# design 1

**Design 1: the metal 2 layer**

Scale bar: 20 um.
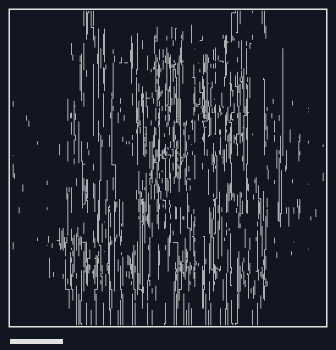
**Design 1: routed clock nets over the placement**

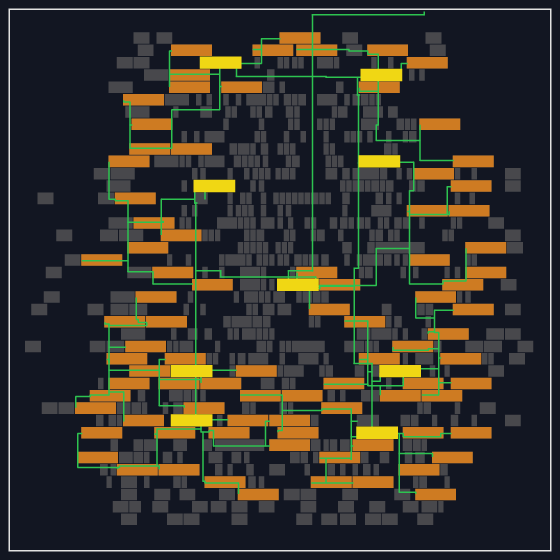
## config.mk

```make
export PLATFORM = sky130hd
export DESIGN_NAME = multiplicador_flat
export DESIGN_NICKNAME = d
export VERILOG_FILES = /design/src/rtl/multiplicador_if.sv /design/src/rtl/multiplicador.sv /design/src/flat_wrapper.sv
export SDC_FILE = /design/constraint.sdc
export NUM_CORES = 1
export LEC_CHECK = 0
export ABC_AREA = 1
export ABC_CLOCK_PERIOD_IN_PS = 5400
export CORE_MARGIN = 3
export CORE_UTILIZATION = 35
export CTS_CLUSTER_SIZE = 30
export DETAILED_ROUTE_END_ITERATION = 10
export SYNTH_ARGS = -nofsm -noshare
export SYNTH_HDL_FRONTEND = slang
export SYNTH_SLANG_ARGS = --single-unit
```

## constraint.sdc

```tcl
create_clock -name clk -period 5.4 [get_ports clk]
set_input_delay 1.62 -clock clk [delete_from_list [all_inputs] [get_ports clk]]
set_output_delay 1.62 -clock clk [all_outputs]
set_load 0.01 [all_outputs]
```

## src/rtl/multiplicador_if.sv

```systemverilog
// Handshake and data bundle for the shift-and-add multiplier.
// The master side issues start/operands; the slave side returns product and status.
interface multiplicador_if #(
   parameter int WIDTH = 16
);
   logic               st;
   logic [WIDTH-1:0]   multiplicando;
   logic [WIDTH-1:0]   multiplicador;
   logic [2*WIDTH-1:0] produto;
   logic               idle;
   logic               done;

   modport master (
      output st, multiplicando, multiplicador,
      input  produto, idle, done
   );

   modport slave (
      input  st, multiplicando, multiplicador,
      output produto, idle, done
   );
endinterface

```

## src/rtl/multiplicador.sv

```systemverilog
// Sequential unsigned shift-and-add multiplier: WIDTH iterations in CALC,
// then a one-cycle DONE pulse with the exact product held in produto.
module multiplicador #(
   parameter int WIDTH = 16
) (
   input  logic           clk,
   input  logic           rst_n,
   multiplicador_if.slave bus
);

   localparam int CNT_W = $clog2(WIDTH);
   localparam logic [CNT_W-1:0] CNT_LAST = CNT_W'(WIDTH - 1);

   typedef enum logic [1:0] {
      IDLE = 2'd0,
      CALC = 2'd1,
      DONE = 2'd2
   } state_t;

   state_t             state;
   state_t             state_nxt;
   logic [2*WIDTH:0]   acc;
   logic [2*WIDTH:0]   acc_nxt;
   logic [WIDTH-1:0]   mcand;
   logic [CNT_W-1:0]   cnt;
   logic [2*WIDTH-1:0] produto_r;
   logic               idle_c;
   logic               done_c;

   // The multiplier occupies the low half of acc and is consumed as the sum
   // shifts in from the top; bit 2*WIDTH catches the carry of the add.
   function automatic logic [2*WIDTH:0] shift_add(input logic [2*WIDTH:0] a,
                                                  input logic [WIDTH-1:0] m);
      logic [WIDTH:0] sum;
      sum = a[2*WIDTH:WIDTH] + (a[0] ? {1'b0, m} : {(WIDTH+1){1'b0}});
      return {1'b0, sum, a[WIDTH-1:1]};
   endfunction

   assign acc_nxt = shift_add(acc, mcand);

   always_ff @(posedge clk or negedge rst_n) begin
      if (!rst_n) begin
         state <= IDLE;
      end else begin
         state <= state_nxt;
      end
   end

   always_comb begin
      state_nxt = state;
      idle_c    = 1'b0;
      done_c    = 1'b0;
      case (state)
         IDLE: begin
            idle_c = 1'b1;
            if (bus.st) state_nxt = CALC;
         end
         CALC: begin
            if (cnt == CNT_LAST) state_nxt = DONE;
         end
         DONE: begin
            done_c    = 1'b1;
            state_nxt = IDLE;
         end
         default: state_nxt = IDLE;
      endcase
   end

   always_ff @(posedge clk or negedge rst_n) begin
      if (!rst_n) begin
         acc       <= '0;
         mcand     <= '0;
         cnt       <= '0;
         produto_r <= '0;
      end else begin
         case (state)
            IDLE: begin
               if (bus.st) begin
                  mcand <= bus.multiplicando;
                  acc   <= {{(WIDTH+1){1'b0}}, bus.multiplicador};
                  cnt   <= '0;
               end
            end
            CALC: begin
               acc <= acc_nxt;
               cnt <= cnt + 1'b1;
               // Final iteration: the shifted value is already the full product.
               if (cnt == CNT_LAST) produto_r <= acc_nxt[2*WIDTH-1:0];
            end
            default: ;
         endcase
      end
   end

   assign bus.produto = produto_r;
   assign bus.idle    = idle_c;
   assign bus.done    = done_c;

endmodule

```

## src/flat_wrapper.sv

```systemverilog
// flat-port wrapper written by rule: the top's interface ports become plain ports
module multiplicador_flat 
#(
   parameter int WIDTH = 16
)
  (clk, rst_n, bus_st, bus_multiplicando, bus_multiplicador, bus_produto, bus_idle, bus_done);
  multiplicador_if #(.WIDTH(WIDTH)) bus_i ();
  input  logic clk;
  input  logic rst_n;
  input wire logic [$bits(bus_i.st)-1:0] bus_st;
  input wire logic [$bits(bus_i.multiplicando)-1:0] bus_multiplicando;
  input wire logic [$bits(bus_i.multiplicador)-1:0] bus_multiplicador;
  output wire logic [$bits(bus_i.produto)-1:0] bus_produto;
  output wire logic [$bits(bus_i.idle)-1:0] bus_idle;
  output wire logic [$bits(bus_i.done)-1:0] bus_done;
  assign bus_i.st = bus_st;
  assign bus_i.multiplicando = bus_multiplicando;
  assign bus_i.multiplicador = bus_multiplicador;
  assign bus_produto = bus_i.produto;
  assign bus_idle = bus_i.idle;
  assign bus_done = bus_i.done;
  multiplicador #(.WIDTH(WIDTH)) u_core (.clk(clk), .rst_n(rst_n), .bus(bus_i));
endmodule
```

==> results.py <==
# Generated from Yosys and OpenROAD reports
metrics = {
    "clock_tree": {
        "postCtsSetupRepairBufs": 0,
        "clkSlewWorstSetupHoldPaths_ps": 60,
    },
    "floorplanning": {
        "core_area_sq_um": 12300,
        "num_io_pins": 69,
    },
    "hold_path": {
        "holdCritPathClass": "reg2reg",
        "hold_depth": 2,
    },
    "final_layout": {
        "largest_class": "registers",
        "nMultiInputCombCells": 349,
        "numSequentialCells": 86,
        "fillers": 1228,
    },
    "detailed_routing": {
        "first_pass_iters": 4,
    },
    "yosys": {
        "ys_area_sq_um": 4470,
        "synth_warnings": 0,
        "ys_seq_share_pct": 48.1,
        "ys_ff": 86,
    },
    "status": {
        "run_status": "completed",
    },
    "timing": {
        "worst_pin_slew_ps": 1070,
    },
    "global_route": {
        "busiest_layer": "met2",
    },
}
Notes on 'the metal 2 layer' of design 1 above:
wire length on this layer = 4450 um
nets with wire on the layer = 498
total wire length: 9.98 mm
met2 Usage GRT: 22.2%

Notes on 'routed clock nets over the placement' of design 1 above:
orange -> flip-flops  # count 86
yellow -> clock-net drivers  # count 9
green -> clock wires  # length 1100 um
flops lie = all over the die
clock network fraction of design power: 17.7%
clk latency late pin: 340 ps
Clock Power: 0.682 mW
Final Skew: 4.83 ps

[critical path: cells and delay by family (launching register included)]
kind                   cells  cell delay (ps)
AND/OR/NAND/NOR            1              150
flip-flops                 1              440
buffers and inverters      1              540
[state kept, by name (all words and copies together) (netlist names)]
name	count
u_core.acc	32
u_core.bus.produto	32
u_core.mcand	16
u_core.cnt	4
u_core.state	2
[kinds of logic (layout without fill, tap and decap cells)]
| kind of cell | count (synthesis) | in the layout | synth area share [%] |
|---|---|---|---|
| simple gates | 240 | 240 | 22.6 |
| buf+inv | 90 | 157 | 9.15 |
| flops | 86 | 86 | 48.1 |
| compound gates | 71 | 71 | 9.12 |
| fa+ha+maj | 18 | 18 | 5.20 |
| mux | 16 | 16 | 5.03 |
| xor+xnor | 4 | 4 | 0.783 |
[stage by stage]
stage	worst slack (ps)	hold slack, ps	instances	util, %
after global placement	2190	467	744	42.7
after floorplan	3090	455	525	-
final	2300	479	760	45.4
after global routing	2230	498	760	45.4
after detailed placement	2110	469	744	42.7
after CTS	2280	486	760	45.4

# design 2

**Design 2: the metal 2 layer**

Scale bar: 50 um.
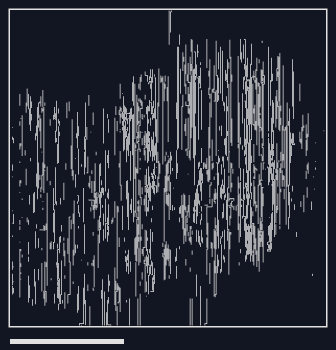
File: config.mk
export PLATFORM = sky130hd
export DESIGN_NAME = quicksort_scheduler
export DESIGN_NICKNAME = d
export VERILOG_FILES = /design/src/rtl/qs_pkg.sv /design/src/rtl/qs_range_stack.sv /design/src/rtl/quicksort_scheduler.sv
export SDC_FILE = /design/constraint.sdc
export NUM_CORES = 1
export LEC_CHECK = 0
export CORE_MARGIN = 4
export CORE_UTILIZATION = 35
export CTS_CLUSTER_DIAMETER = 200
export DETAILED_ROUTE_END_ITERATION = 12
export SLEW_MARGIN = 20
export SYNTH_ARGS = -nofsm -noshare
export SYNTH_HDL_FRONTEND = slang
export SYNTH_HIERARCHICAL = 1
export SYNTH_SLANG_ARGS = --single-unit
File: constraint.sdc
create_clock -name clock -period 5.1 [get_ports clock]
set_input_delay 1.02 -clock clock [delete_from_list [all_inputs] [get_ports clock]]
set_output_delay 1.02 -clock clock [all_outputs]
set_load 0.01 [all_outputs]
File: src/rtl/qs_pkg.sv
// rtl/qs_pkg.sv - shared types and defaults for the quicksort scheduler
package qs_pkg;

    localparam int DEF_IDX_W  = 4;
    localparam int DEF_DATA_W = 4;

    typedef enum logic [2:0] {
        S_IDLE,
        S_POP,
        S_LAUNCH,
        S_WAIT,
        S_PUSH,
        S_DONE
    } state_t;

    typedef struct packed {
        logic [DEF_IDX_W-1:0] lo;
        logic [DEF_IDX_W-1:0] hi;
    } range_t;

endpackage

File: src/rtl/qs_range_stack.sv
// rtl/qs_range_stack.sv - register-array LIFO of index ranges with dual push
module qs_range_stack #(
    parameter  int W     = 8,
    parameter  int DEPTH = 4,
    localparam int CW    = $clog2(DEPTH + 1),
    localparam int IW    = $clog2(DEPTH)
) (
    input  logic          clock,
    input  logic          reset,
    input  logic          clear,
    input  logic          push_a,
    input  logic          push_b,
    input  logic [W-1:0]  data_a,
    input  logic [W-1:0]  data_b,
    input  logic          pop,
    output logic [W-1:0]  top,
    output logic          empty,
    output logic [CW-1:0] count,
    output logic          overflow
);

    logic [W-1:0] mem [DEPTH];
    logic [CW:0]  need;

    // push_a lands below push_b when both are requested in the same cycle
    assign need     = {1'b0, count} + (CW+1)'(push_a) + (CW+1)'(push_b);
    assign overflow = need > (CW+1)'(DEPTH);
    assign empty    = (count == '0);
    assign top      = mem[IW'(count - 1'b1)];

    always_ff @(posedge clock or negedge reset) begin
        if (!reset) begin
            count <= '0;
        end else if (clear) begin
            count <= '0;
        end else if (pop && !empty) begin
            count <= count - 1'b1;
        end else if ((push_a || push_b) && !overflow) begin
            if (push_a && push_b) count <= count + CW'(2);
            else                  count <= count + 1'b1;
        end
    end

    always_ff @(posedge clock) begin
        if (!clear && !(pop && !empty) && (push_a || push_b) && !overflow) begin
            if (push_a && push_b) begin
                mem[IW'(count)]        <= data_a;
                mem[IW'(count + 1'b1)] <= data_b;
            end else if (push_a) begin
                mem[IW'(count)] <= data_a;
            end else begin
                mem[IW'(count)] <= data_b;
            end
        end
    end

endmodule

File: src/rtl/quicksort_scheduler.sv
// rtl/quicksort_scheduler.sv - iterative quicksort sequencer driving an external partition unit
module quicksort_scheduler
    import qs_pkg::*;
#(
    parameter int ARR_WIDTH   = 4,
    parameter int DATA_W      = DEF_DATA_W,
    parameter int IDX_W       = DEF_IDX_W,
    parameter int STACK_DEPTH = 4,
    parameter int TIMEOUT     = 255
) (
    input  logic                        clock,
    input  logic                        reset,
    input  logic                        enable,
    input  logic [ARR_WIDTH*DATA_W-1:0] array_in,
    input  logic [IDX_W-1:0]            lo_ind,
    input  logic [IDX_W-1:0]            hi_ind,
    output logic                        busy,
    output logic                        array_valid,
    output logic                        error,
    output logic [ARR_WIDTH*DATA_W-1:0] sorted_array,
    output logic [IDX_W:0]              part_count,
    output logic                        part_start,
    output logic [ARR_WIDTH*DATA_W-1:0] part_array,
    output logic [IDX_W-1:0]            part_lo,
    output logic [IDX_W-1:0]            part_hi,
    input  logic [ARR_WIDTH*DATA_W-1:0] part_array_out,
    input  logic [IDX_W-1:0]            part_pivot_ind,
    input  logic                        part_valid
);

    localparam int AW  = ARR_WIDTH * DATA_W;
    localparam int TW  = $clog2(TIMEOUT + 1);
    localparam int SCW = $clog2(STACK_DEPTH + 1);

    state_t               state, state_nx;
    logic [AW-1:0]        work;
    logic [IDX_W-1:0]     pivot;
    logic [TW-1:0]        tmo_cnt;
    logic                 stk_push_a, stk_push_b, stk_pop, stk_clear;
    logic [2*IDX_W-1:0]   stk_data_a, stk_data_b, stk_top;
    logic                 stk_empty, stk_overflow;
    logic [SCW-1:0]       stk_count;
    logic                 push_err, in_push, idle_push;
    logic [IDX_W:0]       p_w, lo_w, hi_w, left_len, right_len;
    logic                 pivot_bad, left_ok, right_ok, left_big;
    logic [2*IDX_W-1:0]   left_rng, right_rng, first_rng, second_rng;

    assign busy       = (state != S_IDLE);
    assign part_start = (state == S_LAUNCH);
    assign part_array = work;

    // Range arithmetic is one bit wider so p=0 and p=max neither underflow nor wrap
    assign p_w       = {1'b0, pivot};
    assign lo_w      = {1'b0, part_lo};
    assign hi_w      = {1'b0, part_hi};
    assign pivot_bad = (pivot < part_lo) || (pivot > part_hi);
    assign left_ok   = p_w > lo_w + 1'b1;
    assign right_ok  = p_w + 1'b1 < hi_w;
    assign left_len  = p_w - lo_w;
    assign right_len = hi_w - p_w;
    assign left_big  = left_len >= right_len;
    assign left_rng  = {part_lo, pivot - 1'b1};
    assign right_rng = {pivot + 1'b1, part_hi};

    // Larger range goes deeper so the smaller one is popped first, bounding stack depth
    assign first_rng  = (left_ok && (!right_ok || left_big)) ? left_rng : right_rng;
    assign second_rng = left_big ? right_rng : left_rng;

    assign idle_push  = (state == S_IDLE) && enable && (lo_ind < hi_ind);
    assign in_push    = (state == S_PUSH) && !pivot_bad;
    assign stk_push_a = idle_push || (in_push && (left_ok || right_ok));
    assign stk_push_b = in_push && left_ok && right_ok;
    assign stk_data_a = (state == S_IDLE) ? {lo_ind, hi_ind} : first_rng;
    assign stk_data_b = second_rng;

    qs_range_stack #(
        .W     (2 * IDX_W),
        .DEPTH (STACK_DEPTH)
    ) u_stack (
        .clock    (clock),
        .reset    (reset),
        .clear    (stk_clear),
        .push_a   (stk_push_a),
        .push_b   (stk_push_b),
        .data_a   (stk_data_a),
        .data_b   (stk_data_b),
        .pop      (stk_pop),
        .top      (stk_top),
        .empty    (stk_empty),
        .count    (stk_count),
        .overflow (stk_overflow)
    );

    always_ff @(posedge clock or negedge reset) begin
        if (!reset) state <= S_IDLE;
        else        state <= state_nx;
    end

    always_comb begin
        state_nx  = state;
        stk_pop   = 1'b0;
        stk_clear = 1'b0;
        push_err  = 1'b0;
        case (state)
            S_IDLE: begin
                if (enable) state_nx = (lo_ind < hi_ind) ? S_POP : S_DONE;
            end
            S_POP: begin
                if (stk_empty) begin
                    state_nx = S_DONE;
                end else begin
                    stk_pop  = 1'b1;
                    state_nx = S_LAUNCH;
                end
            end
            S_LAUNCH: state_nx = S_WAIT;
            S_WAIT: begin
                // LAUNCH and the first WAIT cycle already account for two cycles
                if (part_valid)                          state_nx = S_PUSH;
                else if (tmo_cnt == TW'(TIMEOUT - 2))    state_nx = S_DONE;
            end
            S_PUSH: begin
                if (pivot_bad || stk_overflow) begin
                    push_err = 1'b1;
                    state_nx = S_DONE;
                end else begin
                    state_nx = S_POP;
                end
            end
            S_DONE: begin
                stk_clear = (stk_count != '0);
                state_nx  = S_IDLE;
            end
            default: state_nx = S_IDLE;
        endcase
    end

    always_ff @(posedge clock or negedge reset) begin
        if (!reset) begin
            work         <= '0;
            pivot        <= '0;
            tmo_cnt      <= '0;
            part_lo      <= '0;
            part_hi      <= '0;
            sorted_array <= '0;
            array_valid  <= 1'b0;
            error        <= 1'b0;
            part_count   <= '0;
        end else begin
            case (state)
                S_IDLE: begin
                    if (enable) begin
                        work        <= array_in;
                        array_valid <= 1'b0;
                        error       <= 1'b0;
                        part_count  <= '0;
                    end
                end
                S_POP: begin
                    if (!stk_empty) begin
                        part_lo <= stk_top[2*IDX_W-1 -: IDX_W];
                        part_hi <= stk_top[IDX_W-1:0];
                    end
                end
                S_LAUNCH: tmo_cnt <= '0;
                S_WAIT: begin
                    if (part_valid) begin
                        work  <= part_array_out;
                        pivot <= part_pivot_ind;
                        if (part_count != '1) part_count <= part_count + 1'b1;
                    end else if (tmo_cnt == TW'(TIMEOUT - 2)) begin
                        error <= 1'b1;
                    end else begin
                        tmo_cnt <= tmo_cnt + 1'b1;
                    end
                end
                S_PUSH: begin
                    if (push_err) error <= 1'b1;
                end
                S_DONE: begin
                    sorted_array <= work;
                    array_valid  <= !error;
                end
                default: ;
            endcase
        end
    end

endmodule

==> results.py <==
# Generated from Yosys and OpenROAD reports
metrics = {
    "timing": {
        "skew_ps": 8.39,
        "finalClockPeriodUsage_pct": 96.3,
        "grt_setup_unrepaired": "no",
        "fmax_mhz": 204,
        "worst_pin_slew_ps": 844,
        "final_max_slew_viol_count": 0,
    },
    "setup_path": {
        "cp-end-kind": "register",
        "crit_start": "hi_ind[1]",
        "ff2ff_setup_slack_ps": 460,
        "r2r_end": "u_stack/mem[3][1]$_DFFE_PP_",
    },
    "final_layout": {
        "nets": 748,
        "final_layout_top_logic_cells": "clkdlybuf4s50_1, dfrtp_1, o21ai_0",
    },
    "clock_tree": {
        "hold_buffers": 0,
        "htreeDepth": 3,
        "tritoncts": "built",
        "post_cts_resized": 0,
        "clkSinkCount": 97,
        "cts-root-buf": "clkbuf_16",
    },
    "status": {
        "run_status": "completed",
    },
    "hold_path": {
        "min_from": "sorted_array[1]$_DFFE_PN0P_",
        "hold_depth": 1,
        "min_to": "sorted_array[1]$_DFFE_PN0P_",
    },
    "yosys": {
        "ys_ff": 97,
        "avgSynthCellArea_sq_um": 10.8,
        "ys_sh_adder_pct": 9.30,
        "ys_area_sq_um": 6020,
        "fp_nets": 648,
        "synthTopLogicFamily": "multiplexers",
    },
    "detailed_routing": {
        "drc": 0,
        "routed_via_density": 5.06,
        "met1_length_mm": 6.57,
    },
    "floorplanning": {
        "die_w_um": 139,
        "rows": 47,
        "die_y_um": 139,
        "chipArea_sq_um": 19400,
        "num_io_pins": 97,
    },
    "pwr": {
        "p_seq_share_pct": 26.1,
        "p_comb_share_pct": 62.2,
        "power.internal_mw": 3.09,
        "power_switching_mw": 2.49,
    },
    "placed_design": {
        "portBuffers": 96,
    },
    "global_route": {
        "track_usage_pct": 16.0,
        "grt_max_degree": 66,
        "grt_pass1_vias": 4694,
    },
}
## Picture notes: 'the metal 2 layer' of design 2
longest straight run = 51.3 um
nets with wire on the layer = 622
met2 Usage GRT: 25.8%
Vias: 4465
total wire length: 14.9 mm

layout make-up:
class,count,share of cell area (%)
inverter,32,1.59
clock buffer,9,2.99
timing repair buffer,111,14.2
multi-input combinational,406,42.5
sequential,97,34.3
tap,220,3.65
clock inverter,7,0.730
what timing repair did:
| item | in CTS | in global routing |
|---|---|---|
| setup endpoints to repair | 0 | 2 |
| endpoints found under the hold margin | 0 | 0 |
| setup buffers | 0 | 0 |
logic make-up after synthesis:
logic type      after synthesis
compound gates              114
fa+ha+maj                    43
xor+xnor                     18
simple gates                144
flops                        97
mux                          87
buf+inv                      54
metrics by stage:
step                utilization, %  setup TNS, ps
CTS                           45.1              0
detailed placement            43.5          -3830
global route                  45.1              0
global placement              43.5              0
finish                        45.1              0
floorplan                        -              0
power groups by stage:
stage	clock (mW)	combinational (mW)	sequential (mW)
2_1_floorplan	0	2.33	1.43
3_3_place_gp	0	3.39	1.47
3_5_place_dp	0	3.45	1.47
4_1_cts	0.673	3.48	1.46
5_1_grt	0.709	3.87	1.51
6_report	0.650	3.48	1.46

# design 3

`config.mk`:
```
export PLATFORM = sky130hd
export DESIGN_NAME = pump_output_driver
export DESIGN_NICKNAME = d
export VERILOG_FILES = /design/src/rtl/pump_output_driver.sv
export SDC_FILE = /design/constraint.sdc
export NUM_CORES = 1
export LEC_CHECK = 0
export ABC_AREA = 1
export CAP_MARGIN = 5
export CORE_MARGIN = 5
export CORE_UTILIZATION = 50
export CTS_CLUSTER_DIAMETER = 40
export CTS_CLUSTER_SIZE = 16
export DETAILED_ROUTE_END_ITERATION = 6
export PLACE_DENSITY = 0.67
export SYNTH_ARGS = -nofsm -noshare
export SYNTH_HDL_FRONTEND = slang
export SYNTH_SLANG_ARGS = --single-unit
```
`constraint.sdc`:
```
create_clock -name clk -period 5 [get_ports clk]
set_input_delay 1 -clock clk [delete_from_list [all_inputs] [get_ports clk]]
set_output_delay 1 -clock clk [all_outputs]
set_load 0.1 [all_outputs]
```
`src/rtl/pump_output_driver.sv`:
```
// rtl/pump_output_driver.sv - pump drive stage: one-hot arbitration, dead gap, cooldown, max-on fault
module pump_output_driver #(
    parameter int CLOCK_FREQ    = 1_000_000,
    parameter int TICK_HZ       = 1000,
    parameter int MAX_ON_TICKS  = 10000,
    parameter int MIN_OFF_TICKS = 2000,
    parameter int DEAD_TICKS    = 100
) (
    input  logic       clk,
    input  logic       rst,
    input  logic [2:0] pump_req,
    input  logic       enable,
    input  logic       fault_clr,
    output logic [2:0] drive_out,
    output logic [1:0] active_id,
    output logic       busy,
    output logic [2:0] fault
);

    localparam int DIV = CLOCK_FREQ / TICK_HZ;
    localparam int PW  = (DIV > 2) ? $clog2(DIV) : 1;
    localparam int ONW = (MAX_ON_TICKS > 1) ? $clog2(MAX_ON_TICKS) : 1;
    localparam int COW = (MIN_OFF_TICKS > 0) ? $clog2(MIN_OFF_TICKS + 1) : 1;
    localparam int GW  = (DEAD_TICKS > 1) ? $clog2(DEAD_TICKS) : 1;

    typedef enum logic [1:0] {
        S_IDLE  = 2'd0,
        S_DRIVE = 2'd1,
        S_GAP   = 2'd2
    } state_t;

    state_t              state_q, state_d;
    logic [PW-1:0]       presc_q, presc_d;
    logic [ONW-1:0]      on_q, on_d;
    logic [GW-1:0]       gap_q, gap_d;
    logic [2:0][COW-1:0] cool_q, cool_d;
    logic [1:0]          rr_q, rr_d;
    logic [2:0]          drive_q, drive_d;
    logic [1:0]          id_q, id_d;
    logic [2:0]          fault_q, fault_d;

    logic       tick;
    logic [2:0] elig;
    logic       grant_found;
    logic [1:0] grant_idx;
    logic [1:0] scan_idx;
    logic       cutoff;
    logic       drive_exit;

    function automatic logic [1:0] next_idx(input logic [1:0] v);
        next_idx = (v == 2'd2) ? 2'd0 : v + 2'd1;
    endfunction

    assign tick = (presc_q == PW'(DIV - 1));

    always_comb begin
        for (int i = 0; i < 3; i++) begin
            elig[i] = pump_req[i] && !fault_q[i] && (cool_q[i] == '0) && enable;
        end
    end

    // Scan starting at the round-robin pointer; the first eligible pump wins.
    always_comb begin
        grant_found = 1'b0;
        grant_idx   = 2'd0;
        scan_idx    = rr_q;
        for (int k = 0; k < 3; k++) begin
            if (!grant_found && elig[scan_idx]) begin
                grant_found = 1'b1;
                grant_idx   = scan_idx;
            end
            scan_idx = next_idx(scan_idx);
        end
    end

    assign cutoff     = (state_q == S_DRIVE) && tick && (on_q == ONW'(MAX_ON_TICKS - 1));
    assign drive_exit = (state_q == S_DRIVE) &&
                        (!(|(pump_req & drive_q)) || !enable || cutoff);

    always_comb begin
        state_d = state_q;
        presc_d = tick ? '0 : presc_q + 1'b1;
        on_d    = on_q;
        gap_d   = gap_q;
        rr_d    = rr_q;
        drive_d = drive_q;
        id_d    = id_q;
        fault_d = fault_clr ? 3'b000 : fault_q;
        for (int i = 0; i < 3; i++) begin
            cool_d[i] = (tick && cool_q[i] != '0) ? cool_q[i] - 1'b1 : cool_q[i];
        end

        case (state_q)
            S_IDLE: begin
                if (grant_found) begin
                    state_d = S_DRIVE;
                    drive_d = 3'b001 << grant_idx;
                    id_d    = grant_idx + 2'd1;
                    on_d    = '0;
                    rr_d    = next_idx(grant_idx);
                end
            end
            S_DRIVE: begin
                if (tick) begin
                    on_d = on_q + 1'b1;
                end
                if (drive_exit) begin
                    state_d = S_GAP;
                    drive_d = 3'b000;
                    id_d    = 2'd0;
                    gap_d   = '0;
                    for (int i = 0; i < 3; i++) begin
                        if (drive_q[i]) begin
                            cool_d[i] = COW'(MIN_OFF_TICKS);
                        end
                    end
                    // A set on the same edge as fault_clr must survive.
                    if (cutoff) begin
                        fault_d = fault_d | drive_q;
                    end
                end
            end
            S_GAP: begin
                if (DEAD_TICKS == 0) begin
                    state_d = S_IDLE;
                end else if (tick) begin
                    gap_d = gap_q + 1'b1;
                    if (gap_q == GW'(DEAD_TICKS - 1)) begin
                        state_d = S_IDLE;
                    end
                end
            end
            default: begin
                state_d = S_IDLE;
                drive_d = 3'b000;
                id_d    = 2'd0;
            end
        endcase
    end

    always_ff @(posedge clk) begin
        if (rst) begin
            state_q <= S_IDLE;
            presc_q <= '0;
            on_q    <= '0;
            gap_q   <= '0;
            cool_q  <= '0;
            rr_q    <= 2'd0;
            drive_q <= 3'b000;
            id_q    <= 2'd0;
            fault_q <= 3'b000;
        end else begin
            state_q <= state_d;
            presc_q <= presc_d;
            on_q    <= on_d;
            gap_q   <= gap_d;
            cool_q  <= cool_d;
            rr_q    <= rr_d;
            drive_q <= drive_d;
            id_q    <= id_d;
            fault_q <= fault_d;
        end
    end

    assign drive_out = drive_q;
    assign active_id = id_q;
    assign busy      = (state_q != S_IDLE);
    assign fault     = fault_q;

endmodule

```
**Design 3: routed clock nets over the placement**

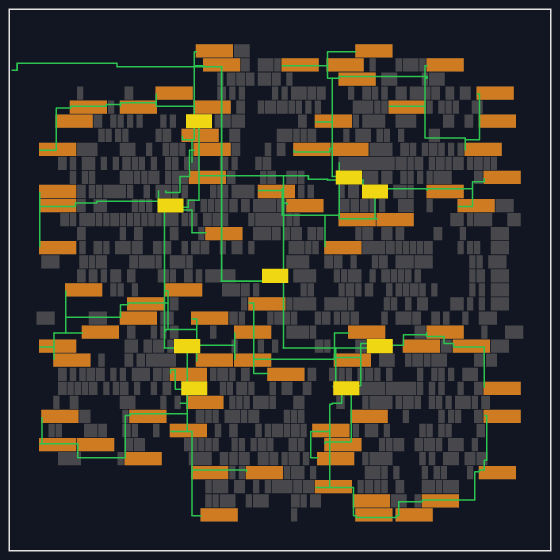
orange -> flip-flops  # count 76
yellow -> clock-net drivers  # count 9
green -> clock wires  # length 973 um
flops lie = all over the die
routed clock nets = 10
clk latency late pin: 350 ps
clock network fraction of design power: 22.6%
Clock Power: 0.464 mW
Final Skew: 11.4 ps

==> results.py <==
# Generated from Yosys and OpenROAD reports
metrics = {
    "status": {
        "run_status": "completed",
    },
    "floorplanning": {
        "die_y_um": 104,
        "die_w_um": 104,
        "n_tap_cell": 108,
        "initCoreUtil_pct": 51.2,
    },
    "yosys": {
        "ys_sh_mux_pct": 0.252,
        "ys_seq_share_pct": 34.1,
        "yosysCellCount": 653,
        "yosysTopAreaCellShare_pct": 34.1,
    },
    "global_route": {
        "grt_pass1_vias": 3802,
        "grt_pass1_wl_mm": 17.1,
        "track_usage_pct": 18.5,
        "grt_max_degree": 45,
    },
    "setup_path": {
        "cp.depth": 3,
        "worst-path-buf-inv": 2,
        "critPathMaxFanout": 3,
        "reg2reg_from": "cool_q[22]$_SDFF_PP0_",
        "worstPathArrival_ps": 2140,
    },
    "placed_design": {
        "gp_congestion": 0.850,
        "hpwlAfterDp_mm": 7.24,
    },
    "timing": {
        "final_max_slew_viol_count": 0,
        "finalClockPeriodUsage_pct": 62.9,
    },
    "detailed_routing": {
        "first_pass_iters": 4,
        "ant_nets": 0,
    },
    "final_layout": {
        "n_all_buffers": 16,
        "comb_share_pct": 52.7,
        "logic_area_sq_um": 2580,
        "nMultiInputCombCells": 483,
    },
    "clock_tree": {
        "tritoncts": "built",
    },
    "hold_path": {
        "min_to": "presc_q[0]$_SDFF_PP0_",
    },
    "pwr": {
        "p_leak_nw": 2.05,
        "power_density_nw_per_um2": 420,
    },
}
**Design 3: placed cells, one color a class**

Scale bar: 20 um. Fill, decap, tap and diode cells in gray.
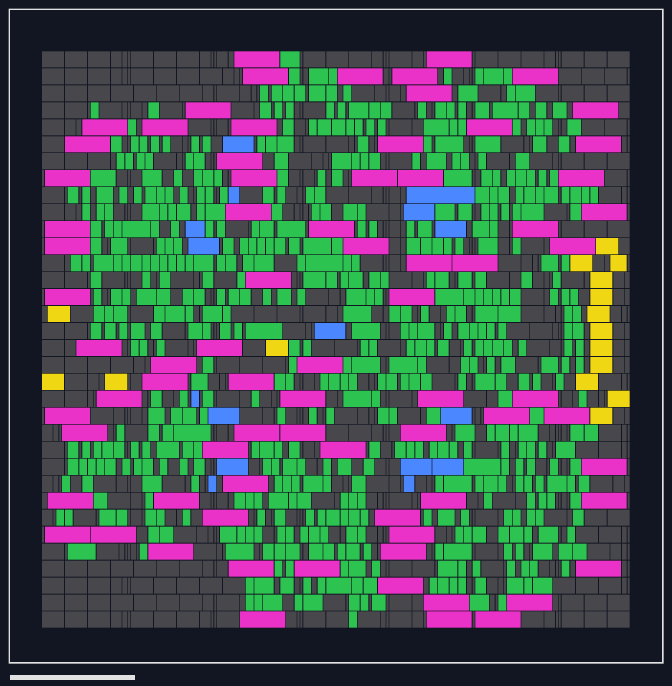
yellow -> remaining buffers and delay cells  # cells 16, share of their area 3.3%
blue -> clock drivers and dummy loads  # cells 16, share of their area 4.1%
magenta -> registers  # cells 76, share of their area 32%
green -> remaining logic cells  # cells 566, share of their area 61%
area of the core: 8720 sq um
placement row count: 34
Seq area share: 31.1%
final core utilization: 56.2%
post-route cell area: 4900 sq um

[report_power, final]
group          internal, mW  total (mW)  leakage [nW]  switching (mW)
Combinational         0.242       0.862          1.33           0.620
Sequential            0.664       0.733         0.615          0.0688
Clock                 0.244       0.464         0.100           0.220
[routing by layer]
layer / vias up / track usage [%] / share of wire [%] / wire length, um
met1: 1935 / 25.2 / 49 / 4870
met3: 13 / 3.35 / 3.4 / 338
li1: 2150 / - / - / -
met5: - / 0 / 0 / 0
met2: 53 / 29.5 / 46 / 4600
met4: 0 / 6.01 / 1.3 / 129
[metrics by stage]
step | instances | worst slack, ps | hold slack (ps) | utilization [%]
global route | 782 | 1770 | 500 | 56.2
global placement | 766 | 1930 | 445 | 54.0
CTS | 782 | 1860 | 472 | 56.2
floorplan | 653 | 2590 | 430 | -
finish | 782 | 1860 | 467 | 56.2
detailed placement | 766 | 1810 | 457 | 54.0
[logic make-up after synthesis]
logic type | count (synthesis)
flops | 76
compound gates | 86
buf+inv | 94
fa+ha+maj | 13
xor+xnor | 32
mux | 1
simple gates | 351
[registers in the layout, summed over array words and instances, names as in the netlist]
signal,cells
active_id,2
cool_q,33
drive_out,3
fault,3
gap_q,7
on_q,14
presc_q,10
rr_q,2
state_q,2

# design 4

**Design 4: the metal 2 layer**

Scale bar: 100 um.
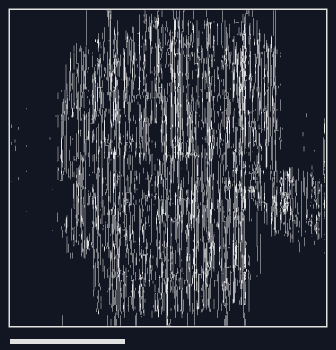
**Design 4: placed standard cells**

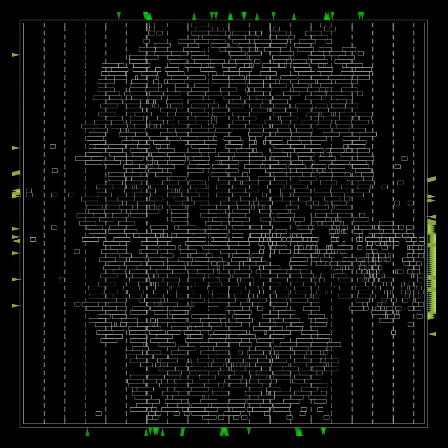
===== config.mk =====
export PLATFORM = sky130hd
export DESIGN_NAME = result_collector
export DESIGN_NICKNAME = d
export VERILOG_FILES = /design/src/rtl/result_collector.sv
export SDC_FILE = /design/constraint.sdc
export NUM_CORES = 1
export LEC_CHECK = 0
export CAP_MARGIN = 30
export CORE_MARGIN = 2
export CORE_UTILIZATION = 30
export CTS_CLUSTER_DIAMETER = 100
export DETAILED_ROUTE_END_ITERATION = 16
export HOLD_SLACK_MARGIN = 0.02
export PLACE_DENSITY = 0.5
export SLEW_MARGIN = 10
export SYNTH_ARGS = -nofsm -noshare
export SYNTH_HDL_FRONTEND = slang
export SYNTH_SLANG_ARGS = --single-unit

===== constraint.sdc =====
create_clock -name clk -period 2.7 [get_ports clk]
set_input_delay 0.675 -clock clk [delete_from_list [all_inputs] [get_ports clk]]
set_output_delay 0.675 -clock clk [all_outputs]
set_load 0.005 [all_outputs]

===== src/rtl/result_collector.sv =====
// Captures a burst of up to DEPTH results from the compute core, then replays
// them in order over valid/ready. Flags short bursts and oversized requests.
module result_collector #(
   parameter int DATA_W = 32,
   parameter int DEPTH  = 16,
   parameter int CNT_W  = 5
) (
   input  logic              clk,
   input  logic              rst_n,
   input  logic              start,
   input  logic [31:0]       n,
   input  logic              in_valid,
   input  logic [DATA_W-1:0] in_data,
   input  logic              in_done,
   output logic              out_valid,
   input  logic              out_ready,
   output logic [DATA_W-1:0] out_data,
   output logic              out_last,
   output logic              busy,
   output logic [CNT_W-1:0]  count,
   output logic              err_short,
   output logic              err_overflow
);

   localparam int AW = (DEPTH > 1) ? $clog2(DEPTH) : 1;

   typedef enum logic [1:0] {S_IDLE, S_CAPTURE, S_DRAIN} state_t;

   state_t              r_state, w_state_nxt;
   logic [DATA_W-1:0]   r_buf [DEPTH];
   logic [CNT_W-1:0]    r_count, r_n_lat, r_rd_idx;
   logic [CNT_W-1:0]    w_cnt_inc, w_n_clip;
   logic [DATA_W-1:0]   r_out_data;
   logic                r_out_valid, r_out_last, r_err_short, r_err_overflow;
   logic                w_accept, w_wr, w_cap_full, w_xfer, w_load, w_drain_done;
   logic                w_busy;

   assign w_accept     = (r_state == S_IDLE) && start && (n != 32'd0);
   assign w_n_clip     = (n > 32'(DEPTH)) ? CNT_W'(DEPTH) : n[CNT_W-1:0];
   assign w_wr         = (r_state == S_CAPTURE) && in_valid;
   assign w_cnt_inc    = r_count + {{(CNT_W-1){1'b0}}, w_wr};
   assign w_cap_full   = (w_cnt_inc == r_n_lat);
   assign w_xfer       = r_out_valid && out_ready;
   // First DRAIN cycle has nothing presented yet; afterwards refill on each transfer.
   assign w_load       = (r_state == S_DRAIN) && (!r_out_valid || (w_xfer && !r_out_last));
   assign w_drain_done = (r_state == S_DRAIN) && w_xfer && r_out_last;

   always_ff @(posedge clk or negedge rst_n) begin
      if (!rst_n) r_state <= S_IDLE;
      else        r_state <= w_state_nxt;
   end

   always_comb begin
      w_state_nxt = r_state;
      case (r_state)
         S_IDLE:    if (w_accept) w_state_nxt = S_CAPTURE;
         S_CAPTURE: begin
            if (w_cap_full)   w_state_nxt = S_DRAIN;
            else if (in_done) w_state_nxt = (w_cnt_inc == '0) ? S_IDLE : S_DRAIN;
         end
         S_DRAIN:   if (w_drain_done) w_state_nxt = S_IDLE;
         default:   w_state_nxt = S_IDLE;
      endcase
   end

   always_comb begin
      w_busy = (r_state != S_IDLE);
   end

   always_ff @(posedge clk) begin
      if (w_wr) r_buf[r_count[AW-1:0]] <= in_data;
   end

   always_ff @(posedge clk or negedge rst_n) begin
      if (!rst_n) begin
         r_count        <= '0;
         r_n_lat        <= '0;
         r_rd_idx       <= '0;
         r_err_short    <= 1'b0;
         r_err_overflow <= 1'b0;
         r_out_valid    <= 1'b0;
         r_out_last     <= 1'b0;
         r_out_data     <= '0;
      end else begin
         if (w_accept) begin
            r_n_lat        <= w_n_clip;
            r_err_overflow <= (n > 32'(DEPTH));
            r_err_short    <= 1'b0;
            r_count        <= '0;
         end
         if (w_wr) r_count <= w_cnt_inc;
         if ((r_state == S_CAPTURE) && in_done && !w_cap_full) r_err_short <= 1'b1;
         if (r_state == S_CAPTURE) r_rd_idx <= '0;
         if (w_load) begin
            r_out_data  <= r_buf[r_rd_idx[AW-1:0]];
            r_out_last  <= (r_rd_idx == r_count - CNT_W'(1));
            r_out_valid <= 1'b1;
            r_rd_idx    <= r_rd_idx + CNT_W'(1);
         end else if (w_drain_done) begin
            r_out_valid <= 1'b0;
            r_out_last  <= 1'b0;
         end
      end
   end

   assign out_valid    = r_out_valid;
   assign out_data     = r_out_data;
   assign out_last     = r_out_last;
   assign busy         = w_busy;
   assign count        = r_count;
   assign err_short    = r_err_short;
   assign err_overflow = r_err_overflow;

endmodule


==> results.py <==
# Generated from Yosys and OpenROAD reports
metrics = {
    "pwr": {
        "ir_worst_vdd_uv": 474,
        "power.group.top": "registers",
        "power.internal_mw": 16.6,
        "p_comb_mw": 4.17,
        "p_leak_nw": 8.35,
        "p_comb_share_pct": 18.8,
        "clock_power_mw": 7.65,
    },
    "timing": {
        "max_slew_margin_pct": 43.3,
        "finalClockPeriodUsage_pct": 95.9,
        "skew_ps": 26.1,
        "layout_setup_ws_ps": 109,
    },
    "setup_path": {
        "crit_start": "count[2]$_DFFE_PN0P_",
        "r2r_end": "err_short$_DFFE_PN0P_",
        "ff2ff_setup_slack_ps": 400,
        "cp-endpoint": "count[2]",
        "worstSetupStartpointType": "register",
    },
    "floorplanning": {
        "die_y_um": 274,
        "rows": 99,
    },
    "final_layout": {
        "fillers": 6690,
        "nets": 1284,
        "finalNonFillerCells": 2210,
        "finalInstanceArea_sq_um": 26600,
        "utilization_pct": 36.6,
    },
    "global_route": {
        "use_met1_pct": 18.7,
        "grt_max_degree": 50,
    },
    "detailed_routing": {
        "wl_per_cell_um": 23.6,
        "drtIter0Drc": 809,
        "ant_nets": 0,
    },
    "yosys": {
        "ys_ff": 565,
        "synth-async-reset-ratio_pct": 9.38,
        "synth_top_cell_by_count": "edfxtp_1",
        "ys_top_cells_by_area": "edfxtp_1, mux4_2, dfrtp_1, mux2i_1, a311oi_1",
        "ys_sh_mux_pct": 14.7,
        "yosys-top-cells-count": "edfxtp_1, mux4_2, dfrtp_1",
        "xor_share_pct": 0.520,
        "flop_cell": "edfxtp_1",
    },
    "placed_design": {
        "portBuffers": 111,
    },
    "clock_tree": {
        "clk_latency_ps": 600,
        "clkSinkCount": 565,
        "hold_buffers": 0,
    },
    "status": {
        "run_status": "completed",
    },
}
About 'the metal 2 layer' of design 4:
longest straight run = 93.2 um
main direction = vertical
nets with wire on the layer = 1147
share of all routed wire = 49%
total wire length: 52.2 mm
met2 Usage GRT: 23.9%
Vias: 10800

About 'placed standard cells' of design 4:
n_taps: 959
area of the core: 72600 sq um

area by class of cell:
type / instances / area, sq um / share of cell area, %
clock buffer: 78 / 1560 / 5.86
clock inverter: 27 / 243 / 0.914
inverter: 7 / 26.3 / 0.0989
multi-input combinational: 398 / 4820 / 18.1
sequential: 565 / 16700 / 62.9
tap: 959 / 1200 / 4.52
timing repair buffer: 176 / 2010 / 7.56
registers in the layout (all words and copies together) (netlist names):
signal and count:
count 5, r_n_lat 5, err_overflow 1, out_last 1
out_data 32, r_state 2, out_valid 1, err_short 1
r_buf 512, r_rd_idx 5
cells in the final DEF (no fill, tap or decap), types with 3 or more instances in the layout:
master	count
clkbuf_16	58
clkinv_1	10
clkdlybuf4s50_1	110
and3_2	4
inv_1	7
buf_4	33
xnor2_1	4
clkinv_2	9
a22o_1	5
a311oi_1	32
ha_1	9
dfrtp_1	49
nand2_1	13
o22ai_1	33
and2_2	12
mux4_2	128
o21ai_0	12
clkbuf_1	17
nor4_1	4
nor2b_1	4
buf_12	33
nand4_1	4
nor4_2	4
nor3_1	5
nand3_1	8
nor2_1	43
mux2i_1	32
xor2_1	9
bufinv_16	4
edfxtp_1	512
clkbuf_8	3

# design 5

**config.mk**
```make
export PLATFORM = sky130hd
export DESIGN_NAME = lsu_dmem_ctrl
export DESIGN_NICKNAME = d
export VERILOG_FILES = /design/src/rtl/lsu_pkg.sv /design/src/rtl/lsu_load_align.sv /design/src/rtl/lsu_dmem_ctrl.sv
export SDC_FILE = /design/constraint.sdc
export NUM_CORES = 1
export LEC_CHECK = 0
export ABC_AREA = 1
export CORE_UTILIZATION = 44
export DETAILED_ROUTE_END_ITERATION = 7
export PLACE_DENSITY = 0.82
export RECOVER_POWER = 100
export SLEW_MARGIN = 15
export SYNTH_ARGS = -nofsm -noshare
export SYNTH_HDL_FRONTEND = slang
export SYNTH_SLANG_ARGS = --single-unit
```
**constraint.sdc**
```tcl
create_clock -name clk -period 3 [get_ports clk]
set_clock_uncertainty 0.2 [all_clocks]
set_input_delay 0.45 -clock clk [delete_from_list [all_inputs] [get_ports clk]]
set_output_delay 0.45 -clock clk [all_outputs]
set_load 0.005 [all_outputs]
```
**src/rtl/lsu_pkg.sv**
```systemverilog
// ============================================================================
//  Module   : lsu_pkg
//  Purpose  : Shared size-code encoding, FSM states and helpers for the LSU.
//  Revision : 1.0 - initial release
// ============================================================================
`default_nettype none

package lsu_pkg;

    localparam int c_NB_WIDTH = 3;

    typedef enum logic [c_NB_WIDTH-1:0] {
        NB_B  = 3'd0,
        NB_BU = 3'd1,
        NB_H  = 3'd2,
        NB_HU = 3'd3,
        NB_W  = 3'd4
    } num_byte_e;

    typedef enum logic [1:0] {
        ST_IDLE = 2'd0,
        ST_REQ  = 2'd1,
        ST_WAIT = 2'd2,
        ST_DONE = 2'd3
    } lsu_state_e;

    // Codes 5-7 are unused by the control unit and alias to a word access.
    function automatic num_byte_e nb_decode(input logic [c_NB_WIDTH-1:0] code);
        return (code > 3'd4) ? NB_W : num_byte_e'(code);
    endfunction

endpackage

`default_nettype wire

```
**src/rtl/lsu_load_align.sv**
```systemverilog
// ============================================================================
//  Module   : lsu_load_align
//  Purpose  : Selects the addressed lane of a read word and sign/zero-extends it.
//  Revision : 1.0 - initial release
// ============================================================================
`default_nettype none

module lsu_load_align
    import lsu_pkg::*;
(
    input  logic [31:0] i_rdata,
    input  logic [1:0]  i_offset,
    input  num_byte_e   i_size,
    output logic [31:0] o_data
);

    logic [31:0] w_lane;

    assign w_lane = i_rdata >> {i_offset, 3'b000};

    always_comb begin
        o_data = w_lane;
        case (i_size)
            NB_B:    o_data = {{24{w_lane[7]}}, w_lane[7:0]};
            NB_BU:   o_data = {24'd0, w_lane[7:0]};
            NB_H:    o_data = {{16{w_lane[15]}}, w_lane[15:0]};
            NB_HU:   o_data = {16'd0, w_lane[15:0]};
            default: o_data = w_lane;
        endcase
    end

endmodule

`default_nettype wire

```
**src/rtl/lsu_dmem_ctrl.sv**
```systemverilog
// ============================================================================
//  Module   : lsu_dmem_ctrl
//  Purpose  : Multi-cycle load/store unit driving a req/gnt/rvalid data bus.
//             Define LSU_ALIGN_CHECK_EN to trap misaligned h/w accesses.
//  Revision : 1.0 - initial release
// ============================================================================
`default_nettype none

module lsu_dmem_ctrl
    import lsu_pkg::*;
#(
    parameter int ADDR_W = 32
) (
    input  logic              clk,
    input  logic              rst,
    input  logic              mem_read,
    input  logic              mem_wren,
    input  logic [2:0]        num_byte,
    input  logic [ADDR_W-1:0] addr,
    input  logic [31:0]       st_data,
    output logic              stall,
    output logic [31:0]       ld_data,
    output logic              done,
    output logic              misalign,
    output logic              dmem_req,
    output logic              dmem_we,
    output logic [ADDR_W-1:0] dmem_addr,
    output logic [3:0]        dmem_be,
    output logic [31:0]       dmem_wdata,
    input  logic              dmem_gnt,
    input  logic              dmem_rvalid,
    input  logic [31:0]       dmem_rdata
);

    lsu_state_e        r_state;
    lsu_state_e        w_state_nxt;

    logic              r_req;
    logic              r_we;
    logic [ADDR_W-1:0] r_addr;
    logic [3:0]        r_be;
    logic [31:0]       r_wdata;
    num_byte_e         r_size;
    logic [1:0]        r_off;
    logic              r_misalign;
    logic [31:0]       r_ld_data;

    logic              w_op;
    num_byte_e         w_size;
    logic [1:0]        w_off;
    logic [3:0]        w_be;
    logic [31:0]       w_wdata;
    logic              w_misalign;
    logic [31:0]       w_ld_ext;

    assign w_op   = mem_read | mem_wren;
    assign w_size = nb_decode(num_byte);

    // Lane decode; w_off is the offset actually used for load extraction,
    // with unaligned low bits of h/w accesses dropped.
    always_comb begin
        w_off   = 2'b00;
        w_be    = 4'b1111;
        w_wdata = st_data;
        case (w_size)
            NB_B, NB_BU: begin
                w_off   = addr[1:0];
                w_be    = 4'b0001 << addr[1:0];
                w_wdata = {4{st_data[7:0]}};
            end
            NB_H, NB_HU: begin
                w_off   = {addr[1], 1'b0};
                w_be    = addr[1] ? 4'b1100 : 4'b0011;
                w_wdata = {2{st_data[15:0]}};
            end
            default: begin
                w_off   = 2'b00;
                w_be    = 4'b1111;
                w_wdata = st_data;
            end
        endcase
    end

`ifdef LSU_ALIGN_CHECK_EN
    assign w_misalign = (((w_size == NB_H) || (w_size == NB_HU)) && addr[0]) ||
                        ((w_size == NB_W) && (addr[1:0] != 2'b00));
`else
    assign w_misalign = 1'b0;
`endif

    lsu_load_align u_load_align (
        .i_rdata  (dmem_rdata),
        .i_offset (r_off),
        .i_size   (r_size),
        .o_data   (w_ld_ext)
    );

    always_ff @(posedge clk) begin
        if (rst) begin
            r_state <= ST_IDLE;
        end else begin
            r_state <= w_state_nxt;
        end
    end

    always_comb begin
        w_state_nxt = r_state;
        case (r_state)
            ST_IDLE: if (w_op)        w_state_nxt = w_misalign ? ST_DONE : ST_REQ;
            ST_REQ:  if (dmem_gnt)    w_state_nxt = r_we ? ST_DONE : ST_WAIT;
            ST_WAIT: if (dmem_rvalid) w_state_nxt = ST_DONE;
            ST_DONE:                  w_state_nxt = ST_IDLE;
            default:                  w_state_nxt = ST_IDLE;
        endcase
    end

    always_ff @(posedge clk) begin
        if (rst) begin
            r_req      <= 1'b0;
            r_we       <= 1'b0;
            r_addr     <= '0;
            r_be       <= 4'b0000;
            r_wdata    <= 32'd0;
            r_size     <= NB_B;
            r_off      <= 2'b00;
            r_misalign <= 1'b0;
            r_ld_data  <= 32'd0;
        end else begin
            case (r_state)
                ST_IDLE: begin
                    if (w_op) begin
                        r_req      <= ~w_misalign;
                        r_we       <= mem_wren;
                        r_addr     <= {addr[ADDR_W-1:2], 2'b00};
                        r_be       <= w_be;
                        r_wdata    <= w_wdata;
                        r_size     <= w_size;
                        r_off      <= w_off;
                        r_misalign <= w_misalign;
                        if (w_misalign) begin
                            r_ld_data <= 32'd0;
                        end
                    end
                end
                ST_REQ: begin
                    if (dmem_gnt) begin
                        r_req <= 1'b0;
                    end
                end
                ST_WAIT: begin
                    if (dmem_rvalid) begin
                        r_ld_data <= w_ld_ext;
                    end
                end
                default: begin
                end
            endcase
        end
    end

    assign stall      = w_op & (r_state != ST_DONE) & ~rst;
    assign done       = (r_state == ST_DONE);
    assign misalign   = (r_state == ST_DONE) & r_misalign;
    assign ld_data    = r_ld_data;
    assign dmem_req   = r_req;
    assign dmem_we    = r_we;
    assign dmem_addr  = r_addr;
    assign dmem_be    = r_be;
    assign dmem_wdata = r_wdata;

endmodule

`default_nettype wire
```
==> results.py <==
# Generated from Yosys and OpenROAD reports
metrics = {
    "status": {
        "run_status": "completed",
    },
    "detailed_routing": {
        "wirelength_mm": 14.9,
        "met1_length_mm": 6.07,
        "maxUsedRoutingLayer": "met4",
    },
    "final_layout": {
        "final_layout_top_logic_cells": "nand2_1, nor2_1, dfxtp_1",
        "clkCellAreaFrac_pct": 4.13,
        "seq_share_pct": 29.1,
        "drive_above_1_share_pct": 4.48,
        "n_all_inverters": 50,
    },
    "floorplanning": {
        "n_tap_cell": 140,
    },
    "clock_tree": {
        "tritoncts": "built",
        "clock_path_buffers": 2,
        "clkSlewWorstSetupHoldPaths_ps": 70,
        "htreeDepth": 3,
    },
    "yosys": {
        "xor_share_pct": 0,
        "ys_sh_adder_pct": 1.24,
        "synth_warnings": 0,
    },
    "pwr": {
        "p_leak_nw": 3.44,
        "ir_worst_vdd_uv": 411,
        "power_mw": 6.04,
        "power_switching_mw": 2.32,
    },
    "global_route": {
        "track_usage_pct": 25.5,
    },
    "setup_path": {
        "r2r_end": "dmem_wdata[2]$_SDFFE_PP0P_",
        "critPathTopFamily": "AND-OR/OR-AND gates",
        "worstPathArrival_ps": 2550,
    },
    "placed_design": {
        "placed_area_sq_um": 7100,
        "dp_cells": 1039,
        "gp_congestion": 0.854,
    },
    "hold_path": {
        "min_from": "dmem_wdata[4]$_SDFFE_PP0P_",
    },
}
-- cells in the mapped netlist --
| library cell | instances | area (sq um) |
|---|---|---|
| nand2_1 | 179 | 672 |
| nor2_1 | 112 | 420 |
| dfxtp_1 | 107 | 2140 |
| a21oi_1 | 53 | 265 |
| nand3_1 | 52 | 260 |
| o21ai_0 | 52 | 260 |
| inv_1 | 45 | 169 |
| o21ai_1 | 22 | 110 |
| clkbuf_1 | 17 | 63.8 |
| a31oi_1 | 16 | 100 |
| buf_4 | 16 | 120 |
| buf_2 | 9 | 45.0 |
| buf_6 | 9 | 101 |
| o211ai_1 | 9 | 67.6 |
| ha_1 | 5 | 62.6 |
| inv_2 | 4 | 15.0 |
| nand3_2 | 3 | 30.0 |
| nor2_2 | 3 | 18.8 |
| nor3_1 | 3 | 15.0 |
| nand2_4 | 2 | 22.5 |
| a211oi_1 | 1 | 7.51 |
| a21oi_2 | 1 | 8.76 |
| buf_1 | 1 | 3.75 |
| clkinv_1 | 1 | 3.75 |
| conb_1 | 1 | 3.75 |
| nand2_2 | 1 | 6.26 |
| nand3_4 | 1 | 17.5 |
| nand3b_1 | 1 | 7.51 |
| nor2_4 | 1 | 11.3 |
| or2_2 | 1 | 6.26 |
**Design 5: placed standard cells**

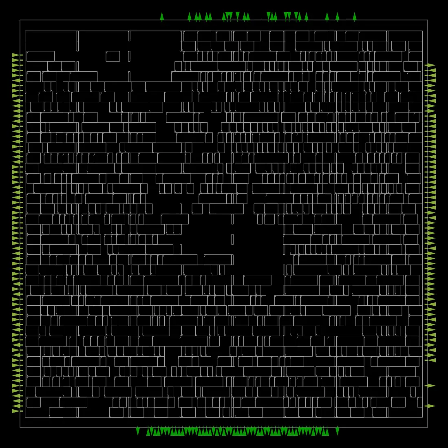
placement row count: 38
final core utilization: 67.0%
Fillers: 992
Seq cells: 107

**Design 5: routed clock nets over the placement**

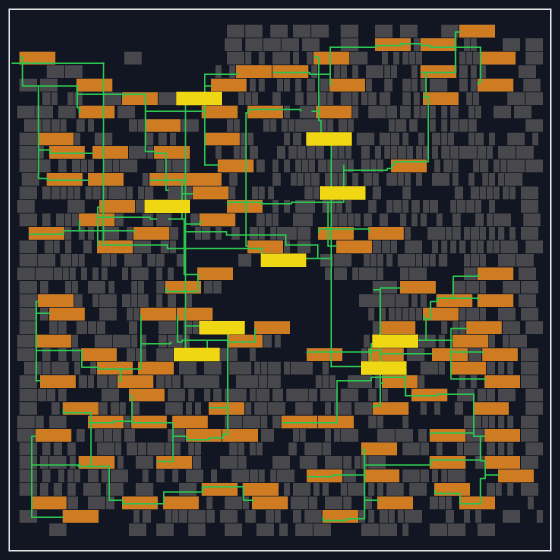
yellow -> clock-net drivers  # count 9
green -> clock wires  # length 1300 um
orange -> flip-flops  # count 107
routed clock nets = 10
Clock Power: 1.20 mW
clk latency late pin: 340 ps


# design 6

**src/rtl/st_commit_ctrl_pkg.sv**
```systemverilog
// Shared definitions for the store commit controller: station tag map,
// datapath widths and the commit FSM state encoding.
package st_commit_ctrl_pkg;

  localparam int TAG_W  = 4;
  localparam int DATA_W = 64;

  // Reservation-station tag map; tag 0 means "no entry".
  localparam logic [TAG_W-1:0] NOTAG    = 4'd0;
  localparam logic [TAG_W-1:0] ALU_TAG1 = 4'd1;
  localparam logic [TAG_W-1:0] ALU_TAG2 = 4'd2;
  localparam logic [TAG_W-1:0] ALU_TAG3 = 4'd3;
  localparam logic [TAG_W-1:0] ALU_TAG4 = 4'd4;
  localparam logic [TAG_W-1:0] MUL_TAG1 = 4'd5;
  localparam logic [TAG_W-1:0] MUL_TAG2 = 4'd6;
  localparam logic [TAG_W-1:0] LD_TAG1  = 4'd7;
  localparam logic [TAG_W-1:0] LD_TAG2  = 4'd8;
  localparam logic [TAG_W-1:0] ST_TAG1  = 4'd9;
  localparam logic [TAG_W-1:0] ST_TAG2  = 4'd10;

  // Commit sequence: wait for ready head, hold the write, release the entry.
  typedef enum logic [1:0] {
    ST_IDLE = 2'd0,
    ST_MEM  = 2'd1,
    ST_FREE = 2'd2
  } st_state_t;

endpackage

```
**src/rtl/tag_order_fifo.sv**
```systemverilog
// Two-deep FIFO of station tags recording store allocation order.
// Entry 0 is always the oldest; a pop shifts entry 1 down.
module tag_order_fifo #(
  parameter int TAG_W = 4
) (
  input  logic             clk,
  input  logic             rst_n,
  input  logic             push,
  input  logic [TAG_W-1:0] push_tag,
  input  logic             pop,
  output logic [TAG_W-1:0] head_tag,
  output logic [1:0]       count,
  output logic             full,
  output logic             empty
);

  logic [TAG_W-1:0] slot_reg [2];
  logic [1:0]       count_reg;
  logic             pop_ok;
  logic             push_ok;

  // A pop frees a place, so a push into a full FIFO is legal in the same cycle.
  assign pop_ok   = pop && (count_reg != 2'd0);
  assign push_ok  = push && ((count_reg != 2'd2) || pop_ok);
  assign head_tag = slot_reg[0];
  assign count    = count_reg;
  assign full     = (count_reg == 2'd2);
  assign empty    = (count_reg == 2'd0);

  // Shift-register storage: push lands behind the survivors of any pop.
  always_ff @(posedge clk or negedge rst_n) begin
    if (!rst_n) begin
      count_reg   <= 2'd0;
      slot_reg[0] <= '0;
      slot_reg[1] <= '0;
    end else begin
      case ({push_ok, pop_ok})
        2'b10: begin
          slot_reg[count_reg[0]] <= push_tag;
          count_reg              <= count_reg + 2'd1;
        end
        2'b01: begin
          slot_reg[0] <= slot_reg[1];
          count_reg   <= count_reg - 2'd1;
        end
        2'b11: begin
          if (count_reg == 2'd2) begin
            slot_reg[0] <= slot_reg[1];
            slot_reg[1] <= push_tag;
          end else begin
            slot_reg[0] <= push_tag;
          end
        end
        default: ;
      endcase
    end
  end

endmodule

```
**src/rtl/st_commit_ctrl.sv**
```systemverilog
// Store commit controller: services the oldest store of the two-entry store
// station, computes base+offset, runs the req/ack memory write and frees the
// station entry with a one-cycle pulse.
module st_commit_ctrl #(
  parameter int               TAG_W   = st_commit_ctrl_pkg::TAG_W,
  parameter int               DATA_W  = st_commit_ctrl_pkg::DATA_W,
  parameter logic [TAG_W-1:0] ST_TAG1 = st_commit_ctrl_pkg::ST_TAG1,
  parameter logic [TAG_W-1:0] ST_TAG2 = st_commit_ctrl_pkg::ST_TAG2,
  parameter logic [TAG_W-1:0] NOTAG   = st_commit_ctrl_pkg::NOTAG
) (
  input  logic              clk,
  input  logic              rst_n,
  input  logic              alloc,
  input  logic [TAG_W-1:0]  alloc_tag,
  input  logic              st_aff_ready,
  input  logic [DATA_W-1:0] st_affinity_op,
  input  logic [DATA_W-1:0] st_affinity_offset,
  input  logic [2*DATA_W-1:0] st_data,
  input  logic              mem_ack,
  output logic [TAG_W-1:0]  query_tag,
  output logic [DATA_W-1:0] address,
  output logic              mem_req,
  output logic [DATA_W-1:0] mem_addr,
  output logic [DATA_W-1:0] mem_wdata,
  output logic              free_tag_flag,
  output logic [TAG_W-1:0]  free_this_tag,
  output logic              order_err,
  output logic [15:0]       stores_done
);

  import st_commit_ctrl_pkg::*;

  st_state_t         state_reg, state_next;
  logic [TAG_W-1:0]  head_tag;
  logic [1:0]        q_count;
  logic              q_full, q_empty;
  logic              push, pop, store_tag;
  logic              launch, ack_take;
  logic [DATA_W-1:0] head_data;

  logic              mem_req_reg;
  logic [DATA_W-1:0] mem_addr_reg, mem_wdata_reg;
  logic              free_flag_reg;
  logic [TAG_W-1:0]  free_tag_reg;
  logic              order_err_reg;
  logic [15:0]       done_reg;

  // Only the two store tags may enter the order queue.
  assign store_tag = (alloc_tag == ST_TAG1) || (alloc_tag == ST_TAG2);
  assign pop       = (state_reg == ST_FREE);
  assign push      = alloc && store_tag && (!q_full || pop);
  assign address   = st_affinity_op + st_affinity_offset;
  assign head_data = (head_tag == ST_TAG2) ? st_data[2*DATA_W-1:DATA_W]
                                           : st_data[DATA_W-1:0];

  tag_order_fifo #(.TAG_W(TAG_W)) u_order (
    .clk      (clk),
    .rst_n    (rst_n),
    .push     (push),
    .push_tag (alloc_tag),
    .pop      (pop),
    .head_tag (head_tag),
    .count    (q_count),
    .full     (q_full),
    .empty    (q_empty)
  );

  // Next-state and query logic; the head is only offered to the station in IDLE.
  always_comb begin
    state_next = state_reg;
    query_tag  = NOTAG;
    launch     = 1'b0;
    ack_take   = 1'b0;
    case (state_reg)
      ST_IDLE: begin
        if (!q_empty) query_tag = head_tag;
        if ((q_count != 2'd0) && st_aff_ready) begin
          launch     = 1'b1;
          state_next = ST_MEM;
        end
      end
      ST_MEM: begin
        if (mem_ack) begin
          ack_take   = 1'b1;
          state_next = ST_FREE;
        end
      end
      ST_FREE: state_next = ST_IDLE;
      default: state_next = ST_IDLE;
    endcase
  end

  // FSM state register.
  always_ff @(posedge clk or negedge rst_n) begin
    if (!rst_n) state_reg <= ST_IDLE;
    else        state_reg <= state_next;
  end

  // Write-port, free-pulse, error and completion registers.
  always_ff @(posedge clk or negedge rst_n) begin
    if (!rst_n) begin
      mem_req_reg   <= 1'b0;
      mem_addr_reg  <= '0;
      mem_wdata_reg <= '0;
      free_flag_reg <= 1'b0;
      free_tag_reg  <= NOTAG;
      order_err_reg <= 1'b0;
      done_reg      <= 16'd0;
    end else begin
      if (alloc && !push) order_err_reg <= 1'b1;
      if (launch) begin
        mem_req_reg   <= 1'b1;
        mem_addr_reg  <= address;
        mem_wdata_reg <= head_data;
      end
      if (ack_take) begin
        mem_req_reg   <= 1'b0;
        free_flag_reg <= 1'b1;
        free_tag_reg  <= head_tag;
      end
      if (pop) begin
        free_flag_reg <= 1'b0;
        free_tag_reg  <= NOTAG;
        done_reg      <= done_reg + 16'd1;
      end
    end
  end

  assign mem_req       = mem_req_reg;
  assign mem_addr      = mem_addr_reg;
  assign mem_wdata     = mem_wdata_reg;
  assign free_tag_flag = free_flag_reg;
  assign free_this_tag = free_tag_reg;
  assign order_err     = order_err_reg;
  assign stores_done   = done_reg;

endmodule
```
**config.mk**
```make
export PLATFORM = sky130hd
export DESIGN_NAME = st_commit_ctrl
export DESIGN_NICKNAME = d
export VERILOG_FILES = /design/src/rtl/st_commit_ctrl_pkg.sv /design/src/rtl/tag_order_fifo.sv /design/src/rtl/st_commit_ctrl.sv
export SDC_FILE = /design/constraint.sdc
export NUM_CORES = 1
export LEC_CHECK = 0
export CORE_AREA = 3 3 186 188
export CTS_CLUSTER_SIZE = 25
export DETAILED_ROUTE_END_ITERATION = 12
export DIE_AREA = 0 0 189 191
export PLACE_DENSITY = 0.65
export SYNTH_ARGS = -nofsm -noshare
export SYNTH_HDL_FRONTEND = slang
export SYNTH_SLANG_ARGS = --single-unit
```
**constraint.sdc**
```tcl
create_clock -name clk -period 6.1 [get_ports clk]
set_clock_uncertainty 0.1 [all_clocks]
set_input_delay 0.915 -clock clk [delete_from_list [all_inputs] [get_ports clk]]
set_output_delay 0.915 -clock clk [all_outputs]
set_load 0.1 [all_outputs]
```
**Design 6: the metal 2 layer**

Scale bar: 50 um.
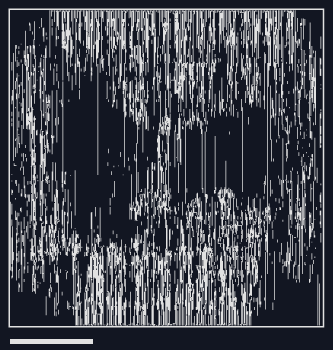
share of all routed wire = 48%
nets with wire on the layer = 1739
longest straight run = 128 um
met2 Usage GRT: 36.0%
Vias: 10900

**Design 6: floorplan with the power grid**

Pins as bars on the die edge. Tap cells in gray.
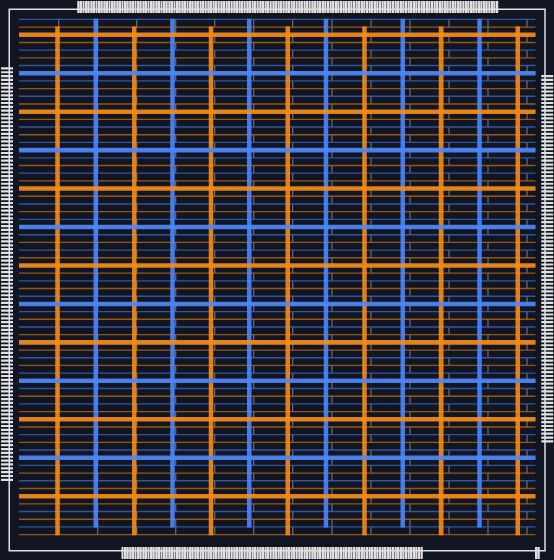
orange -> VSS
blue -> VDD
met5 straps = 13
met4 straps = 13
met1 rails = 68
signal pins = 484
tap cells = 448
area of the core: 33300 sq um
Die Y: 191 um

==> results.py <==
# Generated from Yosys and OpenROAD reports
metrics = {
    "status": {
        "run_status": "completed",
    },
    "yosys": {
        "synthSimpleGateAreaFrac_pct": 17.2,
        "fp_nets": 1587,
        "ys_seq_share_pct": 37.6,
        "syn_inst": 1253,
        "xor_share_pct": 6.61,
        "flop_cell": "dfrtp_1",
        "ys_ff": 163,
        "synthDistinctLibCells": 61,
    },
    "setup_path": {
        "r2r_end": "mem_wdata[39]$_DFFE_PN0P_",
        "cp-endpoint": "address[54]",
        "reg2reg_from": "u_order.count[0]$_DFFE_PN0P_",
        "crit_start": "st_affinity_op[0]",
    },
    "clock_tree": {
        "tritoncts": "built",
        "hold_buffers": 0,
        "cts-root-buf": "clkbuf_16",
        "clock_path_buffers": 2,
        "cts_buffers": 17,
    },
    "detailed_routing": {
        "wl_met2_mm": 19.5,
        "wl_per_cell_um": 18.9,
        "routed_via_density": 5.07,
        "wirelength_mm": 40.8,
        "drc": 0,
    },
    "floorplanning": {
        "initCoreUtil_pct": 32.6,
    },
    "pwr": {
        "power_mw": 10.1,
        "power_density_nw_per_um2": 600,
        "power.internal_mw": 3.92,
        "p_clk_share_pct": 11.5,
        "p_leak_nw": 7.12,
        "ir_worst_vdd_uv": 460,
    },
    "placed_design": {
        "place_ws_ps": 525,
        "placed_area_sq_um": 16100,
    },
    "final_layout": {
        "fillers": 3228,
        "nets": 2025,
        "syn_to_final_growth_pct": 54.4,
        "finalInstanceArea_sq_um": 16800,
        "finalNonFillerCells": 2157,
    },
    "timing": {
        "layout_setup_ws_ps": 446,
        "finalCriticalPeriod_ps": 5650,
        "final_max_slew_viol_count": 0,
    },
    "global_route": {
        "grt.overflow.total": 0,
    },
}
critical path, stage by stage:
cell	delay, ps
clkdlybuf4s50_1	400
ha_1	240
fa_1	420
a21oi_1	390
o211ai_1	210
nand3_1	130
o211ai_1	220
o2111ai_1	390
a31oi_1	220
a21boi_0	520
xnor2_1	330
buf_12	240
power groups by stage:
| stage | sequential, mW | combinational (mW) | clock, mW |
|---|---|---|---|
| after floorplan | 5.00 | 2.08 | 0 |
| after global placement | 1.84 | 7.06 | 0 |
| after detailed placement | 1.86 | 7.09 | 0 |
| after CTS | 1.85 | 7.10 | 1.19 |
| after global routing | 1.91 | 7.33 | 1.23 |
| final | 1.84 | 7.06 | 1.16 |
layout make-up:
| type | count | share of cell area, % |
|---|---|---|
| sequential | 163 | 24.3 |
| multi-input combinational | 991 | 38.0 |
| clock buffer | 20 | 2.78 |
| timing repair buffer | 494 | 30.1 |
| clock inverter | 10 | 0.880 |
| antenna | 7 | 0.104 |
| tap | 448 | 3.34 |
| inverter | 24 | 0.537 |
cell families (layout without fill, tap and decap cells):
family          count (synthesis)  in the layout
simple gates                  427            427
fa+ha+maj                      69             69
flops                         163            163
other cells                     0              7
compound gates                317            317
mux                            96             96
buf+inv                        99            548
xor+xnor                       82             82

# design 7

**Design 7: the metal 2 layer**

Scale bar: 10 um.
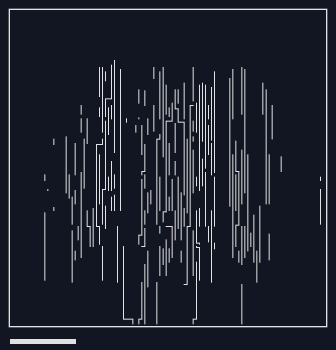
## src/rtl/counter_pkg.sv

```systemverilog
// Shared definitions for the counter family: state encoding, reset reload
// constant and default width.
package counter_pkg;

  localparam int DEFAULT_WIDTH = 4;

  // Replicated to WIDTH bits to form the all-ones reset reload value.
  localparam logic RELOAD_RST_BIT = 1'b1;

  typedef enum logic {
    IDLE = 1'b0,
    RUN  = 1'b1
  } state_t;

endpackage

```

## src/rtl/counter_down_reload.sv

```systemverilog
// Programmable down-counter with one-shot or auto-reload operation and a
// single-cycle registered terminal-count pulse.
module counter_down_reload
  import counter_pkg::*;
#(
  parameter int WIDTH = DEFAULT_WIDTH
) (
  input  logic             clk,
  input  logic             rst,
  input  logic             load,
  input  logic [WIDTH-1:0] load_val,
  input  logic             en,
  input  logic             auto,
  input  logic             stop,
  output logic [WIDTH-1:0] q,
  output logic             tc,
  output logic             busy
);

  state_t           state;
  state_t           state_nxt;
  logic [WIDTH-1:0] reload;
  logic [WIDTH-1:0] reload_nxt;
  logic [WIDTH-1:0] q_nxt;
  logic             tc_nxt;

  function automatic logic [WIDTH-1:0] dec(input logic [WIDTH-1:0] v);
    return v - WIDTH'(1);
  endfunction

  always_comb begin
    state_nxt  = state;
    q_nxt      = q;
    reload_nxt = reload;
    tc_nxt     = 1'b0;
    if (load) begin
      q_nxt      = load_val;
      reload_nxt = load_val;
      state_nxt  = (load_val != '0) ? RUN : IDLE;
    end else if (stop) begin
      state_nxt = IDLE;
    end else if (state == RUN && en) begin
      // q=0 is only reachable in RUN after an auto-reload terminal count.
      if (q == '0) begin
        q_nxt = reload;
      end else begin
        q_nxt = dec(q);
        if (q == WIDTH'(1)) begin
          tc_nxt = 1'b1;
          if (!auto) state_nxt = IDLE;
        end
      end
    end
  end

  always_ff @(posedge clk) begin
    if (rst) begin
      state  <= IDLE;
      q      <= '0;
      reload <= {WIDTH{RELOAD_RST_BIT}};
      tc     <= 1'b0;
    end else begin
      state  <= state_nxt;
      q      <= q_nxt;
      reload <= reload_nxt;
      tc     <= tc_nxt;
    end
  end

  assign busy = (state == RUN);

endmodule

```

## config.mk

```make
export PLATFORM = sky130hd
export DESIGN_NAME = counter_down_reload
export DESIGN_NICKNAME = d
export VERILOG_FILES = /design/src/rtl/counter_pkg.sv /design/src/rtl/counter_down_reload.sv
export SDC_FILE = /design/constraint.sdc
export NUM_CORES = 1
export LEC_CHECK = 0
export ABC_AREA = 0
export CAP_MARGIN = 20
export CORE_MARGIN = 5
export CORE_UTILIZATION = 40
export CTS_CLUSTER_DIAMETER = 100
export CTS_CLUSTER_SIZE = 8
export DETAILED_ROUTE_END_ITERATION = 10
export PLACE_DENSITY = 0.71
export SETUP_SLACK_MARGIN = 0.15
export SLEW_MARGIN = 10
export SYNTH_ARGS = -nofsm -noshare
export SYNTH_HDL_FRONTEND = slang
export SYNTH_SLANG_ARGS = --single-unit
```

## constraint.sdc

```tcl
create_clock -name clk -period 1.55 [get_ports clk]
set_input_delay 0.2325 -clock clk [delete_from_list [all_inputs] [get_ports clk]]
set_output_delay 0.2325 -clock clk [all_outputs]
set_load 0.05 [all_outputs]
```

==> results.py <==
# Generated from Yosys and OpenROAD reports
metrics = {
    "status": {
        "run_status": "complete, but fails checks",
        "violations": "negative setup slack",
    },
    "global_route": {
        "grt.overflow.total": 0,
    },
    "run": {
        "maxCapViolations": 0,
    },
    "pwr": {
        "power.internal_mw": 0.531,
    },
    "floorplanning": {
        "core_area_sq_um": 1330,
    },
    "timing": {
        "setup_violations": 1,
        "holdWs_ps": 494,
        "layout_setup_ws_ps": -6.41,
    },
    "yosys": {
        "fp_nets": 78,
        "yosysCellCount": 65,
        "yosys-top-cells-count": "dfxtp_1, nand2_1, inv_1, nor2_1, nor3_1",
        "flop_cell": "dfxtp_1",
    },
    "setup_path": {
        "path_class": "reg2reg",
    },
    "clock_tree": {
        "clkSlewWorstSetupHoldPaths_ps": 70,
    },
}
## Picture notes: 'the metal 2 layer' of design 7
main direction = vertical
wire length on this layer = 860 um
longest straight run = 21.4 um
Vias: 647
total wire length: 1.71 mm

==> cell type report <==
class / count / area share, %
Tap cell: 15 / 1.87
Clock buffer: 4 / 2.62
Sequential cell: 10 / 21.2
Timing Repair Buffer: 34 / 30.0
Inverter: 4 / 2.00
Multi-Input combinational cell: 48 / 42.3
==> cell families (layout without fill, tap and decap cells) <==
| logic type | Yosys count | count (layout) | share of synthesized area [%] |
|---|---|---|---|
| buffers and inverters | 7 | 42 | 5.86 |
| adders and majority gates | 3 | 3 | 6.51 |
| AOI/OAI and AO/OA | 16 | 16 | 23.4 |
| and+or+nand+nor | 29 | 29 | 29.5 |
| DFF | 10 | 10 | 34.7 |
==> worst max-delay path, cell delays in order, from the launching register on <==
cell	delay, ps
dfxtp_4	350
inv_4	60
ha_4	130
or3b_4	390
buf_6	130
or2_4	210
a41o_1	170
==> registers in the layout (all words and copies together) (netlist names) <==
name    flops
tc          1
q           4
reload      4
busy        1
==> what timing repair did <==
| action | in CTS | in global routing |
|---|---|---|
| buffers inserted | 5 | 1 |
| pin swaps | 5 | 2 |
| gates resized | 7 | 7 |
| setup endpoints to repair | 5 | 6 |

# design 8

**Design 8: the metal 2 layer**

Scale bar: 100 um.
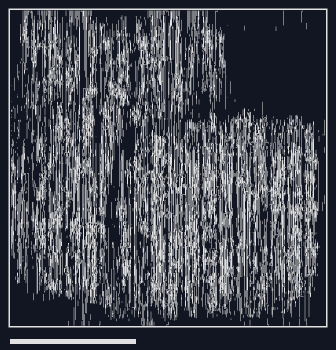
<file path="config.mk">
export PLATFORM = sky130hd
export DESIGN_NAME = sobel_sequencer
export DESIGN_NICKNAME = d
export VERILOG_FILES = /design/src/rtl/sobel_sequencer_pkg.sv /design/src/rtl/sobel_seq_addr_gen.sv /design/src/rtl/sobel_sequencer.sv
export SDC_FILE = /design/constraint.sdc
export NUM_CORES = 1
export LEC_CHECK = 0
export ABC_AREA = 0
export CORE_MARGIN = 2
export CORE_UTILIZATION = 38
export DETAILED_ROUTE_END_ITERATION = 12
export MAX_ROUTING_LAYER = met4
export SLEW_MARGIN = 20
export SYNTH_ARGS = -nofsm -noshare
export SYNTH_HDL_FRONTEND = slang
export SYNTH_SLANG_ARGS = --single-unit
</file>
<file path="constraint.sdc">
create_clock -name clk -period 8.7 [get_ports clk]
set_input_delay 2.61 -clock clk [delete_from_list [all_inputs] [get_ports clk]]
set_output_delay 2.61 -clock clk [all_outputs]
set_load 0.05 [all_outputs]
</file>
<file path="src/rtl/sobel_sequencer_pkg.sv">
// rtl/sobel_sequencer_pkg.sv - shared constants, state encoding and helpers for the Sobel sequencer
package sobel_sequencer_pkg;

  localparam int NUM_SOBEL_ACCELERATORS = 16;
  localparam int PERF_W                 = 32;
  localparam int LOADED_W               = 2;

  localparam logic [LOADED_W-1:0] ROWS_NEEDED = LOADED_W'(3);

  typedef enum logic [2:0] {
    SEQ_IDLE  = 3'd0,
    SEQ_READ  = 3'd1,
    SEQ_WAIT  = 3'd2,
    SEQ_WRITE = 3'd3,
    SEQ_DONE  = 3'd4
  } seq_state_t;

  // Rows held in the three-row stack, saturating once the window is primed.
  function automatic logic [LOADED_W-1:0] loaded_inc(input logic [LOADED_W-1:0] loaded);
    return (loaded == ROWS_NEEDED) ? ROWS_NEEDED : loaded + LOADED_W'(1);
  endfunction

endpackage

</file>
<file path="src/rtl/sobel_seq_addr_gen.sv">
// rtl/sobel_seq_addr_gen.sv - strip column, source row base and destination row accumulators
// Produces next-cycle read/write addresses and the write byte-enable mask for the active strip.
module sobel_seq_addr_gen
  import sobel_sequencer_pkg::*;
#(
  parameter int N      = NUM_SOBEL_ACCELERATORS,
  parameter int ADDR_W = 32,
  parameter int DIM_W  = 16
) (
  input  logic              clk,
  input  logic              rst_n,
  input  logic              i_init,
  input  logic              i_shift,
  input  logic              i_next_strip,
  input  logic [DIM_W-1:0]  i_width,
  input  logic [ADDR_W-1:0] i_src_base,
  input  logic [ADDR_W-1:0] i_dst_base,
  output logic [ADDR_W-1:0] o_rd_addr_nxt,
  output logic [ADDR_W-1:0] o_wr_addr_nxt,
  output logic [N-1:0]      o_wr_be_nxt,
  output logic              o_last_strip
);

  localparam logic [DIM_W:0] N_EXT = (DIM_W+1)'(N);

  logic [DIM_W-1:0]  r_col;
  logic [ADDR_W-1:0] r_row_base;
  logic [ADDR_W-1:0] r_dst_row;
  logic [DIM_W-1:0]  w_col_nxt;
  logic [ADDR_W-1:0] w_row_base_nxt;
  logic [ADDR_W-1:0] w_dst_row_nxt;
  logic [ADDR_W-1:0] w_width_a;
  logic [ADDR_W-1:0] w_col_a;
  logic [ADDR_W-1:0] w_dst_start;
  logic [DIM_W:0]    w_lim;

  assign w_width_a   = ADDR_W'(i_width);
  // dst_row tracks dst + (row-2)*width, so it starts two rows "above" the base.
  assign w_dst_start = i_dst_base - (w_width_a << 1);
  assign w_lim       = {1'b0, i_width} - (DIM_W+1)'(2);

  always_comb begin
    w_col_nxt      = r_col;
    w_row_base_nxt = r_row_base;
    w_dst_row_nxt  = r_dst_row;
    if (i_init) begin
      w_col_nxt      = '0;
      w_row_base_nxt = i_src_base;
      w_dst_row_nxt  = w_dst_start;
    end else if (i_next_strip) begin
      w_col_nxt      = r_col + DIM_W'(N);
      w_row_base_nxt = i_src_base;
      w_dst_row_nxt  = w_dst_start;
    end else if (i_shift) begin
      w_row_base_nxt = r_row_base + w_width_a;
      w_dst_row_nxt  = r_dst_row + w_width_a;
    end
  end

  always_ff @(posedge clk or negedge rst_n) begin
    if (!rst_n) begin
      r_col      <= '0;
      r_row_base <= '0;
      r_dst_row  <= '0;
    end else begin
      r_col      <= w_col_nxt;
      r_row_base <= w_row_base_nxt;
      r_dst_row  <= w_dst_row_nxt;
    end
  end

  assign w_col_a       = ADDR_W'(w_col_nxt);
  assign o_rd_addr_nxt = w_row_base_nxt + w_col_a;
  assign o_wr_addr_nxt = w_dst_row_nxt + w_col_a + ADDR_W'(1);

  always_comb begin
    o_wr_be_nxt = '0;
    for (int i = 0; i < N; i++) begin
      o_wr_be_nxt[i] = (({1'b0, w_col_nxt} + (DIM_W+1)'(i + 1)) <= w_lim);
    end
  end

  assign o_last_strip = (({1'b0, r_col} + N_EXT) >= w_lim);

endmodule

</file>
<file path="src/rtl/sobel_sequencer.sv">
// rtl/sobel_sequencer.sv - strip-walking controller feeding the Sobel row registers and output writes
// Optional SOBEL_SEQ_PERF_EN adds busy-cycle and stall counters.
module sobel_sequencer
  import sobel_sequencer_pkg::*;
#(
  parameter int N      = NUM_SOBEL_ACCELERATORS,
  parameter int ADDR_W = 32,
  parameter int DIM_W  = 16
) (
  input  logic              clk,
  input  logic              rst_n,
  input  logic              go,
  input  logic [DIM_W-1:0]  cfg_width,
  input  logic [DIM_W-1:0]  cfg_height,
  input  logic [ADDR_W-1:0] cfg_src_base,
  input  logic [ADDR_W-1:0] cfg_dst_base,
  output logic              busy,
  output logic              done,
  output logic              rd_req,
  output logic [ADDR_W-1:0] rd_addr,
  input  logic              rd_ack,
  input  logic              rd_valid,
  output logic              srow_shift,
  output logic              wr_req,
  output logic [ADDR_W-1:0] wr_addr,
  output logic [N-1:0]      wr_be,
  input  logic              wr_ack
`ifdef SOBEL_SEQ_PERF_EN
  ,
  output logic [PERF_W-1:0] perf_cycles,
  output logic [PERF_W-1:0] perf_stall
`endif
);

  seq_state_t r_state;
  seq_state_t w_state_nxt;

  logic [DIM_W-1:0]    r_row;
  logic [LOADED_W-1:0] r_loaded;
  logic                r_rd_req;
  logic [ADDR_W-1:0]   r_rd_addr;
  logic                r_wr_req;
  logic [ADDR_W-1:0]   r_wr_addr;
  logic [N-1:0]        r_wr_be;

  logic                w_init;
  logic                w_shift;
  logic                w_next_strip;
  logic                w_go_accept;
  logic                w_too_small;
  logic [LOADED_W-1:0] w_loaded_inc;
  logic [ADDR_W-1:0]   w_rd_addr_nxt;
  logic [ADDR_W-1:0]   w_wr_addr_nxt;
  logic [N-1:0]        w_wr_be_nxt;
  logic                w_last_strip;

  assign w_go_accept  = (r_state == SEQ_IDLE) && go;
  assign w_too_small  = (cfg_width < DIM_W'(3)) || (cfg_height < DIM_W'(3));
  assign w_loaded_inc = loaded_inc(r_loaded);

  always_comb begin
    w_state_nxt  = r_state;
    w_init       = 1'b0;
    w_shift      = 1'b0;
    w_next_strip = 1'b0;
    case (r_state)
      SEQ_IDLE: begin
        if (go) begin
          if (w_too_small) begin
            w_state_nxt = SEQ_DONE;
          end else begin
            w_init      = 1'b1;
            w_state_nxt = SEQ_READ;
          end
        end
      end
      SEQ_READ: begin
        if (rd_ack) w_state_nxt = SEQ_WAIT;
      end
      SEQ_WAIT: begin
        if (rd_valid) begin
          w_shift     = 1'b1;
          w_state_nxt = (w_loaded_inc == ROWS_NEEDED) ? SEQ_WRITE : SEQ_READ;
        end
      end
      SEQ_WRITE: begin
        if (wr_ack) begin
          if (r_row < cfg_height) begin
            w_state_nxt = SEQ_READ;
          end else if (w_last_strip) begin
            w_state_nxt = SEQ_DONE;
          end else begin
            w_next_strip = 1'b1;
            w_state_nxt  = SEQ_READ;
          end
        end
      end
      SEQ_DONE: w_state_nxt = SEQ_IDLE;
      default:  w_state_nxt = SEQ_IDLE;
    endcase
  end

  always_ff @(posedge clk or negedge rst_n) begin
    if (!rst_n) begin
      r_state <= SEQ_IDLE;
    end else begin
      r_state <= w_state_nxt;
    end
  end

  always_ff @(posedge clk or negedge rst_n) begin
    if (!rst_n) begin
      r_row    <= '0;
      r_loaded <= '0;
    end else if (w_init || w_next_strip) begin
      r_row    <= '0;
      r_loaded <= '0;
    end else if (w_shift) begin
      r_row    <= r_row + DIM_W'(1);
      r_loaded <= w_loaded_inc;
    end
  end

  sobel_seq_addr_gen #(
    .N      (N),
    .ADDR_W (ADDR_W),
    .DIM_W  (DIM_W)
  ) u_addr_gen (
    .clk           (clk),
    .rst_n         (rst_n),
    .i_init        (w_init),
    .i_shift       (w_shift),
    .i_next_strip  (w_next_strip),
    .i_width       (cfg_width),
    .i_src_base    (cfg_src_base),
    .i_dst_base    (cfg_dst_base),
    .o_rd_addr_nxt (w_rd_addr_nxt),
    .o_wr_addr_nxt (w_wr_addr_nxt),
    .o_wr_be_nxt   (w_wr_be_nxt),
    .o_last_strip  (w_last_strip)
  );

  // Requests are registered from the next state so acks never reach them combinationally.
  always_ff @(posedge clk or negedge rst_n) begin
    if (!rst_n) begin
      r_rd_req  <= 1'b0;
      r_rd_addr <= '0;
      r_wr_req  <= 1'b0;
      r_wr_addr <= '0;
      r_wr_be   <= '0;
    end else begin
      r_rd_req <= (w_state_nxt == SEQ_READ);
      r_wr_req <= (w_state_nxt == SEQ_WRITE);
      if (w_state_nxt == SEQ_READ) r_rd_addr <= w_rd_addr_nxt;
      if (w_state_nxt == SEQ_WRITE) begin
        r_wr_addr <= w_wr_addr_nxt;
        r_wr_be   <= w_wr_be_nxt;
      end
    end
  end

  assign busy       = (r_state == SEQ_READ) || (r_state == SEQ_WAIT) || (r_state == SEQ_WRITE);
  assign done       = (r_state == SEQ_DONE);
  assign srow_shift = w_shift;
  assign rd_req     = r_rd_req;
  assign rd_addr    = r_rd_addr;
  assign wr_req     = r_wr_req;
  assign wr_addr    = r_wr_addr;
  assign wr_be      = r_wr_be;

`ifdef SOBEL_SEQ_PERF_EN
  logic [PERF_W-1:0] r_perf_cycles;
  logic [PERF_W-1:0] r_perf_stall;
  logic              w_stall;

  assign w_stall = ((r_state == SEQ_READ) && !rd_ack) || ((r_state == SEQ_WRITE) && !wr_ack);

  always_ff @(posedge clk or negedge rst_n) begin
    if (!rst_n) begin
      r_perf_cycles <= '0;
      r_perf_stall  <= '0;
    end else if (w_go_accept) begin
      r_perf_cycles <= '0;
      r_perf_stall  <= '0;
    end else begin
      if (busy && (r_perf_cycles != '1)) r_perf_cycles <= r_perf_cycles + PERF_W'(1);
      if (w_stall && (r_perf_stall != '1)) r_perf_stall <= r_perf_stall + PERF_W'(1);
    end
  end

  assign perf_cycles = r_perf_cycles;
  assign perf_stall  = r_perf_stall;
`else
  logic w_unused_go_accept;
  assign w_unused_go_accept = w_go_accept;
`endif

endmodule
</file>
==> results.py <==
# Generated from Yosys and OpenROAD reports
metrics = {
    "clock_tree": {
        "clk_latency_ps": 520,
        "hold_buffers": 0,
    },
    "setup_path": {
        "rr_worst_depth": 29,
        "worstPathArrival_ps": 8850,
        "path_class": "in2reg",
    },
    "floorplanning": {
        "initCoreUtil_pct": 38.4,
        "die_y_um": 251,
    },
    "global_route": {
        "grt.overflow.total": 0,
    },
    "yosys": {
        "ys_area_sq_um": 23200,
        "synthSimpleGateAreaFrac_pct": 21.2,
        "synthTopLogicFamily": "simple AND/OR/NAND/NOR gates",
    },
    "final_layout": {
        "n_clock_buffer": 18,
        "layout.nonclk_buf_share_pct": 15.4,
        "nMultiInputCombCells": 2503,
    },
    "timing": {
        "tns_ps": 0,
    },
    "status": {
        "run_status": "completed",
    },
    "placed_design": {
        "gp_congestion": 0.995,
        "portBuffers": 186,
    },
}
## Picture notes: 'the metal 2 layer' of design 8
longest straight run = 83.2 um
wire length on this layer = 44.2 mm
main direction = vertical
nets with wire on the layer = 3190
share of all routed wire = 47%
met2 Usage GRT: 50.0%
Vias: 23900
total wire length: 93.5 mm

-- registers in the layout, summed over array words and instances (netlist names), 2 cells and up --
register,flops
rd_addr,32
u_addr_gen.r_dst_row,32
u_addr_gen.r_row_base,32
wr_addr,32
r_row,16
u_addr_gen.r_col,16
wr_be,16
r_state,3
r_loaded,2
-- cell usage after synthesis (19+ instances only) --
cell type / number
nor2b_1: 31
o21ai_0: 180
o211ai_1: 19
and3_1: 24
a21oi_1: 177
inv_1: 107
dfrtp_1: 183
or3_1: 19
nand2_1: 283
a31oi_1: 28
a21o_1: 86
nor2_1: 294
xnor2_1: 276
clkbuf_1: 65
ha_1: 350
nor4_1: 26
nand2b_1: 38
xor2_1: 81
o21a_1: 40
a211oi_1: 38
nand4_1: 56
nor3_1: 71
nand3_1: 78
-- tightest hold or removal path, stage by stage, from the launching register on --
cell,delay [ps]
dfrtp_1,340
nand2_1,40
o21ai_0,60
-- power by group --
part           total, mW  leakage, nW  internal [mW]  switching, mW
Clock              0.844        0.282          0.385          0.459
Sequential          1.45         2.26           1.19          0.257
Combinational       3.91         10.6           1.52           2.39

# design 9

**Design 9: routed clock nets over the placement**

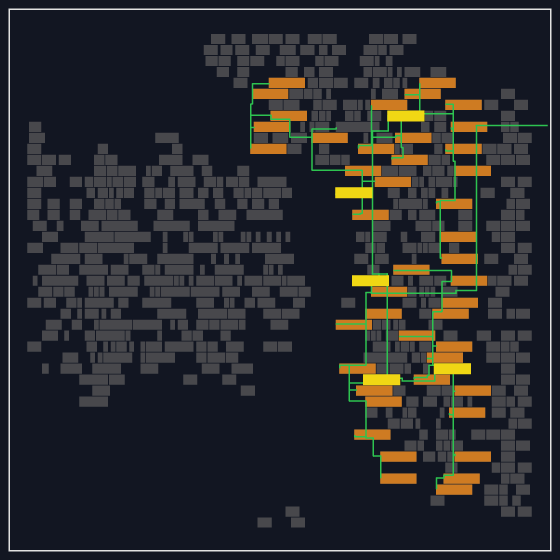
**Design 9: placed standard cells**

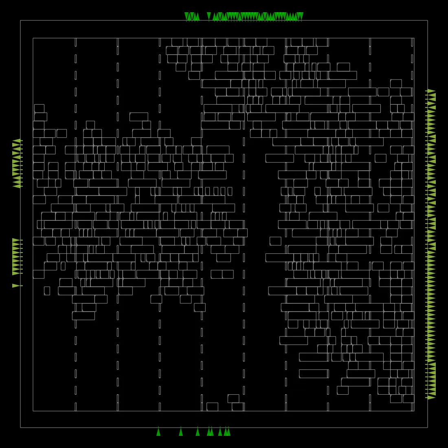
--- src/rtl/vga_fb_arbiter_if.sv ---
// Frame-buffer arbiter bus: timing-generator inputs, writer valid/ready port,
// single-port RAM strobes and the unpacked pixel stream.
interface vga_fb_arbiter_if #(
   parameter int unsigned ADDR_W = 14,
   parameter int unsigned PIX_W  = 8
);
   logic                  disp_ena;
   logic [8:0]            col;
   logic [7:0]            row;
   logic                  vblank;
   logic                  wr_only_vblank;
   logic                  wr_valid;
   logic                  wr_ready;
   logic [ADDR_W-1:0]     wr_addr;
   logic [2*PIX_W-1:0]    wr_data;
   logic                  mem_en;
   logic                  mem_we;
   logic [ADDR_W-1:0]     mem_addr;
   logic [2*PIX_W-1:0]    mem_wdata;
   logic [2*PIX_W-1:0]    mem_rdata;
   logic                  pix_valid;
   logic [PIX_W-1:0]      pixel_out;
   logic [15:0]           wr_stall_cnt;
   logic [15:0]           frame_cnt;

   modport slave (
      input  disp_ena, col, row, vblank, wr_only_vblank,
      input  wr_valid, wr_addr, wr_data, mem_rdata,
      output wr_ready, mem_en, mem_we, mem_addr, mem_wdata,
      output pix_valid, pixel_out, wr_stall_cnt, frame_cnt
   );

   modport master (
      output disp_ena, col, row, vblank, wr_only_vblank,
      output wr_valid, wr_addr, wr_data, mem_rdata,
      input  wr_ready, mem_en, mem_we, mem_addr, mem_wdata,
      input  pix_valid, pixel_out, wr_stall_cnt, frame_cnt
   );
endinterface

--- src/rtl/vga_fb_arbiter.sv ---
// Shares a single-port frame buffer between display fetch (even-column slots,
// absolute priority) and a pixel writer; unpacks 2 pixels per word for display.
module vga_fb_arbiter #(
   parameter int unsigned H_PIXELS = 250,
   parameter int unsigned V_PIXELS = 125,
   parameter int unsigned ADDR_W   = 14,
   parameter int unsigned PIX_W    = 8
) (
   input logic              clk,
   input logic              rst,
   vga_fb_arbiter_if.slave  bus
);

   localparam int unsigned WORD_W = 2 * PIX_W;
   localparam int unsigned HALF_W = H_PIXELS / 2;
   localparam int unsigned CNT_W  = 16;

   if (((H_PIXELS % 2) != 0) || ((V_PIXELS * HALF_W) > (2 ** ADDR_W))) begin : g_bad_cfg
      $error("vga_fb_arbiter: H_PIXELS must be even and the frame must fit in ADDR_W");
   end

   logic              is_rd;
   logic              is_wr;
   logic [ADDR_W-1:0] disp_addr;

   logic              pix_valid_q, pix_valid_d;
   logic              rd_q, rd_d;
   logic              odd_q, odd_d;
   logic              vblank_q, vblank_d;
   logic [PIX_W-1:0]  hold_q, hold_d;
   logic [CNT_W-1:0]  stall_cnt_q, stall_cnt_d;
   logic [CNT_W-1:0]  frame_cnt_q, frame_cnt_d;

   assign disp_addr = ADDR_W'(bus.row) * ADDR_W'(HALF_W) + ADDR_W'(bus.col[8:1]);

   // Slot decision: display read, then writer, then idle; all strobes dead in reset.
   always_comb begin
      is_rd         = 1'b0;
      is_wr         = 1'b0;
      bus.mem_addr  = '0;
      bus.mem_wdata = '0;
      if (!rst) begin
         is_rd = bus.disp_ena && !bus.col[0];
         is_wr = !is_rd && bus.wr_valid && (!bus.wr_only_vblank || bus.vblank);
      end
      if (is_rd) begin
         bus.mem_addr = disp_addr;
      end else if (is_wr) begin
         bus.mem_addr  = bus.wr_addr;
         bus.mem_wdata = bus.wr_data;
      end
      bus.mem_en   = is_rd || is_wr;
      bus.mem_we   = is_wr;
      bus.wr_ready = is_wr;
   end

   // A line only goes valid once its first read result is in flight, so a
   // mid-line reset release stays blank until the next even column.
   always_comb begin
      rd_d        = is_rd;
      odd_d       = bus.disp_ena && bus.col[0];
      pix_valid_d = bus.disp_ena && (is_rd || pix_valid_q);
      vblank_d    = bus.vblank;
      hold_d      = hold_q;
      if (rd_q) begin
         hold_d = bus.mem_rdata[WORD_W-1:PIX_W];
      end
      stall_cnt_d = stall_cnt_q;
      if (bus.wr_valid && !bus.wr_ready && (stall_cnt_q != {CNT_W{1'b1}})) begin
         stall_cnt_d = stall_cnt_q + CNT_W'(1);
      end
      frame_cnt_d = frame_cnt_q;
      if (bus.vblank && !vblank_q) begin
         frame_cnt_d = frame_cnt_q + CNT_W'(1);
      end
   end

   always_ff @(posedge clk or posedge rst) begin
      if (rst) begin
         pix_valid_q <= 1'b0;
         rd_q        <= 1'b0;
         odd_q       <= 1'b0;
         vblank_q    <= 1'b0;
         hold_q      <= '0;
         stall_cnt_q <= '0;
         frame_cnt_q <= '0;
      end else begin
         pix_valid_q <= pix_valid_d;
         rd_q        <= rd_d;
         odd_q       <= odd_d;
         vblank_q    <= vblank_d;
         hold_q      <= hold_d;
         stall_cnt_q <= stall_cnt_d;
         frame_cnt_q <= frame_cnt_d;
      end
   end

   // Low pixel comes straight off the RAM data the cycle after the read.
   always_comb begin
      bus.pixel_out = '0;
      if (pix_valid_q) begin
         if (rd_q) begin
            bus.pixel_out = bus.mem_rdata[PIX_W-1:0];
         end else if (odd_q) begin
            bus.pixel_out = hold_q;
         end
      end
   end

   assign bus.pix_valid    = pix_valid_q;
   assign bus.wr_stall_cnt = stall_cnt_q;
   assign bus.frame_cnt    = frame_cnt_q;

endmodule
--- src/flat_wrapper.sv ---
// flat-port wrapper written by rule: the top's interface ports become plain ports
module vga_fb_arbiter_flat 
#(
   parameter int unsigned H_PIXELS = 250,
   parameter int unsigned V_PIXELS = 125,
   parameter int unsigned ADDR_W   = 14,
   parameter int unsigned PIX_W    = 8
)
  (clk, rst, bus_disp_ena, bus_col, bus_row, bus_vblank, bus_wr_only_vblank, bus_wr_valid, bus_wr_addr, bus_wr_data, bus_mem_rdata, bus_wr_ready, bus_mem_en, bus_mem_we, bus_mem_addr, bus_mem_wdata, bus_pix_valid, bus_pixel_out, bus_wr_stall_cnt, bus_frame_cnt);
  vga_fb_arbiter_if #(.ADDR_W(ADDR_W), .PIX_W(PIX_W)) bus_i ();
  input logic clk;
  input logic rst;
  input wire logic [$bits(bus_i.disp_ena)-1:0] bus_disp_ena;
  input wire logic [$bits(bus_i.col)-1:0] bus_col;
  input wire logic [$bits(bus_i.row)-1:0] bus_row;
  input wire logic [$bits(bus_i.vblank)-1:0] bus_vblank;
  input wire logic [$bits(bus_i.wr_only_vblank)-1:0] bus_wr_only_vblank;
  input wire logic [$bits(bus_i.wr_valid)-1:0] bus_wr_valid;
  input wire logic [$bits(bus_i.wr_addr)-1:0] bus_wr_addr;
  input wire logic [$bits(bus_i.wr_data)-1:0] bus_wr_data;
  input wire logic [$bits(bus_i.mem_rdata)-1:0] bus_mem_rdata;
  output wire logic [$bits(bus_i.wr_ready)-1:0] bus_wr_ready;
  output wire logic [$bits(bus_i.mem_en)-1:0] bus_mem_en;
  output wire logic [$bits(bus_i.mem_we)-1:0] bus_mem_we;
  output wire logic [$bits(bus_i.mem_addr)-1:0] bus_mem_addr;
  output wire logic [$bits(bus_i.mem_wdata)-1:0] bus_mem_wdata;
  output wire logic [$bits(bus_i.pix_valid)-1:0] bus_pix_valid;
  output wire logic [$bits(bus_i.pixel_out)-1:0] bus_pixel_out;
  output wire logic [$bits(bus_i.wr_stall_cnt)-1:0] bus_wr_stall_cnt;
  output wire logic [$bits(bus_i.frame_cnt)-1:0] bus_frame_cnt;
  assign bus_i.disp_ena = bus_disp_ena;
  assign bus_i.col = bus_col;
  assign bus_i.row = bus_row;
  assign bus_i.vblank = bus_vblank;
  assign bus_i.wr_only_vblank = bus_wr_only_vblank;
  assign bus_i.wr_valid = bus_wr_valid;
  assign bus_i.wr_addr = bus_wr_addr;
  assign bus_i.wr_data = bus_wr_data;
  assign bus_i.mem_rdata = bus_mem_rdata;
  assign bus_wr_ready = bus_i.wr_ready;
  assign bus_mem_en = bus_i.mem_en;
  assign bus_mem_we = bus_i.mem_we;
  assign bus_mem_addr = bus_i.mem_addr;
  assign bus_mem_wdata = bus_i.mem_wdata;
  assign bus_pix_valid = bus_i.pix_valid;
  assign bus_pixel_out = bus_i.pixel_out;
  assign bus_wr_stall_cnt = bus_i.wr_stall_cnt;
  assign bus_frame_cnt = bus_i.frame_cnt;
  vga_fb_arbiter #(.H_PIXELS(H_PIXELS), .V_PIXELS(V_PIXELS), .ADDR_W(ADDR_W), .PIX_W(PIX_W)) u_core (.clk(clk), .rst(rst), .bus(bus_i));
endmodule
--- config.mk ---
export PLATFORM = sky130hd
export DESIGN_NAME = vga_fb_arbiter_flat
export DESIGN_NICKNAME = d
export VERILOG_FILES = /design/src/rtl/vga_fb_arbiter_if.sv /design/src/rtl/vga_fb_arbiter.sv /design/src/flat_wrapper.sv
export SDC_FILE = /design/constraint.sdc
export NUM_CORES = 1
export LEC_CHECK = 0
export ABC_AREA = 0
export CAP_MARGIN = 5
export CORE_MARGIN = 4
export CORE_UTILIZATION = 25
export CTS_CLUSTER_SIZE = 10
export DETAILED_ROUTE_END_ITERATION = 10
export SETUP_SLACK_MARGIN = 0.15
export SYNTH_ARGS = -nofsm -noshare
export SYNTH_HDL_FRONTEND = slang
export SYNTH_SLANG_ARGS = --single-unit
--- constraint.sdc ---
create_clock -name clk -period 4.7 [get_ports clk]
set_clock_uncertainty 0.05 [all_clocks]
set_input_delay 0.47 -clock clk [delete_from_list [all_inputs] [get_ports clk]]
set_output_delay 0.47 -clock clk [all_outputs]
set_load 0.02 [all_outputs]
==> results.py <==
# Generated from Yosys and OpenROAD reports
metrics = {
    "status": {
        "run_status": "completed",
    },
    "clock_tree": {
        "hold_buffers": 0,
        "clkSinkCount": 44,
    },
    "setup_path": {
        "cp-endpoint": "bus_mem_addr[13]",
        "rr_worst_depth": 5,
        "reg2reg_from": "u_core.bus.wr_stall_cnt[0]$_DFFE_PP0P_",
    },
    "timing": {
        "hold_viol_final": 0,
        "final_max_slew_viol_count": 0,
        "finalCriticalPeriod_ps": 4620,
    },
    "final_layout": {
        "clkCellAreaFrac_pct": 2.97,
    },
    "yosys": {
        "yosysCellCount": 396,
        "ys_seq_share_pct": 27.9,
        "synthDistinctLibCells": 45,
        "yosysTopAreaCellShare_pct": 27.9,
        "syn_inst": 396,
    },
    "run": {
        "maxCapViolations": 0,
    },
}
About 'routed clock nets over the placement' of design 9:
yellow -> clock-net drivers  # count 5
orange -> flip-flops  # count 44
green -> clock wires  # length 580 um
routed clock nets = 6
clk latency late pin: 280 ps
clock network fraction of design power: 15.8%
Clock Power: 0.435 mW

About 'placed standard cells' of design 9:
placement row count: 45
n_taps: 211
final core utilization: 40.8%
Seq cells: 44

flip-flops by register name, indices dropped and copies added, names as in the netlist:
register                 flops
u_core.vblank_q              1
u_core.bus.pix_valid         1
u_core.bus.wr_stall_cnt     16
u_core.bus.frame_cnt        16
u_core.odd_q                 1
u_core.hold_q                8
u_core.rd_q                  1
power breakdown:
group          internal (mW)  switching, mW
Sequential             0.451         0.0976
Combinational          0.932          0.843
Clock                  0.301          0.134
Total                   1.68           1.07
worst max-delay path: cells and delay by family:
family | cells | cell delay (ps)
AND-OR/OR-AND | 4 | 720
XOR/XNOR | 2 | 330
adder cells (fa/ha/maj) | 5 | 2050
buffers and inverters | 6 | 540
Yosys cell counts (all sizes together), types with 4 or more instances:
library cell,n
a21o,8
a21oi,9
a22o,14
and2,10
and3,21
buf,4
clkbuf,5
dfrtp,44
fa,27
ha,43
inv,54
mux2,10
nand2,32
nand3,10
nand4,7
nor2,4
nor2b,5
nor3,9
o21ai,10
xnor2,28
xor2,14
cell families after synthesis:
logic type	after synthesis
buf+inv	63
xor+xnor	42
flops	44
fa+ha+maj	70
compound gates	58
simple gates	108
mux	11

# design 10

**Design 10: the metal 2 layer**

Scale bar: 200 um.
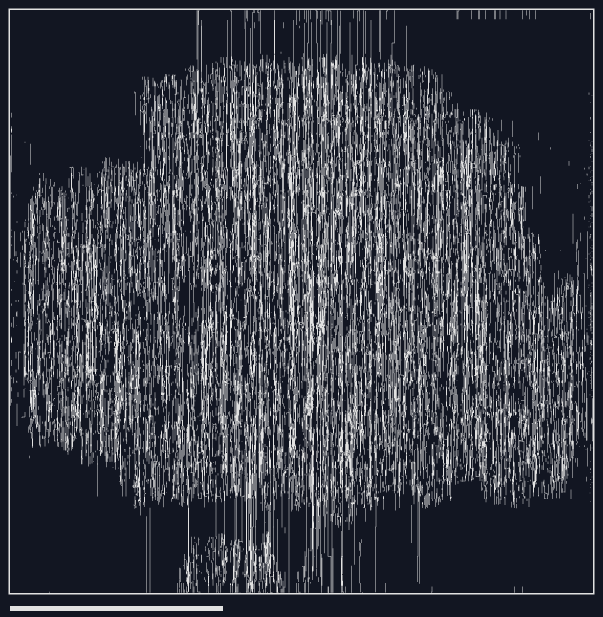
**Design 10: placed cells, one color a class**

Scale bar: 200 um. Fill, decap, tap and diode cells in gray.
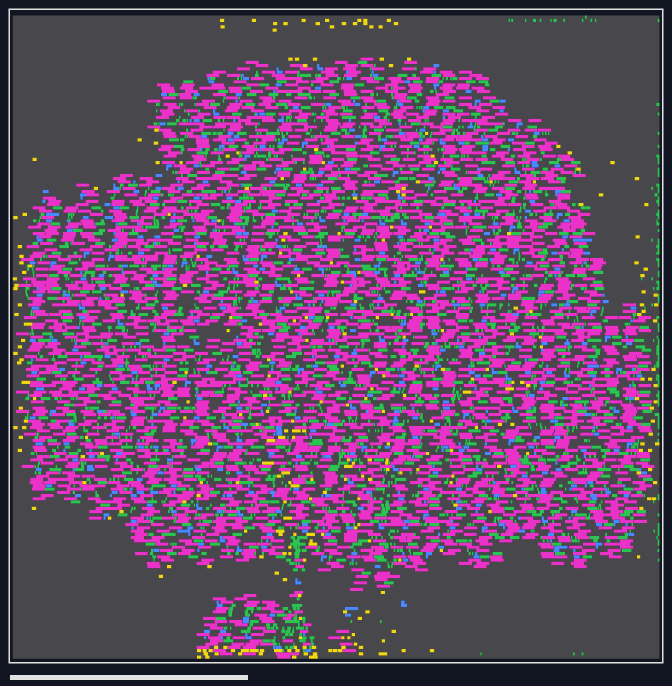
**config.mk**
```make
export PLATFORM = sky130hd
export DESIGN_NAME = ama_riscv_icache_flat
export DESIGN_NICKNAME = d
export VERILOG_FILES = /design/src/rtl/ama_riscv_icache_pkg.sv /design/src/rtl/rv_if.sv /design/src/rtl/ama_riscv_icache_refill.sv /design/src/rtl/ama_riscv_icache.sv /design/src/flat_wrapper.sv
export SDC_FILE = /design/constraint.sdc
export NUM_CORES = 2
export LEC_CHECK = 0
export CAP_MARGIN = 5
export CORE_MARGIN = 2
export CORE_UTILIZATION = 35
export CTS_BUF_LIST = sky130_fd_sc_hd__clkbuf_8
export DETAILED_ROUTE_END_ITERATION = 8
export HOLD_SLACK_MARGIN = 0.08
export PLACE_DENSITY = 0.56
export SKIP_LAST_GASP = 1
export SYNTH_ARGS = -nofsm -noshare
export SYNTH_HDL_FRONTEND = slang
export SYNTH_SLANG_ARGS = --single-unit
```
**constraint.sdc**
```tcl
create_clock -name clk -period 78.4 [get_ports clk]
set_clock_uncertainty 0.2 [all_clocks]
set_input_delay 15.68 -clock clk [delete_from_list [all_inputs] [get_ports clk]]
set_output_delay 15.68 -clock clk [all_outputs]
set_load 0.05 [all_outputs]
```
**src/rtl/ama_riscv_icache_pkg.sv**
```systemverilog
`default_nettype none
// =============================================================================
// Module  : ama_riscv_icache_pkg
// Brief   : Shared bus widths, cache geometry, address layout and FSM encoding
// Rev     : 1.0
// =============================================================================
package ama_riscv_icache_pkg;

    localparam int CORE_ADDR_BUS_B      = 16;
    localparam int CORE_DATA_BUS        = 32;
    localparam int MEM_ADDR_BUS         = 12;
    localparam int MEM_DATA_BUS         = 128;
    localparam int CACHE_LINE_SIZE      = 512;
    localparam int MEM_TRANSFERS_PER_CL = CACHE_LINE_SIZE / MEM_DATA_BUS;
    localparam int BEAT_CNT_W           = $clog2(MEM_TRANSFERS_PER_CL);
    localparam int CL_BYTE_W            = $clog2(CACHE_LINE_SIZE / 8);
    localparam int TAG_W                = CORE_ADDR_BUS_B - CL_BYTE_W;

    localparam int ICACHE_SETS = 4;
    localparam int IC_IDX_W    = $clog2(ICACHE_SETS);

    typedef logic [1:0] cache_state_t;
    localparam cache_state_t IC_RESET = 2'd0;
    localparam cache_state_t IC_READY = 2'd1;
    localparam cache_state_t IC_MISS  = 2'd2;

    // Byte-address layout of a core fetch for the default geometry
    typedef struct packed {
        logic [TAG_W-IC_IDX_W-1:0] tag;
        logic [IC_IDX_W-1:0]       idx;
        logic [BEAT_CNT_W-1:0]     beat;
        logic [1:0]                word;
        logic [1:0]                byte_off;
    } ic_addr_t;

    function automatic bit is_pow2(input int n);
        return (n > 0) && ((n & (n - 1)) == 0);
    endfunction

endpackage
`default_nettype wire

```
**src/rtl/rv_if.sv**
```systemverilog
`default_nettype none
// =============================================================================
// Module  : rv_if / rv_if_da
// Brief   : Valid/ready channel, plain data and address+write-data flavours
// Rev     : 1.0
// =============================================================================
interface rv_if #(
    parameter int DW = 32
) ();
    logic          valid;
    logic          ready;
    logic [DW-1:0] data;

    modport TX (output valid, output data, input ready);
    modport RX (input valid, input data, output ready);
endinterface

interface rv_if_da #(
    parameter int AW = 32,
    parameter int DW = 32
) ();
    logic          valid;
    logic          ready;
    logic [AW-1:0] addr;
    logic [DW-1:0] wdata;

    modport TX (output valid, output addr, output wdata, input ready);
    modport RX (input valid, input addr, input wdata, output ready);
endinterface
`default_nettype wire

```
**src/rtl/ama_riscv_icache_refill.sv**
```systemverilog
`default_nettype none
// =============================================================================
// Module  : ama_riscv_icache_refill
// Brief   : Counts refill beats and assembles them into one cache line
// Rev     : 1.0
// =============================================================================
module ama_riscv_icache_refill
    import ama_riscv_icache_pkg::*;
(
    input  logic                       clk,
    input  logic                       rst,
    input  logic                       beat_valid,
    input  logic [MEM_DATA_BUS-1:0]    beat_data,
    output logic [CACHE_LINE_SIZE-1:0] line,
    output logic                       done
);
    localparam logic [BEAT_CNT_W-1:0] LAST_BEAT = BEAT_CNT_W'(MEM_TRANSFERS_PER_CL - 1);

    logic [BEAT_CNT_W-1:0]      r_beat_cnt;
    logic [CACHE_LINE_SIZE-1:0] r_line;

    // The final beat is merged combinationally so the array can take the
    // complete line at the end of that same cycle.
    always_comb begin
        line = r_line;
        if (beat_valid) begin
            line[int'(r_beat_cnt) * MEM_DATA_BUS +: MEM_DATA_BUS] = beat_data;
        end
    end

    assign done = beat_valid && (r_beat_cnt == LAST_BEAT);

    always_ff @(posedge clk) begin
        if (rst) begin
            r_beat_cnt <= '0;
        end else if (beat_valid) begin
            r_beat_cnt <= r_beat_cnt + BEAT_CNT_W'(1);
        end
    end

    always_ff @(posedge clk) begin
        if (beat_valid) begin
            r_line <= line;
        end
    end

endmodule
`default_nettype wire

```
**src/rtl/ama_riscv_icache.sv**
```systemverilog
`default_nettype none
// =============================================================================
// Module  : ama_riscv_icache
// Brief   : Direct-mapped read-only instruction cache with line refill;
//           defining ICACHE_STATS_EN adds saturating hit_cnt / miss_cnt outputs
// Rev     : 1.0
// =============================================================================
module ama_riscv_icache
    import ama_riscv_icache_pkg::*;
#(
    parameter int SETS = ICACHE_SETS
) (
    input  logic        clk,
    input  logic        rst,
    rv_if.RX            req,
    rv_if.TX            rsp,
    rv_if_da.TX         mem_req,
    rv_if.RX            mem_rsp
`ifdef ICACHE_STATS_EN
    ,
    output logic [31:0] hit_cnt,
    output logic [31:0] miss_cnt
`endif
);
    localparam int IDX_W    = $clog2(SETS);
    localparam int TAG_BITS = TAG_W - IDX_W;
    localparam int WSEL_W   = CL_BYTE_W - 2;

    if (!is_pow2(SETS) || (SETS < 2)) begin : g_sets_check
        $error("ama_riscv_icache: SETS must be a power of two and at least 2");
    end

    cache_state_t               r_state;
    logic [SETS-1:0]            r_valid;
    logic [TAG_BITS-1:0]        r_tag  [SETS];
    logic [CACHE_LINE_SIZE-1:0] r_data [SETS];
    logic [CORE_ADDR_BUS_B-1:2] r_addr;
    logic                       r_pending;
    logic                       r_mem_sent;

    logic [IDX_W-1:0]           w_idx;
    logic [TAG_BITS-1:0]        w_tag;
    logic [WSEL_W-1:0]          w_wsel;
    logic                       w_hit;
    logic                       w_lookup;
    logic                       w_rsp_valid;
    logic                       w_miss;
    logic                       w_accept;
    logic                       w_beat;
    logic                       w_fill_done;
    logic [CACHE_LINE_SIZE-1:0] w_fill_line;
    logic                       w_unused;

    assign w_idx  = r_addr[CL_BYTE_W +: IDX_W];
    assign w_tag  = r_addr[CORE_ADDR_BUS_B-1 -: TAG_BITS];
    assign w_wsel = r_addr[CL_BYTE_W-1:2];

    assign w_hit       = r_valid[w_idx] && (r_tag[w_idx] == w_tag);
    assign w_lookup    = r_pending && (r_state == IC_READY);
    assign w_rsp_valid = w_lookup && w_hit;
    assign w_miss      = w_lookup && !w_hit;
    assign w_accept    = req.valid && req.ready;

    assign req.ready = (r_state == IC_READY) && !(r_pending && !w_hit);

    assign rsp.valid = w_rsp_valid;
    assign rsp.data  = w_rsp_valid ?
                       r_data[w_idx][int'(w_wsel) * CORE_DATA_BUS +: CORE_DATA_BUS] : '0;

    // The pending address doubles as the refill address while in IC_MISS
    assign mem_req.valid = (r_state == IC_MISS) && !r_mem_sent;
    assign mem_req.addr  = {w_tag, w_idx, {BEAT_CNT_W{1'b0}}};
    assign mem_req.wdata = '0;

    assign mem_rsp.ready = (r_state == IC_MISS) && r_mem_sent;
    assign w_beat        = mem_rsp.valid && mem_rsp.ready;

    assign w_unused = ^{req.data[1:0], rsp.ready};

    ama_riscv_icache_refill u_refill (
        .clk        (clk),
        .rst        (rst),
        .beat_valid (w_beat),
        .beat_data  (mem_rsp.data),
        .line       (w_fill_line),
        .done       (w_fill_done)
    );

    always_ff @(posedge clk) begin
        if (rst) begin
            r_state    <= IC_RESET;
            r_valid    <= '0;
            r_pending  <= 1'b0;
            r_mem_sent <= 1'b0;
        end else begin
            case (r_state)
                IC_RESET: r_state <= IC_READY;
                IC_READY: begin
                    if (w_miss) begin
                        r_state <= IC_MISS;
                    end
                end
                IC_MISS: begin
                    if (mem_req.valid && mem_req.ready) begin
                        r_mem_sent <= 1'b1;
                    end
                    if (w_fill_done) begin
                        r_state        <= IC_READY;
                        r_mem_sent     <= 1'b0;
                        r_valid[w_idx] <= 1'b1;
                    end
                end
                default: r_state <= IC_RESET;
            endcase

            // A missed lookup stays pending and is answered after the refill
            if (w_accept) begin
                r_pending <= 1'b1;
            end else if (w_rsp_valid) begin
                r_pending <= 1'b0;
            end
        end
    end

    always_ff @(posedge clk) begin
        if (w_accept) begin
            r_addr <= req.data[CORE_ADDR_BUS_B-1:2];
        end
        if (w_fill_done) begin
            r_tag[w_idx]  <= w_tag;
            r_data[w_idx] <= w_fill_line;
        end
    end

`ifdef ICACHE_STATS_EN
    logic        r_refilled;
    logic [31:0] r_hit_cnt;
    logic [31:0] r_miss_cnt;

    // The response right after a refill answers the original miss, not a hit
    always_ff @(posedge clk) begin
        if (rst) begin
            r_refilled <= 1'b0;
            r_hit_cnt  <= '0;
            r_miss_cnt <= '0;
        end else begin
            r_refilled <= w_fill_done;
            if (w_rsp_valid && !r_refilled && (r_hit_cnt != '1)) begin
                r_hit_cnt <= r_hit_cnt + 32'd1;
            end
            if (w_miss && (r_miss_cnt != '1)) begin
                r_miss_cnt <= r_miss_cnt + 32'd1;
            end
        end
    end

    assign hit_cnt  = r_hit_cnt;
    assign miss_cnt = r_miss_cnt;
`endif

    a_beat_after_req: assert property (@(posedge clk) disable iff (rst)
        mem_rsp.valid |-> ((r_state == IC_MISS) && r_mem_sent));

endmodule
`default_nettype wire

```
**src/flat_wrapper.sv**
```systemverilog
// flat-port wrapper written by rule: the top's interface ports become plain ports
module ama_riscv_icache_flat import ama_riscv_icache_pkg::*;
#(
    parameter int SETS = ICACHE_SETS
)
  (clk, rst, req_valid, req_data, req_ready, rsp_valid, rsp_data, rsp_ready, mem_req_valid, mem_req_addr, mem_req_wdata, mem_req_ready, mem_rsp_valid, mem_rsp_data, mem_rsp_ready);
  rv_if #(.DW(CORE_ADDR_BUS_B)) req_i ();
  rv_if #(.DW(CORE_DATA_BUS)) rsp_i ();
  rv_if_da #(.AW(MEM_ADDR_BUS), .DW(MEM_DATA_BUS)) mem_req_i ();
  rv_if #(.DW(MEM_DATA_BUS)) mem_rsp_i ();
  input  logic clk;
  input  logic rst;
  input wire logic [$bits(req_i.valid)-1:0] req_valid;
  input wire logic [$bits(req_i.data)-1:0] req_data;
  output wire logic [$bits(req_i.ready)-1:0] req_ready;
  output wire logic [$bits(rsp_i.valid)-1:0] rsp_valid;
  output wire logic [$bits(rsp_i.data)-1:0] rsp_data;
  input wire logic [$bits(rsp_i.ready)-1:0] rsp_ready;
  output wire logic [$bits(mem_req_i.valid)-1:0] mem_req_valid;
  output wire logic [$bits(mem_req_i.addr)-1:0] mem_req_addr;
  output wire logic [$bits(mem_req_i.wdata)-1:0] mem_req_wdata;
  input wire logic [$bits(mem_req_i.ready)-1:0] mem_req_ready;
  input wire logic [$bits(mem_rsp_i.valid)-1:0] mem_rsp_valid;
  input wire logic [$bits(mem_rsp_i.data)-1:0] mem_rsp_data;
  output wire logic [$bits(mem_rsp_i.ready)-1:0] mem_rsp_ready;
  assign req_i.valid = req_valid;
  assign req_i.data = req_data;
  assign req_ready = req_i.ready;
  assign rsp_valid = rsp_i.valid;
  assign rsp_data = rsp_i.data;
  assign rsp_i.ready = rsp_ready;
  assign mem_req_valid = mem_req_i.valid;
  assign mem_req_addr = mem_req_i.addr;
  assign mem_req_wdata = mem_req_i.wdata;
  assign mem_req_i.ready = mem_req_ready;
  assign mem_rsp_i.valid = mem_rsp_valid;
  assign mem_rsp_i.data = mem_rsp_data;
  assign mem_rsp_ready = mem_rsp_i.ready;
  ama_riscv_icache #(.SETS(SETS)) u_core (.clk(clk), .rst(rst), .req(req_i), .rsp(rsp_i), .mem_req(mem_req_i), .mem_rsp(mem_rsp_i));
endmodule
```
==> results.py <==
# Generated from Yosys and OpenROAD reports
metrics = {
    "floorplanning": {
        "core_area_sq_um": 295000,
        "num_io_pins": 326,
        "initCoreUtil_pct": 35.2,
    },
    "clock_tree": {
        "htreeDepth": 5,
        "hold_buffers": 0,
        "postCtsSetupRepairBufs": 0,
        "cts_buffers": 425,
        "tritoncts": "built",
    },
    "placed_design": {
        "place_ws_ps": 55450,
        "hpwlAfterDp_mm": 148,
        "portBuffers": 192,
    },
    "yosys": {
        "ys_ff": 2618,
        "ys_sh_mux_pct": 12.9,
        "ys_area_sq_um": 104000,
        "syn_inst": 5769,
        "ys_top_cells_by_area": "edfxtp_1, mux4_2, nand2_1, o21ai_0, buf_4",
        "yosysTopAreaCellShare_pct": 75.4,
        "yosysCellCount": 5769,
    },
    "pwr": {
        "p_seq_share_pct": 56.4,
        "power_density_nw_per_um2": 23.0,
        "p_comb_share_pct": 3.9,
    },
    "setup_path": {
        "critPathMaxFanout": 47,
    },
    "final_layout": {
        "nets": 6316,
        "top_regs": "u_core.r_data x2048, u_core.u_refill.r_line x512, u_core.r_tag x32",
        "largest_register_ffs": 2048,
    },
    "timing": {
        "fmax_mhz": 44.1,
        "worst_pin_slew_ps": 1120,
        "layout_setup_ws_ps": 55700,
        "max_slew_margin_pct": 24.9,
        "finalCriticalPeriod_ps": 22700,
        "holdWs_ps": 267,
        "tns_ps": 0,
    },
    "global_route": {
        "grt_max_degree": 187,
        "grt.overflow.total": 0,
        "grt_pass1_wl_mm": 388,
    },
    "status": {
        "run_status": "completed",
    },
}
## Picture notes: 'the metal 2 layer' of design 10
nets with wire on the layer = 5300
longest straight run = 241 um
Vias: 53800
total wire length: 269 mm

## Picture notes: 'placed cells, one color a class' of design 10
blue -> clock drivers and dummy loads  # cells 760, share of their area 6.7%
yellow -> remaining buffers and delay cells  # cells 320, share of their area 2.7%
green -> remaining logic cells  # cells 2795, share of their area 21%
magenta -> registers  # cells 2618, share of their area 70%
placement row count: 199
post-route cell area: 117000 sq um

layer usage:
layer / global-route usage (%) / vias up / routed length, um / share of wire, %
li1: - / 23300 / - / -
met1: 23.2 / 28100 / 112000 / 42
met2: 28.9 / 1870 / 129000 / 48
met3: 3.64 / 487 / 18900 / 7.0
met4: 5.84 / 28 / 8340 / 3.1
met5: 0 / - / 175 / 0.065
final cells by class:
cell class / instances / area [sq um]
clock buffer: 435 / 5990
fill: 26700 / 177000
sequential: 2618 / 78500
timing repair buffer: 320 / 3030
antenna: 16 / 40.0
multi-input combinational: 2785 / 23200
tap: 3919 / 4900
clock inverter: 325 / 1550
inverter: 10 / 42.5
worst paths after layout:
check / from / end / slack (ps) / depth (start not counted)
setup / recovery: register / rsp_data[6] / 55700 / 10
setup reg to reg: u_core.r_state[1]$_SDFFE_PP0P_ / u_core.r_data[2][391]$_DFFE_PP_ / 71130 / 9
hold reg to reg: u_core.r_valid[2]$_SDFFE_PP0P_ / u_core.r_valid[2]$_SDFFE_PP0P_ / 270 / 1
hold / removal: u_core.r_valid[2]$_SDFFE_PP0P_ / u_core.r_valid[2]$_SDFFE_PP0P_ / 270 / 1

# design 11

**Design 11: the metal 2 layer**

Scale bar: 20 um.
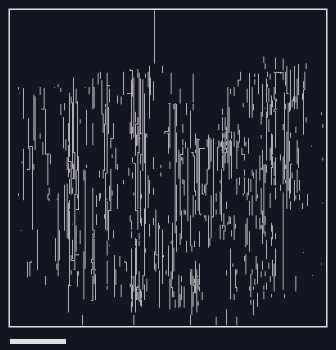
**Design 11: floorplan with the power grid**

Pins as bars on the die edge. Tap cells in gray.
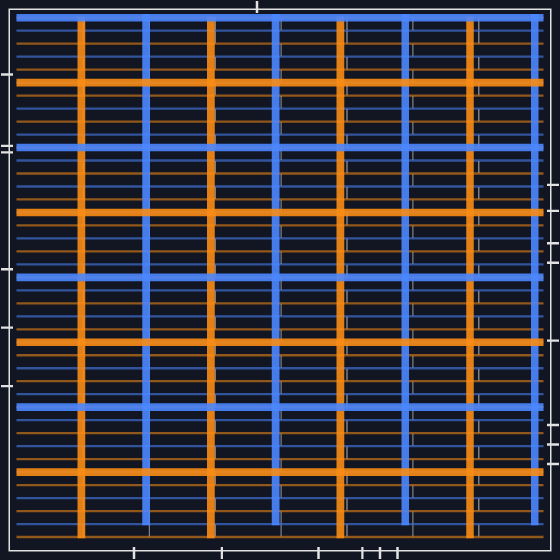
File: src/rtl/uart_pkg.sv
// uart_pkg: shared UART transmitter state type and frame constants
package uart_pkg;
    typedef enum logic [2:0] {IDLE, START, DATA, PARITY, STOP} uart_tx_state_t;
    localparam int DATA_BITS = 8;
    localparam logic START_BIT = 1'b0;
    localparam logic STOP_BIT = 1'b1;
endpackage

File: src/rtl/uart_sync_fifo.sv
// uart_sync_fifo: count-based synchronous FIFO with show-ahead head and overflow pulse
module uart_sync_fifo #(
    parameter int DEPTH = 8,
    parameter int WIDTH = 8
) (
    input  logic                     clk,
    input  logic                     rst,
    input  logic                     wr_en,
    input  logic [WIDTH-1:0]         wr_data,
    input  logic                     rd_en,
    output logic [WIDTH-1:0]         rd_data,
    output logic                     full,
    output logic                     empty,
    output logic [$clog2(DEPTH):0]   count,
    output logic                     overflow
);
    localparam int AW = $clog2(DEPTH);
    logic [WIDTH-1:0] mem [DEPTH];
    logic [AW-1:0] wr_ptr, rd_ptr;
    logic wr_ok, rd_ok;
    assign full = count == (AW+1)'(DEPTH);
    assign empty = count == '0;
    assign wr_ok = wr_en && !full;
    assign rd_ok = rd_en && !empty;
    assign rd_data = mem[rd_ptr];
    always_ff @(posedge clk) begin
        if (rst) begin
            wr_ptr <= '0;
            rd_ptr <= '0;
            count <= '0;
            overflow <= 1'b0;
        end else begin
            overflow <= wr_en && full;
            wr_ptr <= wr_ok ? wr_ptr + 1'b1 : wr_ptr;
            rd_ptr <= rd_ok ? rd_ptr + 1'b1 : rd_ptr;
            count <= count + (AW+1)'(wr_ok) - (AW+1)'(rd_ok);
        end
    end
    always_ff @(posedge clk)
        if (wr_ok) mem[wr_ptr] <= wr_data;
endmodule

File: src/rtl/uart_tx_fifo.sv
// uart_tx_fifo: byte FIFO feeding an 8-bit UART serializer with optional parity
module uart_tx_fifo
    import uart_pkg::*;
#(
    parameter int TICKS_PER_BIT = 434,
    parameter int TICKS_PER_BIT_SIZE = 9,
    parameter int FIFO_DEPTH = 8,
    parameter int PARITY_EN = 0,
    parameter int PARITY_ODD = 0
) (
    input  logic                          i_clk,
    input  logic                          i_rst,
    input  logic                          i_wr_en,
    input  logic [7:0]                    i_wr_data,
    output logic                          o_full,
    output logic                          o_empty,
    output logic [$clog2(FIFO_DEPTH):0]   o_count,
    output logic                          o_overflow,
    output logic                          o_dout,
    output logic                          o_busy,
    output logic                          o_done
);
    uart_tx_state_t state;
    logic [TICKS_PER_BIT_SIZE-1:0] tick;
    logic [2:0] idx;
    logic [7:0] sh, head;
    logic last_tick, pop;
    assign last_tick = tick == TICKS_PER_BIT_SIZE'(TICKS_PER_BIT - 1);
    assign pop = !o_empty && (state == IDLE || (state == STOP && last_tick));
    uart_sync_fifo #(.DEPTH(FIFO_DEPTH), .WIDTH(8)) u_fifo (
        .clk(i_clk),
        .rst(i_rst),
        .wr_en(i_wr_en),
        .wr_data(i_wr_data),
        .rd_en(pop),
        .rd_data(head),
        .full(o_full),
        .empty(o_empty),
        .count(o_count),
        .overflow(o_overflow)
    );
    always_ff @(posedge i_clk) begin
        if (i_rst) begin
            state <= IDLE;
            tick <= '0;
            idx <= '0;
            sh <= '0;
            o_dout <= STOP_BIT;
            o_busy <= 1'b0;
            o_done <= 1'b0;
        end else begin
            o_done <= 1'b0;
            tick <= last_tick ? '0 : tick + 1'b1;
            case (state)
                IDLE: begin
                    tick <= '0;
                    if (pop) begin
                        sh <= head;
                        state <= START;
                        o_dout <= START_BIT;
                        o_busy <= 1'b1;
                    end
                end
                START: if (last_tick) begin
                    state <= DATA;
                    idx <= '0;
                    o_dout <= sh[0];
                end
                DATA: if (last_tick) begin
                    if (idx == 3'(DATA_BITS - 1)) begin
                        state <= PARITY_EN != 0 ? PARITY : STOP;
                        o_dout <= PARITY_EN != 0 ? (^sh) ^ (PARITY_ODD != 0) : STOP_BIT;
                    end else begin
                        idx <= idx + 3'd1;
                        o_dout <= sh[idx + 3'd1];
                    end
                end
                PARITY: if (last_tick) begin
                    state <= STOP;
                    o_dout <= STOP_BIT;
                end
                STOP: if (last_tick) begin
                    o_done <= 1'b1;
                    if (pop) begin
                        sh <= head;
                        state <= START;
                        o_dout <= START_BIT;
                    end else begin
                        state <= IDLE;
                        o_busy <= 1'b0;
                    end
                end
                default: state <= IDLE;
            endcase
        end
    end
endmodule
File: config.mk
export PLATFORM = sky130hd
export DESIGN_NAME = uart_tx_fifo
export DESIGN_NICKNAME = d
export VERILOG_FILES = /design/src/rtl/uart_pkg.sv /design/src/rtl/uart_sync_fifo.sv /design/src/rtl/uart_tx_fifo.sv
export SDC_FILE = /design/constraint.sdc
export NUM_CORES = 1
export LEC_CHECK = 0
export CAP_MARGIN = 20
export CORE_UTILIZATION = 35
export CTS_CLUSTER_SIZE = 28
export DETAILED_ROUTE_END_ITERATION = 10
export PLACE_DENSITY = 0.55
export SYNTH_ARGS = -nofsm -noshare
export SYNTH_HDL_FRONTEND = slang
export SYNTH_SLANG_ARGS = --single-unit
File: constraint.sdc
create_clock -name i_clk -period 3.2 [get_ports i_clk]
set_input_delay 0.8 -clock i_clk [delete_from_list [all_inputs] [get_ports i_clk]]
set_output_delay 0.8 -clock i_clk [all_outputs]
set_load 0.01 [all_outputs]
==> results.py <==
# Generated from Yosys and OpenROAD reports
metrics = {
    "final_layout": {
        "finalInstanceArea_sq_um": 5040,
        "nets": 355,
    },
    "setup_path": {
        "timing.critical_path.mode_cell": "inv_1",
        "max_stage_delay_ps": 530,
        "worstSetupStartpointType": "register",
        "critPathMaxFanout": 6,
        "ff2ff_setup_slack_ps": 750,
        "worstPathArrival_ps": 2010,
        "crit_start": "u_fifo.count[2]$_SDFF_PP0_",
        "r2r_end": "u_fifo.count[2]$_SDFF_PP0_",
        "rr_worst_depth": 12,
        "reg2reg_from": "u_fifo.count[2]$_SDFF_PP0_",
    },
    "hold_path": {
        "holdCritPathClass": "reg2reg",
    },
    "yosys": {
        "synthTopLogicFamily": "multiplexers",
        "ys_seq_share_pct": 63.0,
        "yosysTopAreaCellShare_pct": 44.5,
        "synthSimpleGateAreaFrac_pct": 10.0,
        "synth_warnings": 0,
        "ys_ff": 104,
        "ys_sh_aoi_pct": 6.31,
    },
    "status": {
        "run_status": "completed",
    },
    "pwr": {
        "powerSeq_mw": 1.73,
        "p_leak_nw": 1.66,
        "switching_share_pct": 29.6,
        "p_comb_share_pct": 26.6,
        "clock_power_mw": 1.15,
    },
    "detailed_routing": {
        "met1_length_mm": 3.72,
        "wl_met2_mm": 3.56,
        "maxUsedRoutingLayer": "met4",
        "wl_met3_um": 244,
        "first_pass_iters": 4,
    },
    "placed_design": {
        "portBuffers": 20,
        "gp_congestion": 0.741,
    },
    "timing": {
        "grt_setup_unrepaired": "no",
        "final_max_slew_viol_count": 0,
        "layout_setup_ws_ps": 391,
    },
    "floorplanning": {
        "chipArea_sq_um": 12800,
    },
    "clock_tree": {
        "cts-root-buf": "clkbuf_16",
    },
    "global_route": {
        "grt_pass1_wl_mm": 12.7,
    },
}
About 'the metal 2 layer' of design 11:
share of all routed wire = 47%
nets with wire on the layer = 281
longest straight run = 46.6 um
main direction = vertical
Vias: 2444
met2 Usage GRT: 20.8%

About 'floorplan with the power grid' of design 11:
orange -> VSS
blue -> VDD
signal pins = 21
met1 rails = 41
met5 straps = 8
area of the core: 12000 sq um
VDD IR max: 341 uV
Die Y: 113 um
die x size: 113 um

## sequential cells by signal (all words and copies together), names as in the netlist, named ones only
register and count:
u_fifo.rd_ptr 3, state 3, o_done 1, o_dout 1, tick 9, u_fifo.mem 64, u_fifo.count 4, sh 8
u_fifo.wr_ptr 3, u_fifo.overflow 1, o_busy 1, idx 3
## worst max-delay path, delay by kind of cell, from the launching register on
| kind | cells | cell delay, ps |
|---|---|---|
| fa+ha+maj | 1 | 150 |
| buf+inv | 3 | 700 |
| flops | 1 | 310 |
| simple gates | 1 | 520 |
## stage by stage
step / hold WS, ps / utilization, % / cells / total power [mW]
6_report: 481 / 42.0 / 483 / 3.92
5_1_grt: 512 / 42.0 / 483 / 4.17
4_1_cts: 493 / 42.0 / 483 / 3.98
3_5_place_dp: 477 / 39.4 / 467 / 2.82
3_3_place_gp: 460 / 39.4 / 467 / 2.81
2_1_floorplan: 441 / - / 304 / 2.49
## cell type report
type,instances,share of cell area [%]
tap,147,3.65
timing repair buffer,31,5.61
clock buffer,9,4.47
multi-input combinational,171,29.5
inverter,14,1.04
clock inverter,7,1.71
sequential,104,54.0

# design 12

File: src/rtl/tspi_tx_arb.sv
// tspi_tx_arb: two-requester round-robin arbiter and frame sequencer feeding
// the SPI byte transmitter. One transmitter transaction per byte; a watchdog
// aborts the frame if the transmitter stalls in either wait phase.
module tspi_tx_arb #(
  parameter int SPI0_0  = 8,      // data byte width
  parameter int SPI0_1  = 32,     // clock divider width
  parameter int LEN_W   = 8,      // frame length width, 0 encodes 2^LEN_W
  parameter int TIMEOUT = 65535   // watchdog limit per wait phase, 1..65535
) (
  input  logic              clk,
  input  logic              rst,
  input  logic              rq0_req,
  input  logic [LEN_W-1:0]  rq0_len,
  input  logic [SPI0_1-1:0] rq0_div,
  input  logic [SPI0_0-1:0] rq0_data,
  input  logic              rq0_dvalid,
  output logic              rq0_dready,
  output logic              rq0_gnt,
  output logic              rq0_done,
  output logic              rq0_err,
  input  logic              rq1_req,
  input  logic [LEN_W-1:0]  rq1_len,
  input  logic [SPI0_1-1:0] rq1_div,
  input  logic [SPI0_0-1:0] rq1_data,
  input  logic              rq1_dvalid,
  output logic              rq1_dready,
  output logic              rq1_gnt,
  output logic              rq1_done,
  output logic              rq1_err,
  output logic              txd_en,
  input  logic              txd_cmpt,
  input  logic              tx_dreq,
  output logic              tx_valid,
  output logic [SPI0_0-1:0] tx_data,
  output logic [SPI0_1-1:0] tx_div
);

  typedef enum logic [3:0] {
    IDLE, GRANT, START, WAIT_DREQ, FETCH, SEND, WAIT_CMPT, NEXT, DONE, ABORT
  } state_t;

  // Length 0 stands for a full 2^LEN_W byte frame.
  localparam logic [LEN_W:0] FULL = {1'b1, {LEN_W{1'b0}}};
  localparam logic [15:0]    TO   = 16'(TIMEOUT);

  state_t                        state;
  logic                          idx;   // granted requester
  logic                          rr;    // last served requester
  logic [LEN_W:0]                cnt;   // bytes left in frame
  logic [15:0]                   wd;    // watchdog, cycles in current wait
  logic [1:0]                    gnt;
  logic [1:0]                    done;
  logic [1:0]                    err;

  // Requester inputs gathered into index-able arrays.
  logic [1:0]                    req;
  logic [1:0]                    dvalid;
  logic [1:0][LEN_W-1:0]         len;
  logic [1:0][SPI0_1-1:0]        div;
  logic [1:0][SPI0_0-1:0]        data;

  assign req    = {rq1_req, rq0_req};
  assign dvalid = {rq1_dvalid, rq0_dvalid};
  assign len    = {rq1_len, rq0_len};
  assign div    = {rq1_div, rq0_div};
  assign data   = {rq1_data, rq0_data};

  assign rq0_gnt  = gnt[0];
  assign rq1_gnt  = gnt[1];
  assign rq0_done = done[0];
  assign rq1_done = done[1];
  assign rq0_err  = err[0];
  assign rq1_err  = err[1];

  // Byte accept is only offered to the owner while fetching.
  assign rq0_dready = (state == FETCH) && !idx;
  assign rq1_dready = (state == FETCH) &&  idx;

  logic        pick;
  logic [1:0]  own;
  logic [15:0] wd_nxt;
  logic        wd_hit;

  // Winner selection: a lone requester wins; on a tie the one not served last.
  always_comb begin
    pick = req[1];
    if (req == 2'b11) pick = ~rr;
  end

  assign own    = idx ? 2'b10 : 2'b01;
  assign wd_nxt = wd + 16'd1;
  assign wd_hit = (wd_nxt == TO);

  // Frame sequencer with registered handshake outputs.
  always_ff @(posedge clk or negedge rst) begin
    if (!rst) begin
      state    <= IDLE;
      idx      <= 1'b0;
      rr       <= 1'b1;
      cnt      <= '0;
      wd       <= '0;
      gnt      <= '0;
      done     <= '0;
      err      <= '0;
      txd_en   <= 1'b0;
      tx_valid <= 1'b0;
      tx_data  <= '0;
      tx_div   <= '0;
    end else begin
      case (state)
        IDLE: begin
          if (|req) begin
            idx   <= pick;
            gnt   <= pick ? 2'b10 : 2'b01;
            state <= GRANT;
          end
        end
        GRANT: begin
          cnt    <= (len[idx] == '0) ? FULL : {1'b0, len[idx]};
          tx_div <= div[idx];
          txd_en <= 1'b1;
          state  <= START;
        end
        START: begin
          txd_en <= 1'b0;
          wd     <= '0;
          state  <= WAIT_DREQ;
        end
        WAIT_DREQ: begin
          if (tx_dreq) begin
            state <= FETCH;
          end else if (wd_hit) begin
            err   <= own;
            state <= ABORT;
          end else begin
            wd <= wd_nxt;
          end
        end
        FETCH: begin
          // No watchdog: the requester is obliged to supply the byte.
          if (dvalid[idx]) begin
            tx_data  <= data[idx];
            tx_valid <= 1'b1;
            state    <= SEND;
          end
        end
        SEND: begin
          tx_valid <= 1'b0;
          wd       <= '0;
          state    <= WAIT_CMPT;
        end
        WAIT_CMPT: begin
          if (txd_cmpt) begin
            state <= NEXT;
          end else if (wd_hit) begin
            err   <= own;
            state <= ABORT;
          end else begin
            wd <= wd_nxt;
          end
        end
        NEXT: begin
          cnt <= cnt - 1'b1;
          if (cnt == {{LEN_W{1'b0}}, 1'b1}) begin
            done  <= own;
            state <= DONE;
          end else begin
            txd_en <= 1'b1;
            state  <= START;
          end
        end
        DONE: begin
          done  <= '0;
          gnt   <= '0;
          rr    <= idx;
          state <= IDLE;
        end
        ABORT: begin
          // Remaining bytes of the frame are simply dropped.
          err   <= '0;
          gnt   <= '0;
          rr    <= idx;
          state <= IDLE;
        end
        default: state <= IDLE;
      endcase
    end
  end

endmodule

File: config.mk
export PLATFORM = sky130hd
export DESIGN_NAME = tspi_tx_arb
export DESIGN_NICKNAME = d
export VERILOG_FILES = /design/src/rtl/tspi_tx_arb.sv
export SDC_FILE = /design/constraint.sdc
export NUM_CORES = 1
export LEC_CHECK = 0
export CORE_ASPECT_RATIO = 1.4
export CORE_MARGIN = 8
export CORE_UTILIZATION = 30
export CTS_BUF_LIST = sky130_fd_sc_hd__clkbuf_2
export CTS_CLUSTER_SIZE = 10
export DETAILED_ROUTE_END_ITERATION = 7
export SYNTH_ARGS = -nofsm -noshare
export SYNTH_HDL_FRONTEND = slang
export SYNTH_SLANG_ARGS = --single-unit
export TNS_END_PERCENT = 100
File: constraint.sdc
create_clock -name clk -period 5.9 [get_ports clk]
set_clock_uncertainty 0.2 [all_clocks]
set_input_delay 1.18 -clock clk [delete_from_list [all_inputs] [get_ports clk]]
set_output_delay 1.18 -clock clk [all_outputs]
set_load 0.05 [all_outputs]
**Design 12: floorplan with the power grid**

Pins as bars on the die edge. Tap cells in gray.
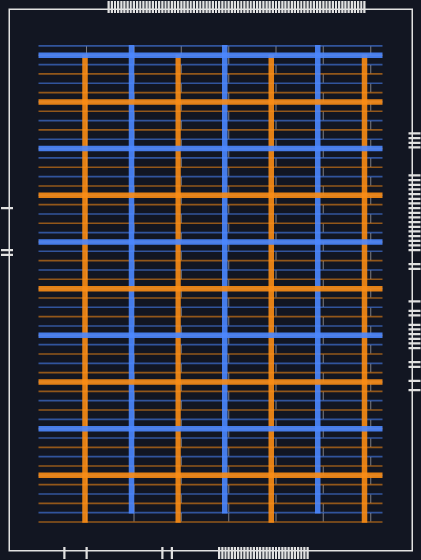
blue -> VDD
orange -> VSS
rows = 51
signal pins = 154
tap cells = 185
met4 straps = 7
die x size: 117 um
area of the core: 13900 sq um
Die Y: 157 um

**Design 12: placed standard cells**

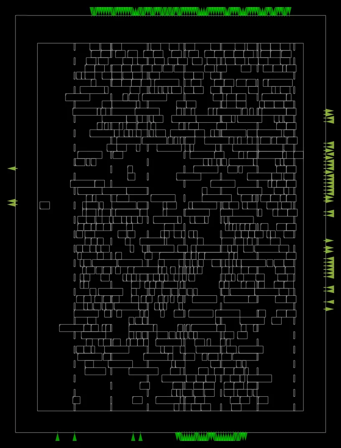
Seq cells: 79
n_taps: 185
Fillers: 1418

==> results.py <==
# Generated from Yosys and OpenROAD reports
metrics = {
    "status": {
        "run_status": "completed",
    },
    "clock_tree": {
        "clkSinkCount": 79,
        "post_cts_resized": 0,
    },
    "final_layout": {
        "drive_above_1_share_pct": 5.93,
        "n_all_inverters": 9,
        "regArea_sq_um": 1980,
        "n_all_buffers": 158,
    },
    "setup_path": {
        "cp-endpoint": "rq1_dready",
        "rr_worst_depth": 6,
        "max_stage_delay_ps": 810,
    },
    "yosys": {
        "avgSynthCellArea_sq_um": 9.35,
        "ys_sh_mux_pct": 13.2,
        "flop_cell": "dfrtp_1",
    },
    "global_route": {
        "antenna_found_initial": 1,
        "grt.overflow.total": 0,
    },
    "pwr": {
        "power_mw": 2.99,
    },
    "timing": {
        "max_slew_margin_pct": 24.7,
        "finalClockPeriodUsage_pct": 67.0,
    },
    "detailed_routing": {
        "wl_per_cell_um": 17.3,
    },
    "placed_design": {
        "placed_area_sq_um": 5990,
        "dp_cells": 776,
        "gp_congestion": 0.814,
    },
    "hold_path": {
        "hold_depth": 1,
    },
}
power by group:
group / internal, mW / switching [mW]
combinational: 0.626 / 1.11
sequential: 0.738 / 0.175
clock: 0.141 / 0.199
flip-flops by register name (all words and copies together), names as in the netlist, 2 cells and up:
name,cells
cnt,9
wd,16
done,2
tx_div,32
err,2
gnt,2
state,4
tx_data,8
layer usage:
layer	global-route usage, %	up-vias	routed length, um
li1	-	1961	-
met1	15.3	1929	4840
met2	27.8	84	7840
met3	3.45	15	788
met4	5.88	0	253
met5	0	-	0
cell usage after synthesis, types with 6 or more instances:
cell type | number | area (sq um)
mux2i_1 | 51 | 510
o211ai_1 | 12 | 90.1
o21ai_0 | 20 | 100
inv_1 | 9 | 33.8
nor2_1 | 54 | 203
buf_1 | 6 | 22.5
o31ai_1 | 9 | 67.6
a21oi_1 | 47 | 235
and3_1 | 6 | 37.5
clkbuf_1 | 14 | 52.6
nor2b_1 | 8 | 50.1
dfrtp_1 | 78 | 1950
nand3_1 | 16 | 80.1
nand2_1 | 41 | 154
nor3_1 | 11 | 55.1

# design 13

**Design 13: placed standard cells**

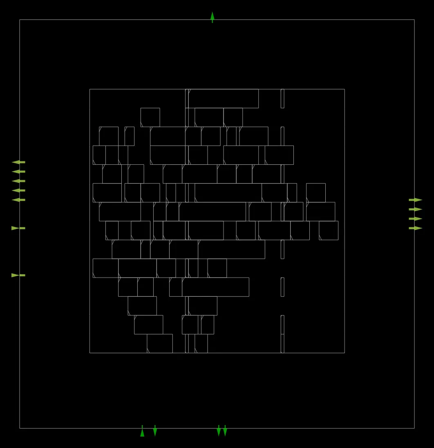
**Design 13: routed clock nets over the placement**

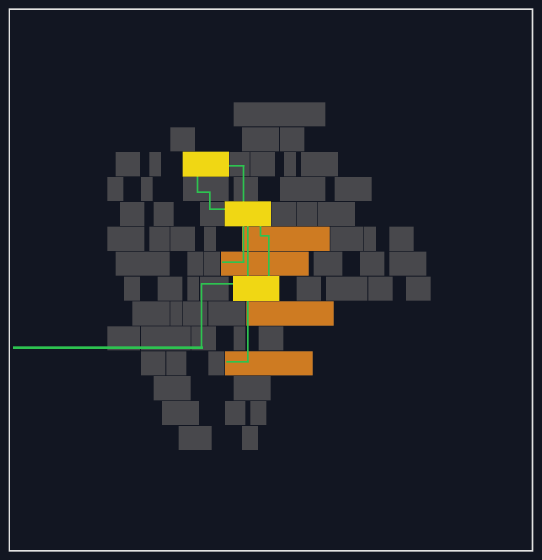
**Design 13: placed cells, one color a class**

Scale bar: 20 um. Fill, decap, tap and diode cells in gray.
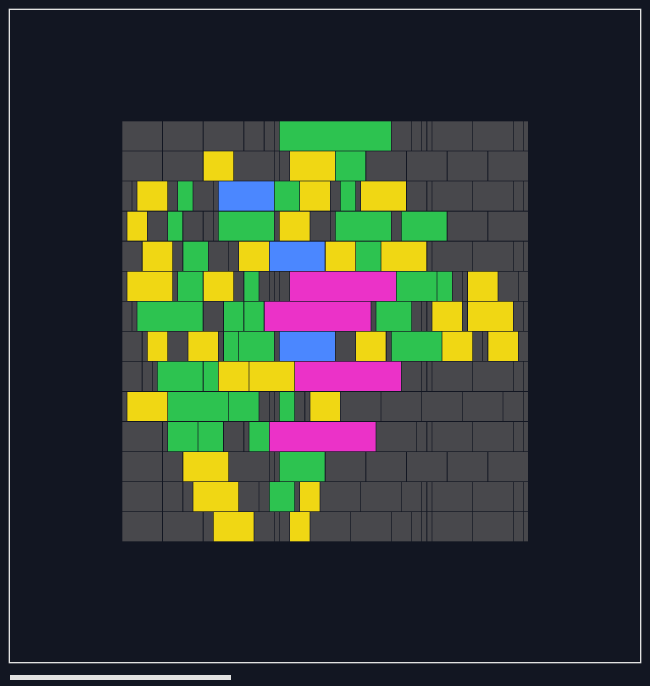
File: config.mk
export PLATFORM = sky130hd
export DESIGN_NAME = tap_controller_flat
export DESIGN_NICKNAME = d
export VERILOG_FILES = /design/src/rtl/tap_if.sv /design/src/rtl/tap_controller.sv /design/src/flat_wrapper.sv
export SDC_FILE = /design/constraint.sdc
export NUM_CORES = 1
export LEC_CHECK = 0
export ABC_AREA = 0
export ABC_CLOCK_PERIOD_IN_PS = 1800
export CAP_MARGIN = 40
export CORE_AREA = 10 10 47 49
export CTS_BUF_LIST = sky130_fd_sc_hd__clkbuf_8
export CTS_CLUSTER_DIAMETER = 40
export DETAILED_ROUTE_END_ITERATION = 16
export DIE_AREA = 0 0 57 59
export GPL_ROUTABILITY_DRIVEN = 0
export SLEW_MARGIN = 5
export SYNTH_ARGS = -nofsm -noshare
export SYNTH_HDL_FRONTEND = slang
export SYNTH_SLANG_ARGS = --single-unit
File: constraint.sdc
create_clock -name TCK -period 1.8 [get_ports TCK]
set_clock_uncertainty 0.15 [all_clocks]
set_input_delay 0.45 -clock TCK [delete_from_list [all_inputs] [get_ports TCK]]
set_output_delay 0.45 -clock TCK [all_outputs]
set_load 0.02 [all_outputs]
File: src/rtl/tap_if.sv
// TAP controller signal bundle: TMS steering input plus the registered
// state and the per-state decodes consumed by the scan output logic.
interface tap_if;
    logic       TMS;
    logic [3:0] tap_state;
    logic       tlr_reset;
    logic       run_idle;
    logic       dr_capture;
    logic       dr_shift;
    logic       dr_update;
    logic       ir_capture;
    logic       ir_shift;
    logic       ir_update;
    logic       ir_select;

    // Host side: drives TMS, observes the controller state and decodes.
    modport master (
        output TMS,
        input  tap_state, tlr_reset, run_idle,
        input  dr_capture, dr_shift, dr_update,
        input  ir_capture, ir_shift, ir_update, ir_select
    );

    // Controller side: samples TMS, publishes state and decodes.
    modport slave (
        input  TMS,
        output tap_state, tlr_reset, run_idle,
        output dr_capture, dr_shift, dr_update,
        output ir_capture, ir_shift, ir_update, ir_select
    );
endinterface

File: src/rtl/tap_controller.sv
// IEEE 1149.1 TAP controller: 16-state Moore FSM clocked by TCK and steered
// by TMS. The state uses the standard 4-bit encoding so tap_state can be
// compared directly against the standard; every output is a decode of the
// registered state, so nothing downstream sees a TMS-to-output path.
module tap_controller (
    input  logic TCK,
    input  logic TRST,
    tap_if.slave bus
);

    typedef enum logic [3:0] {
        EX2_DR = 4'h0,
        EX1_DR = 4'h1,
        SH_DR  = 4'h2,
        PAU_DR = 4'h3,
        SEL_IR = 4'h4,
        UPD_DR = 4'h5,
        CAP_DR = 4'h6,
        SEL_DR = 4'h7,
        EX2_IR = 4'h8,
        EX1_IR = 4'h9,
        SH_IR  = 4'hA,
        PAU_IR = 4'hB,
        RTI    = 4'hC,
        UPD_IR = 4'hD,
        CAP_IR = 4'hE,
        TLR    = 4'hF
    } tap_state_t;

    tap_state_t state;
    tap_state_t state_next;

    // State register; TRST pulls the controller into Test-Logic-Reset at once,
    // abandoning any scan in progress without passing through an Update state.
    always_ff @(posedge TCK or posedge TRST) begin
        if (TRST) begin
            state <= TLR;
        end else begin
            state <= state_next;
        end
    end

    // Next-state function: the DR and IR columns share the same shape.
    always_comb begin
        state_next = TLR;
        case (state)
            TLR:    state_next = bus.TMS ? TLR    : RTI;
            RTI:    state_next = bus.TMS ? SEL_DR : RTI;
            SEL_DR: state_next = bus.TMS ? SEL_IR : CAP_DR;
            CAP_DR: state_next = bus.TMS ? EX1_DR : SH_DR;
            SH_DR:  state_next = bus.TMS ? EX1_DR : SH_DR;
            EX1_DR: state_next = bus.TMS ? UPD_DR : PAU_DR;
            PAU_DR: state_next = bus.TMS ? EX2_DR : PAU_DR;
            EX2_DR: state_next = bus.TMS ? UPD_DR : SH_DR;
            UPD_DR: state_next = bus.TMS ? SEL_DR : RTI;
            SEL_IR: state_next = bus.TMS ? TLR    : CAP_IR;
            CAP_IR: state_next = bus.TMS ? EX1_IR : SH_IR;
            SH_IR:  state_next = bus.TMS ? EX1_IR : SH_IR;
            EX1_IR: state_next = bus.TMS ? UPD_IR : PAU_IR;
            PAU_IR: state_next = bus.TMS ? EX2_IR : PAU_IR;
            EX2_IR: state_next = bus.TMS ? UPD_IR : SH_IR;
            UPD_IR: state_next = bus.TMS ? SEL_DR : RTI;
            default: state_next = TLR;
        endcase
    end

    // Moore decodes of the registered state; each strobe lasts exactly as
    // long as the FSM sits in the matching state.
    always_comb begin
        bus.tap_state  = state;
        bus.tlr_reset  = (state == TLR);
        bus.run_idle   = (state == RTI);
        bus.dr_capture = (state == CAP_DR);
        bus.dr_shift   = (state == SH_DR);
        bus.dr_update  = (state == UPD_DR);
        bus.ir_capture = (state == CAP_IR);
        bus.ir_shift   = (state == SH_IR);
        bus.ir_update  = (state == UPD_IR);
        bus.ir_select  = 1'b0;
        case (state)
            SEL_IR, CAP_IR, SH_IR, EX1_IR, PAU_IR, EX2_IR, UPD_IR:
                bus.ir_select = 1'b1;
            default:
                bus.ir_select = 1'b0;
        endcase
    end

endmodule
File: src/flat_wrapper.sv
// flat-port wrapper written by rule: the top's interface ports become plain ports
module tap_controller_flat 
  (TCK, TRST, bus_TMS, bus_tap_state, bus_tlr_reset, bus_run_idle, bus_dr_capture, bus_dr_shift, bus_dr_update, bus_ir_capture, bus_ir_shift, bus_ir_update, bus_ir_select);
  tap_if bus_i ();
  input  logic TCK;
  input  logic TRST;
  input wire logic [$bits(bus_i.TMS)-1:0] bus_TMS;
  output wire logic [$bits(bus_i.tap_state)-1:0] bus_tap_state;
  output wire logic [$bits(bus_i.tlr_reset)-1:0] bus_tlr_reset;
  output wire logic [$bits(bus_i.run_idle)-1:0] bus_run_idle;
  output wire logic [$bits(bus_i.dr_capture)-1:0] bus_dr_capture;
  output wire logic [$bits(bus_i.dr_shift)-1:0] bus_dr_shift;
  output wire logic [$bits(bus_i.dr_update)-1:0] bus_dr_update;
  output wire logic [$bits(bus_i.ir_capture)-1:0] bus_ir_capture;
  output wire logic [$bits(bus_i.ir_shift)-1:0] bus_ir_shift;
  output wire logic [$bits(bus_i.ir_update)-1:0] bus_ir_update;
  output wire logic [$bits(bus_i.ir_select)-1:0] bus_ir_select;
  assign bus_i.TMS = bus_TMS;
  assign bus_tap_state = bus_i.tap_state;
  assign bus_tlr_reset = bus_i.tlr_reset;
  assign bus_run_idle = bus_i.run_idle;
  assign bus_dr_capture = bus_i.dr_capture;
  assign bus_dr_shift = bus_i.dr_shift;
  assign bus_dr_update = bus_i.dr_update;
  assign bus_ir_capture = bus_i.ir_capture;
  assign bus_ir_shift = bus_i.ir_shift;
  assign bus_ir_update = bus_i.ir_update;
  assign bus_ir_select = bus_i.ir_select;
  tap_controller u_core (.TCK(TCK), .TRST(TRST), .bus(bus_i));
endmodule
==> results.py <==
# Generated from Yosys and OpenROAD reports
metrics = {
    "yosys": {
        "flop_cell": "dfstp_2",
        "synthDistinctLibCells": 21,
        "fp_nets": 43,
        "syn_inst": 40,
        "yosysCellCount": 40,
    },
    "detailed_routing": {
        "wirelength_mm": 1.01,
        "routed_via_density": 4.52,
        "num_vias": 384,
        "ant_nets": 0,
    },
    "timing": {
        "layout_setup_ws_ps": -73.0,
        "finalCriticalPeriod_ps": 1870,
        "setup_violations": 5,
        "max_slew_margin_pct": 86.3,
    },
    "status": {
        "violations": "negative setup slack",
        "run_status": "complete, but fails checks",
    },
    "setup_path": {
        "cp_slowest_cell": "dfstp_2",
        "max_stage_delay_ps": 570,
        "cp-end-kind": "primary output",
    },
    "final_layout": {
        "nMultiInputCombCells": 31,
        "n_all_buffers": 30,
        "final_common_cell": "buf_4",
        "syn_to_final_growth_pct": 106,
        "comb_share_pct": 38.3,
        "numSequentialCells": 4,
    },
    "pwr": {
        "power.group.top": "combinational cells",
        "p_leak_nw": 0.313,
        "power_density_nw_per_um2": 2210,
        "power_switching_mw": 0.625,
    },
    "global_route": {
        "busiest_layer": "met2",
        "grt_pass1_vias": 368,
        "use_met1_pct": 6.95,
    },
    "floorplanning": {
        "die_w_um": 57,
        "chipArea_sq_um": 3360,
    },
    "placed_design": {
        "dp_cells": 76,
    },
    "clock_tree": {
        "htreeDepth": 1,
    },
}
## Picture notes: 'placed standard cells' of design 13
final core utilization: 48.7%
area of the core: 1400 sq um

## Picture notes: 'routed clock nets over the placement' of design 13
orange -> flip-flops  # count 4
green -> clock wires  # length 89.4 um
yellow -> clock-net drivers  # count 3
flops lie = center
routed clock nets = 4
clk latency late pin: 210 ps
clock network fraction of design power: 12.4%
Clock Power: 0.186 mW

## Picture notes: 'placed cells, one color a class' of design 13
magenta -> registers  # cells 4, share of their area 16%
yellow -> remaining buffers and delay cells  # cells 30, share of their area 38%
blue -> clock-net drivers  # cells 3, share of their area 6.2%
green -> remaining logic cells  # cells 32, share of their area 40%
Seq area share: 15.4%
placement row count: 14

[final timing paths]
path	start	end	slack, ps	cells after the start
setup / recovery	u_core.bus.tap_state[2]$_DFF_PP1_	bus_ir_select	-70	4
hold reg to reg	u_core.bus.tap_state[2]$_DFF_PP1_	u_core.bus.tap_state[2]$_DFF_PP1_	500	3
min in group TCK	u_core.bus.tap_state[2]$_DFF_PP1_	u_core.bus.tap_state[2]$_DFF_PP1_	500	3
setup reg to reg	u_core.bus.tap_state[1]$_DFF_PP1_	u_core.bus.tap_state[1]$_DFF_PP1_	140	5
max in group asynchronous	TRST	u_core.bus.tap_state[2]$_DFF_PP1_	1000	2
hold / removal	TRST	u_core.bus.tap_state[3]$_DFF_PP1_	480	2
[critical path: cells and delay by family, from the launching register on]
kind | cells | cell delay (ps)
buffers and inverters | 1 | 130
and+or+nand+nor | 1 | 60
DFF | 1 | 570
AOI/OAI and AO/OA | 2 | 310
[repair_timing]
item | in CTS | in global routing
setup buffers | 1 | 5
pin swaps | 2 | 3
setup endpoints to repair | 13 | 11
gates resized | 63 | 15
[logic make-up after synthesis]
family,share of synthesized area (%)
simple gates,32.1
buf+inv,9.81
mux,6.79
flops,31.7
compound gates,19.6

# design 14

`src/rtl/lab1_sweep_pkg.sv`:
```
// Shared state type, sizing constants and vector-to-drive mapping for the lab1 sweep controller.
package lab1_sweep_pkg;

    localparam int IDX_W   = 4;
    localparam int NUM_VEC = 16;

    typedef enum logic [1:0] {
        IDLE,
        SETTLE,
        SAMPLE,
        DONE
    } sweep_state_t;

    // Datapath inputs are active-low: vector idx is presented as its complement on {e,u,t,g}.
    function automatic logic [3:0] vec_drive(input logic [IDX_W-1:0] idx);
        return ~idx;
    endfunction

endpackage

```
`src/rtl/lab1_sweep_settle_tmr.sv`:
```
// Settle-time counter: clears on request, counts while enabled, flags the terminal count.
module lab1_sweep_settle_tmr
    import lab1_sweep_pkg::*;
#(
    parameter int WIDTH = IDX_W
) (
    input  logic             clk,
    input  logic             rst_n,
    input  logic             clr,
    input  logic             en,
    input  logic [WIDTH-1:0] term,
    output logic             tc
);

    logic [WIDTH-1:0] cnt;

    // NOTE: registered state is always written with <=; mixing in = here would race the readers.
    always_ff @(posedge clk or negedge rst_n) begin
        if (!rst_n) begin
            cnt <= '0;
        end else if (clr) begin
            cnt <= '0;
        end else if (en) begin
            cnt <= cnt + WIDTH'(1);
        end
    end

    assign tc = (cnt == term);

endmodule

```
`src/rtl/lab1_sweep_ctrl.sv`:
```
// Sweeps a 4-input lab datapath through all 16 vectors and captures its X/Y truth table.
// Define LAB1_SWEEP_CHECK_EN to compare captures against EXP_X/EXP_Y and record the first failure.
module lab1_sweep_ctrl
    import lab1_sweep_pkg::*;
#(
    parameter int          SETTLE_CYCLES = 2,
    parameter logic [15:0] EXP_X         = 16'h0000,
    parameter logic [15:0] EXP_Y         = 16'h0000
) (
    input  logic             clk,
    input  logic             rst_n,
    input  logic             start,
    input  logic             abort,
    input  logic             x_in,
    input  logic             y_in,
    output logic             g,
    output logic             t,
    output logic             u,
    output logic             e,
    output logic             busy,
    output logic             done,
    output logic [15:0]      table_x,
    output logic [15:0]      table_y,
    output logic             mismatch,
    output logic [IDX_W-1:0] fail_idx
);

    localparam logic [IDX_W-1:0] LAST_IDX  = IDX_W'(NUM_VEC - 1);
    localparam logic [IDX_W-1:0] SETTLE_TC = IDX_W'(SETTLE_CYCLES - 1);

    sweep_state_t     state, next_state;
    logic [IDX_W-1:0] idx;
    logic             settle_tc;
    logic             sampling;

    assign sampling = (state == SAMPLE) && !abort;

    lab1_sweep_settle_tmr #(
        .WIDTH (IDX_W)
    ) u_settle (
        .clk   (clk),
        .rst_n (rst_n),
        .clr   (state != SETTLE),
        .en    (state == SETTLE),
        .term  (SETTLE_TC),
        .tc    (settle_tc)
    );

    always_ff @(posedge clk or negedge rst_n) begin
        if (!rst_n) begin
            state <= IDLE;
        end else begin
            state <= next_state;
        end
    end

    // NOTE: next_state gets its default before any branch, so no path can infer a latch.
    always_comb begin
        next_state = state;
        if (abort) begin
            next_state = IDLE;
        end else begin
            case (state)
                IDLE:    if (start) next_state = SETTLE;
                SETTLE:  if (settle_tc) next_state = SAMPLE;
                SAMPLE:  next_state = (idx == LAST_IDX) ? DONE : SETTLE;
                DONE:    next_state = IDLE;
                default: next_state = IDLE;
            endcase
        end
    end

    // idx only advances on SAMPLE -> SETTLE, so the drives hold steady through each sample.
    always_ff @(posedge clk or negedge rst_n) begin
        if (!rst_n) begin
            idx <= '0;
        end else if (next_state == IDLE) begin
            idx <= '0;
        end else if (sampling && (idx != LAST_IDX)) begin
            idx <= idx + IDX_W'(1);
        end
    end

    // NOTE: the tables survive start and abort on purpose; only rst_n clears them.
    always_ff @(posedge clk or negedge rst_n) begin
        if (!rst_n) begin
            table_x <= '0;
            table_y <= '0;
        end else if (sampling) begin
            table_x[idx] <= x_in;
            table_y[idx] <= y_in;
        end
    end

    assign {e, u, t, g} = vec_drive(idx);
    assign busy         = (state == SETTLE) || (state == SAMPLE);
    assign done         = (state == DONE);

`ifdef LAB1_SWEEP_CHECK_EN
    logic accept;
    logic vec_bad;

    assign accept  = (state == IDLE) && start && !abort;
    assign vec_bad = (x_in != EXP_X[idx]) || (y_in != EXP_Y[idx]);

    always_ff @(posedge clk or negedge rst_n) begin
        if (!rst_n) begin
            mismatch <= 1'b0;
            fail_idx <= '0;
        end else if (accept) begin
            mismatch <= 1'b0;
            fail_idx <= '0;
        end else if (sampling && vec_bad && !mismatch) begin
            mismatch <= 1'b1;
            fail_idx <= idx;
        end
    end
`else
    logic unused_exp;

    assign unused_exp = ^{EXP_X, EXP_Y};
    assign mismatch   = 1'b0;
    assign fail_idx   = '0;
`endif

endmodule

```
`config.mk`:
```
export PLATFORM = sky130hd
export DESIGN_NAME = lab1_sweep_ctrl
export DESIGN_NICKNAME = d
export VERILOG_FILES = /design/src/rtl/lab1_sweep_pkg.sv /design/src/rtl/lab1_sweep_settle_tmr.sv /design/src/rtl/lab1_sweep_ctrl.sv
export SDC_FILE = /design/constraint.sdc
export NUM_CORES = 1
export LEC_CHECK = 0
export CAP_MARGIN = 20
export CORE_MARGIN = 1.5
export CORE_UTILIZATION = 35
export CTS_CLUSTER_SIZE = 40
export DETAILED_ROUTE_END_ITERATION = 7
export DONT_BUFFER_PORTS = 1
export GPL_ROUTABILITY_DRIVEN = 0
export PLACE_DENSITY = 0.5
export SETUP_SLACK_MARGIN = 0.4
export SYNTH_ARGS = -nofsm -noshare
export SYNTH_HDL_FRONTEND = slang
export SYNTH_SLANG_ARGS = --single-unit
export TNS_END_PERCENT = 50
```
`constraint.sdc`:
```
create_clock -name clk -period 2.64 [get_ports clk]
set_input_delay 0.792 -clock clk [delete_from_list [all_inputs] [get_ports clk]]
set_output_delay 0.792 -clock clk [all_outputs]
set_load 0.01 [all_outputs]
```
**Design 14: placed standard cells**

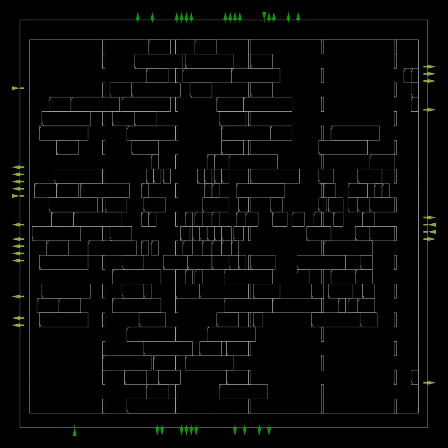
Layout Cells excl Fill: 233
final core utilization: 39.9%
area of the core: 5200 sq um
placement row count: 26

**Design 14: routed clock nets over the placement**

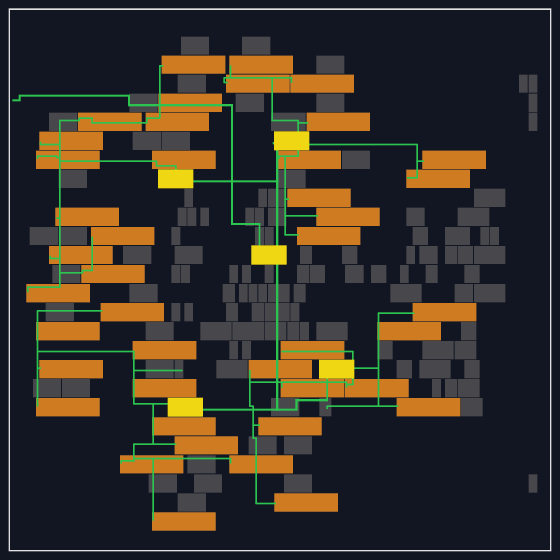
yellow -> clock-net drivers  # count 5
orange -> flip-flops  # count 42
green -> clock wires  # length 500 um
routed clock nets = 6
Clock Power: 0.415 mW
clk latency late pin: 290 ps
Final Skew: 3.94 ps
clock network fraction of design power: 36.1%

==> results.py <==
# Generated from Yosys and OpenROAD reports
metrics = {
    "status": {
        "run_status": "completed",
    },
    "timing": {
        "grt_setup_unrepaired": "no",
        "holdWs_ps": 189,
        "hold_viol_final": 0,
    },
    "clock_tree": {
        "clkSlewWorstSetupHoldPaths_ps": 80,
        "hold_buffers": 0,
        "tritoncts": "built",
        "clkSinkCount": 42,
        "clock_path_buffers": 2,
    },
    "placed_design": {
        "place_ws_ps": 739,
        "placed_area_sq_um": 1990,
        "dp_cells": 225,
    },
    "pwr": {
        "p_leak_nw": 0.983,
        "power_density_nw_per_um2": 553,
        "p_comb_mw": 0.0591,
        "power_switching_mw": 0.252,
    },
    "setup_path": {
        "cp-endpoint": "busy",
        "reg2reg_from": "state[0]$_DFF_PN0_",
        "rr_worst_depth": 7,
        "crit_start": "state[0]$_DFF_PN0_",
    },
    "yosys": {
        "synth-edff-count": 0,
        "ys_area_sq_um": 1930,
        "ys_sh_mux_pct": 18.7,
        "ys_ff": 42,
        "flop_cell": "dfrtp_1",
        "xor_share_pct": 1.36,
        "syn-cell-area_sq_um": 1930,
        "ys_sh_adder_pct": 6.50,
        "synthSimpleGateAreaFrac_pct": 10.9,
        "ys_seq_share_pct": 54.6,
    },
    "detailed_routing": {
        "num_vias": 1141,
    },
    "floorplanning": {
        "num_io_pins": 49,
        "initCoreUtil_pct": 37.0,
    },
    "global_route": {
        "grt.overflow.total": 0,
        "grt_pass1_wl_mm": 6.15,
        "grt_pass1_vias": 1235,
        "track_usage_pct": 13.6,
        "antenna_found_initial": 0,
    },
    "run": {
        "warnings": 33,
    },
}
**Design 14: floorplan with the power grid**

Pins as bars on the die edge. Tap cells in gray.
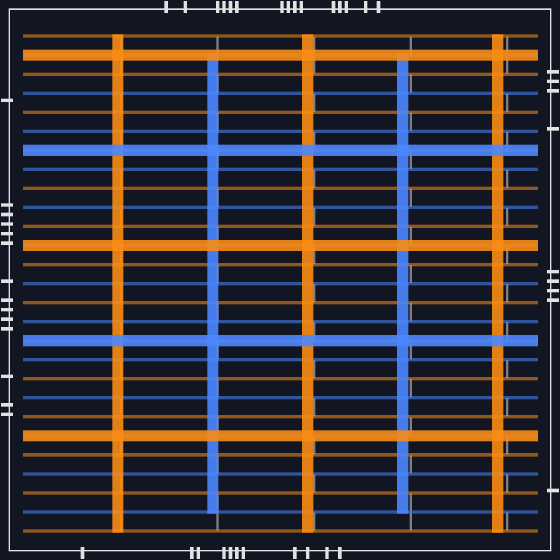
blue -> VDD
orange -> VSS
rows = 26
met5 straps = 5
signal pins = 49
die x size: 77.2 um
Die Y: 77.2 um
VDD IR max: 217 uV

[per-layer routing]
metal,vias to the layer above,global-route usage [%],wire [um]
li1,525,-,-
met1,577,14.4,1460
met2,33,24.0,1940
met5,-,0,0
met4,0,4.91,55
met3,6,5.48,272
[registers in the layout, indices dropped and copies added, names as in the netlist]
name,flops
idx,4
state,2
table_x,16
table_y,16
u_settle.cnt,4
[final cells by class]
cell class	count	area, sq um
fill	513	3130
sequential	42	1050
multi-input combinational	104	810
tap	70	87.6
clock buffer	7	86.3
inverter	8	30.0
timing repair buffer	1	7.51
clock inverter	1	5.00
[cells in the final DEF (no fill, tap or decap)]
cell type   n
dfrtp_1    42
mux2_2     32
nor2_1     15
ha_1       10
nand2_1     9
inv_1       8
nand3_1     8
clkbuf_8    6
conb_1      5
nor2b_1     4
a21oi_1     3
and2_1      3
o21ai_0     2
xnor2_1     2
or3b_1      1
o21a_1      1
a311o_1     1
and2_2      1
nand4_1     1
o211ai_1    1
nand2b_1    1
xor2_1      1
or3_1       1
a22oi_2     1
a211oi_1    1
clkbuf_1    1
clkinv_2    1
buf_4       1
[worst max-delay path: stages (launching register included)]
cell     delay [ps]
dfrtp_1         420
inv_1            90
ha_1            350

# design 15

**Design 15: placed standard cells**

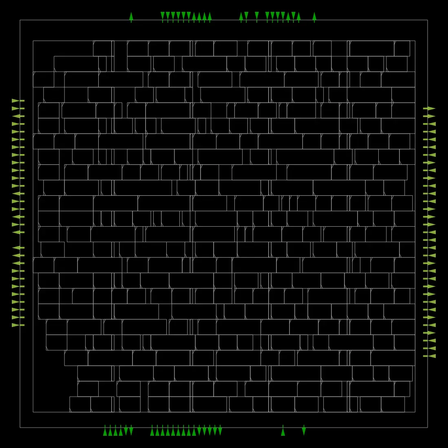
**Design 15: routed clock nets over the placement**

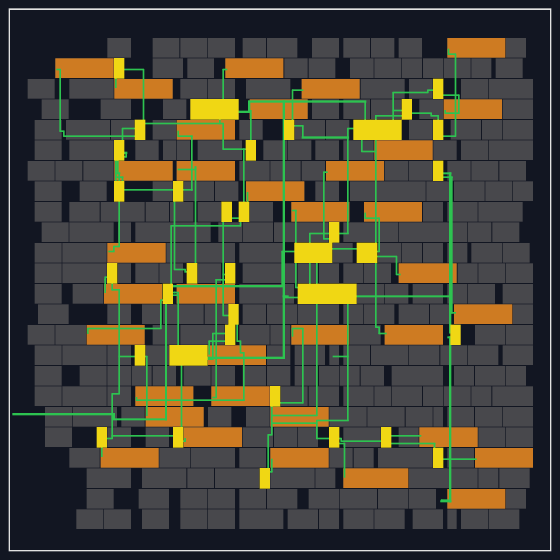
===== config.mk =====
export PLATFORM = sky130hd
export DESIGN_NAME = stream_arbiter
export DESIGN_NICKNAME = d
export VERILOG_FILES = /design/src/rtl/stream_arbiter.sv
export SDC_FILE = /design/constraint.sdc
export NUM_CORES = 1
export LEC_CHECK = 0
export CAP_MARGIN = 20
export CORE_MARGIN = 2
export CORE_UTILIZATION = 36
export DETAILED_ROUTE_END_ITERATION = 8
export HOLD_SLACK_MARGIN = 0.08
export PLACE_DENSITY_LB_ADDON = 0.15
export SYNTH_ARGS = -nofsm -noshare
export SYNTH_HDL_FRONTEND = slang
export SYNTH_SLANG_ARGS = --single-unit

===== constraint.sdc =====
create_clock -name clock -period 1.7 [get_ports clock]
set_input_delay 0.425 -clock clock [delete_from_list [all_inputs] [get_ports clock]]
set_output_delay 0.425 -clock clock [all_outputs]
set_load 0.03 [all_outputs]

===== src/rtl/stream_arbiter.sv =====
// Round-robin arbiter that merges NUM_REQ valid/ready streams into one
// registered output slot. All state advances on the falling clock edge.
module stream_arbiter #(
  parameter int NUM_REQ = 2,
  parameter int DATA_W  = 32
) (
  input  logic                         clock,
  input  logic                         nreset,
  input  logic                         flush,
  input  logic [NUM_REQ-1:0]           req_valid,
  input  logic [NUM_REQ*DATA_W-1:0]    req_data,
  output logic [NUM_REQ-1:0]           req_ready,
  output logic                         out_valid,
  output logic [DATA_W-1:0]            out_data,
  output logic [$clog2(NUM_REQ)-1:0]   out_id,
  input  logic                         out_ready
);

  localparam int ID_W = $clog2(NUM_REQ);
  localparam logic [ID_W-1:0] LAST_ID = ID_W'(NUM_REQ - 1);

  typedef enum logic {
    EMPTY = 1'b0,
    FULL  = 1'b1
  } slot_state_e;

  slot_state_e         state_q, state_d;
  logic [DATA_W-1:0]   data_q, data_d;
  logic [ID_W-1:0]     id_q, id_d;
  logic [ID_W-1:0]     rrPtr_q, rrPtr_d;

  logic [NUM_REQ-1:0]  grant;
  logic [ID_W-1:0]     grantId;
  logic [ID_W-1:0]     cand;
  logic                found;
  logic [DATA_W-1:0]   grantData;
  logic                slotFree;
  logic                upXfer;
  logic                downXfer;

  // Round-robin search: first valid requester starting at rrPtr_q, wrapping at NUM_REQ.
  always_comb begin
    grant   = '0;
    grantId = '0;
    cand    = '0;
    found   = 1'b0;
    for (int k = 0; k < NUM_REQ; k++) begin
      cand = ID_W'((int'(rrPtr_q) + k) % NUM_REQ);
      if (!found && req_valid[cand]) begin
        grant[cand] = 1'b1;
        grantId     = cand;
        found       = 1'b1;
      end
    end
  end

  // Payload mux driven by the one-hot grant so ready never looks at data.
  always_comb begin
    grantData = '0;
    for (int i = 0; i < NUM_REQ; i++) begin
      if (grant[i]) begin
        grantData = req_data[i*DATA_W +: DATA_W];
      end
    end
  end

  assign slotFree  = (!out_valid || out_ready) && !flush && nreset;
  assign req_ready = grant & {NUM_REQ{slotFree}};
  assign upXfer    = |req_ready;
  assign downXfer  = out_valid && out_ready;

  // Slot next-state: flush empties, a new upstream beat replaces, a drained beat empties.
  always_comb begin
    state_d = state_q;
    data_d  = data_q;
    id_d    = id_q;
    rrPtr_d = rrPtr_q;
    if (flush) begin
      state_d = EMPTY;
    end else if (upXfer) begin
      state_d = FULL;
      data_d  = grantData;
      id_d    = grantId;
      rrPtr_d = (grantId == LAST_ID) ? '0 : grantId + 1'b1;
    end else if (downXfer) begin
      state_d = EMPTY;
    end
  end

  // State registers on the falling edge with synchronous active-low reset.
  always_ff @(negedge clock) begin
    if (!nreset) begin
      state_q <= EMPTY;
      data_q  <= '0;
      id_q    <= '0;
      rrPtr_q <= '0;
    end else begin
      state_q <= state_d;
      data_q  <= data_d;
      id_q    <= id_d;
      rrPtr_q <= rrPtr_d;
    end
  end

  assign out_valid = (state_q == FULL);
  assign out_data  = data_q;
  assign out_id    = id_q;

endmodule


==> results.py <==
# Generated from Yosys and OpenROAD reports
metrics = {
    "final_layout": {
        "antenna_cells": 0,
        "n_all_inverters": 1,
        "logic_area_sq_um": 1140,
    },
    "yosys": {
        "synth-edff-count": 0,
        "syn_inst": 169,
        "ys_seq_share_pct": 42.5,
        "ys_ff": 35,
        "ys_sh_mux_pct": 0,
    },
    "global_route": {
        "track_usage_pct": 28.1,
        "use_met3_pct": 10.5,
    },
    "pwr": {
        "ir_worst_vdd_uv": 452,
        "p_comb_share_pct": 30.9,
        "power.internal_mw": 1.72,
    },
    "detailed_routing": {
        "num_vias": 2399,
        "routed_via_density": 6.06,
    },
    "timing": {
        "tns_ps": -24630,
        "setup_violations": 70,
        "layout_setup_ws_ps": -901,
    },
    "status": {
        "run_status": "complete, but fails checks",
        "violations": "negative setup slack",
    },
}
Notes on 'placed standard cells' of design 15 above:
Fillers: 181
Layout Cells excl Fill: 396
placement row count: 24
area of the core: 4380 sq um
Seq cells: 35

Notes on 'routed clock nets over the placement' of design 15 above:
yellow -> clock-net drivers  # count 40
green -> clock wires  # length 878 um
orange -> flip-flops  # count 35
flops lie = all over the die
routed clock nets = 41
Clock Power: 0.974 mW
Final Skew: 26.7 ps
clk latency late pin: 370 ps
clock network fraction of design power: 35.5%

==> repair_timing <==
item	in CTS	in global routing
resized	121	34
setup buffers	12	11
cloned	4	2
pin swaps	27	23
setup endpoints to repair	71	70
==> flip-flops by register name, indices dropped and copies added, names as in the netlist <==
register   flops
rrPtr_q        1
out_id         1
out_data      32
out_valid      1
==> cell usage in the layout (no fill, tap or decap) <==
cell / instances
o211a_1: 1
o311a_1: 4
or3_4: 1
clkdlybuf4s50_1: 64
nand2_1: 1
dfxtp_2: 34
inv_1: 36
a32oi_1: 4
nand2b_4: 3
inv_2: 1
a221o_1: 4
buf_12: 5
nand4_1: 1
buf_4: 36
nor2b_4: 2
nor2_4: 1
buf_8: 4
clkbuf_16: 2
buf_16: 2
o21ai_2: 25
a21boi_4: 1
o311ai_1: 25
dfxtp_4: 1
a32oi_2: 24
and3_4: 1
a21oi_2: 1
o311ai_0: 3
clkbuf_8: 5
o21ai_1: 4
buf_6: 48
==> power by group through the flow <==
stage	Clock (mW)	Sequential, mW	Combinational, mW
final	0.974	0.921	0.846
after global routing	1.09	0.922	0.882
after detailed placement	0.129	0.919	0.595
after CTS	0.894	0.918	0.749
after floorplan	0.129	1.01	0.184
after global placement	0.129	0.919	0.592

# design 16

### src/rtl/spi_word_master.sv
`default_nettype none
// ============================================================================
// Module   : spi_word_master
// Brief    : Single-word (16-bit) SPI mode-0 master, MSB first, with a
//            start/busy/valid handshake toward the boot mailbox bank.
// Revision : 1.0 - initial release
// ============================================================================
module spi_word_master #(
  parameter int unsigned CLK_DIV = 2
) (
  input  logic        clkEth,
  input  logic        rst,
  input  logic        start,
  input  logic [15:0] tx_data,
  output logic        busy,
  output logic [15:0] rx_data,
  output logic        rx_valid,
  output logic        sclk,
  output logic        mosi,
  input  logic        miso,
  output logic        ss_n
);

  typedef enum logic [1:0] {
    IDLE     = 2'd0,
    SHIFT_LO = 2'd1,
    SHIFT_HI = 2'd2,
    DONE     = 2'd3
  } state_t;

  localparam logic [7:0] DIV_LAST = 8'(CLK_DIV - 1);

  state_t      state;
  state_t      state_next;
  logic [7:0]  div_cnt;
  logic [3:0]  bit_cnt;
  logic [15:0] shreg;
  logic        miso_bit;
  logic        div_done;
  logic        accept;
  logic        last_bit;

  assign div_done = (div_cnt == DIV_LAST);
  assign last_bit = (bit_cnt == 4'd15);
  // DONE already reports busy=0, so a start there is taken back-to-back.
  assign accept   = start && ((state == IDLE) || (state == DONE));

  always_comb begin
    state_next = state;
    case (state)
      IDLE:     if (accept) state_next = SHIFT_LO;
      SHIFT_LO: if (div_done) state_next = SHIFT_HI;
      SHIFT_HI: if (div_done) state_next = last_bit ? DONE : SHIFT_LO;
      DONE:     state_next = accept ? SHIFT_LO : IDLE;
      default:  state_next = IDLE;
    endcase
  end

  always_ff @(posedge clkEth or posedge rst) begin
    if (rst) begin
      state    <= IDLE;
      div_cnt  <= 8'd0;
      bit_cnt  <= 4'd0;
      shreg    <= 16'h0000;
      miso_bit <= 1'b0;
      rx_data  <= 16'h0000;
    end else begin
      state <= state_next;
      case (state)
        IDLE, DONE: begin
          if (accept) begin
            shreg   <= tx_data;
            div_cnt <= 8'd0;
            bit_cnt <= 4'd0;
          end
        end
        SHIFT_LO: begin
          if (div_done) begin
            div_cnt  <= 8'd0;
            miso_bit <= miso;
          end else begin
            div_cnt <= div_cnt + 8'd1;
          end
        end
        SHIFT_HI: begin
          if (div_done) begin
            div_cnt <= 8'd0;
            shreg   <= {shreg[14:0], miso_bit};
            bit_cnt <= bit_cnt + 4'd1;
            if (last_bit) rx_data <= {shreg[14:0], miso_bit};
          end else begin
            div_cnt <= div_cnt + 8'd1;
          end
        end
        default: ;
      endcase
    end
  end

  assign busy     = (state == SHIFT_LO) || (state == SHIFT_HI);
  assign ss_n     = !busy;
  assign sclk     = (state == SHIFT_HI);
  assign mosi     = busy && shreg[15];
  assign rx_valid = (state == DONE);

endmodule
`default_nettype wire

### config.mk
export PLATFORM = sky130hd
export DESIGN_NAME = spi_word_master
export DESIGN_NICKNAME = d
export VERILOG_FILES = /design/src/rtl/spi_word_master.sv
export SDC_FILE = /design/constraint.sdc
export NUM_CORES = 1
export LEC_CHECK = 0
export ABC_AREA = 1
export CORE_MARGIN = 2
export CORE_UTILIZATION = 45
export DETAILED_ROUTE_END_ITERATION = 12
export GPL_TIMING_DRIVEN = 1
export PLACE_DENSITY = 0.75
export SLEW_MARGIN = 20
export SYNTH_ARGS = -nofsm -noshare
export SYNTH_HDL_FRONTEND = slang
export SYNTH_SLANG_ARGS = --single-unit
### constraint.sdc
create_clock -name clkEth -period 4.5 [get_ports clkEth]
set_input_delay 0.45 -clock clkEth [delete_from_list [all_inputs] [get_ports clkEth]]
set_output_delay 0.45 -clock clkEth [all_outputs]
set_load 0.02 [all_outputs]
**Design 16: the metal 2 layer**

Scale bar: 20 um.
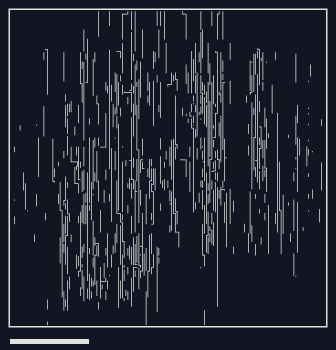
longest straight run = 29.9 um
main direction = vertical
total wire length: 5.16 mm
Vias: 2092
met2 Usage GRT: 28.6%

==> results.py <==
# Generated from Yosys and OpenROAD reports
metrics = {
    "status": {
        "run_status": "completed",
    },
    "timing": {
        "setup_violations": 0,
        "layout_setup_ws_ps": 1730,
        "skew_ps": 6.13,
        "max_slew_margin_pct": 45.5,
    },
    "hold_path": {
        "min_from": "rx_data[12]$_DFFE_PP0P_",
    },
    "clock_tree": {
        "clkSlewWorstSetupHoldPaths_ps": 90,
        "cts-root-buf": "clkbuf_8",
    },
    "final_layout": {
        "syn_to_final_growth_pct": 18.1,
    },
    "global_route": {
        "grt_pass1_vias": 2042,
        "busiest_layer": "met2",
    },
    "setup_path": {
        "cp-end-kind": "primary output",
        "crit_start": "state[0]$_DFFE_PP0P_",
    },
    "placed_design": {
        "placed_area_sq_um": 2940,
        "portBuffers": 40,
    },
    "floorplanning": {
        "rows": 27,
    },
    "pwr": {
        "power_mw": 1.62,
    },
}
**Design 16: floorplan with the power grid**

Pins as bars on the die edge. Tap cells in gray.
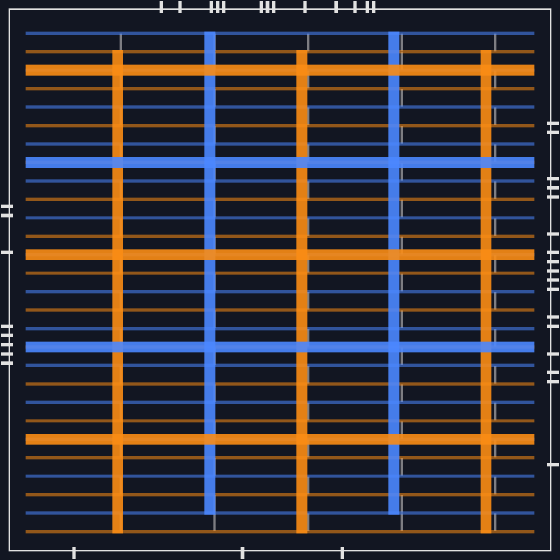
blue -> VDD
orange -> VSS
met4 straps = 5
met5 straps = 5
met1 rails = 28
rows = 27
VDD IR max: 453 uV
Die Y: 79.6 um
die x size: 79.6 um
area of the core: 5510 sq um

-- state kept, by name, indices dropped and copies added (netlist names) --
name	cells
shreg	16
div_cnt	8
bit_cnt	4
miso_bit	1
state	2
rx_data	16
-- cells in the final DEF (no fill, tap or decap) --
cell type        instances
o21ai_4                  1
nand3b_1                 1
inv_2                    5
xnor2_1                  1
o21ai_2                  6
clkinv_4                 1
ha_1                     8
clkbuf_8                 6
nand4_1                  6
nor2_4                   2
nor2_2                   2
inv_4                    1
nand2_1                123
clkinvlp_4               1
clkdlybuf4s50_1         40
clkinv_2                 1
o22ai_1                  4
o21ai_0                 12
inv_1                   19
nor2_1                   5
nand2_8                  1
xor2_1                   2
nand3_1                 38
dfrtp_1                 47
nand2_4                  3
nand3_2                  1
nand2_2                 12
-- layout make-up --
| class | count | area (sq um) | share of cell area [%] |
|---|---|---|---|
| clock buffer | 6 | 82.6 | 2.72 |
| tap | 72 | 90.1 | 2.97 |
| multi-input combinational | 228 | 1170 | 38.5 |
| inverter | 26 | 101 | 3.34 |
| clock inverter | 2 | 16.3 | 0.536 |
| sequential | 47 | 1180 | 38.7 |
| timing repair buffer | 40 | 400 | 13.2 |

# design 17

<file path="src/rtl/cmpm_sar_scan.sv">
// Round-robin SAR scan controller for the shared comparator/mux ADC front end.
// Define CMPM_SYNC_EN to pass comp_o through a 2-flop synchronizer with longer bit waits.
module cmpm_sar_scan #(
  parameter int unsigned N_CHNL = 14,
  parameter int unsigned CW     = $clog2(N_CHNL),
  parameter logic [7:0]  T_RST  = 8'd2,
  parameter logic [7:0]  T_GAP  = 8'd1,
  parameter logic [7:0]  T_SMP  = 8'd4,
  parameter logic [7:0]  T_BIT  = 8'd2
) (
  input  logic                   clk,
  input  logic                   rst,
  input  logic                   scan_en,
  input  logic [N_CHNL-1:0]      chnl_en,
  input  logic                   comp_o,
  output logic [N_CHNL-1:0]      dac_sel,
  output logic                   sh_rst,
  output logic                   sh_hold,
  output logic [9:0]             dac_code,
  output logic                   adc_vld,
  output logic [CW-1:0]          adc_chnl,
  output logic [9:0]             adc_data,
  output logic [N_CHNL*10-1:0]   adc_res,
  output logic                   busy
);

  localparam logic [7:0] TRstE = (T_RST == 8'd0) ? 8'd1 : T_RST;
  localparam logic [7:0] TGapE = (T_GAP == 8'd0) ? 8'd1 : T_GAP;
  localparam logic [7:0] TSmpE = (T_SMP == 8'd0) ? 8'd1 : T_SMP;
  localparam logic [7:0] TBitE = (T_BIT == 8'd0) ? 8'd1 : T_BIT;

  typedef enum logic [2:0] {StIdle, StRst, StGap1, StSmp, StHld, StBit, StDone} state_e;

  logic                 w_comp;
  logic [CW-1:0]        w_next_ch;
  logic [9:0]           w_acc_nxt;
  logic [9:0]           w_trial_nxt;

  state_e               r_state;
  logic [8:0]           r_cnt;
  logic [3:0]           r_bit;
  logic [9:0]           r_acc;
  logic [CW-1:0]        r_chnl;
  logic [CW-1:0]        r_last;
  logic [N_CHNL-1:0]    r_dac_sel;
  logic                 r_sh_rst;
  logic                 r_sh_hold;
  logic [9:0]           r_dac_code;
  logic                 r_vld;
  logic [CW-1:0]        r_adc_chnl;
  logic [9:0]           r_adc_data;
  logic [N_CHNL*10-1:0] r_adc_res;
  logic                 r_busy;

`ifdef CMPM_SYNC_EN
  localparam logic [8:0] TBitW = {1'b0, TBitE} + 9'd2;
  logic [1:0] r_sync;

  always_ff @(posedge clk or posedge rst) begin
    if (rst) r_sync <= 2'b00;
    else     r_sync <= {r_sync[0], comp_o};
  end

  assign w_comp = r_sync[1];
`else
  localparam logic [8:0] TBitW = {1'b0, TBitE};

  assign w_comp = comp_o;
`endif

  // Smallest forward distance from r_last wins, hence the descending scan.
  always_comb begin
    w_next_ch = r_last;
    for (int k = int'(N_CHNL); k >= 1; k--) begin
      if (chnl_en[CW'((int'(r_last) + k) % int'(N_CHNL))]) begin
        w_next_ch = CW'((int'(r_last) + k) % int'(N_CHNL));
      end
    end
  end

  always_comb begin
    w_acc_nxt        = r_acc;
    w_acc_nxt[r_bit] = w_comp;
    w_trial_nxt      = w_acc_nxt | (10'd1 << (r_bit - 4'd1));
  end

  always_ff @(posedge clk or posedge rst) begin
    if (rst) begin
      r_state    <= StIdle;
      r_cnt      <= '0;
      r_bit      <= '0;
      r_acc      <= '0;
      r_chnl     <= '0;
      r_last     <= CW'(N_CHNL - 1);
      r_dac_sel  <= '0;
      r_sh_rst   <= 1'b0;
      r_sh_hold  <= 1'b1;
      r_dac_code <= '0;
      r_vld      <= 1'b0;
      r_adc_chnl <= '0;
      r_adc_data <= '0;
      r_adc_res  <= '0;
      r_busy     <= 1'b0;
    end else begin
      r_vld <= 1'b0;
      unique case (r_state)
        StIdle: begin
          if (scan_en && |chnl_en) begin
            r_chnl    <= w_next_ch;
            r_acc     <= '0;
            r_cnt     <= {1'b0, TRstE} - 9'd1;
            r_sh_rst  <= 1'b1;
            r_sh_hold <= 1'b1;
            r_busy    <= 1'b1;
            r_state   <= StRst;
          end
        end
        StRst: begin
          if (r_cnt == '0) begin
            r_sh_rst <= 1'b0;
            r_cnt    <= {1'b0, TGapE} - 9'd1;
            r_state  <= StGap1;
          end else begin
            r_cnt <= r_cnt - 9'd1;
          end
        end
        StGap1: begin
          if (r_cnt == '0) begin
            r_dac_sel <= N_CHNL'(1) << r_chnl;
            r_sh_hold <= 1'b0;
            r_cnt     <= {1'b0, TSmpE} - 9'd1;
            r_state   <= StSmp;
          end else begin
            r_cnt <= r_cnt - 9'd1;
          end
        end
        StSmp: begin
          if (r_cnt == '0) begin
            r_sh_hold <= 1'b1;
            r_cnt     <= {1'b0, TGapE} - 9'd1;
            r_state   <= StHld;
          end else begin
            r_cnt <= r_cnt - 9'd1;
          end
        end
        StHld: begin
          if (r_cnt == '0) begin
            r_dac_sel  <= '0;
            r_bit      <= 4'd9;
            r_dac_code <= 10'h200;
            r_cnt      <= TBitW - 9'd1;
            r_state    <= StBit;
          end else begin
            r_cnt <= r_cnt - 9'd1;
          end
        end
        StBit: begin
          if (r_cnt == '0) begin
            r_acc <= w_acc_nxt;
            if (r_bit == 4'd0) begin
              r_dac_code <= '0;
              r_vld      <= 1'b1;
              r_adc_chnl <= r_chnl;
              r_adc_data <= w_acc_nxt;
              r_last     <= r_chnl;
              for (int i = 0; i < int'(N_CHNL); i++) begin
                if (r_chnl == CW'(i)) r_adc_res[i*10 +: 10] <= w_acc_nxt;
              end
              r_state <= StDone;
            end else begin
              r_bit      <= r_bit - 4'd1;
              r_dac_code <= w_trial_nxt;
              r_cnt      <= TBitW - 9'd1;
            end
          end else begin
            r_cnt <= r_cnt - 9'd1;
          end
        end
        StDone: begin
          r_busy  <= 1'b0;
          r_state <= StIdle;
        end
        default: r_state <= StIdle;
      endcase
    end
  end

  assign dac_sel  = r_dac_sel;
  assign sh_rst   = r_sh_rst;
  assign sh_hold  = r_sh_hold;
  assign dac_code = r_dac_code;
  assign adc_vld  = r_vld;
  assign adc_chnl = r_adc_chnl;
  assign adc_data = r_adc_data;
  assign adc_res  = r_adc_res;
  assign busy     = r_busy;

endmodule

</file>
<file path="config.mk">
export PLATFORM = sky130hd
export DESIGN_NAME = cmpm_sar_scan
export DESIGN_NICKNAME = d
export VERILOG_FILES = /design/src/rtl/cmpm_sar_scan.sv
export SDC_FILE = /design/constraint.sdc
export NUM_CORES = 1
export LEC_CHECK = 0
export CAP_MARGIN = 20
export CORE_MARGIN = 2
export CORE_UTILIZATION = 50
export CTS_CLUSTER_SIZE = 40
export DETAILED_ROUTE_END_ITERATION = 6
export HOLD_SLACK_MARGIN = 0.02
export PLACE_DENSITY_LB_ADDON = 0.15
export SETUP_SLACK_MARGIN = 0.4
export SYNTH_ARGS = -nofsm -noshare
export SYNTH_HDL_FRONTEND = slang
export SYNTH_SLANG_ARGS = --single-unit
</file>
<file path="constraint.sdc">
create_clock -name clk -period 6.8 [get_ports clk]
set_input_delay 0.68 -clock clk [delete_from_list [all_inputs] [get_ports clk]]
set_output_delay 0.68 -clock clk [all_outputs]
set_load 0.005 [all_outputs]
</file>
==> results.py <==
# Generated from Yosys and OpenROAD reports
metrics = {
    "status": {
        "run_status": "completed",
    },
    "final_layout": {
        "finalNonFillerCells": 2128,
        "final_layout_top_logic_cells": "dfrtp_1, clkdlybuf4s50_1, nand2_1",
        "clkCellAreaFrac_pct": 4.61,
        "antenna_cells": 0,
        "n_all_buffers": 226,
        "logic_area_sq_um": 7940,
        "seq_share_pct": 31.7,
        "regArea_sq_um": 5390,
    },
    "yosys": {
        "synth_warnings": 0,
        "top_area_cell": "dfrtp_1",
        "yosysCellCount": 1592,
        "synth_top_cell_by_count": "dfrtp_1",
        "ys_sh_mux_pct": 8.48,
        "xor_share_pct": 2.49,
        "ys_area_sq_um": 13900,
        "ys_ff": 215,
        "ys_top_cells_by_area": "dfrtp_1, a21oi_1, mux2i_1, nand2_1, o21ai_0",
        "fp_nets": 1663,
        "syn-cell-area_sq_um": 13900,
        "yosys-top-cells-count": "dfrtp_1, nand2_1, nor2_1",
    },
    "detailed_routing": {
        "drc": 0,
        "num_vias": 12800,
    },
    "global_route": {
        "busiest_layer": "met2",
        "grt.overflow.total": 0,
        "track_usage_pct": 29.6,
    },
    "placed_design": {
        "gp_congestion": 0.994,
        "hpwlAfterDp_mm": 31.7,
    },
    "floorplanning": {
        "initCoreUtil_pct": 51.1,
    },
    "timing": {
        "hold_viol_final": 0,
        "grt_setup_unrepaired": "no",
        "fmax_mhz": 191,
    },
    "setup_path": {
        "critPathMaxFanout": 24,
        "max_stage_delay_ps": 870,
    },
    "run": {
        "warnings": 50,
    },
}
[how the worst max path moves through the flow]
stage,startpoint,end,depth (start not counted)
after floorplan,r_last[1]$_DFFE_PP0P_,r_chnl[1]$_DFFE_PP0P_,21
after global placement,r_last[0]$_DFFE_PP1P_,r_chnl[1]$_DFFE_PP0P_,13
after detailed placement,r_last[0]$_DFFE_PP1P_,r_chnl[1]$_DFFE_PP0P_,14
after CTS,r_last[0]$_DFFE_PP1P_,r_chnl[1]$_DFFE_PP0P_,14
after global routing,r_last[0]$_DFFE_PP1P_,r_chnl[0]$_DFFE_PP0P_,15
final,r_last[2]$_DFFE_PP1P_,r_chnl[0]$_DFFE_PP0P_,15
[flip-flops by register name (all words and copies together), names as in the netlist]
register and count:
adc_res 140, dac_sel 14, adc_data 10, dac_code 10, r_acc 10, r_cnt 9, r_bit 4, r_chnl 4
r_last 4, adc_chnl 3, r_state 3, adc_vld 1, busy 1, sh_hold 1, sh_rst 1
[power by group]
| part | internal (mW) | leakage [nW] | switching (mW) |
|---|---|---|---|
| registers | 1.39 | 2.11 | 0.139 |
| clock network | 0.775 | 0.382 | 0.519 |
| logic | 0.588 | 4.50 | 0.893 |
| total | 2.75 | 6.99 | 1.55 |
**Design 17: placed standard cells**

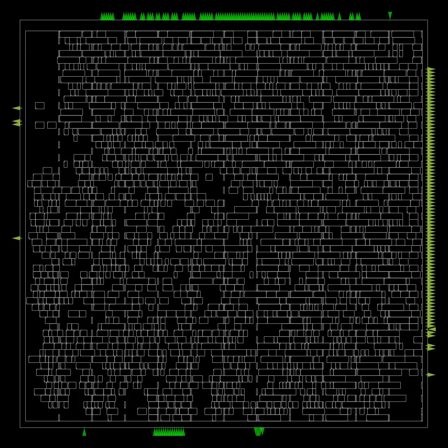
final core utilization: 62.6%
Seq cells: 215
placement row count: 60
Fillers: 2375
n_taps: 372

**Design 17: routed clock nets over the placement**

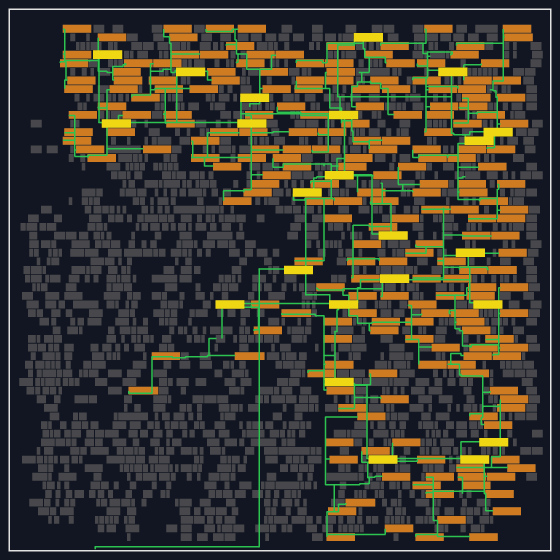
orange -> flip-flops  # count 215
green -> clock wires  # length 2560 um
yellow -> clock-net drivers  # count 23
flops lie = all over the die
routed clock nets = 24
clock network fraction of design power: 30.1%
Clock Power: 1.29 mW
Final Skew: 23.8 ps


# design 18

**Design 18: routed clock nets over the placement**

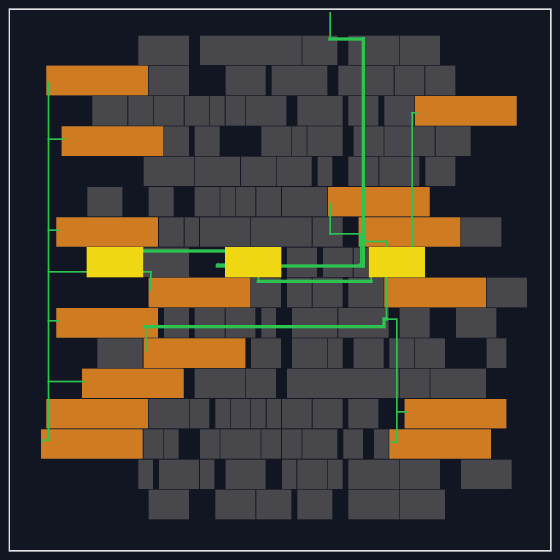
**Design 18: floorplan with the power grid**

Pins as bars on the die edge. Tap cells in gray.
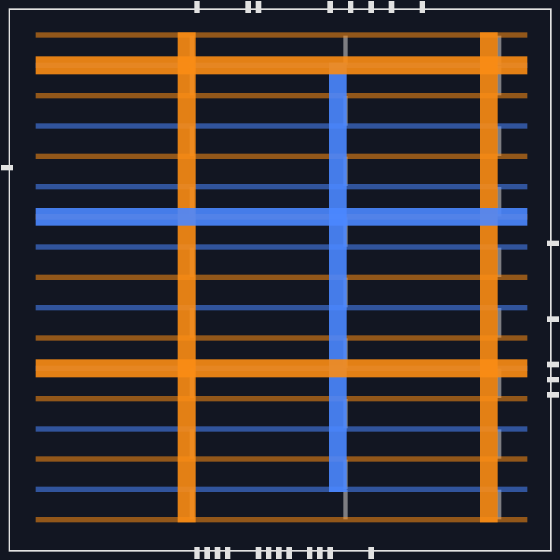
File: src/rtl/foc_pkg.sv
// Shared definitions for the 4-to-5 forbidden-overlap crosstalk-avoidance code.
// The codeword table below is the one both the encoder and the decoder use.
package foc_pkg;

    localparam int FOC_SYM_W = 4;
    localparam int FOC_CW_W  = 5;
    localparam int FOC_NSYM  = 16;

    // Legal codewords indexed by the 4-bit symbol they carry.
    localparam logic [FOC_CW_W-1:0] FOC_CW [FOC_NSYM] = '{
        5'b00000, 5'b00100, 5'b00001, 5'b00101,
        5'b00011, 5'b00111, 5'b10011, 5'b10111,
        5'b10000, 5'b10100, 5'b10001, 5'b10101,
        5'b11000, 5'b11100, 5'b11001, 5'b11101
    };

    // Decoded beat: illegal codewords carry err=1 and a zero symbol.
    typedef struct packed {
        logic                 err;
        logic [FOC_SYM_W-1:0] sym;
    } foc_dec_t;

    // Reverse lookup of the codeword table. Codewords that match no entry
    // are reported as illegal with symbol 0000.
    function automatic foc_dec_t foc_decode(input logic [FOC_CW_W-1:0] cw);
        foc_dec_t r;
        r.err = 1'b1;
        r.sym = '0;
        for (int i = 0; i < FOC_NSYM; i++) begin
            if (cw == FOC_CW[i]) begin
                r.err = 1'b0;
                r.sym = i[FOC_SYM_W-1:0];
            end
        end
        return r;
    endfunction

    // Forward lookup, kept beside the decoder so the table has one home.
    function automatic logic [FOC_CW_W-1:0] foc_encode(input logic [FOC_SYM_W-1:0] sym);
        return FOC_CW[sym];
    endfunction

endpackage

File: src/rtl/foc_dec_lut.sv
// Combinational FOC codeword -> {err, symbol} lookup built from the shared table.
module foc_dec_lut
    import foc_pkg::*;
(
    input  logic [FOC_CW_W-1:0]  cw,
    output logic [FOC_SYM_W-1:0] sym,
    output logic                 err
);

    foc_dec_t dec;

    // Match the codeword against every legal entry; no match means illegal.
    always_comb begin
        dec = foc_decode(cw);
        sym = dec.sym;
        err = dec.err;
    end

endmodule

File: src/rtl/foc_dec_5to4.sv
// Streaming FOC 5-to-4 decoder: one registered valid/ready stage, per-beat
// illegal-codeword flag, saturating error counter and sticky error bit.
module foc_dec_5to4
    import foc_pkg::*;
#(
    parameter int ERR_CNT_W = 8
) (
    input  logic                 clk,
    input  logic                 rst_n,
    input  logic                 in_valid,
    output logic                 in_ready,
    input  logic [FOC_CW_W-1:0]  data_in,
    output logic                 out_valid,
    input  logic                 out_ready,
    output logic [FOC_SYM_W-1:0] data_out,
    output logic                 out_err,
    input  logic                 err_clr,
    output logic [ERR_CNT_W-1:0] err_cnt,
    output logic                 err_sticky
);

    localparam logic [ERR_CNT_W-1:0] CNT_MAX = '1;

    // Handshake: a beat moves on a side when that side's valid and ready are
    // both high at a rising edge. A source holds valid/data until it moves;
    // in_ready = !out_valid || out_ready, so the stage refills in the same
    // cycle it drains and sustains one beat per cycle.
    logic                 xfer_in;
    logic                 xfer_out;
    logic [FOC_CW_W-1:0]  cw_gated;
    logic [FOC_SYM_W-1:0] lut_sym;
    logic                 lut_err;
    logic                 illegal_in;
    logic [ERR_CNT_W-1:0] cnt_base;
    logic [ERR_CNT_W-1:0] cnt_next;
    logic                 sticky_next;

    // Ready is combinational from out_ready so the stage never bubbles.
    always_comb begin
        in_ready = !out_valid || out_ready;
        xfer_in  = in_valid && in_ready;
        xfer_out = out_valid && out_ready;
    end

    // Forcing the codeword to zero when idle keeps X on an idle bus out of
    // the lookup and everything downstream of it.
    always_comb begin
        cw_gated = in_valid ? data_in : '0;
    end

    foc_dec_lut u_lut (
        .cw  (cw_gated),
        .sym (lut_sym),
        .err (lut_err)
    );

    // Error bookkeeping: clear applies first, then the current illegal beat
    // counts, so clear plus illegal leaves the counter at one.
    always_comb begin
        illegal_in  = xfer_in && lut_err;
        cnt_base    = err_clr ? '0 : err_cnt;
        sticky_next = (err_clr ? 1'b0 : err_sticky) | illegal_in;
        cnt_next    = cnt_base;
        if (illegal_in && (cnt_base != CNT_MAX)) begin
            cnt_next = cnt_base + 1'b1;
        end
    end

    // Output stage: load on transfer-in, empty on a drain with nothing new.
    always_ff @(posedge clk or negedge rst_n) begin
        if (!rst_n) begin
            out_valid <= 1'b0;
            data_out  <= '0;
            out_err   <= 1'b0;
        end else if (xfer_in) begin
            out_valid <= 1'b1;
            data_out  <= lut_sym;
            out_err   <= lut_err;
        end else if (xfer_out) begin
            out_valid <= 1'b0;
        end
    end

    // Link-quality counters, independent of the data path.
    always_ff @(posedge clk or negedge rst_n) begin
        if (!rst_n) begin
            err_cnt    <= '0;
            err_sticky <= 1'b0;
        end else begin
            err_cnt    <= cnt_next;
            err_sticky <= sticky_next;
        end
    end

endmodule

File: config.mk
export PLATFORM = sky130hd
export DESIGN_NAME = foc_dec_5to4
export DESIGN_NICKNAME = d
export VERILOG_FILES = /design/src/rtl/foc_pkg.sv /design/src/rtl/foc_dec_lut.sv /design/src/rtl/foc_dec_5to4.sv
export SDC_FILE = /design/constraint.sdc
export NUM_CORES = 1
export LEC_CHECK = 0
export CORE_MARGIN = 2
export CORE_UTILIZATION = 40
export CTS_BUF_LIST = sky130_fd_sc_hd__clkbuf_8 sky130_fd_sc_hd__clkbuf_16
export DETAILED_ROUTE_END_ITERATION = 7
export HOLD_SLACK_MARGIN = 0.1
export PLACE_DENSITY = 0.77
export SYNTH_ARGS = -nofsm -noshare
export SYNTH_HDL_FRONTEND = slang
export SYNTH_SLANG_ARGS = --single-unit
File: constraint.sdc
create_clock -name clk -period 1.6 [get_ports clk]
set_input_delay 0.32 -clock clk [delete_from_list [all_inputs] [get_ports clk]]
set_output_delay 0.32 -clock clk [all_outputs]
set_load 0.01 [all_outputs]
==> results.py <==
# Generated from Yosys and OpenROAD reports
metrics = {
    "final_layout": {
        "antenna_cells": 0,
        "nMultiInputCombCells": 60,
        "drive_above_1_share_pct": 38.6,
        "fillers": 132,
        "nets": 144,
        "syn_to_final_growth_pct": 76.3,
        "n_all_inverters": 4,
        "n_all_buffers": 49,
        "seq_share_pct": 26.9,
    },
    "yosys": {
        "avgSynthCellArea_sq_um": 9.78,
        "top_area_cell": "dfrtp_1",
        "ys_sh_aoi_pct": 12.3,
        "fp_nets": 92,
        "ys_seq_share_pct": 47.4,
        "ys_top_cells_by_area": "dfrtp_1, mux2_2, o21ai_0, nand2_1, nor2_1",
        "synthTopLogicFamily": "simple AND/OR/NAND/NOR gates",
    },
    "detailed_routing": {
        "wl_met3_um": 86,
        "routed_via_density": 4.88,
        "maxUsedRoutingLayer": "met4",
        "num_vias": 776,
    },
    "global_route": {
        "use_met1_pct": 22.9,
        "grt_pass1_wl_mm": 3.52,
        "use_met2_pct": 33.3,
        "grt_pass1_vias": 811,
        "busiest_layer": "met2",
    },
    "clock_tree": {
        "clk_latency_ps": 250,
        "cts-root-buf": "clkbuf_8",
        "clkSlewWorstSetupHoldPaths_ps": 60,
    },
    "setup_path": {
        "worstSetupStartpointType": "input pin",
        "worst-path-buf-inv": 1,
        "max_stage_delay_ps": 310,
        "r2r_end": "err_cnt[4]$_DFF_PN0_",
    },
    "status": {
        "run_status": "complete, but fails checks",
        "violations": "negative setup slack",
    },
    "timing": {
        "layout_setup_ws_ps": -31.0,
        "hold_viol_final": 0,
        "worst_pin_slew_ps": 481,
        "setup_violations": 6,
    },
    "placed_design": {
        "dp_cells": 151,
        "portBuffers": 25,
    },
    "run": {
        "maxCapViolations": 0,
    },
}
About 'routed clock nets over the placement' of design 18:
yellow -> clock-net drivers  # count 3
green -> clock wires  # length 194 um
orange -> flip-flops  # count 15
routed clock nets = 4
clock network fraction of design power: 30.7%
Final Skew: 7.19 ps

About 'floorplan with the power grid' of design 18:
blue -> VDD
orange -> VSS
met4 straps = 3
rows = 16
tap cells = 27
met5 straps = 3
met1 rails = 17
area of the core: 1920 sq um
VDD IR max: 791 uV
Die Y: 48.5 um
die x size: 48.5 um

-- where the power goes --
| group | switching (mW) | internal (mW) |
|---|---|---|
| Sequential | 0.0152 | 0.406 |
| Combinational | 0.103 | 0.136 |
| Clock | 0.123 | 0.170 |
-- worst register-to-register path, cell delays in order (launching register included) --
cell,delay (ps)
dfrtp_1,390
nor2b_4,140
ha_4,170
nand4b_1,170
o21ai_2,100
nor4_2,170
mux2_2,370
-- worst max path at each step --
| stage | start | end | cells past startpoint |
|---|---|---|---|
| after floorplan | err_cnt[1]$_DFF_PN0_ | err_cnt[1]$_DFF_PN0_ | 6 |
| after global placement | err_clr | err_cnt[1]$_DFF_PN0_ | 7 |
| after detailed placement | err_clr | err_cnt[4]$_DFF_PN0_ | 7 |
| after CTS | err_cnt[1]$_DFF_PN0_ | err_cnt[4]$_DFF_PN0_ | 6 |
| after global routing | err_cnt[0]$_DFF_PN0_ | err_cnt[5]$_DFF_PN0_ | 6 |
| final | err_clr | err_cnt[1]$_DFF_PN0_ | 7 |
-- state kept, by name, summed over array words and instances (netlist names) --
name / count
err_cnt: 8
data_out: 4
err_sticky: 1
out_err: 1
out_valid: 1

# design 19

**Design 19: floorplan with the power grid**

Pins as bars on the die edge. Tap cells in gray.
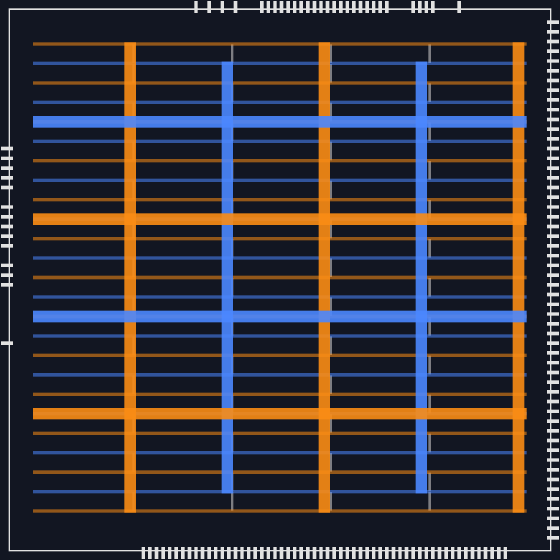
**Design 19: placed standard cells**

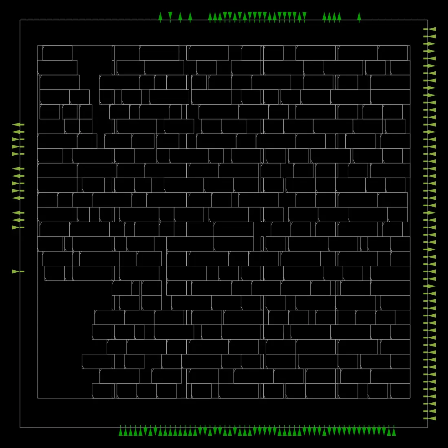
## src/rtl/lis_mem_arbiter_pkg.sv

```systemverilog
// Shared definitions for the LIS memory-port arbiter: FSM encodings and quota helpers.
package lis_mem_arbiter_pkg;

    typedef enum logic {
        ARB_S_CPU = 1'b0,
        ARB_S_DMA = 1'b1
    } arb_state_t;

    localparam int QUOTA_W = 4;

    // Saturating increment: the counter never climbs past the CPU quota.
    function automatic logic [QUOTA_W-1:0] quota_inc(
        input logic [QUOTA_W-1:0] q,
        input logic [QUOTA_W-1:0] lim
    );
        return (q >= lim) ? lim : q + 4'd1;
    endfunction

endpackage

```

## src/rtl/lis_mem_arbiter_if.sv

```systemverilog
// CPU, DMA and memory-side signals of the shared byte-wide memory port.
interface lis_mem_arbiter_if #(
    parameter int AW = 32
);
    logic          cpu_ce;
    logic [AW-1:0] cpu_address;
    logic [7:0]    cpu_out;
    logic          cpu_we;
    logic [7:0]    cpu_in;

    logic          dma_req;
    logic [AW-1:0] dma_address;
    logic [7:0]    dma_out;
    logic          dma_we;
    logic          dma_ack;
    logic          dma_valid;
    logic [7:0]    dma_in;

    logic [AW-1:0] mem_address;
    logic [7:0]    mem_out;
    logic          mem_we;
    logic [7:0]    mem_in;

    modport slave (
        output cpu_ce, cpu_in, dma_ack, dma_valid, dma_in, mem_address, mem_out, mem_we,
        input  cpu_address, cpu_out, cpu_we, dma_req, dma_address, dma_out, dma_we, mem_in
    );

    modport master (
        input  cpu_ce, cpu_in, dma_ack, dma_valid, dma_in, mem_address, mem_out, mem_we,
        output cpu_address, cpu_out, cpu_we, dma_req, dma_address, dma_out, dma_we, mem_in
    );

endinterface

```

## src/rtl/lis_mem_arbiter.sv

```systemverilog
// Cycle-stealing arbiter: the CPU is frozen for one cycle per DMA slot and its
// displaced read byte is replayed afterwards so the stall is transparent.
module lis_mem_arbiter
    import lis_mem_arbiter_pkg::*;
#(
    parameter int CPU_SLOTS = 3,
    parameter int AW        = 32
) (
    input  logic             clock,
    input  logic             reset_n,
    lis_mem_arbiter_if.slave bus
);

    localparam logic [QUOTA_W-1:0] SLOTS = 4'(CPU_SLOTS);

    arb_state_t         state_reg;
    logic [QUOTA_W-1:0] quota_reg;
    logic [QUOTA_W-1:0] quota_next;
    logic [7:0]         hold_reg;
    logic               replay_reg;
    logic               rd_pend_reg;

    logic               is_dma;
    logic               grant;
    logic [AW-1:0]      mem_address_mux;
    logic [7:0]         mem_out_mux;
    logic               mem_we_mux;
    logic [7:0]         cpu_in_mux;

    assign is_dma     = (state_reg == ARB_S_DMA);
    assign quota_next = quota_inc(quota_reg, SLOTS);

    // Grant once the cycle in progress completes the CPU's quota of enabled cycles,
    // giving one DMA slot every CPU_SLOTS+1 cycles under a held request.
    assign grant = bus.dma_req && (quota_next == SLOTS);

    always_ff @(posedge clock) begin
        if (!reset_n) begin
            state_reg   <= ARB_S_CPU;
            quota_reg   <= '0;
            hold_reg    <= '0;
            replay_reg  <= 1'b0;
            rd_pend_reg <= 1'b0;
        end else begin
            case (state_reg)
                ARB_S_CPU: begin
                    quota_reg   <= quota_next;
                    replay_reg  <= 1'b0;
                    rd_pend_reg <= 1'b0;
                    if (grant) begin
                        state_reg <= ARB_S_DMA;
                    end
                end
                ARB_S_DMA: begin
                    // mem_in now carries the byte for the CPU's last address; keep it for replay.
                    hold_reg    <= bus.mem_in;
                    replay_reg  <= 1'b1;
                    quota_reg   <= '0;
                    rd_pend_reg <= ~bus.dma_we;
                    state_reg   <= ARB_S_CPU;
                end
                default: begin
                    state_reg <= ARB_S_CPU;
                end
            endcase
        end
    end

    assign mem_address_mux = is_dma ? bus.dma_address : bus.cpu_address;
    assign mem_we_mux      = is_dma ? bus.dma_we      : bus.cpu_we;

    for (genvar gi = 0; gi < 8; gi++) begin : g_byte
        assign mem_out_mux[gi] = is_dma     ? bus.dma_out[gi] : bus.cpu_out[gi];
        assign cpu_in_mux[gi]  = replay_reg ? hold_reg[gi]    : bus.mem_in[gi];
    end

    assign bus.mem_address = mem_address_mux;
    assign bus.mem_out     = mem_out_mux;
    assign bus.mem_we      = mem_we_mux;
    assign bus.cpu_in      = cpu_in_mux;
    assign bus.cpu_ce      = ~is_dma;
    assign bus.dma_ack     = is_dma;
    assign bus.dma_valid   = rd_pend_reg;
    assign bus.dma_in      = bus.mem_in;

endmodule

```

## src/flat_wrapper.sv

```systemverilog
// flat-port wrapper written by rule: the top's interface ports become plain ports
module lis_mem_arbiter_flat import lis_mem_arbiter_pkg::*;
#(
    parameter int CPU_SLOTS = 3,
    parameter int AW        = 32
)
  (clock, reset_n, bus_cpu_ce, bus_cpu_in, bus_dma_ack, bus_dma_valid, bus_dma_in, bus_mem_address, bus_mem_out, bus_mem_we, bus_cpu_address, bus_cpu_out, bus_cpu_we, bus_dma_req, bus_dma_address, bus_dma_out, bus_dma_we, bus_mem_in);
  lis_mem_arbiter_if #(.AW(AW)) bus_i ();
  input  logic clock;
  input  logic reset_n;
  output wire logic [$bits(bus_i.cpu_ce)-1:0] bus_cpu_ce;
  output wire logic [$bits(bus_i.cpu_in)-1:0] bus_cpu_in;
  output wire logic [$bits(bus_i.dma_ack)-1:0] bus_dma_ack;
  output wire logic [$bits(bus_i.dma_valid)-1:0] bus_dma_valid;
  output wire logic [$bits(bus_i.dma_in)-1:0] bus_dma_in;
  output wire logic [$bits(bus_i.mem_address)-1:0] bus_mem_address;
  output wire logic [$bits(bus_i.mem_out)-1:0] bus_mem_out;
  output wire logic [$bits(bus_i.mem_we)-1:0] bus_mem_we;
  input wire logic [$bits(bus_i.cpu_address)-1:0] bus_cpu_address;
  input wire logic [$bits(bus_i.cpu_out)-1:0] bus_cpu_out;
  input wire logic [$bits(bus_i.cpu_we)-1:0] bus_cpu_we;
  input wire logic [$bits(bus_i.dma_req)-1:0] bus_dma_req;
  input wire logic [$bits(bus_i.dma_address)-1:0] bus_dma_address;
  input wire logic [$bits(bus_i.dma_out)-1:0] bus_dma_out;
  input wire logic [$bits(bus_i.dma_we)-1:0] bus_dma_we;
  input wire logic [$bits(bus_i.mem_in)-1:0] bus_mem_in;
  assign bus_cpu_ce = bus_i.cpu_ce;
  assign bus_cpu_in = bus_i.cpu_in;
  assign bus_dma_ack = bus_i.dma_ack;
  assign bus_dma_valid = bus_i.dma_valid;
  assign bus_dma_in = bus_i.dma_in;
  assign bus_mem_address = bus_i.mem_address;
  assign bus_mem_out = bus_i.mem_out;
  assign bus_mem_we = bus_i.mem_we;
  assign bus_i.cpu_address = bus_cpu_address;
  assign bus_i.cpu_out = bus_cpu_out;
  assign bus_i.cpu_we = bus_cpu_we;
  assign bus_i.dma_req = bus_dma_req;
  assign bus_i.dma_address = bus_dma_address;
  assign bus_i.dma_out = bus_dma_out;
  assign bus_i.dma_we = bus_dma_we;
  assign bus_i.mem_in = bus_mem_in;
  lis_mem_arbiter #(.CPU_SLOTS(CPU_SLOTS), .AW(AW)) u_core (.clock(clock), .reset_n(reset_n), .bus(bus_i));
endmodule
```

## config.mk

```make
export PLATFORM = sky130hd
export DESIGN_NAME = lis_mem_arbiter_flat
export DESIGN_NICKNAME = d
export VERILOG_FILES = /design/src/rtl/lis_mem_arbiter_pkg.sv /design/src/rtl/lis_mem_arbiter_if.sv /design/src/rtl/lis_mem_arbiter.sv /design/src/flat_wrapper.sv
export SDC_FILE = /design/constraint.sdc
export NUM_CORES = 1
export LEC_CHECK = 0
export ABC_AREA = 0
export CAP_MARGIN = 20
export CORE_MARGIN = 3
export CORE_UTILIZATION = 28
export DETAILED_ROUTE_END_ITERATION = 6
export PLACE_DENSITY = 0.82
export SYNTH_ARGS = -nofsm -noshare
export SYNTH_HDL_FRONTEND = slang
export SYNTH_SLANG_ARGS = --single-unit
```

## constraint.sdc

```tcl
create_clock -name clock -period 1.25 [get_ports clock]
set_clock_uncertainty 0.1 [all_clocks]
set_input_delay 0.1875 -clock clock [delete_from_list [all_inputs] [get_ports clock]]
set_output_delay 0.1875 -clock clock [all_outputs]
set_load 0.05 [all_outputs]
```

==> results.py <==
# Generated from Yosys and OpenROAD reports
metrics = {
    "pwr": {
        "p_comb_share_pct": 68.3,
        "powerSeq_mw": 0.524,
        "clock_power_mw": 0.397,
        "p_leak_nw": 1.65,
    },
    "timing": {
        "hold_viol_final": 0,
        "layout_setup_ws_ps": -366,
        "setup_violations": 51,
        "holdWs_ps": 270,
        "finalClockPeriodUsage_pct": 129,
        "finalCriticalPeriod_ps": 1620,
    },
    "final_layout": {
        "fillers": 244,
        "n_all_buffers": 169,
        "nets": 362,
        "layout.nonclk_buf_share_pct": 62.5,
        "seq_share_pct": 8.27,
    },
    "hold_path": {
        "min_to": "u_core.hold_reg[0]$_SDFFE_PN0P_",
    },
    "clock_tree": {
        "postCtsSetupRepairBufs": 0,
        "htreeDepth": 1,
        "cts-root-buf": "clkbuf_8",
    },
    "status": {
        "violations": "negative setup slack",
        "run_status": "complete, but fails checks",
    },
    "yosys": {
        "yosysCellCount": 108,
    },
    "detailed_routing": {
        "routed_via_density": 4.54,
    },
    "floorplanning": {
        "chipArea_sq_um": 5700,
    },
    "setup_path": {
        "critPathTopFamily": "flip-flops",
        "timing.critical_path.mode_cell": "buf_12",
    },
    "run": {
        "warnings": 29,
    },
}
Notes on 'floorplan with the power grid' of design 19 above:
blue -> VDD
orange -> VSS
signal pins = 153
met4 straps = 5
met5 straps = 4
die x size: 75.5 um
VDD IR max: 642 uV
area of the core: 4500 sq um
Die Y: 75.5 um

Notes on 'placed standard cells' of design 19 above:
final core utilization: 81.9%
n_taps: 52
Seq cells: 15
Layout Cells excl Fill: 319

[cells in the mapped netlist]
cell type | n | area share, %
ha_1 | 1 | 0.93
mux2_2 | 8 | 6.7
nor3_1 | 1 | 0.37
nand2b_1 | 2 | 0.93
buf_8 | 1 | 1.1
and2_4 | 1 | 0.65
a21oi_1 | 2 | 0.74
dfxtp_1 | 15 | 22
mux2_4 | 41 | 46
buf_6 | 5 | 4.2
a211oi_1 | 1 | 0.56
conb_1 | 1 | 0.28
buf_4 | 8 | 4.4
and2b_1 | 1 | 0.56
inv_1 | 3 | 0.83
nor2b_1 | 8 | 3.7
buf_2 | 1 | 0.37
mux2i_1 | 8 | 5.9
[per-stage QoR]
stage	setup TNS [ps]	cell area, sq um	std cells
floorplan	-6610	1380	109
global placement	-3940	3550	314
detailed placement	-4300	3550	314
CTS	-16360	3650	318
global route	-17730	3690	319
finish	-16100	3690	319
[logic make-up after synthesis]
group,after synthesis,share of synthesized area (%)
fa+ha+maj,1,0.926
other cells,1,0.278
compound gates,3,1.30
buf+inv,18,10.9
mux,57,58.1
flops,15,22.2
simple gates,13,6.20

# design 20

$ cat config.mk
export PLATFORM = sky130hd
export DESIGN_NAME = imem_boot_loader
export DESIGN_NICKNAME = d
export VERILOG_FILES = /design/src/rtl/imem_boot_loader_pkg.sv /design/src/rtl/imem_boot_loader_byte_pair_assembler.sv /design/src/rtl/imem_boot_loader.sv
export SDC_FILE = /design/constraint.sdc
export NUM_CORES = 1
export LEC_CHECK = 0
export ABC_CLOCK_PERIOD_IN_PS = 2300
export CORE_ASPECT_RATIO = 0.75
export CORE_MARGIN = 2
export CORE_UTILIZATION = 30
export CTS_CLUSTER_DIAMETER = 120
export DETAILED_ROUTE_END_ITERATION = 16
export PLACE_DENSITY = 0.59
export SLEW_MARGIN = 20
export SYNTH_ARGS = -nofsm -noshare
export SYNTH_HDL_FRONTEND = slang
export SYNTH_SLANG_ARGS = --single-unit
$ cat constraint.sdc
create_clock -name clk -period 2.3 [get_ports clk]
set_input_delay 0.46 -clock clk [delete_from_list [all_inputs] [get_ports clk]]
set_output_delay 0.46 -clock clk [all_outputs]
set_load 0.02 [all_outputs]
$ cat src/rtl/imem_boot_loader_pkg.sv
// imem_boot_loader_pkg: shared sizes, FSM state encoding and checksum operator for the imem boot loader
package imem_boot_loader_pkg;
  localparam int DEPTH = 16;
  localparam int ADDR_W = 4;
  localparam int WORD_W = 16;
  localparam int BYTE_W = 8;
  localparam int LEN_MIN = 1;
  localparam logic [2:0] S_IDLE = 3'd0;
  localparam logic [2:0] S_LEN = 3'd1;
  localparam logic [2:0] S_LO = 3'd2;
  localparam logic [2:0] S_HI = 3'd3;
  localparam logic [2:0] S_CHK = 3'd4;
  localparam logic [2:0] S_DONE = 3'd5;
  localparam logic [2:0] S_ERR = 3'd6;
  function automatic logic [BYTE_W-1:0] csum_op(input logic [BYTE_W-1:0] a, input logic [BYTE_W-1:0] b);
    return a ^ b;
  endfunction
endpackage

$ cat src/rtl/imem_boot_loader_byte_pair_assembler.sv
// imem_boot_loader_byte_pair_assembler: latches lo byte, emits {hi,lo} word with 1-cycle imem_we at the running address; ports clk rst clr lo_we hi_we byte_in -> imem_we imem_addr imem_wdata words_loaded
module imem_boot_loader_byte_pair_assembler
  import imem_boot_loader_pkg::*;
(
  input  logic              clk,
  input  logic              rst,
  input  logic              clr,
  input  logic              lo_we,
  input  logic              hi_we,
  input  logic [BYTE_W-1:0] byte_in,
  output logic              imem_we,
  output logic [ADDR_W-1:0] imem_addr,
  output logic [WORD_W-1:0] imem_wdata,
  output logic [ADDR_W:0]   words_loaded
);
  logic [BYTE_W-1:0] lo_q, lo_d;
  logic we_q, we_d;
  logic [ADDR_W-1:0] addr_q, addr_d;
  logic [WORD_W-1:0] wdata_q, wdata_d;
  logic [ADDR_W:0] cnt_q, cnt_d;
  always_comb begin
    lo_d = lo_we ? byte_in : lo_q;
    we_d = hi_we;
    addr_d = hi_we ? cnt_q[ADDR_W-1:0] : addr_q;
    wdata_d = hi_we ? {byte_in, lo_q} : wdata_q;
    cnt_d = clr ? '0 : hi_we ? cnt_q + 1'b1 : cnt_q;
  end
  always_ff @(posedge clk) begin
    if (rst) begin
      lo_q <= '0;
      we_q <= 1'b0;
      addr_q <= '0;
      wdata_q <= '0;
      cnt_q <= '0;
    end else begin
      lo_q <= lo_d;
      we_q <= we_d;
      addr_q <= addr_d;
      wdata_q <= wdata_d;
      cnt_q <= cnt_d;
    end
  end
  assign imem_we = we_q;
  assign imem_addr = addr_q;
  assign imem_wdata = wdata_q;
  assign words_loaded = cnt_q;
endmodule

$ cat src/rtl/imem_boot_loader.sv
// imem_boot_loader: frame FSM (LEN, words lo/hi, XOR checksum) loading imem and holding the core; ports clk rst load_start byte_valid byte_in -> imem_we imem_addr imem_wdata cpu_hold load_done load_err words_loaded
module imem_boot_loader
  import imem_boot_loader_pkg::*;
(
  input  logic              clk,
  input  logic              rst,
  input  logic              load_start,
  input  logic              byte_valid,
  input  logic [BYTE_W-1:0] byte_in,
  output logic              imem_we,
  output logic [ADDR_W-1:0] imem_addr,
  output logic [WORD_W-1:0] imem_wdata,
  output logic              cpu_hold,
  output logic              load_done,
  output logic              load_err,
  output logic [ADDR_W:0]   words_loaded
);
  logic [2:0] state_q, state_d;
  logic [ADDR_W:0] len_q, len_d;
  logic [BYTE_W-1:0] csum_q, csum_d;
  logic hold_q, hold_d, done_q, done_d, err_q, err_d;
  logic lo_we, hi_we, len_ok;
  assign len_ok = byte_in >= BYTE_W'(LEN_MIN) && byte_in <= BYTE_W'(DEPTH);
  always_comb begin
    state_d = state_q;
    len_d = len_q;
    csum_d = csum_q;
    hold_d = hold_q;
    done_d = done_q;
    err_d = err_q;
    lo_we = 1'b0;
    hi_we = 1'b0;
    if (load_start) begin
      state_d = S_LEN;
      csum_d = '0;
      hold_d = 1'b1;
      done_d = 1'b0;
      err_d = 1'b0;
    end else if (byte_valid) begin
      case (state_q)
        S_LEN: begin
          len_d = len_ok ? byte_in[ADDR_W:0] : len_q;
          state_d = len_ok ? S_LO : S_ERR;
          err_d = !len_ok;
        end
        S_LO: begin
          lo_we = 1'b1;
          csum_d = csum_op(csum_q, byte_in);
          state_d = S_HI;
        end
        S_HI: begin
          hi_we = 1'b1;
          csum_d = csum_op(csum_q, byte_in);
          state_d = (words_loaded + 1'b1 == len_q) ? S_CHK : S_LO;
        end
        S_CHK: begin
          state_d = (byte_in == csum_q) ? S_DONE : S_ERR;
          done_d = byte_in == csum_q;
          err_d = byte_in != csum_q;
          hold_d = byte_in != csum_q;
        end
        default: ;
      endcase
    end
  end
  always_ff @(posedge clk) begin
    if (rst) begin
      state_q <= S_IDLE;
      len_q <= '0;
      csum_q <= '0;
      hold_q <= 1'b0;
      done_q <= 1'b0;
      err_q <= 1'b0;
    end else begin
      state_q <= state_d;
      len_q <= len_d;
      csum_q <= csum_d;
      hold_q <= hold_d;
      done_q <= done_d;
      err_q <= err_d;
    end
  end
  imem_boot_loader_byte_pair_assembler u_bpa (
    .clk(clk),
    .rst(rst),
    .clr(load_start),
    .lo_we(lo_we),
    .hi_we(hi_we),
    .byte_in(byte_in),
    .imem_we(imem_we),
    .imem_addr(imem_addr),
    .imem_wdata(imem_wdata),
    .words_loaded(words_loaded)
  );
  assign cpu_hold = hold_q;
  assign load_done = done_q;
  assign load_err = err_q;
endmodule

==> results.py <==
# Generated from Yosys and OpenROAD reports
metrics = {
    "global_route": {
        "grt_pass1_wl_mm": 9.27,
        "track_usage_pct": 14.2,
        "grt_max_degree": 20,
    },
    "timing": {
        "tns_ps": 0,
        "finalClockPeriodUsage_pct": 85.2,
        "max_slew_margin_pct": 69.7,
        "grt_setup_unrepaired": "no",
        "fmax_mhz": 510,
    },
    "yosys": {
        "synth-edff-count": 0,
        "top_area_cell": "dfxtp_1",
        "synthSimpleGateAreaFrac_pct": 24.6,
        "syn_inst": 265,
        "ys_sh_adder_pct": 0.561,
    },
    "detailed_routing": {
        "num_vias": 1900,
        "met1_length_mm": 2.82,
        "ant_nets": 0,
        "wirelength_mm": 5.54,
    },
    "placed_design": {
        "portBuffers": 40,
        "dp_cells": 408,
        "gp_congestion": 0.821,
        "place_ws_ps": 35.6,
    },
    "setup_path": {
        "cp_slowest_cell": "clkdlybuf4s50_1",
    },
    "final_layout": {
        "antenna_cells": 0,
    },
    "clock_tree": {
        "clkSlewWorstSetupHoldPaths_ps": 100,
    },
    "status": {
        "run_status": "completed",
    },
    "floorplanning": {
        "chipArea_sq_um": 8150,
    },
}
layout make-up:
| class | count | area [sq um] |
|---|---|---|
| clock buffers | 5 | 68.8 |
| clock inverters | 3 | 26.3 |
| fillers | 749 | 4350 |
| multi-input cells | 195 | 1090 |
| flip-flops and latches | 53 | 1060 |
| well taps | 101 | 126 |
| repair buffers | 59 | 543 |
power breakdown:
| group | internal [mW] | switching (mW) | leakage, nW |
|---|---|---|---|
| combinational | 0.0602 | 0.0691 | 0.550 |
| sequential | 0.925 | 0.00987 | 0.428 |
| clock | 0.223 | 0.346 | 0.0487 |
| total | 1.21 | 0.425 | 1.03 |
path summary, 6_finish.rpt:
path | start | to | slack [ps] | cells after the start
worst max register to register | u_bpa.words_loaded[0]$_SDFFE_PP0P_ | state_q[2]$_SDFFE_PP0P_ | 370 | 6
worst min register to register | u_bpa.imem_addr[3]$_SDFFE_PP0P_ | u_bpa.imem_addr[3]$_SDFFE_PP0P_ | 460 | 2
worst min-delay path | u_bpa.imem_addr[3]$_SDFFE_PP0P_ | u_bpa.imem_addr[3]$_SDFFE_PP0P_ | 460 | 2
worst max-delay path | u_bpa.words_loaded[3]$_SDFFE_PP0P_ | words_loaded[3] | 340 | 1
**Design 20: routed clock nets over the placement**

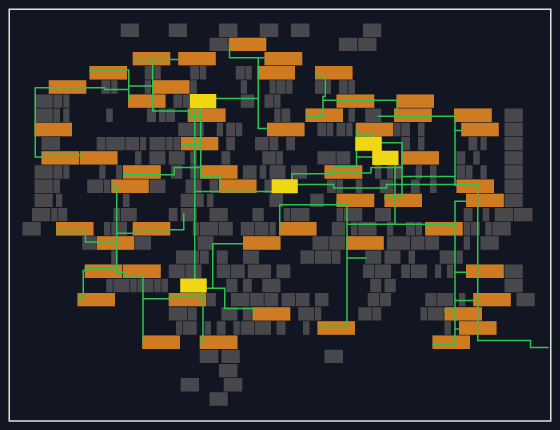
orange -> flip-flops  # count 53
yellow -> clock-net drivers  # count 5
green -> clock wires  # length 704 um
routed clock nets = 6
clock network fraction of design power: 34.8%
Final Skew: 7.42 ps
clk latency late pin: 310 ps
Clock Power: 0.568 mW

**Design 20: placed cells, one color a class**

Scale bar: 20 um. Fill, decap, tap and diode cells in gray.
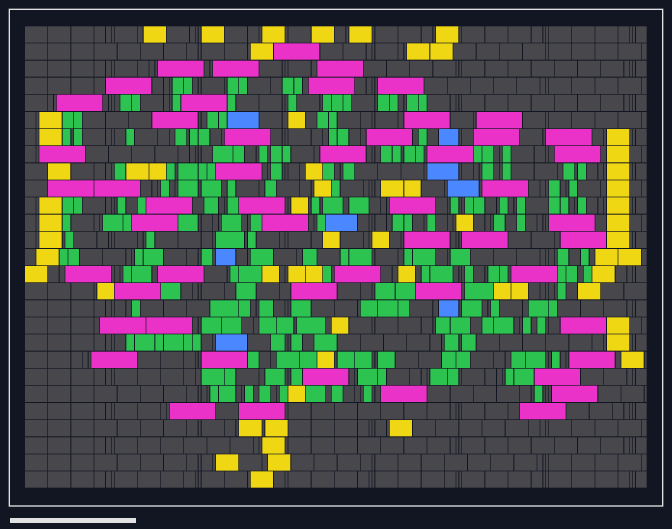
blue -> clock drivers and dummy loads  # cells 8, share of their area 3.4%
green -> remaining logic cells  # cells 195, share of their area 39%
yellow -> remaining buffers and delay cells  # cells 59, share of their area 19%
magenta -> registers  # cells 53, share of their area 38%
final core utilization: 40.2%
area of the core: 7260 sq um
placement row count: 27
Seq area share: 36.4%


# design 21

**Design 21: the metal 2 layer**

Scale bar: 20 um.
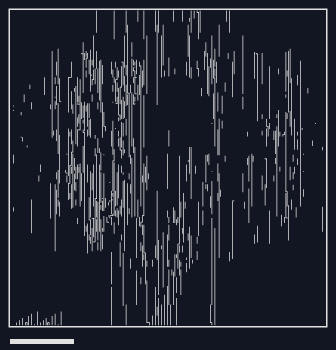
$ cat src/rtl/tdpr_pkg.sv
// ---------------------------------------------------------------------------
// tdpr_pkg
// Shared definitions for the true dual-port RAM burst port:
//   - state_e          : burst sequencer states
//   - ADDR_SIZE_DEF    : default RAM address width
//   - DATA_SIZE_DEF    : default RAM word width
//   - RD_BUF_DEPTH     : depth of the read return buffer
//   - rd_credit_ok()   : decides whether another RAM read may be issued
// ---------------------------------------------------------------------------
package tdpr_pkg;

  localparam int ADDR_SIZE_DEF = 8;
  localparam int DATA_SIZE_DEF = 8;
  localparam int RD_BUF_DEPTH  = 2;

  typedef enum logic [1:0] {
    IDLE  = 2'd0,
    WRITE = 2'd1,
    READ  = 2'd2,
    DRAIN = 2'd3
  } state_e;

  // A new read may be issued when buffered + in-flight reads leave a free
  // slot, counting the slot that the current output handshake frees.
  function automatic logic rd_credit_ok(input logic [1:0] occ,
                                        input logic       inflight,
                                        input logic       pop);
    logic [2:0] used;
    logic [2:0] avail;
    used  = {1'b0, occ} + {2'b00, inflight};
    avail = 3'(RD_BUF_DEPTH) + {2'b00, pop};
    return (used < avail);
  endfunction

endpackage

$ cat src/rtl/tdpr_rd_skid.sv
// ---------------------------------------------------------------------------
// tdpr_rd_skid
// Two-entry FIFO holding returned read words tagged with the burst-last flag.
// Absorbs the RAM's one-cycle read latency while the consumer stalls.
// Ports:
//   clk, rst_n      : clock, asynchronous active-low reset
//   i_push          : write one entry (RAM data of a read issued last cycle)
//   i_push_data     : word to store
//   i_push_last     : last-beat tag to store with the word
//   i_pop           : consumer takes the head entry (ignored when empty)
//   o_valid         : head entry present
//   o_data, o_last  : head entry contents
//   o_occ           : number of stored entries (0..2)
// ---------------------------------------------------------------------------
module tdpr_rd_skid
  import tdpr_pkg::*;
#(
  parameter int DATA_SIZE = DATA_SIZE_DEF
) (
  input  logic                 clk,
  input  logic                 rst_n,
  input  logic                 i_push,
  input  logic [DATA_SIZE-1:0] i_push_data,
  input  logic                 i_push_last,
  input  logic                 i_pop,
  output logic                 o_valid,
  output logic [DATA_SIZE-1:0] o_data,
  output logic                 o_last,
  output logic [1:0]           o_occ
);

  logic [DATA_SIZE-1:0] r_data_0;
  logic [DATA_SIZE-1:0] r_data_1;
  logic                 r_last_0;
  logic                 r_last_1;
  logic                 r_wr_ptr;
  logic                 r_rd_ptr;
  logic [1:0]           r_occ;
  logic                 w_pop;

  assign w_pop = i_pop & (r_occ != 2'd0);

  // Storage, pointers and occupancy.
  always_ff @(posedge clk or negedge rst_n) begin
    if (!rst_n) begin
      r_data_0 <= {DATA_SIZE{1'b0}};
      r_data_1 <= {DATA_SIZE{1'b0}};
      r_last_0 <= 1'b0;
      r_last_1 <= 1'b0;
      r_wr_ptr <= 1'b0;
      r_rd_ptr <= 1'b0;
      r_occ    <= 2'd0;
    end else begin
      if (i_push) begin
        if (r_wr_ptr) begin
          r_data_1 <= i_push_data;
          r_last_1 <= i_push_last;
        end else begin
          r_data_0 <= i_push_data;
          r_last_0 <= i_push_last;
        end
        r_wr_ptr <= ~r_wr_ptr;
      end
      if (w_pop) begin
        r_rd_ptr <= ~r_rd_ptr;
      end
      case ({i_push, w_pop})
        2'b10:   r_occ <= r_occ + 2'd1;
        2'b01:   r_occ <= r_occ - 2'd1;
        default: r_occ <= r_occ;
      endcase
    end
  end

  assign o_valid = (r_occ != 2'd0);
  assign o_data  = r_rd_ptr ? r_data_1 : r_data_0;
  assign o_last  = r_rd_ptr ? r_last_1 : r_last_0;
  assign o_occ   = r_occ;

endmodule

$ cat src/rtl/tdpr_burst_port.sv
// ---------------------------------------------------------------------------
// tdpr_burst_port
// Burst initiator for one port of a true dual-port RAM. Accepts one command
// (read/write, start address, beats-1) and sequences consecutive RAM accesses.
// Write beats stream in on wr_*; read beats stream out on rd_* through a
// two-entry return buffer.
// Ports:
//   clk, rst_n                       : clock, asynchronous active-low reset
//   cmd_valid/cmd_ready              : command handshake
//   cmd_write, cmd_addr, cmd_len     : command fields (len = beats-1)
//   wr_valid/wr_ready, wr_data       : write-data stream
//   rd_valid/rd_ready, rd_data,
//   rd_last                          : read-data stream, last beat flagged
//   busy, done                       : burst in progress / completion pulse
//   ram_en, ram_we, ram_addr,
//   ram_din, ram_dout                : RAM port (read data 1 cycle later)
// ---------------------------------------------------------------------------
module tdpr_burst_port
  import tdpr_pkg::*;
#(
  parameter int ADDR_SIZE = ADDR_SIZE_DEF,
  parameter int DATA_SIZE = DATA_SIZE_DEF
) (
  input  logic                 clk,
  input  logic                 rst_n,
  input  logic                 cmd_valid,
  output logic                 cmd_ready,
  input  logic                 cmd_write,
  input  logic [ADDR_SIZE-1:0] cmd_addr,
  input  logic [ADDR_SIZE-1:0] cmd_len,
  input  logic                 wr_valid,
  output logic                 wr_ready,
  input  logic [DATA_SIZE-1:0] wr_data,
  output logic                 rd_valid,
  input  logic                 rd_ready,
  output logic [DATA_SIZE-1:0] rd_data,
  output logic                 rd_last,
  output logic                 busy,
  output logic                 done,
  output logic                 ram_en,
  output logic                 ram_we,
  output logic [ADDR_SIZE-1:0] ram_addr,
  output logic [DATA_SIZE-1:0] ram_din,
  input  logic [DATA_SIZE-1:0] ram_dout
);

  localparam logic [ADDR_SIZE-1:0] ADDR_ZERO = {ADDR_SIZE{1'b0}};
  localparam logic [ADDR_SIZE-1:0] ADDR_ONE  = {{(ADDR_SIZE-1){1'b0}}, 1'b1};

  state_e               r_state;
  state_e               w_state_nxt;
  logic [ADDR_SIZE-1:0] r_addr;
  logic [ADDR_SIZE-1:0] w_addr_nxt;
  logic [ADDR_SIZE-1:0] r_cnt;
  logic [ADDR_SIZE-1:0] w_cnt_nxt;
  logic                 r_inflight;
  logic                 w_inflight_nxt;
  logic                 r_inflight_last;
  logic                 w_inflight_last_nxt;
  logic                 r_done;
  logic                 w_done_nxt;

  logic                 w_cmd_ready;
  logic                 w_wr_ready;
  logic                 w_ram_en;
  logic                 w_ram_we;
  logic                 w_issue;
  logic                 w_rd_pop;
  logic                 w_rd_valid;
  logic                 w_rd_last;
  logic [DATA_SIZE-1:0] w_rd_data;
  logic [1:0]           w_occ;

  assign w_rd_pop = w_rd_valid & rd_ready;

  // Return buffer; the word read last cycle is captured while r_inflight.
  tdpr_rd_skid #(
    .DATA_SIZE (DATA_SIZE)
  ) u_rd_skid (
    .clk         (clk),
    .rst_n       (rst_n),
    .i_push      (r_inflight),
    .i_push_data (ram_dout),
    .i_push_last (r_inflight_last),
    .i_pop       (w_rd_pop),
    .o_valid     (w_rd_valid),
    .o_data      (w_rd_data),
    .o_last      (w_rd_last),
    .o_occ       (w_occ)
  );

  // State, counters, in-flight tracking and done pulse.
  always_ff @(posedge clk or negedge rst_n) begin
    if (!rst_n) begin
      r_state         <= IDLE;
      r_addr          <= ADDR_ZERO;
      r_cnt           <= ADDR_ZERO;
      r_inflight      <= 1'b0;
      r_inflight_last <= 1'b0;
      r_done          <= 1'b0;
    end else begin
      r_state         <= w_state_nxt;
      r_addr          <= w_addr_nxt;
      r_cnt           <= w_cnt_nxt;
      r_inflight      <= w_inflight_nxt;
      r_inflight_last <= w_inflight_last_nxt;
      r_done          <= w_done_nxt;
    end
  end

  // Next-state, counter updates and RAM/handshake strobes.
  always_comb begin
    w_state_nxt         = r_state;
    w_addr_nxt          = r_addr;
    w_cnt_nxt           = r_cnt;
    w_inflight_nxt      = 1'b0;
    w_inflight_last_nxt = 1'b0;
    w_done_nxt          = 1'b0;
    w_cmd_ready         = 1'b0;
    w_wr_ready          = 1'b0;
    w_ram_en            = 1'b0;
    w_ram_we            = 1'b0;
    w_issue             = 1'b0;

    case (r_state)
      IDLE: begin
        w_cmd_ready = 1'b1;
        if (cmd_valid) begin
          w_addr_nxt  = cmd_addr;
          w_cnt_nxt   = cmd_len;
          w_state_nxt = cmd_write ? WRITE : READ;
        end else begin
          w_state_nxt = IDLE;
        end
      end

      WRITE: begin
        w_wr_ready = 1'b1;
        w_ram_en   = wr_valid;
        w_ram_we   = wr_valid;
        if (wr_valid) begin
          w_addr_nxt = r_addr + ADDR_ONE;
          // r_cnt holds beats-1, so zero means this is the final beat.
          if (r_cnt == ADDR_ZERO) begin
            w_state_nxt = IDLE;
            w_done_nxt  = 1'b1;
          end else begin
            w_cnt_nxt = r_cnt - ADDR_ONE;
          end
        end else begin
          w_state_nxt = WRITE;
        end
      end

      READ: begin
        w_issue  = rd_credit_ok(w_occ, r_inflight, w_rd_pop);
        w_ram_en = w_issue;
        if (w_issue) begin
          w_addr_nxt          = r_addr + ADDR_ONE;
          w_inflight_nxt      = 1'b1;
          w_inflight_last_nxt = (r_cnt == ADDR_ZERO);
          if (r_cnt == ADDR_ZERO) begin
            w_state_nxt = DRAIN;
          end else begin
            w_cnt_nxt = r_cnt - ADDR_ONE;
          end
        end else begin
          w_state_nxt = READ;
        end
      end

      DRAIN: begin
        if ((w_occ == 2'd0) && !r_inflight) begin
          w_state_nxt = IDLE;
          w_done_nxt  = 1'b1;
        end else begin
          w_state_nxt = DRAIN;
        end
      end

      default: begin
        w_state_nxt = IDLE;
      end
    endcase
  end

  assign cmd_ready = w_cmd_ready;
  assign wr_ready  = w_wr_ready;
  assign ram_en    = w_ram_en;
  assign ram_we    = w_ram_we;
  assign ram_addr  = r_addr;
  assign ram_din   = wr_data;
  assign rd_valid  = w_rd_valid;
  assign rd_data   = w_rd_data;
  assign rd_last   = w_rd_last;
  assign busy      = (r_state != IDLE);
  assign done      = r_done;

endmodule

$ cat config.mk
export PLATFORM = sky130hd
export DESIGN_NAME = tdpr_burst_port
export DESIGN_NICKNAME = d
export VERILOG_FILES = /design/src/rtl/tdpr_pkg.sv /design/src/rtl/tdpr_rd_skid.sv /design/src/rtl/tdpr_burst_port.sv
export SDC_FILE = /design/constraint.sdc
export NUM_CORES = 1
export LEC_CHECK = 0
export CORE_MARGIN = 3
export CORE_UTILIZATION = 30
export CTS_CLUSTER_DIAMETER = 50
export DETAILED_ROUTE_END_ITERATION = 16
export PLACE_DENSITY = 0.65
export REMOVE_ABC_BUFFERS = 1
export SLEW_MARGIN = 20
export SYNTH_ARGS = -nofsm -noshare
export SYNTH_HDL_FRONTEND = slang
export SYNTH_HIERARCHICAL = 1
export SYNTH_SLANG_ARGS = --single-unit
export TNS_END_PERCENT = 5
$ cat constraint.sdc
create_clock -name clk -period 2.65 [get_ports clk]
set_input_delay 0.265 -clock clk [delete_from_list [all_inputs] [get_ports clk]]
set_output_delay 0.265 -clock clk [all_outputs]
set_load 0.05 [all_outputs]
==> results.py <==
# Generated from Yosys and OpenROAD reports
metrics = {
    "detailed_routing": {
        "wl_met2_mm": 2.91,
        "first_pass_iters": 4,
        "drc": 0,
        "routed_via_density": 5.17,
        "met1_length_mm": 2.58,
        "ant_nets": 0,
    },
    "setup_path": {
        "path_class": "reg2out",
        "cp-end-kind": "primary output",
    },
    "placed_design": {
        "placed_area_sq_um": 3170,
    },
    "yosys": {
        "top_area_cell": "dfrtp_1",
        "synth_top_cell_by_count": "dfrtp_1",
        "yosysCellCount": 243,
        "yosysTopAreaCellShare_pct": 42.1,
    },
    "status": {
        "run_status": "completed",
    },
    "hold_path": {
        "holdCritPathClass": "in2async",
    },
    "clock_tree": {
        "clock_path_buffers": 2,
    },
    "global_route": {
        "grt.overflow.total": 0,
        "use_met3_pct": 3.43,
    },
}
## Picture notes: 'the metal 2 layer' of design 21
nets with wire on the layer = 291
longest straight run = 45.2 um
main direction = vertical
met2 Usage GRT: 20.4%
total wire length: 5.84 mm
Vias: 2058

==> logic make-up after synthesis <==
family                     after synthesis  synth area share, %
xor gates and xnor gates                 5                 1.71
buffers and inverters                   35                 6.36
AOI/OAI and AO/OA                       52                 16.2
and+or+nand+nor                         66                 14.7
adders and majority gates               12                 5.87
DFF                                     43                 42.1
muxes                                   30                 13.1
==> final cells by class <==
cell class,count,area (sq um)
fillers,808,4990
clock buffers,6,72.6
repair buffers,60,593
clock inverters,2,12.5
inverters,17,63.8
well taps,105,131
multi-input cells,165,1320
flip-flops and latches,43,1080
==> worst paths after layout <==
path	from	endpoint	slack, ps	cells after the start
worst max-delay path	r_state[1]$_DFFE_PN0P_	ram_we	290	5
worst min-delay path	rst_n	ram_addr[1]$_DFFE_PN0P_	490	2
worst max register to register	r_inflight$_DFF_PN0_	ram_addr[3]$_DFFE_PN0P_	370	7
worst min register to register	u_rd_skid/r_data_1[2]$_DFFE_PN0P_	u_rd_skid/r_data_1[2]$_DFFE_PN0P_	510	1
max in group asynchronous	rst_n	r_inflight_last$_DFF_PN0_	1780	2
min in group clk	u_rd_skid/r_data_1[2]$_DFFE_PN0P_	u_rd_skid/r_data_1[2]$_DFFE_PN0P_	510	1

# design 22

**Design 22: floorplan with the power grid**

Pins as bars on the die edge. Tap cells in gray.
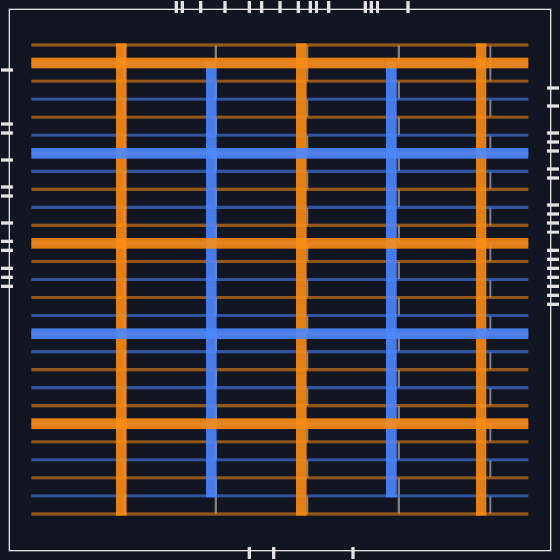
**Design 22: routed clock nets over the placement**

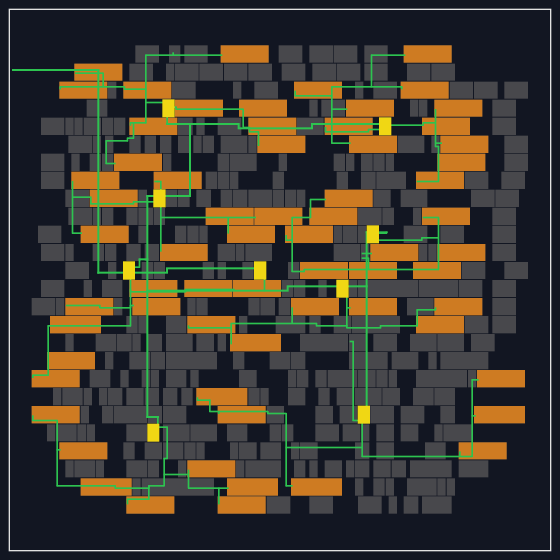
## src/rtl/sev_seg_scan_driver.sv

```systemverilog
// Four-digit seven-segment scan driver: time-multiplexes shadowed digit data
// onto common digit-select pins with a blanking gap between slots.
module sev_seg_scan_driver #(
   parameter int DIGIT_PERIOD_CYCLES = 50000,
   parameter int BLANK_CYCLES        = 500,
   parameter int SEG_ACTIVE_LOW      = 1,
   parameter int DIGIT_ACTIVE_LOW    = 1
) (
   input  logic       clk,
   input  logic       rst,
   input  logic       ctrl_en,
   input  logic [6:0] ctrl_digit_0,
   input  logic [6:0] ctrl_digit_1,
   input  logic [6:0] ctrl_digit_2,
   input  logic [6:0] ctrl_digit_3,
   input  logic [3:0] ctrl_dots,
   output logic [6:0] seg_out,
   output logic       dot_out,
   output logic [3:0] digit_sel,
   output logic       frame_start
);

   localparam int CW = (DIGIT_PERIOD_CYCLES > 2) ? $clog2(DIGIT_PERIOD_CYCLES) : 1;
   localparam logic [CW-1:0] CNT_LAST   = CW'(DIGIT_PERIOD_CYCLES - 1);
   localparam logic [CW-1:0] BLANK_LAST = CW'((BLANK_CYCLES > 0) ? BLANK_CYCLES - 1 : 0);

   localparam logic [1:0] IDLE  = 2'd0;
   localparam logic [1:0] BLANK = 2'd1;
   localparam logic [1:0] SHOW  = 2'd2;
   localparam logic [1:0] SLOT_ENTRY = (BLANK_CYCLES == 0) ? SHOW : BLANK;

   localparam logic SEG_INV = (SEG_ACTIVE_LOW != 0);
   localparam logic DIG_INV = (DIGIT_ACTIVE_LOW != 0);

   logic [1:0]    state, state_n;
   logic [1:0]    idx, idx_n;
   logic [CW-1:0] cnt, cnt_n;
   logic          latch, fs_n;

   logic [6:0] shadow_digit [4];
   logic [3:0] shadow_dots;
   logic [6:0] ctrl_digit   [4];
   logic [6:0] digit_n      [4];
   logic [3:0] dots_n;

   logic [6:0] seg_lit;
   logic       dot_lit;
   logic [3:0] sel_on;

   always_comb begin
      ctrl_digit[0] = ctrl_digit_0;
      ctrl_digit[1] = ctrl_digit_1;
      ctrl_digit[2] = ctrl_digit_2;
      ctrl_digit[3] = ctrl_digit_3;
   end

   always_comb begin
      state_n = state;
      idx_n   = idx;
      cnt_n   = cnt;
      latch   = 1'b0;
      fs_n    = 1'b0;
      case (state)
         IDLE: begin
            if (ctrl_en) begin
               state_n = SLOT_ENTRY;
               idx_n   = '0;
               cnt_n   = '0;
               latch   = 1'b1;
               fs_n    = 1'b1;
            end
         end
         BLANK: begin
            if (!ctrl_en) begin
               state_n = IDLE;
               idx_n   = '0;
               cnt_n   = '0;
            end else begin
               cnt_n = cnt + 1'b1;
               if (cnt == BLANK_LAST) state_n = SHOW;
            end
         end
         SHOW: begin
            if (!ctrl_en) begin
               state_n = IDLE;
               idx_n   = '0;
               cnt_n   = '0;
            end else if (cnt == CNT_LAST) begin
               state_n = SLOT_ENTRY;
               cnt_n   = '0;
               idx_n   = idx + 1'b1;
               // Wrapping past digit 3 is the frame boundary: fresh snapshot.
               if (idx == 2'd3) begin
                  latch = 1'b1;
                  fs_n  = 1'b1;
               end
            end else begin
               cnt_n = cnt + 1'b1;
            end
         end
         default: begin
            state_n = IDLE;
            idx_n   = '0;
            cnt_n   = '0;
         end
      endcase
   end

   // Pins are derived from next-state values so they register on the same edge.
   always_comb begin
      for (int unsigned i = 0; i < 4; i++)
         digit_n[i] = latch ? ctrl_digit[i] : shadow_digit[i];
      dots_n  = latch ? ctrl_dots : shadow_dots;
      seg_lit = '0;
      dot_lit = 1'b0;
      sel_on  = '0;
      if (state_n == SHOW) begin
         seg_lit = digit_n[idx_n];
         dot_lit = dots_n[idx_n];
         sel_on  = 4'b0001 << idx_n;
      end
   end

   always_ff @(posedge clk) begin
      if (rst) begin
         state       <= IDLE;
         idx         <= '0;
         cnt         <= '0;
         for (int unsigned i = 0; i < 4; i++) shadow_digit[i] <= '0;
         shadow_dots <= '0;
         frame_start <= 1'b0;
         seg_out     <= {7{SEG_INV}};
         dot_out     <= SEG_INV;
         digit_sel   <= {4{DIG_INV}};
      end else begin
         state       <= state_n;
         idx         <= idx_n;
         cnt         <= cnt_n;
         for (int unsigned i = 0; i < 4; i++) shadow_digit[i] <= digit_n[i];
         shadow_dots <= dots_n;
         frame_start <= fs_n;
         seg_out     <= seg_lit ^ {7{SEG_INV}};
         dot_out     <= dot_lit ^ SEG_INV;
         digit_sel   <= sel_on ^ {4{DIG_INV}};
      end
   end

endmodule
```

## config.mk

```make
export PLATFORM = sky130hd
export DESIGN_NAME = sev_seg_scan_driver
export DESIGN_NICKNAME = d
export VERILOG_FILES = /design/src/rtl/sev_seg_scan_driver.sv
export SDC_FILE = /design/constraint.sdc
export NUM_CORES = 1
export LEC_CHECK = 0
export CORE_MARGIN = 3
export CORE_UTILIZATION = 50
export CTS_BUF_LIST = sky130_fd_sc_hd__clkbuf_2
export DETAILED_ROUTE_END_ITERATION = 8
export GPL_ROUTABILITY_DRIVEN = 0
export PLACE_DENSITY_LB_ADDON = 0.1
export SETUP_SLACK_MARGIN = 0.15
export SLEW_MARGIN = 20
export SYNTH_ARGS = -nofsm -noshare
export SYNTH_HDL_FRONTEND = slang
export SYNTH_SLANG_ARGS = --single-unit
```

## constraint.sdc

```tcl
create_clock -name clk -period 2.7 [get_ports clk]
set_input_delay 0.675 -clock clk [delete_from_list [all_inputs] [get_ports clk]]
set_output_delay 0.675 -clock clk [all_outputs]
set_load 0.01 [all_outputs]
```

==> results.py <==
# Generated from Yosys and OpenROAD reports
metrics = {
    "status": {
        "run_status": "completed",
    },
    "clock_tree": {
        "cts-root-buf": "clkbuf_2",
        "clkSinkCount": 65,
    },
    "detailed_routing": {
        "ant_nets": 0,
        "wl_met3_um": 327,
    },
    "placed_design": {
        "portBuffers": 47,
        "dp_cells": 428,
    },
    "yosys": {
        "synthSimpleGateAreaFrac_pct": 22.2,
        "synth-edff-count": 0,
        "fp_nets": 351,
    },
    "floorplanning": {
        "core_area_sq_um": 5300,
    },
    "timing": {
        "setup_violations": 0,
    },
    "final_layout": {
        "nets": 417,
        "top_register": "shadow_digit",
    },
    "setup_path": {
        "crit_path_cell_trace": "or4_4 > or4_4 > nand3_4 > nand2_4 > nor3_4 > buf_12 > o31ai_4 > o221a_1",
    },
}
## Picture notes: 'floorplan with the power grid' of design 22
orange -> VSS
blue -> VDD
signal pins = 48
rows = 26
met4 straps = 5
tap cells = 70
met5 straps = 5
die x size: 81.5 um
Die Y: 81.5 um
VDD IR max: 315 uV

## Picture notes: 'routed clock nets over the placement' of design 22
orange -> flip-flops  # count 65
green -> clock wires  # length 767 um
yellow -> clock-net drivers  # count 9
flops lie = all over the die
routed clock nets = 10
clk latency late pin: 500 ps
Clock Power: 0.558 mW
clock network fraction of design power: 31.2%

[worst max-delay path by stage]
stage	start	end	cells past startpoint
after global placement	ctrl_en	dot_out$_SDFF_PP1_	7
after CTS	cnt[13]$_SDFFE_PP0P_	seg_out[2]$_SDFF_PP1_	8
after detailed placement	ctrl_en	seg_out[4]$_SDFF_PP1_	7
after global routing	cnt[13]$_SDFFE_PP0P_	seg_out[6]$_SDFF_PP1_	8
after floorplan	cnt[0]$_SDFFE_PP0P_	dot_out$_SDFF_PP1_	8
final	cnt[13]$_SDFFE_PP0P_	dot_out$_SDFF_PP1_	8
[what timing repair did]
action / 4_1_cts / 5_1_grt
cloned: 2 / 0
gates resized: 13 / 5
setup endpoints to repair: 17 / 20
pin swaps: 9 / 3
buffers inserted: 3 / 2
[cells in the mapped netlist (all sizes together), types with 3 or more instances]
| master | n |
|---|---|
| dfxtp | 65 |
| nor2 | 45 |
| nand2 | 44 |
| a21oi | 36 |
| mux2i | 17 |
| o21ai | 13 |
| o221a | 8 |
| xnor2 | 8 |
| buf | 6 |
| clkbuf | 6 |
| ha | 6 |
| nand3 | 6 |
| nand4 | 5 |
| nor3 | 5 |
| and2 | 4 |
| inv | 4 |
| xor2 | 4 |
| nor3b | 3 |

# design 23

**Design 23: placed standard cells**

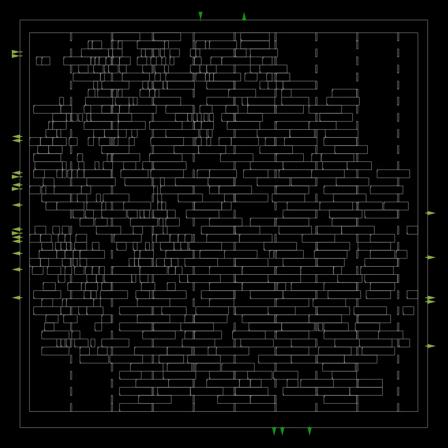
**Design 23: placed cells, one color a class**

Scale bar: 50 um. Fill, decap, tap and diode cells in gray.
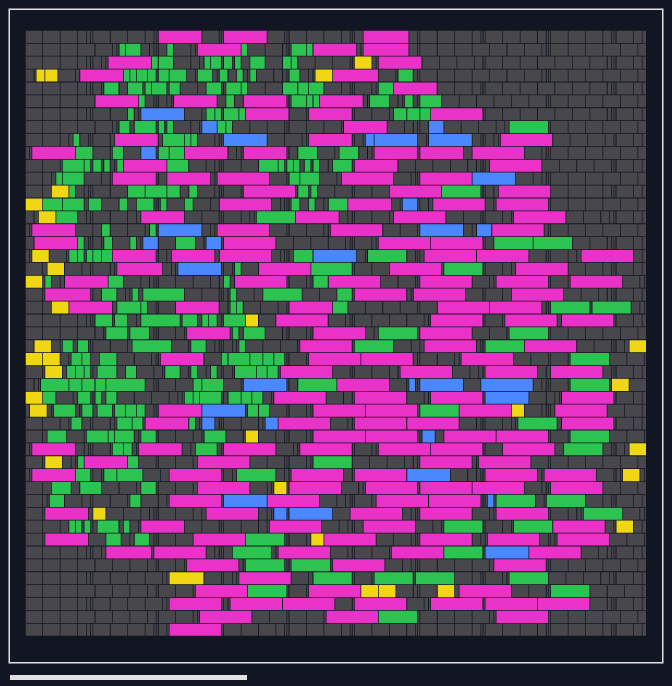
File: src/rtl/ps2_rx_fifo.sv
// PS/2 device-to-host receiver: synchronised, deglitched clock, start/8 data/odd parity/stop framing,
// and a first-word-fall-through byte FIFO with sticky parity, framing and overflow flags.
module ps2_rx_fifo #(
    parameter int DEPTH_LOG2   = 4,
    parameter int SYNC_STAGES  = 2,
    parameter int FILT_LEN     = 4,
    parameter int TIMEOUT      = 20000,
    parameter int CHECK_PARITY = 1
) (
    input  logic                  clk,
    input  logic                  rst,
    input  logic                  PS2C,
    input  logic                  PS2D,
    input  logic                  done,
    input  logic                  clr_err,
    output logic                  rdy,
    output logic [7:0]            data,
    output logic                  shift,
    output logic [DEPTH_LOG2:0]   count,
    output logic                  perr,
    output logic                  ferr,
    output logic                  ovf,
    output logic [1:0]            fsm_state
);
    localparam int DEPTH = 1 << DEPTH_LOG2;
    localparam int FW    = $clog2(FILT_LEN + 1);
    localparam int TW    = $clog2(TIMEOUT + 1);
    localparam logic [FW-1:0]         FILT_LAST   = FW'(FILT_LEN - 1);
    localparam logic [TW-1:0]         TIMEOUT_CNT = TW'(TIMEOUT);
    localparam logic [DEPTH_LOG2:0]   FULL_CNT    = (DEPTH_LOG2 + 1)'(DEPTH);

    typedef enum logic [1:0] {IDLE = 2'd0, DATA = 2'd1, PARITY = 2'd2, STOP = 2'd3} state_t;

    logic [SYNC_STAGES-1:0] c_sync, d_sync;
    logic                   c_s, d_s;
    logic                   filt;
    logic [FW-1:0]          filt_cnt;
    state_t                 state, state_next;
    logic [7:0]             shreg;
    logic [2:0]             bitcnt;
    logic                   par_bit;
    logic [TW-1:0]          tcnt;
    logic                   timeout, par_ok, push, set_perr, set_ferr;
    logic [7:0]             mem [DEPTH];
    logic [DEPTH_LOG2-1:0]  wptr, rptr;
    logic                   pop, full, push_ok, drop;

    assign c_s = c_sync[SYNC_STAGES-1];
    assign d_s = d_sync[SYNC_STAGES-1];

    always_ff @(posedge clk or negedge rst) begin
        if (!rst) begin
            c_sync <= '1;
            d_sync <= '1;
        end else begin
            c_sync <= {c_sync[SYNC_STAGES-2:0], PS2C};
            d_sync <= {d_sync[SYNC_STAGES-2:0], PS2D};
        end
    end

    // The filtered level only follows after FILT_LEN consecutive disagreeing samples.
    always_ff @(posedge clk or negedge rst) begin
        if (!rst) begin
            filt     <= 1'b1;
            filt_cnt <= '0;
            shift    <= 1'b0;
        end else begin
            shift <= 1'b0;
            if (c_s == filt) begin
                filt_cnt <= '0;
            end else if (filt_cnt == FILT_LAST) begin
                filt     <= c_s;
                filt_cnt <= '0;
                shift    <= (c_s == 1'b0);
            end else begin
                filt_cnt <= filt_cnt + 1'b1;
            end
        end
    end

    assign timeout   = (state != IDLE) && (tcnt == TIMEOUT_CNT);
    assign par_ok    = ^{shreg, par_bit};
    assign fsm_state = state;

    always_ff @(posedge clk or negedge rst) begin
        if (!rst) state <= IDLE;
        else      state <= state_next;
    end

    always_comb begin
        state_next = state;
        push       = 1'b0;
        set_perr   = 1'b0;
        set_ferr   = 1'b0;
        if (shift) begin
            case (state)
                IDLE:   if (!d_s) state_next = DATA;
                DATA:   if (bitcnt == 3'd7) state_next = PARITY;
                PARITY: state_next = STOP;
                STOP: begin
                    state_next = IDLE;
                    if (!d_s)                            set_ferr = 1'b1;
                    else if (CHECK_PARITY != 0 && !par_ok) set_perr = 1'b1;
                    else                                 push     = 1'b1;
                end
                default: state_next = IDLE;
            endcase
        end else if (timeout) begin
            state_next = IDLE;
            set_ferr   = 1'b1;
        end
    end

    always_ff @(posedge clk or negedge rst) begin
        if (!rst) begin
            shreg   <= '0;
            bitcnt  <= '0;
            par_bit <= 1'b0;
            tcnt    <= '0;
        end else if (shift) begin
            tcnt <= '0;
            case (state)
                IDLE: begin
                    bitcnt  <= '0;
                    par_bit <= 1'b0;
                end
                DATA: begin
                    shreg[bitcnt] <= d_s;
                    bitcnt        <= bitcnt + 3'd1;
                end
                PARITY:  par_bit <= d_s;
                default: ;
            endcase
        end else if (state == IDLE || timeout) begin
            tcnt <= '0;
        end else begin
            tcnt <= tcnt + 1'b1;
        end
    end

    // A full FIFO still takes a byte if the same cycle frees a slot.
    assign rdy     = (count != '0);
    assign pop     = done && rdy;
    assign full    = (count == FULL_CNT);
    assign push_ok = push && (!full || pop);
    assign drop    = push && full && !pop;
    assign data    = mem[rptr];

    always_ff @(posedge clk) begin
        if (push_ok) mem[wptr] <= shreg;
    end

    always_ff @(posedge clk or negedge rst) begin
        if (!rst) begin
            wptr  <= '0;
            rptr  <= '0;
            count <= '0;
        end else begin
            if (push_ok) wptr <= wptr + 1'b1;
            if (pop)     rptr <= rptr + 1'b1;
            case ({push_ok, pop})
                2'b10:   count <= count + 1'b1;
                2'b01:   count <= count - 1'b1;
                default: ;
            endcase
        end
    end

    always_ff @(posedge clk or negedge rst) begin
        if (!rst) begin
            perr <= 1'b0;
            ferr <= 1'b0;
            ovf  <= 1'b0;
        end else begin
            perr <= set_perr | (perr & ~clr_err);
            ferr <= set_ferr | (ferr & ~clr_err);
            ovf  <= drop     | (ovf  & ~clr_err);
        end
    end
endmodule

File: config.mk
export PLATFORM = sky130hd
export DESIGN_NAME = ps2_rx_fifo
export DESIGN_NICKNAME = d
export VERILOG_FILES = /design/src/rtl/ps2_rx_fifo.sv
export SDC_FILE = /design/constraint.sdc
export NUM_CORES = 1
export LEC_CHECK = 0
export CORE_MARGIN = 3
export CORE_UTILIZATION = 45
export DETAILED_ROUTE_END_ITERATION = 8
export MAX_ROUTING_LAYER = met4
export PLACE_DENSITY = 0.6
export SLEW_MARGIN = 5
export SYNTH_ARGS = -nofsm -noshare
export SYNTH_HDL_FRONTEND = slang
export SYNTH_SLANG_ARGS = --single-unit
File: constraint.sdc
create_clock -name clk -period 4.3 [get_ports clk]
set_input_delay 0.86 -clock clk [delete_from_list [all_inputs] [get_ports clk]]
set_output_delay 0.86 -clock clk [all_outputs]
set_load 0.02 [all_outputs]
==> results.py <==
# Generated from Yosys and OpenROAD reports
metrics = {
    "yosys": {
        "ys_top_cells_by_area": "edfxtp_1, dfrtp_1, mux4_2, ha_1, mux2_2",
        "ys_seq_share_pct": 66.7,
        "avgSynthCellArea_sq_um": 16.8,
        "ys_ff": 182,
        "yosys-top-cells-count": "edfxtp_1, dfrtp_1, mux4_2",
        "ys_sh_adder_pct": 2.57,
        "ys_sh_aoi_pct": 2.39,
        "syn-cell-area_sq_um": 7790,
    },
    "global_route": {
        "grt.overflow.total": 0,
        "use_met3_pct": 3.51,
        "track_usage_pct": 17.9,
    },
    "detailed_routing": {
        "wl_met2_mm": 7.20,
        "routed_via_density": 5.54,
        "ant_nets": 0,
    },
    "clock_tree": {
        "clkSlewWorstSetupHoldPaths_ps": 70,
        "clk_latency_ps": 430,
        "cts-root-buf": "clkbuf_16",
        "htreeDepth": 4,
        "clkSinkCount": 182,
    },
    "hold_path": {
        "min_to": "c_sync[1]$_DFF_PN1_",
        "hold_depth": 0,
    },
    "setup_path": {
        "crit_start": "rptr[0]$_DFFE_PN0P_",
        "worstSetupStartpointType": "register",
        "cp-end-kind": "primary output",
        "cp_slowest_cell": "mux4_2",
        "worstPathArrival_ps": 2900,
        "path_class": "reg2out",
        "critPathMaxFanout": 29,
        "max_stage_delay_ps": 600,
        "critPathTopFamily": "multiplexers",
    },
    "pwr": {
        "powerSeq_mw": 2.07,
        "switching_share_pct": 27.8,
        "power.group.top": "registers",
    },
    "timing": {
        "fmax_mhz": 266,
        "setup_violations": 0,
        "tns_ps": 0,
    },
    "final_layout": {
        "final_common_cell": "edfxtp_1",
        "nets": 520,
    },
    "status": {
        "run_status": "completed",
    },
    "floorplanning": {
        "chipArea_sq_um": 18900,
        "initCoreUtil_pct": 46.5,
    },
    "placed_design": {
        "dp_cells": 699,
        "hpwlAfterDp_mm": 9.69,
    },
}
About 'placed standard cells' of design 23:
Layout Cells excl Fill: 731
Fillers: 1347
area of the core: 16800 sq um
n_taps: 220

About 'placed cells, one color a class' of design 23:
yellow -> remaining buffers and delay cells  # cells 33, share of their area 3.7%
green -> remaining logic cells  # cells 264, share of their area 29%
blue -> clock drivers and dummy loads  # cells 32, share of their area 6.5%
magenta -> registers  # cells 182, share of their area 60%
post-route cell area: 8900 sq um
placement row count: 47
Seq area share: 58.5%

-- flip-flops by register name (all words and copies together) (netlist names) --
signal / count
filt_cnt: 3
bitcnt: 3
c_sync: 2
perr: 1
filt: 1
par_bit: 1
count: 5
tcnt: 15
shift: 1
rptr: 4
ferr: 1
d_sync: 2
ovf: 1
shreg: 8
mem: 128
wptr: 4
fsm_state: 2
-- worst register-to-register path: stages (launching register included) --
cell	delay, ps
dfrtp_1	750
xor2_1	210
xnor3_2	570
mux2i_2	410
nor2_1	170
ha_1	420
nor4_1	330
mux2_2	220
nor4_1	50
mux2_1	290
-- metrics by stage --
stage	total power, mW	hold slack [ps]
2_1_floorplan	2.72	345
4_1_cts	4.49	359
3_3_place_gp	3.01	346
5_1_grt	4.63	364
3_5_place_dp	3.03	349
6_report	4.44	357
-- layout make-up --
| class | count | area, sq um | share of cell area [%] |
|---|---|---|---|
| well taps | 220 | 275 | 3.09 |
| multi-input cells | 250 | 2490 | 28.0 |
| inverters | 14 | 52.6 | 0.591 |
| flip-flops and latches | 182 | 5200 | 58.5 |
| clock buffers | 19 | 433 | 4.87 |
| repair buffers | 33 | 318 | 3.57 |
| clock inverters | 13 | 126 | 1.42 |


==> notes/layouts.md <==
Pictures saved along the way, in no particular order.

Routed clock nets over the placement.
picture 1
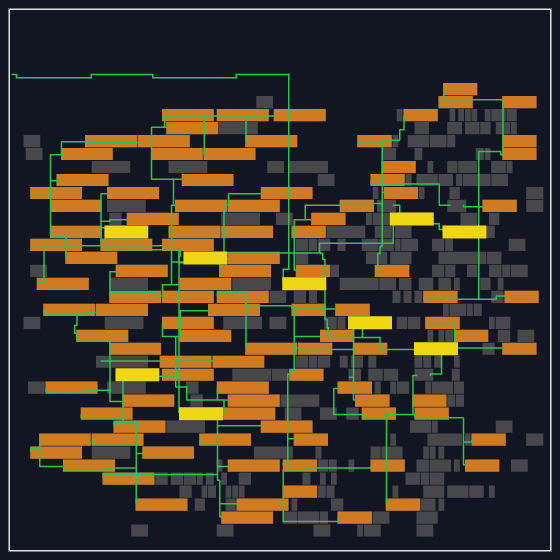
picture 2
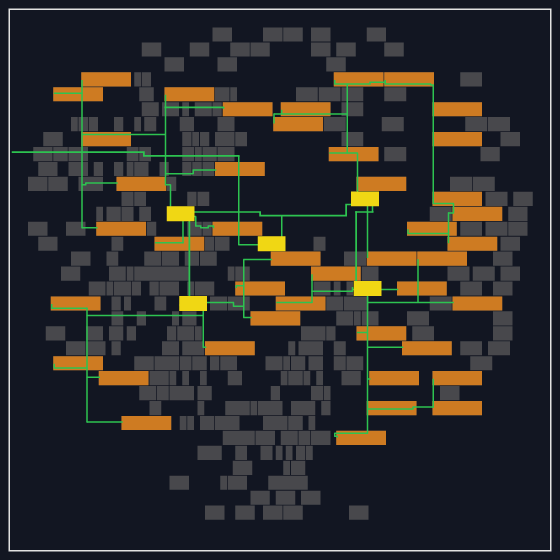
picture 3
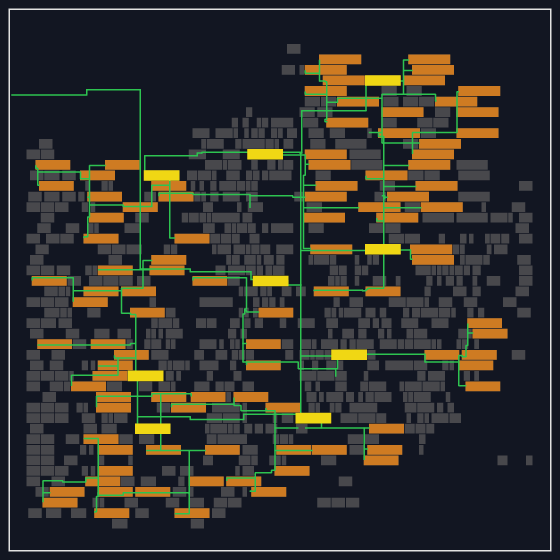
picture 4
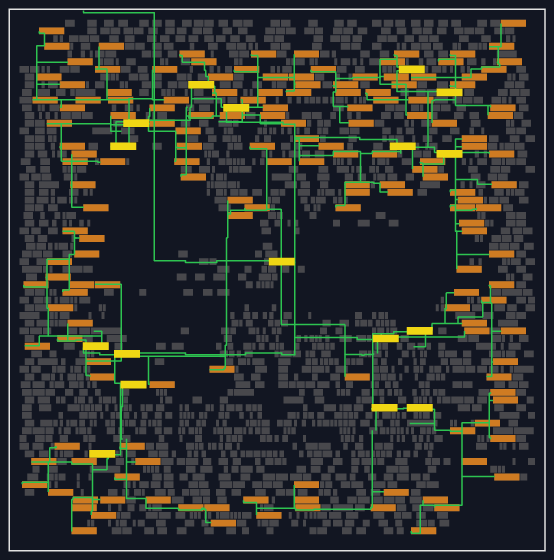
picture 5
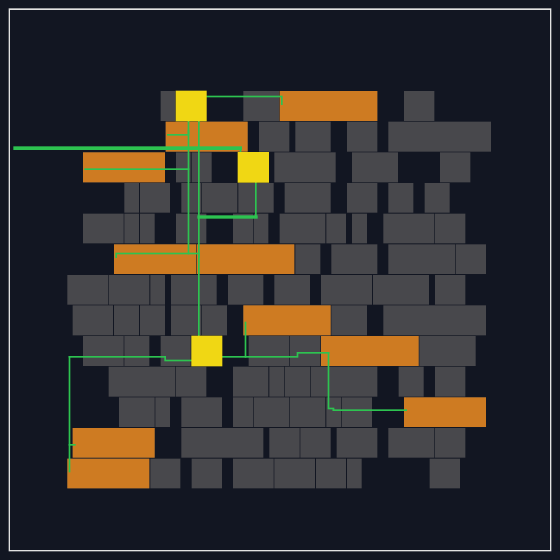
picture 6
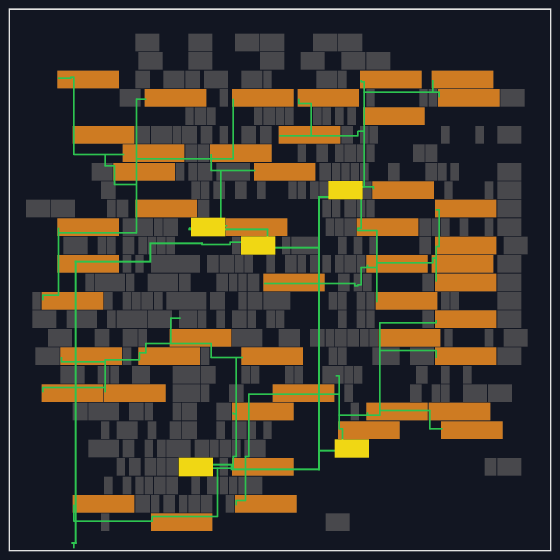
picture 1 -> design 11
picture 6 -> design 16
picture 4 -> design 6
picture 5 -> design 7
picture 2 -> design 21
picture 3 -> design 2

Key to picture 5:
green -> clock wires  # length 146 um
yellow -> clock-net drivers  # count 3
orange -> flip-flops  # count 10
routed clock nets = 4


==> layout pictures side by side <==
Placed standard cells.
Plate I
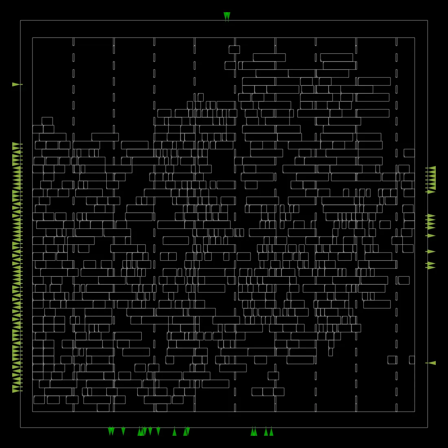
Plate II
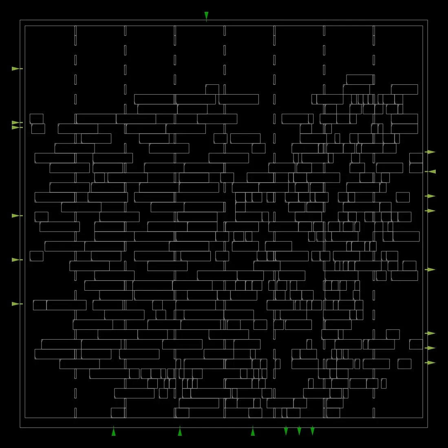
Plate III
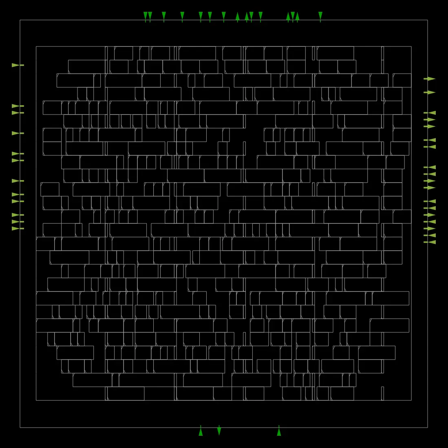
Plate IV
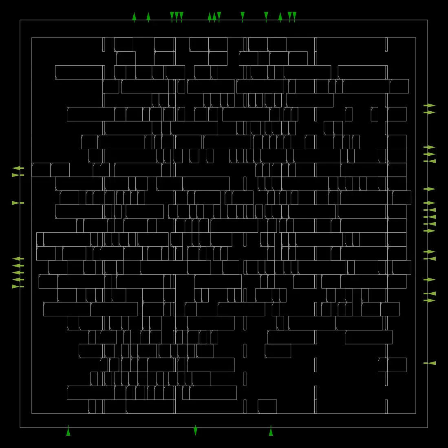
Plate V
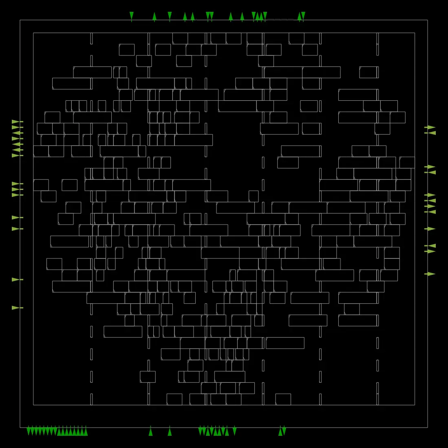
Plate VI
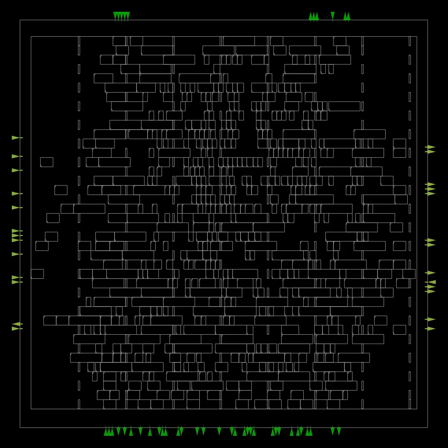
For design 11, see Plate II.
For design 1, see Plate VI.
For design 22, see Plate III.
For design 16, see Plate IV.
For design 21, see Plate V.
For design 2, see Plate I.

Power is estimated from default activity; no workload was simulated.
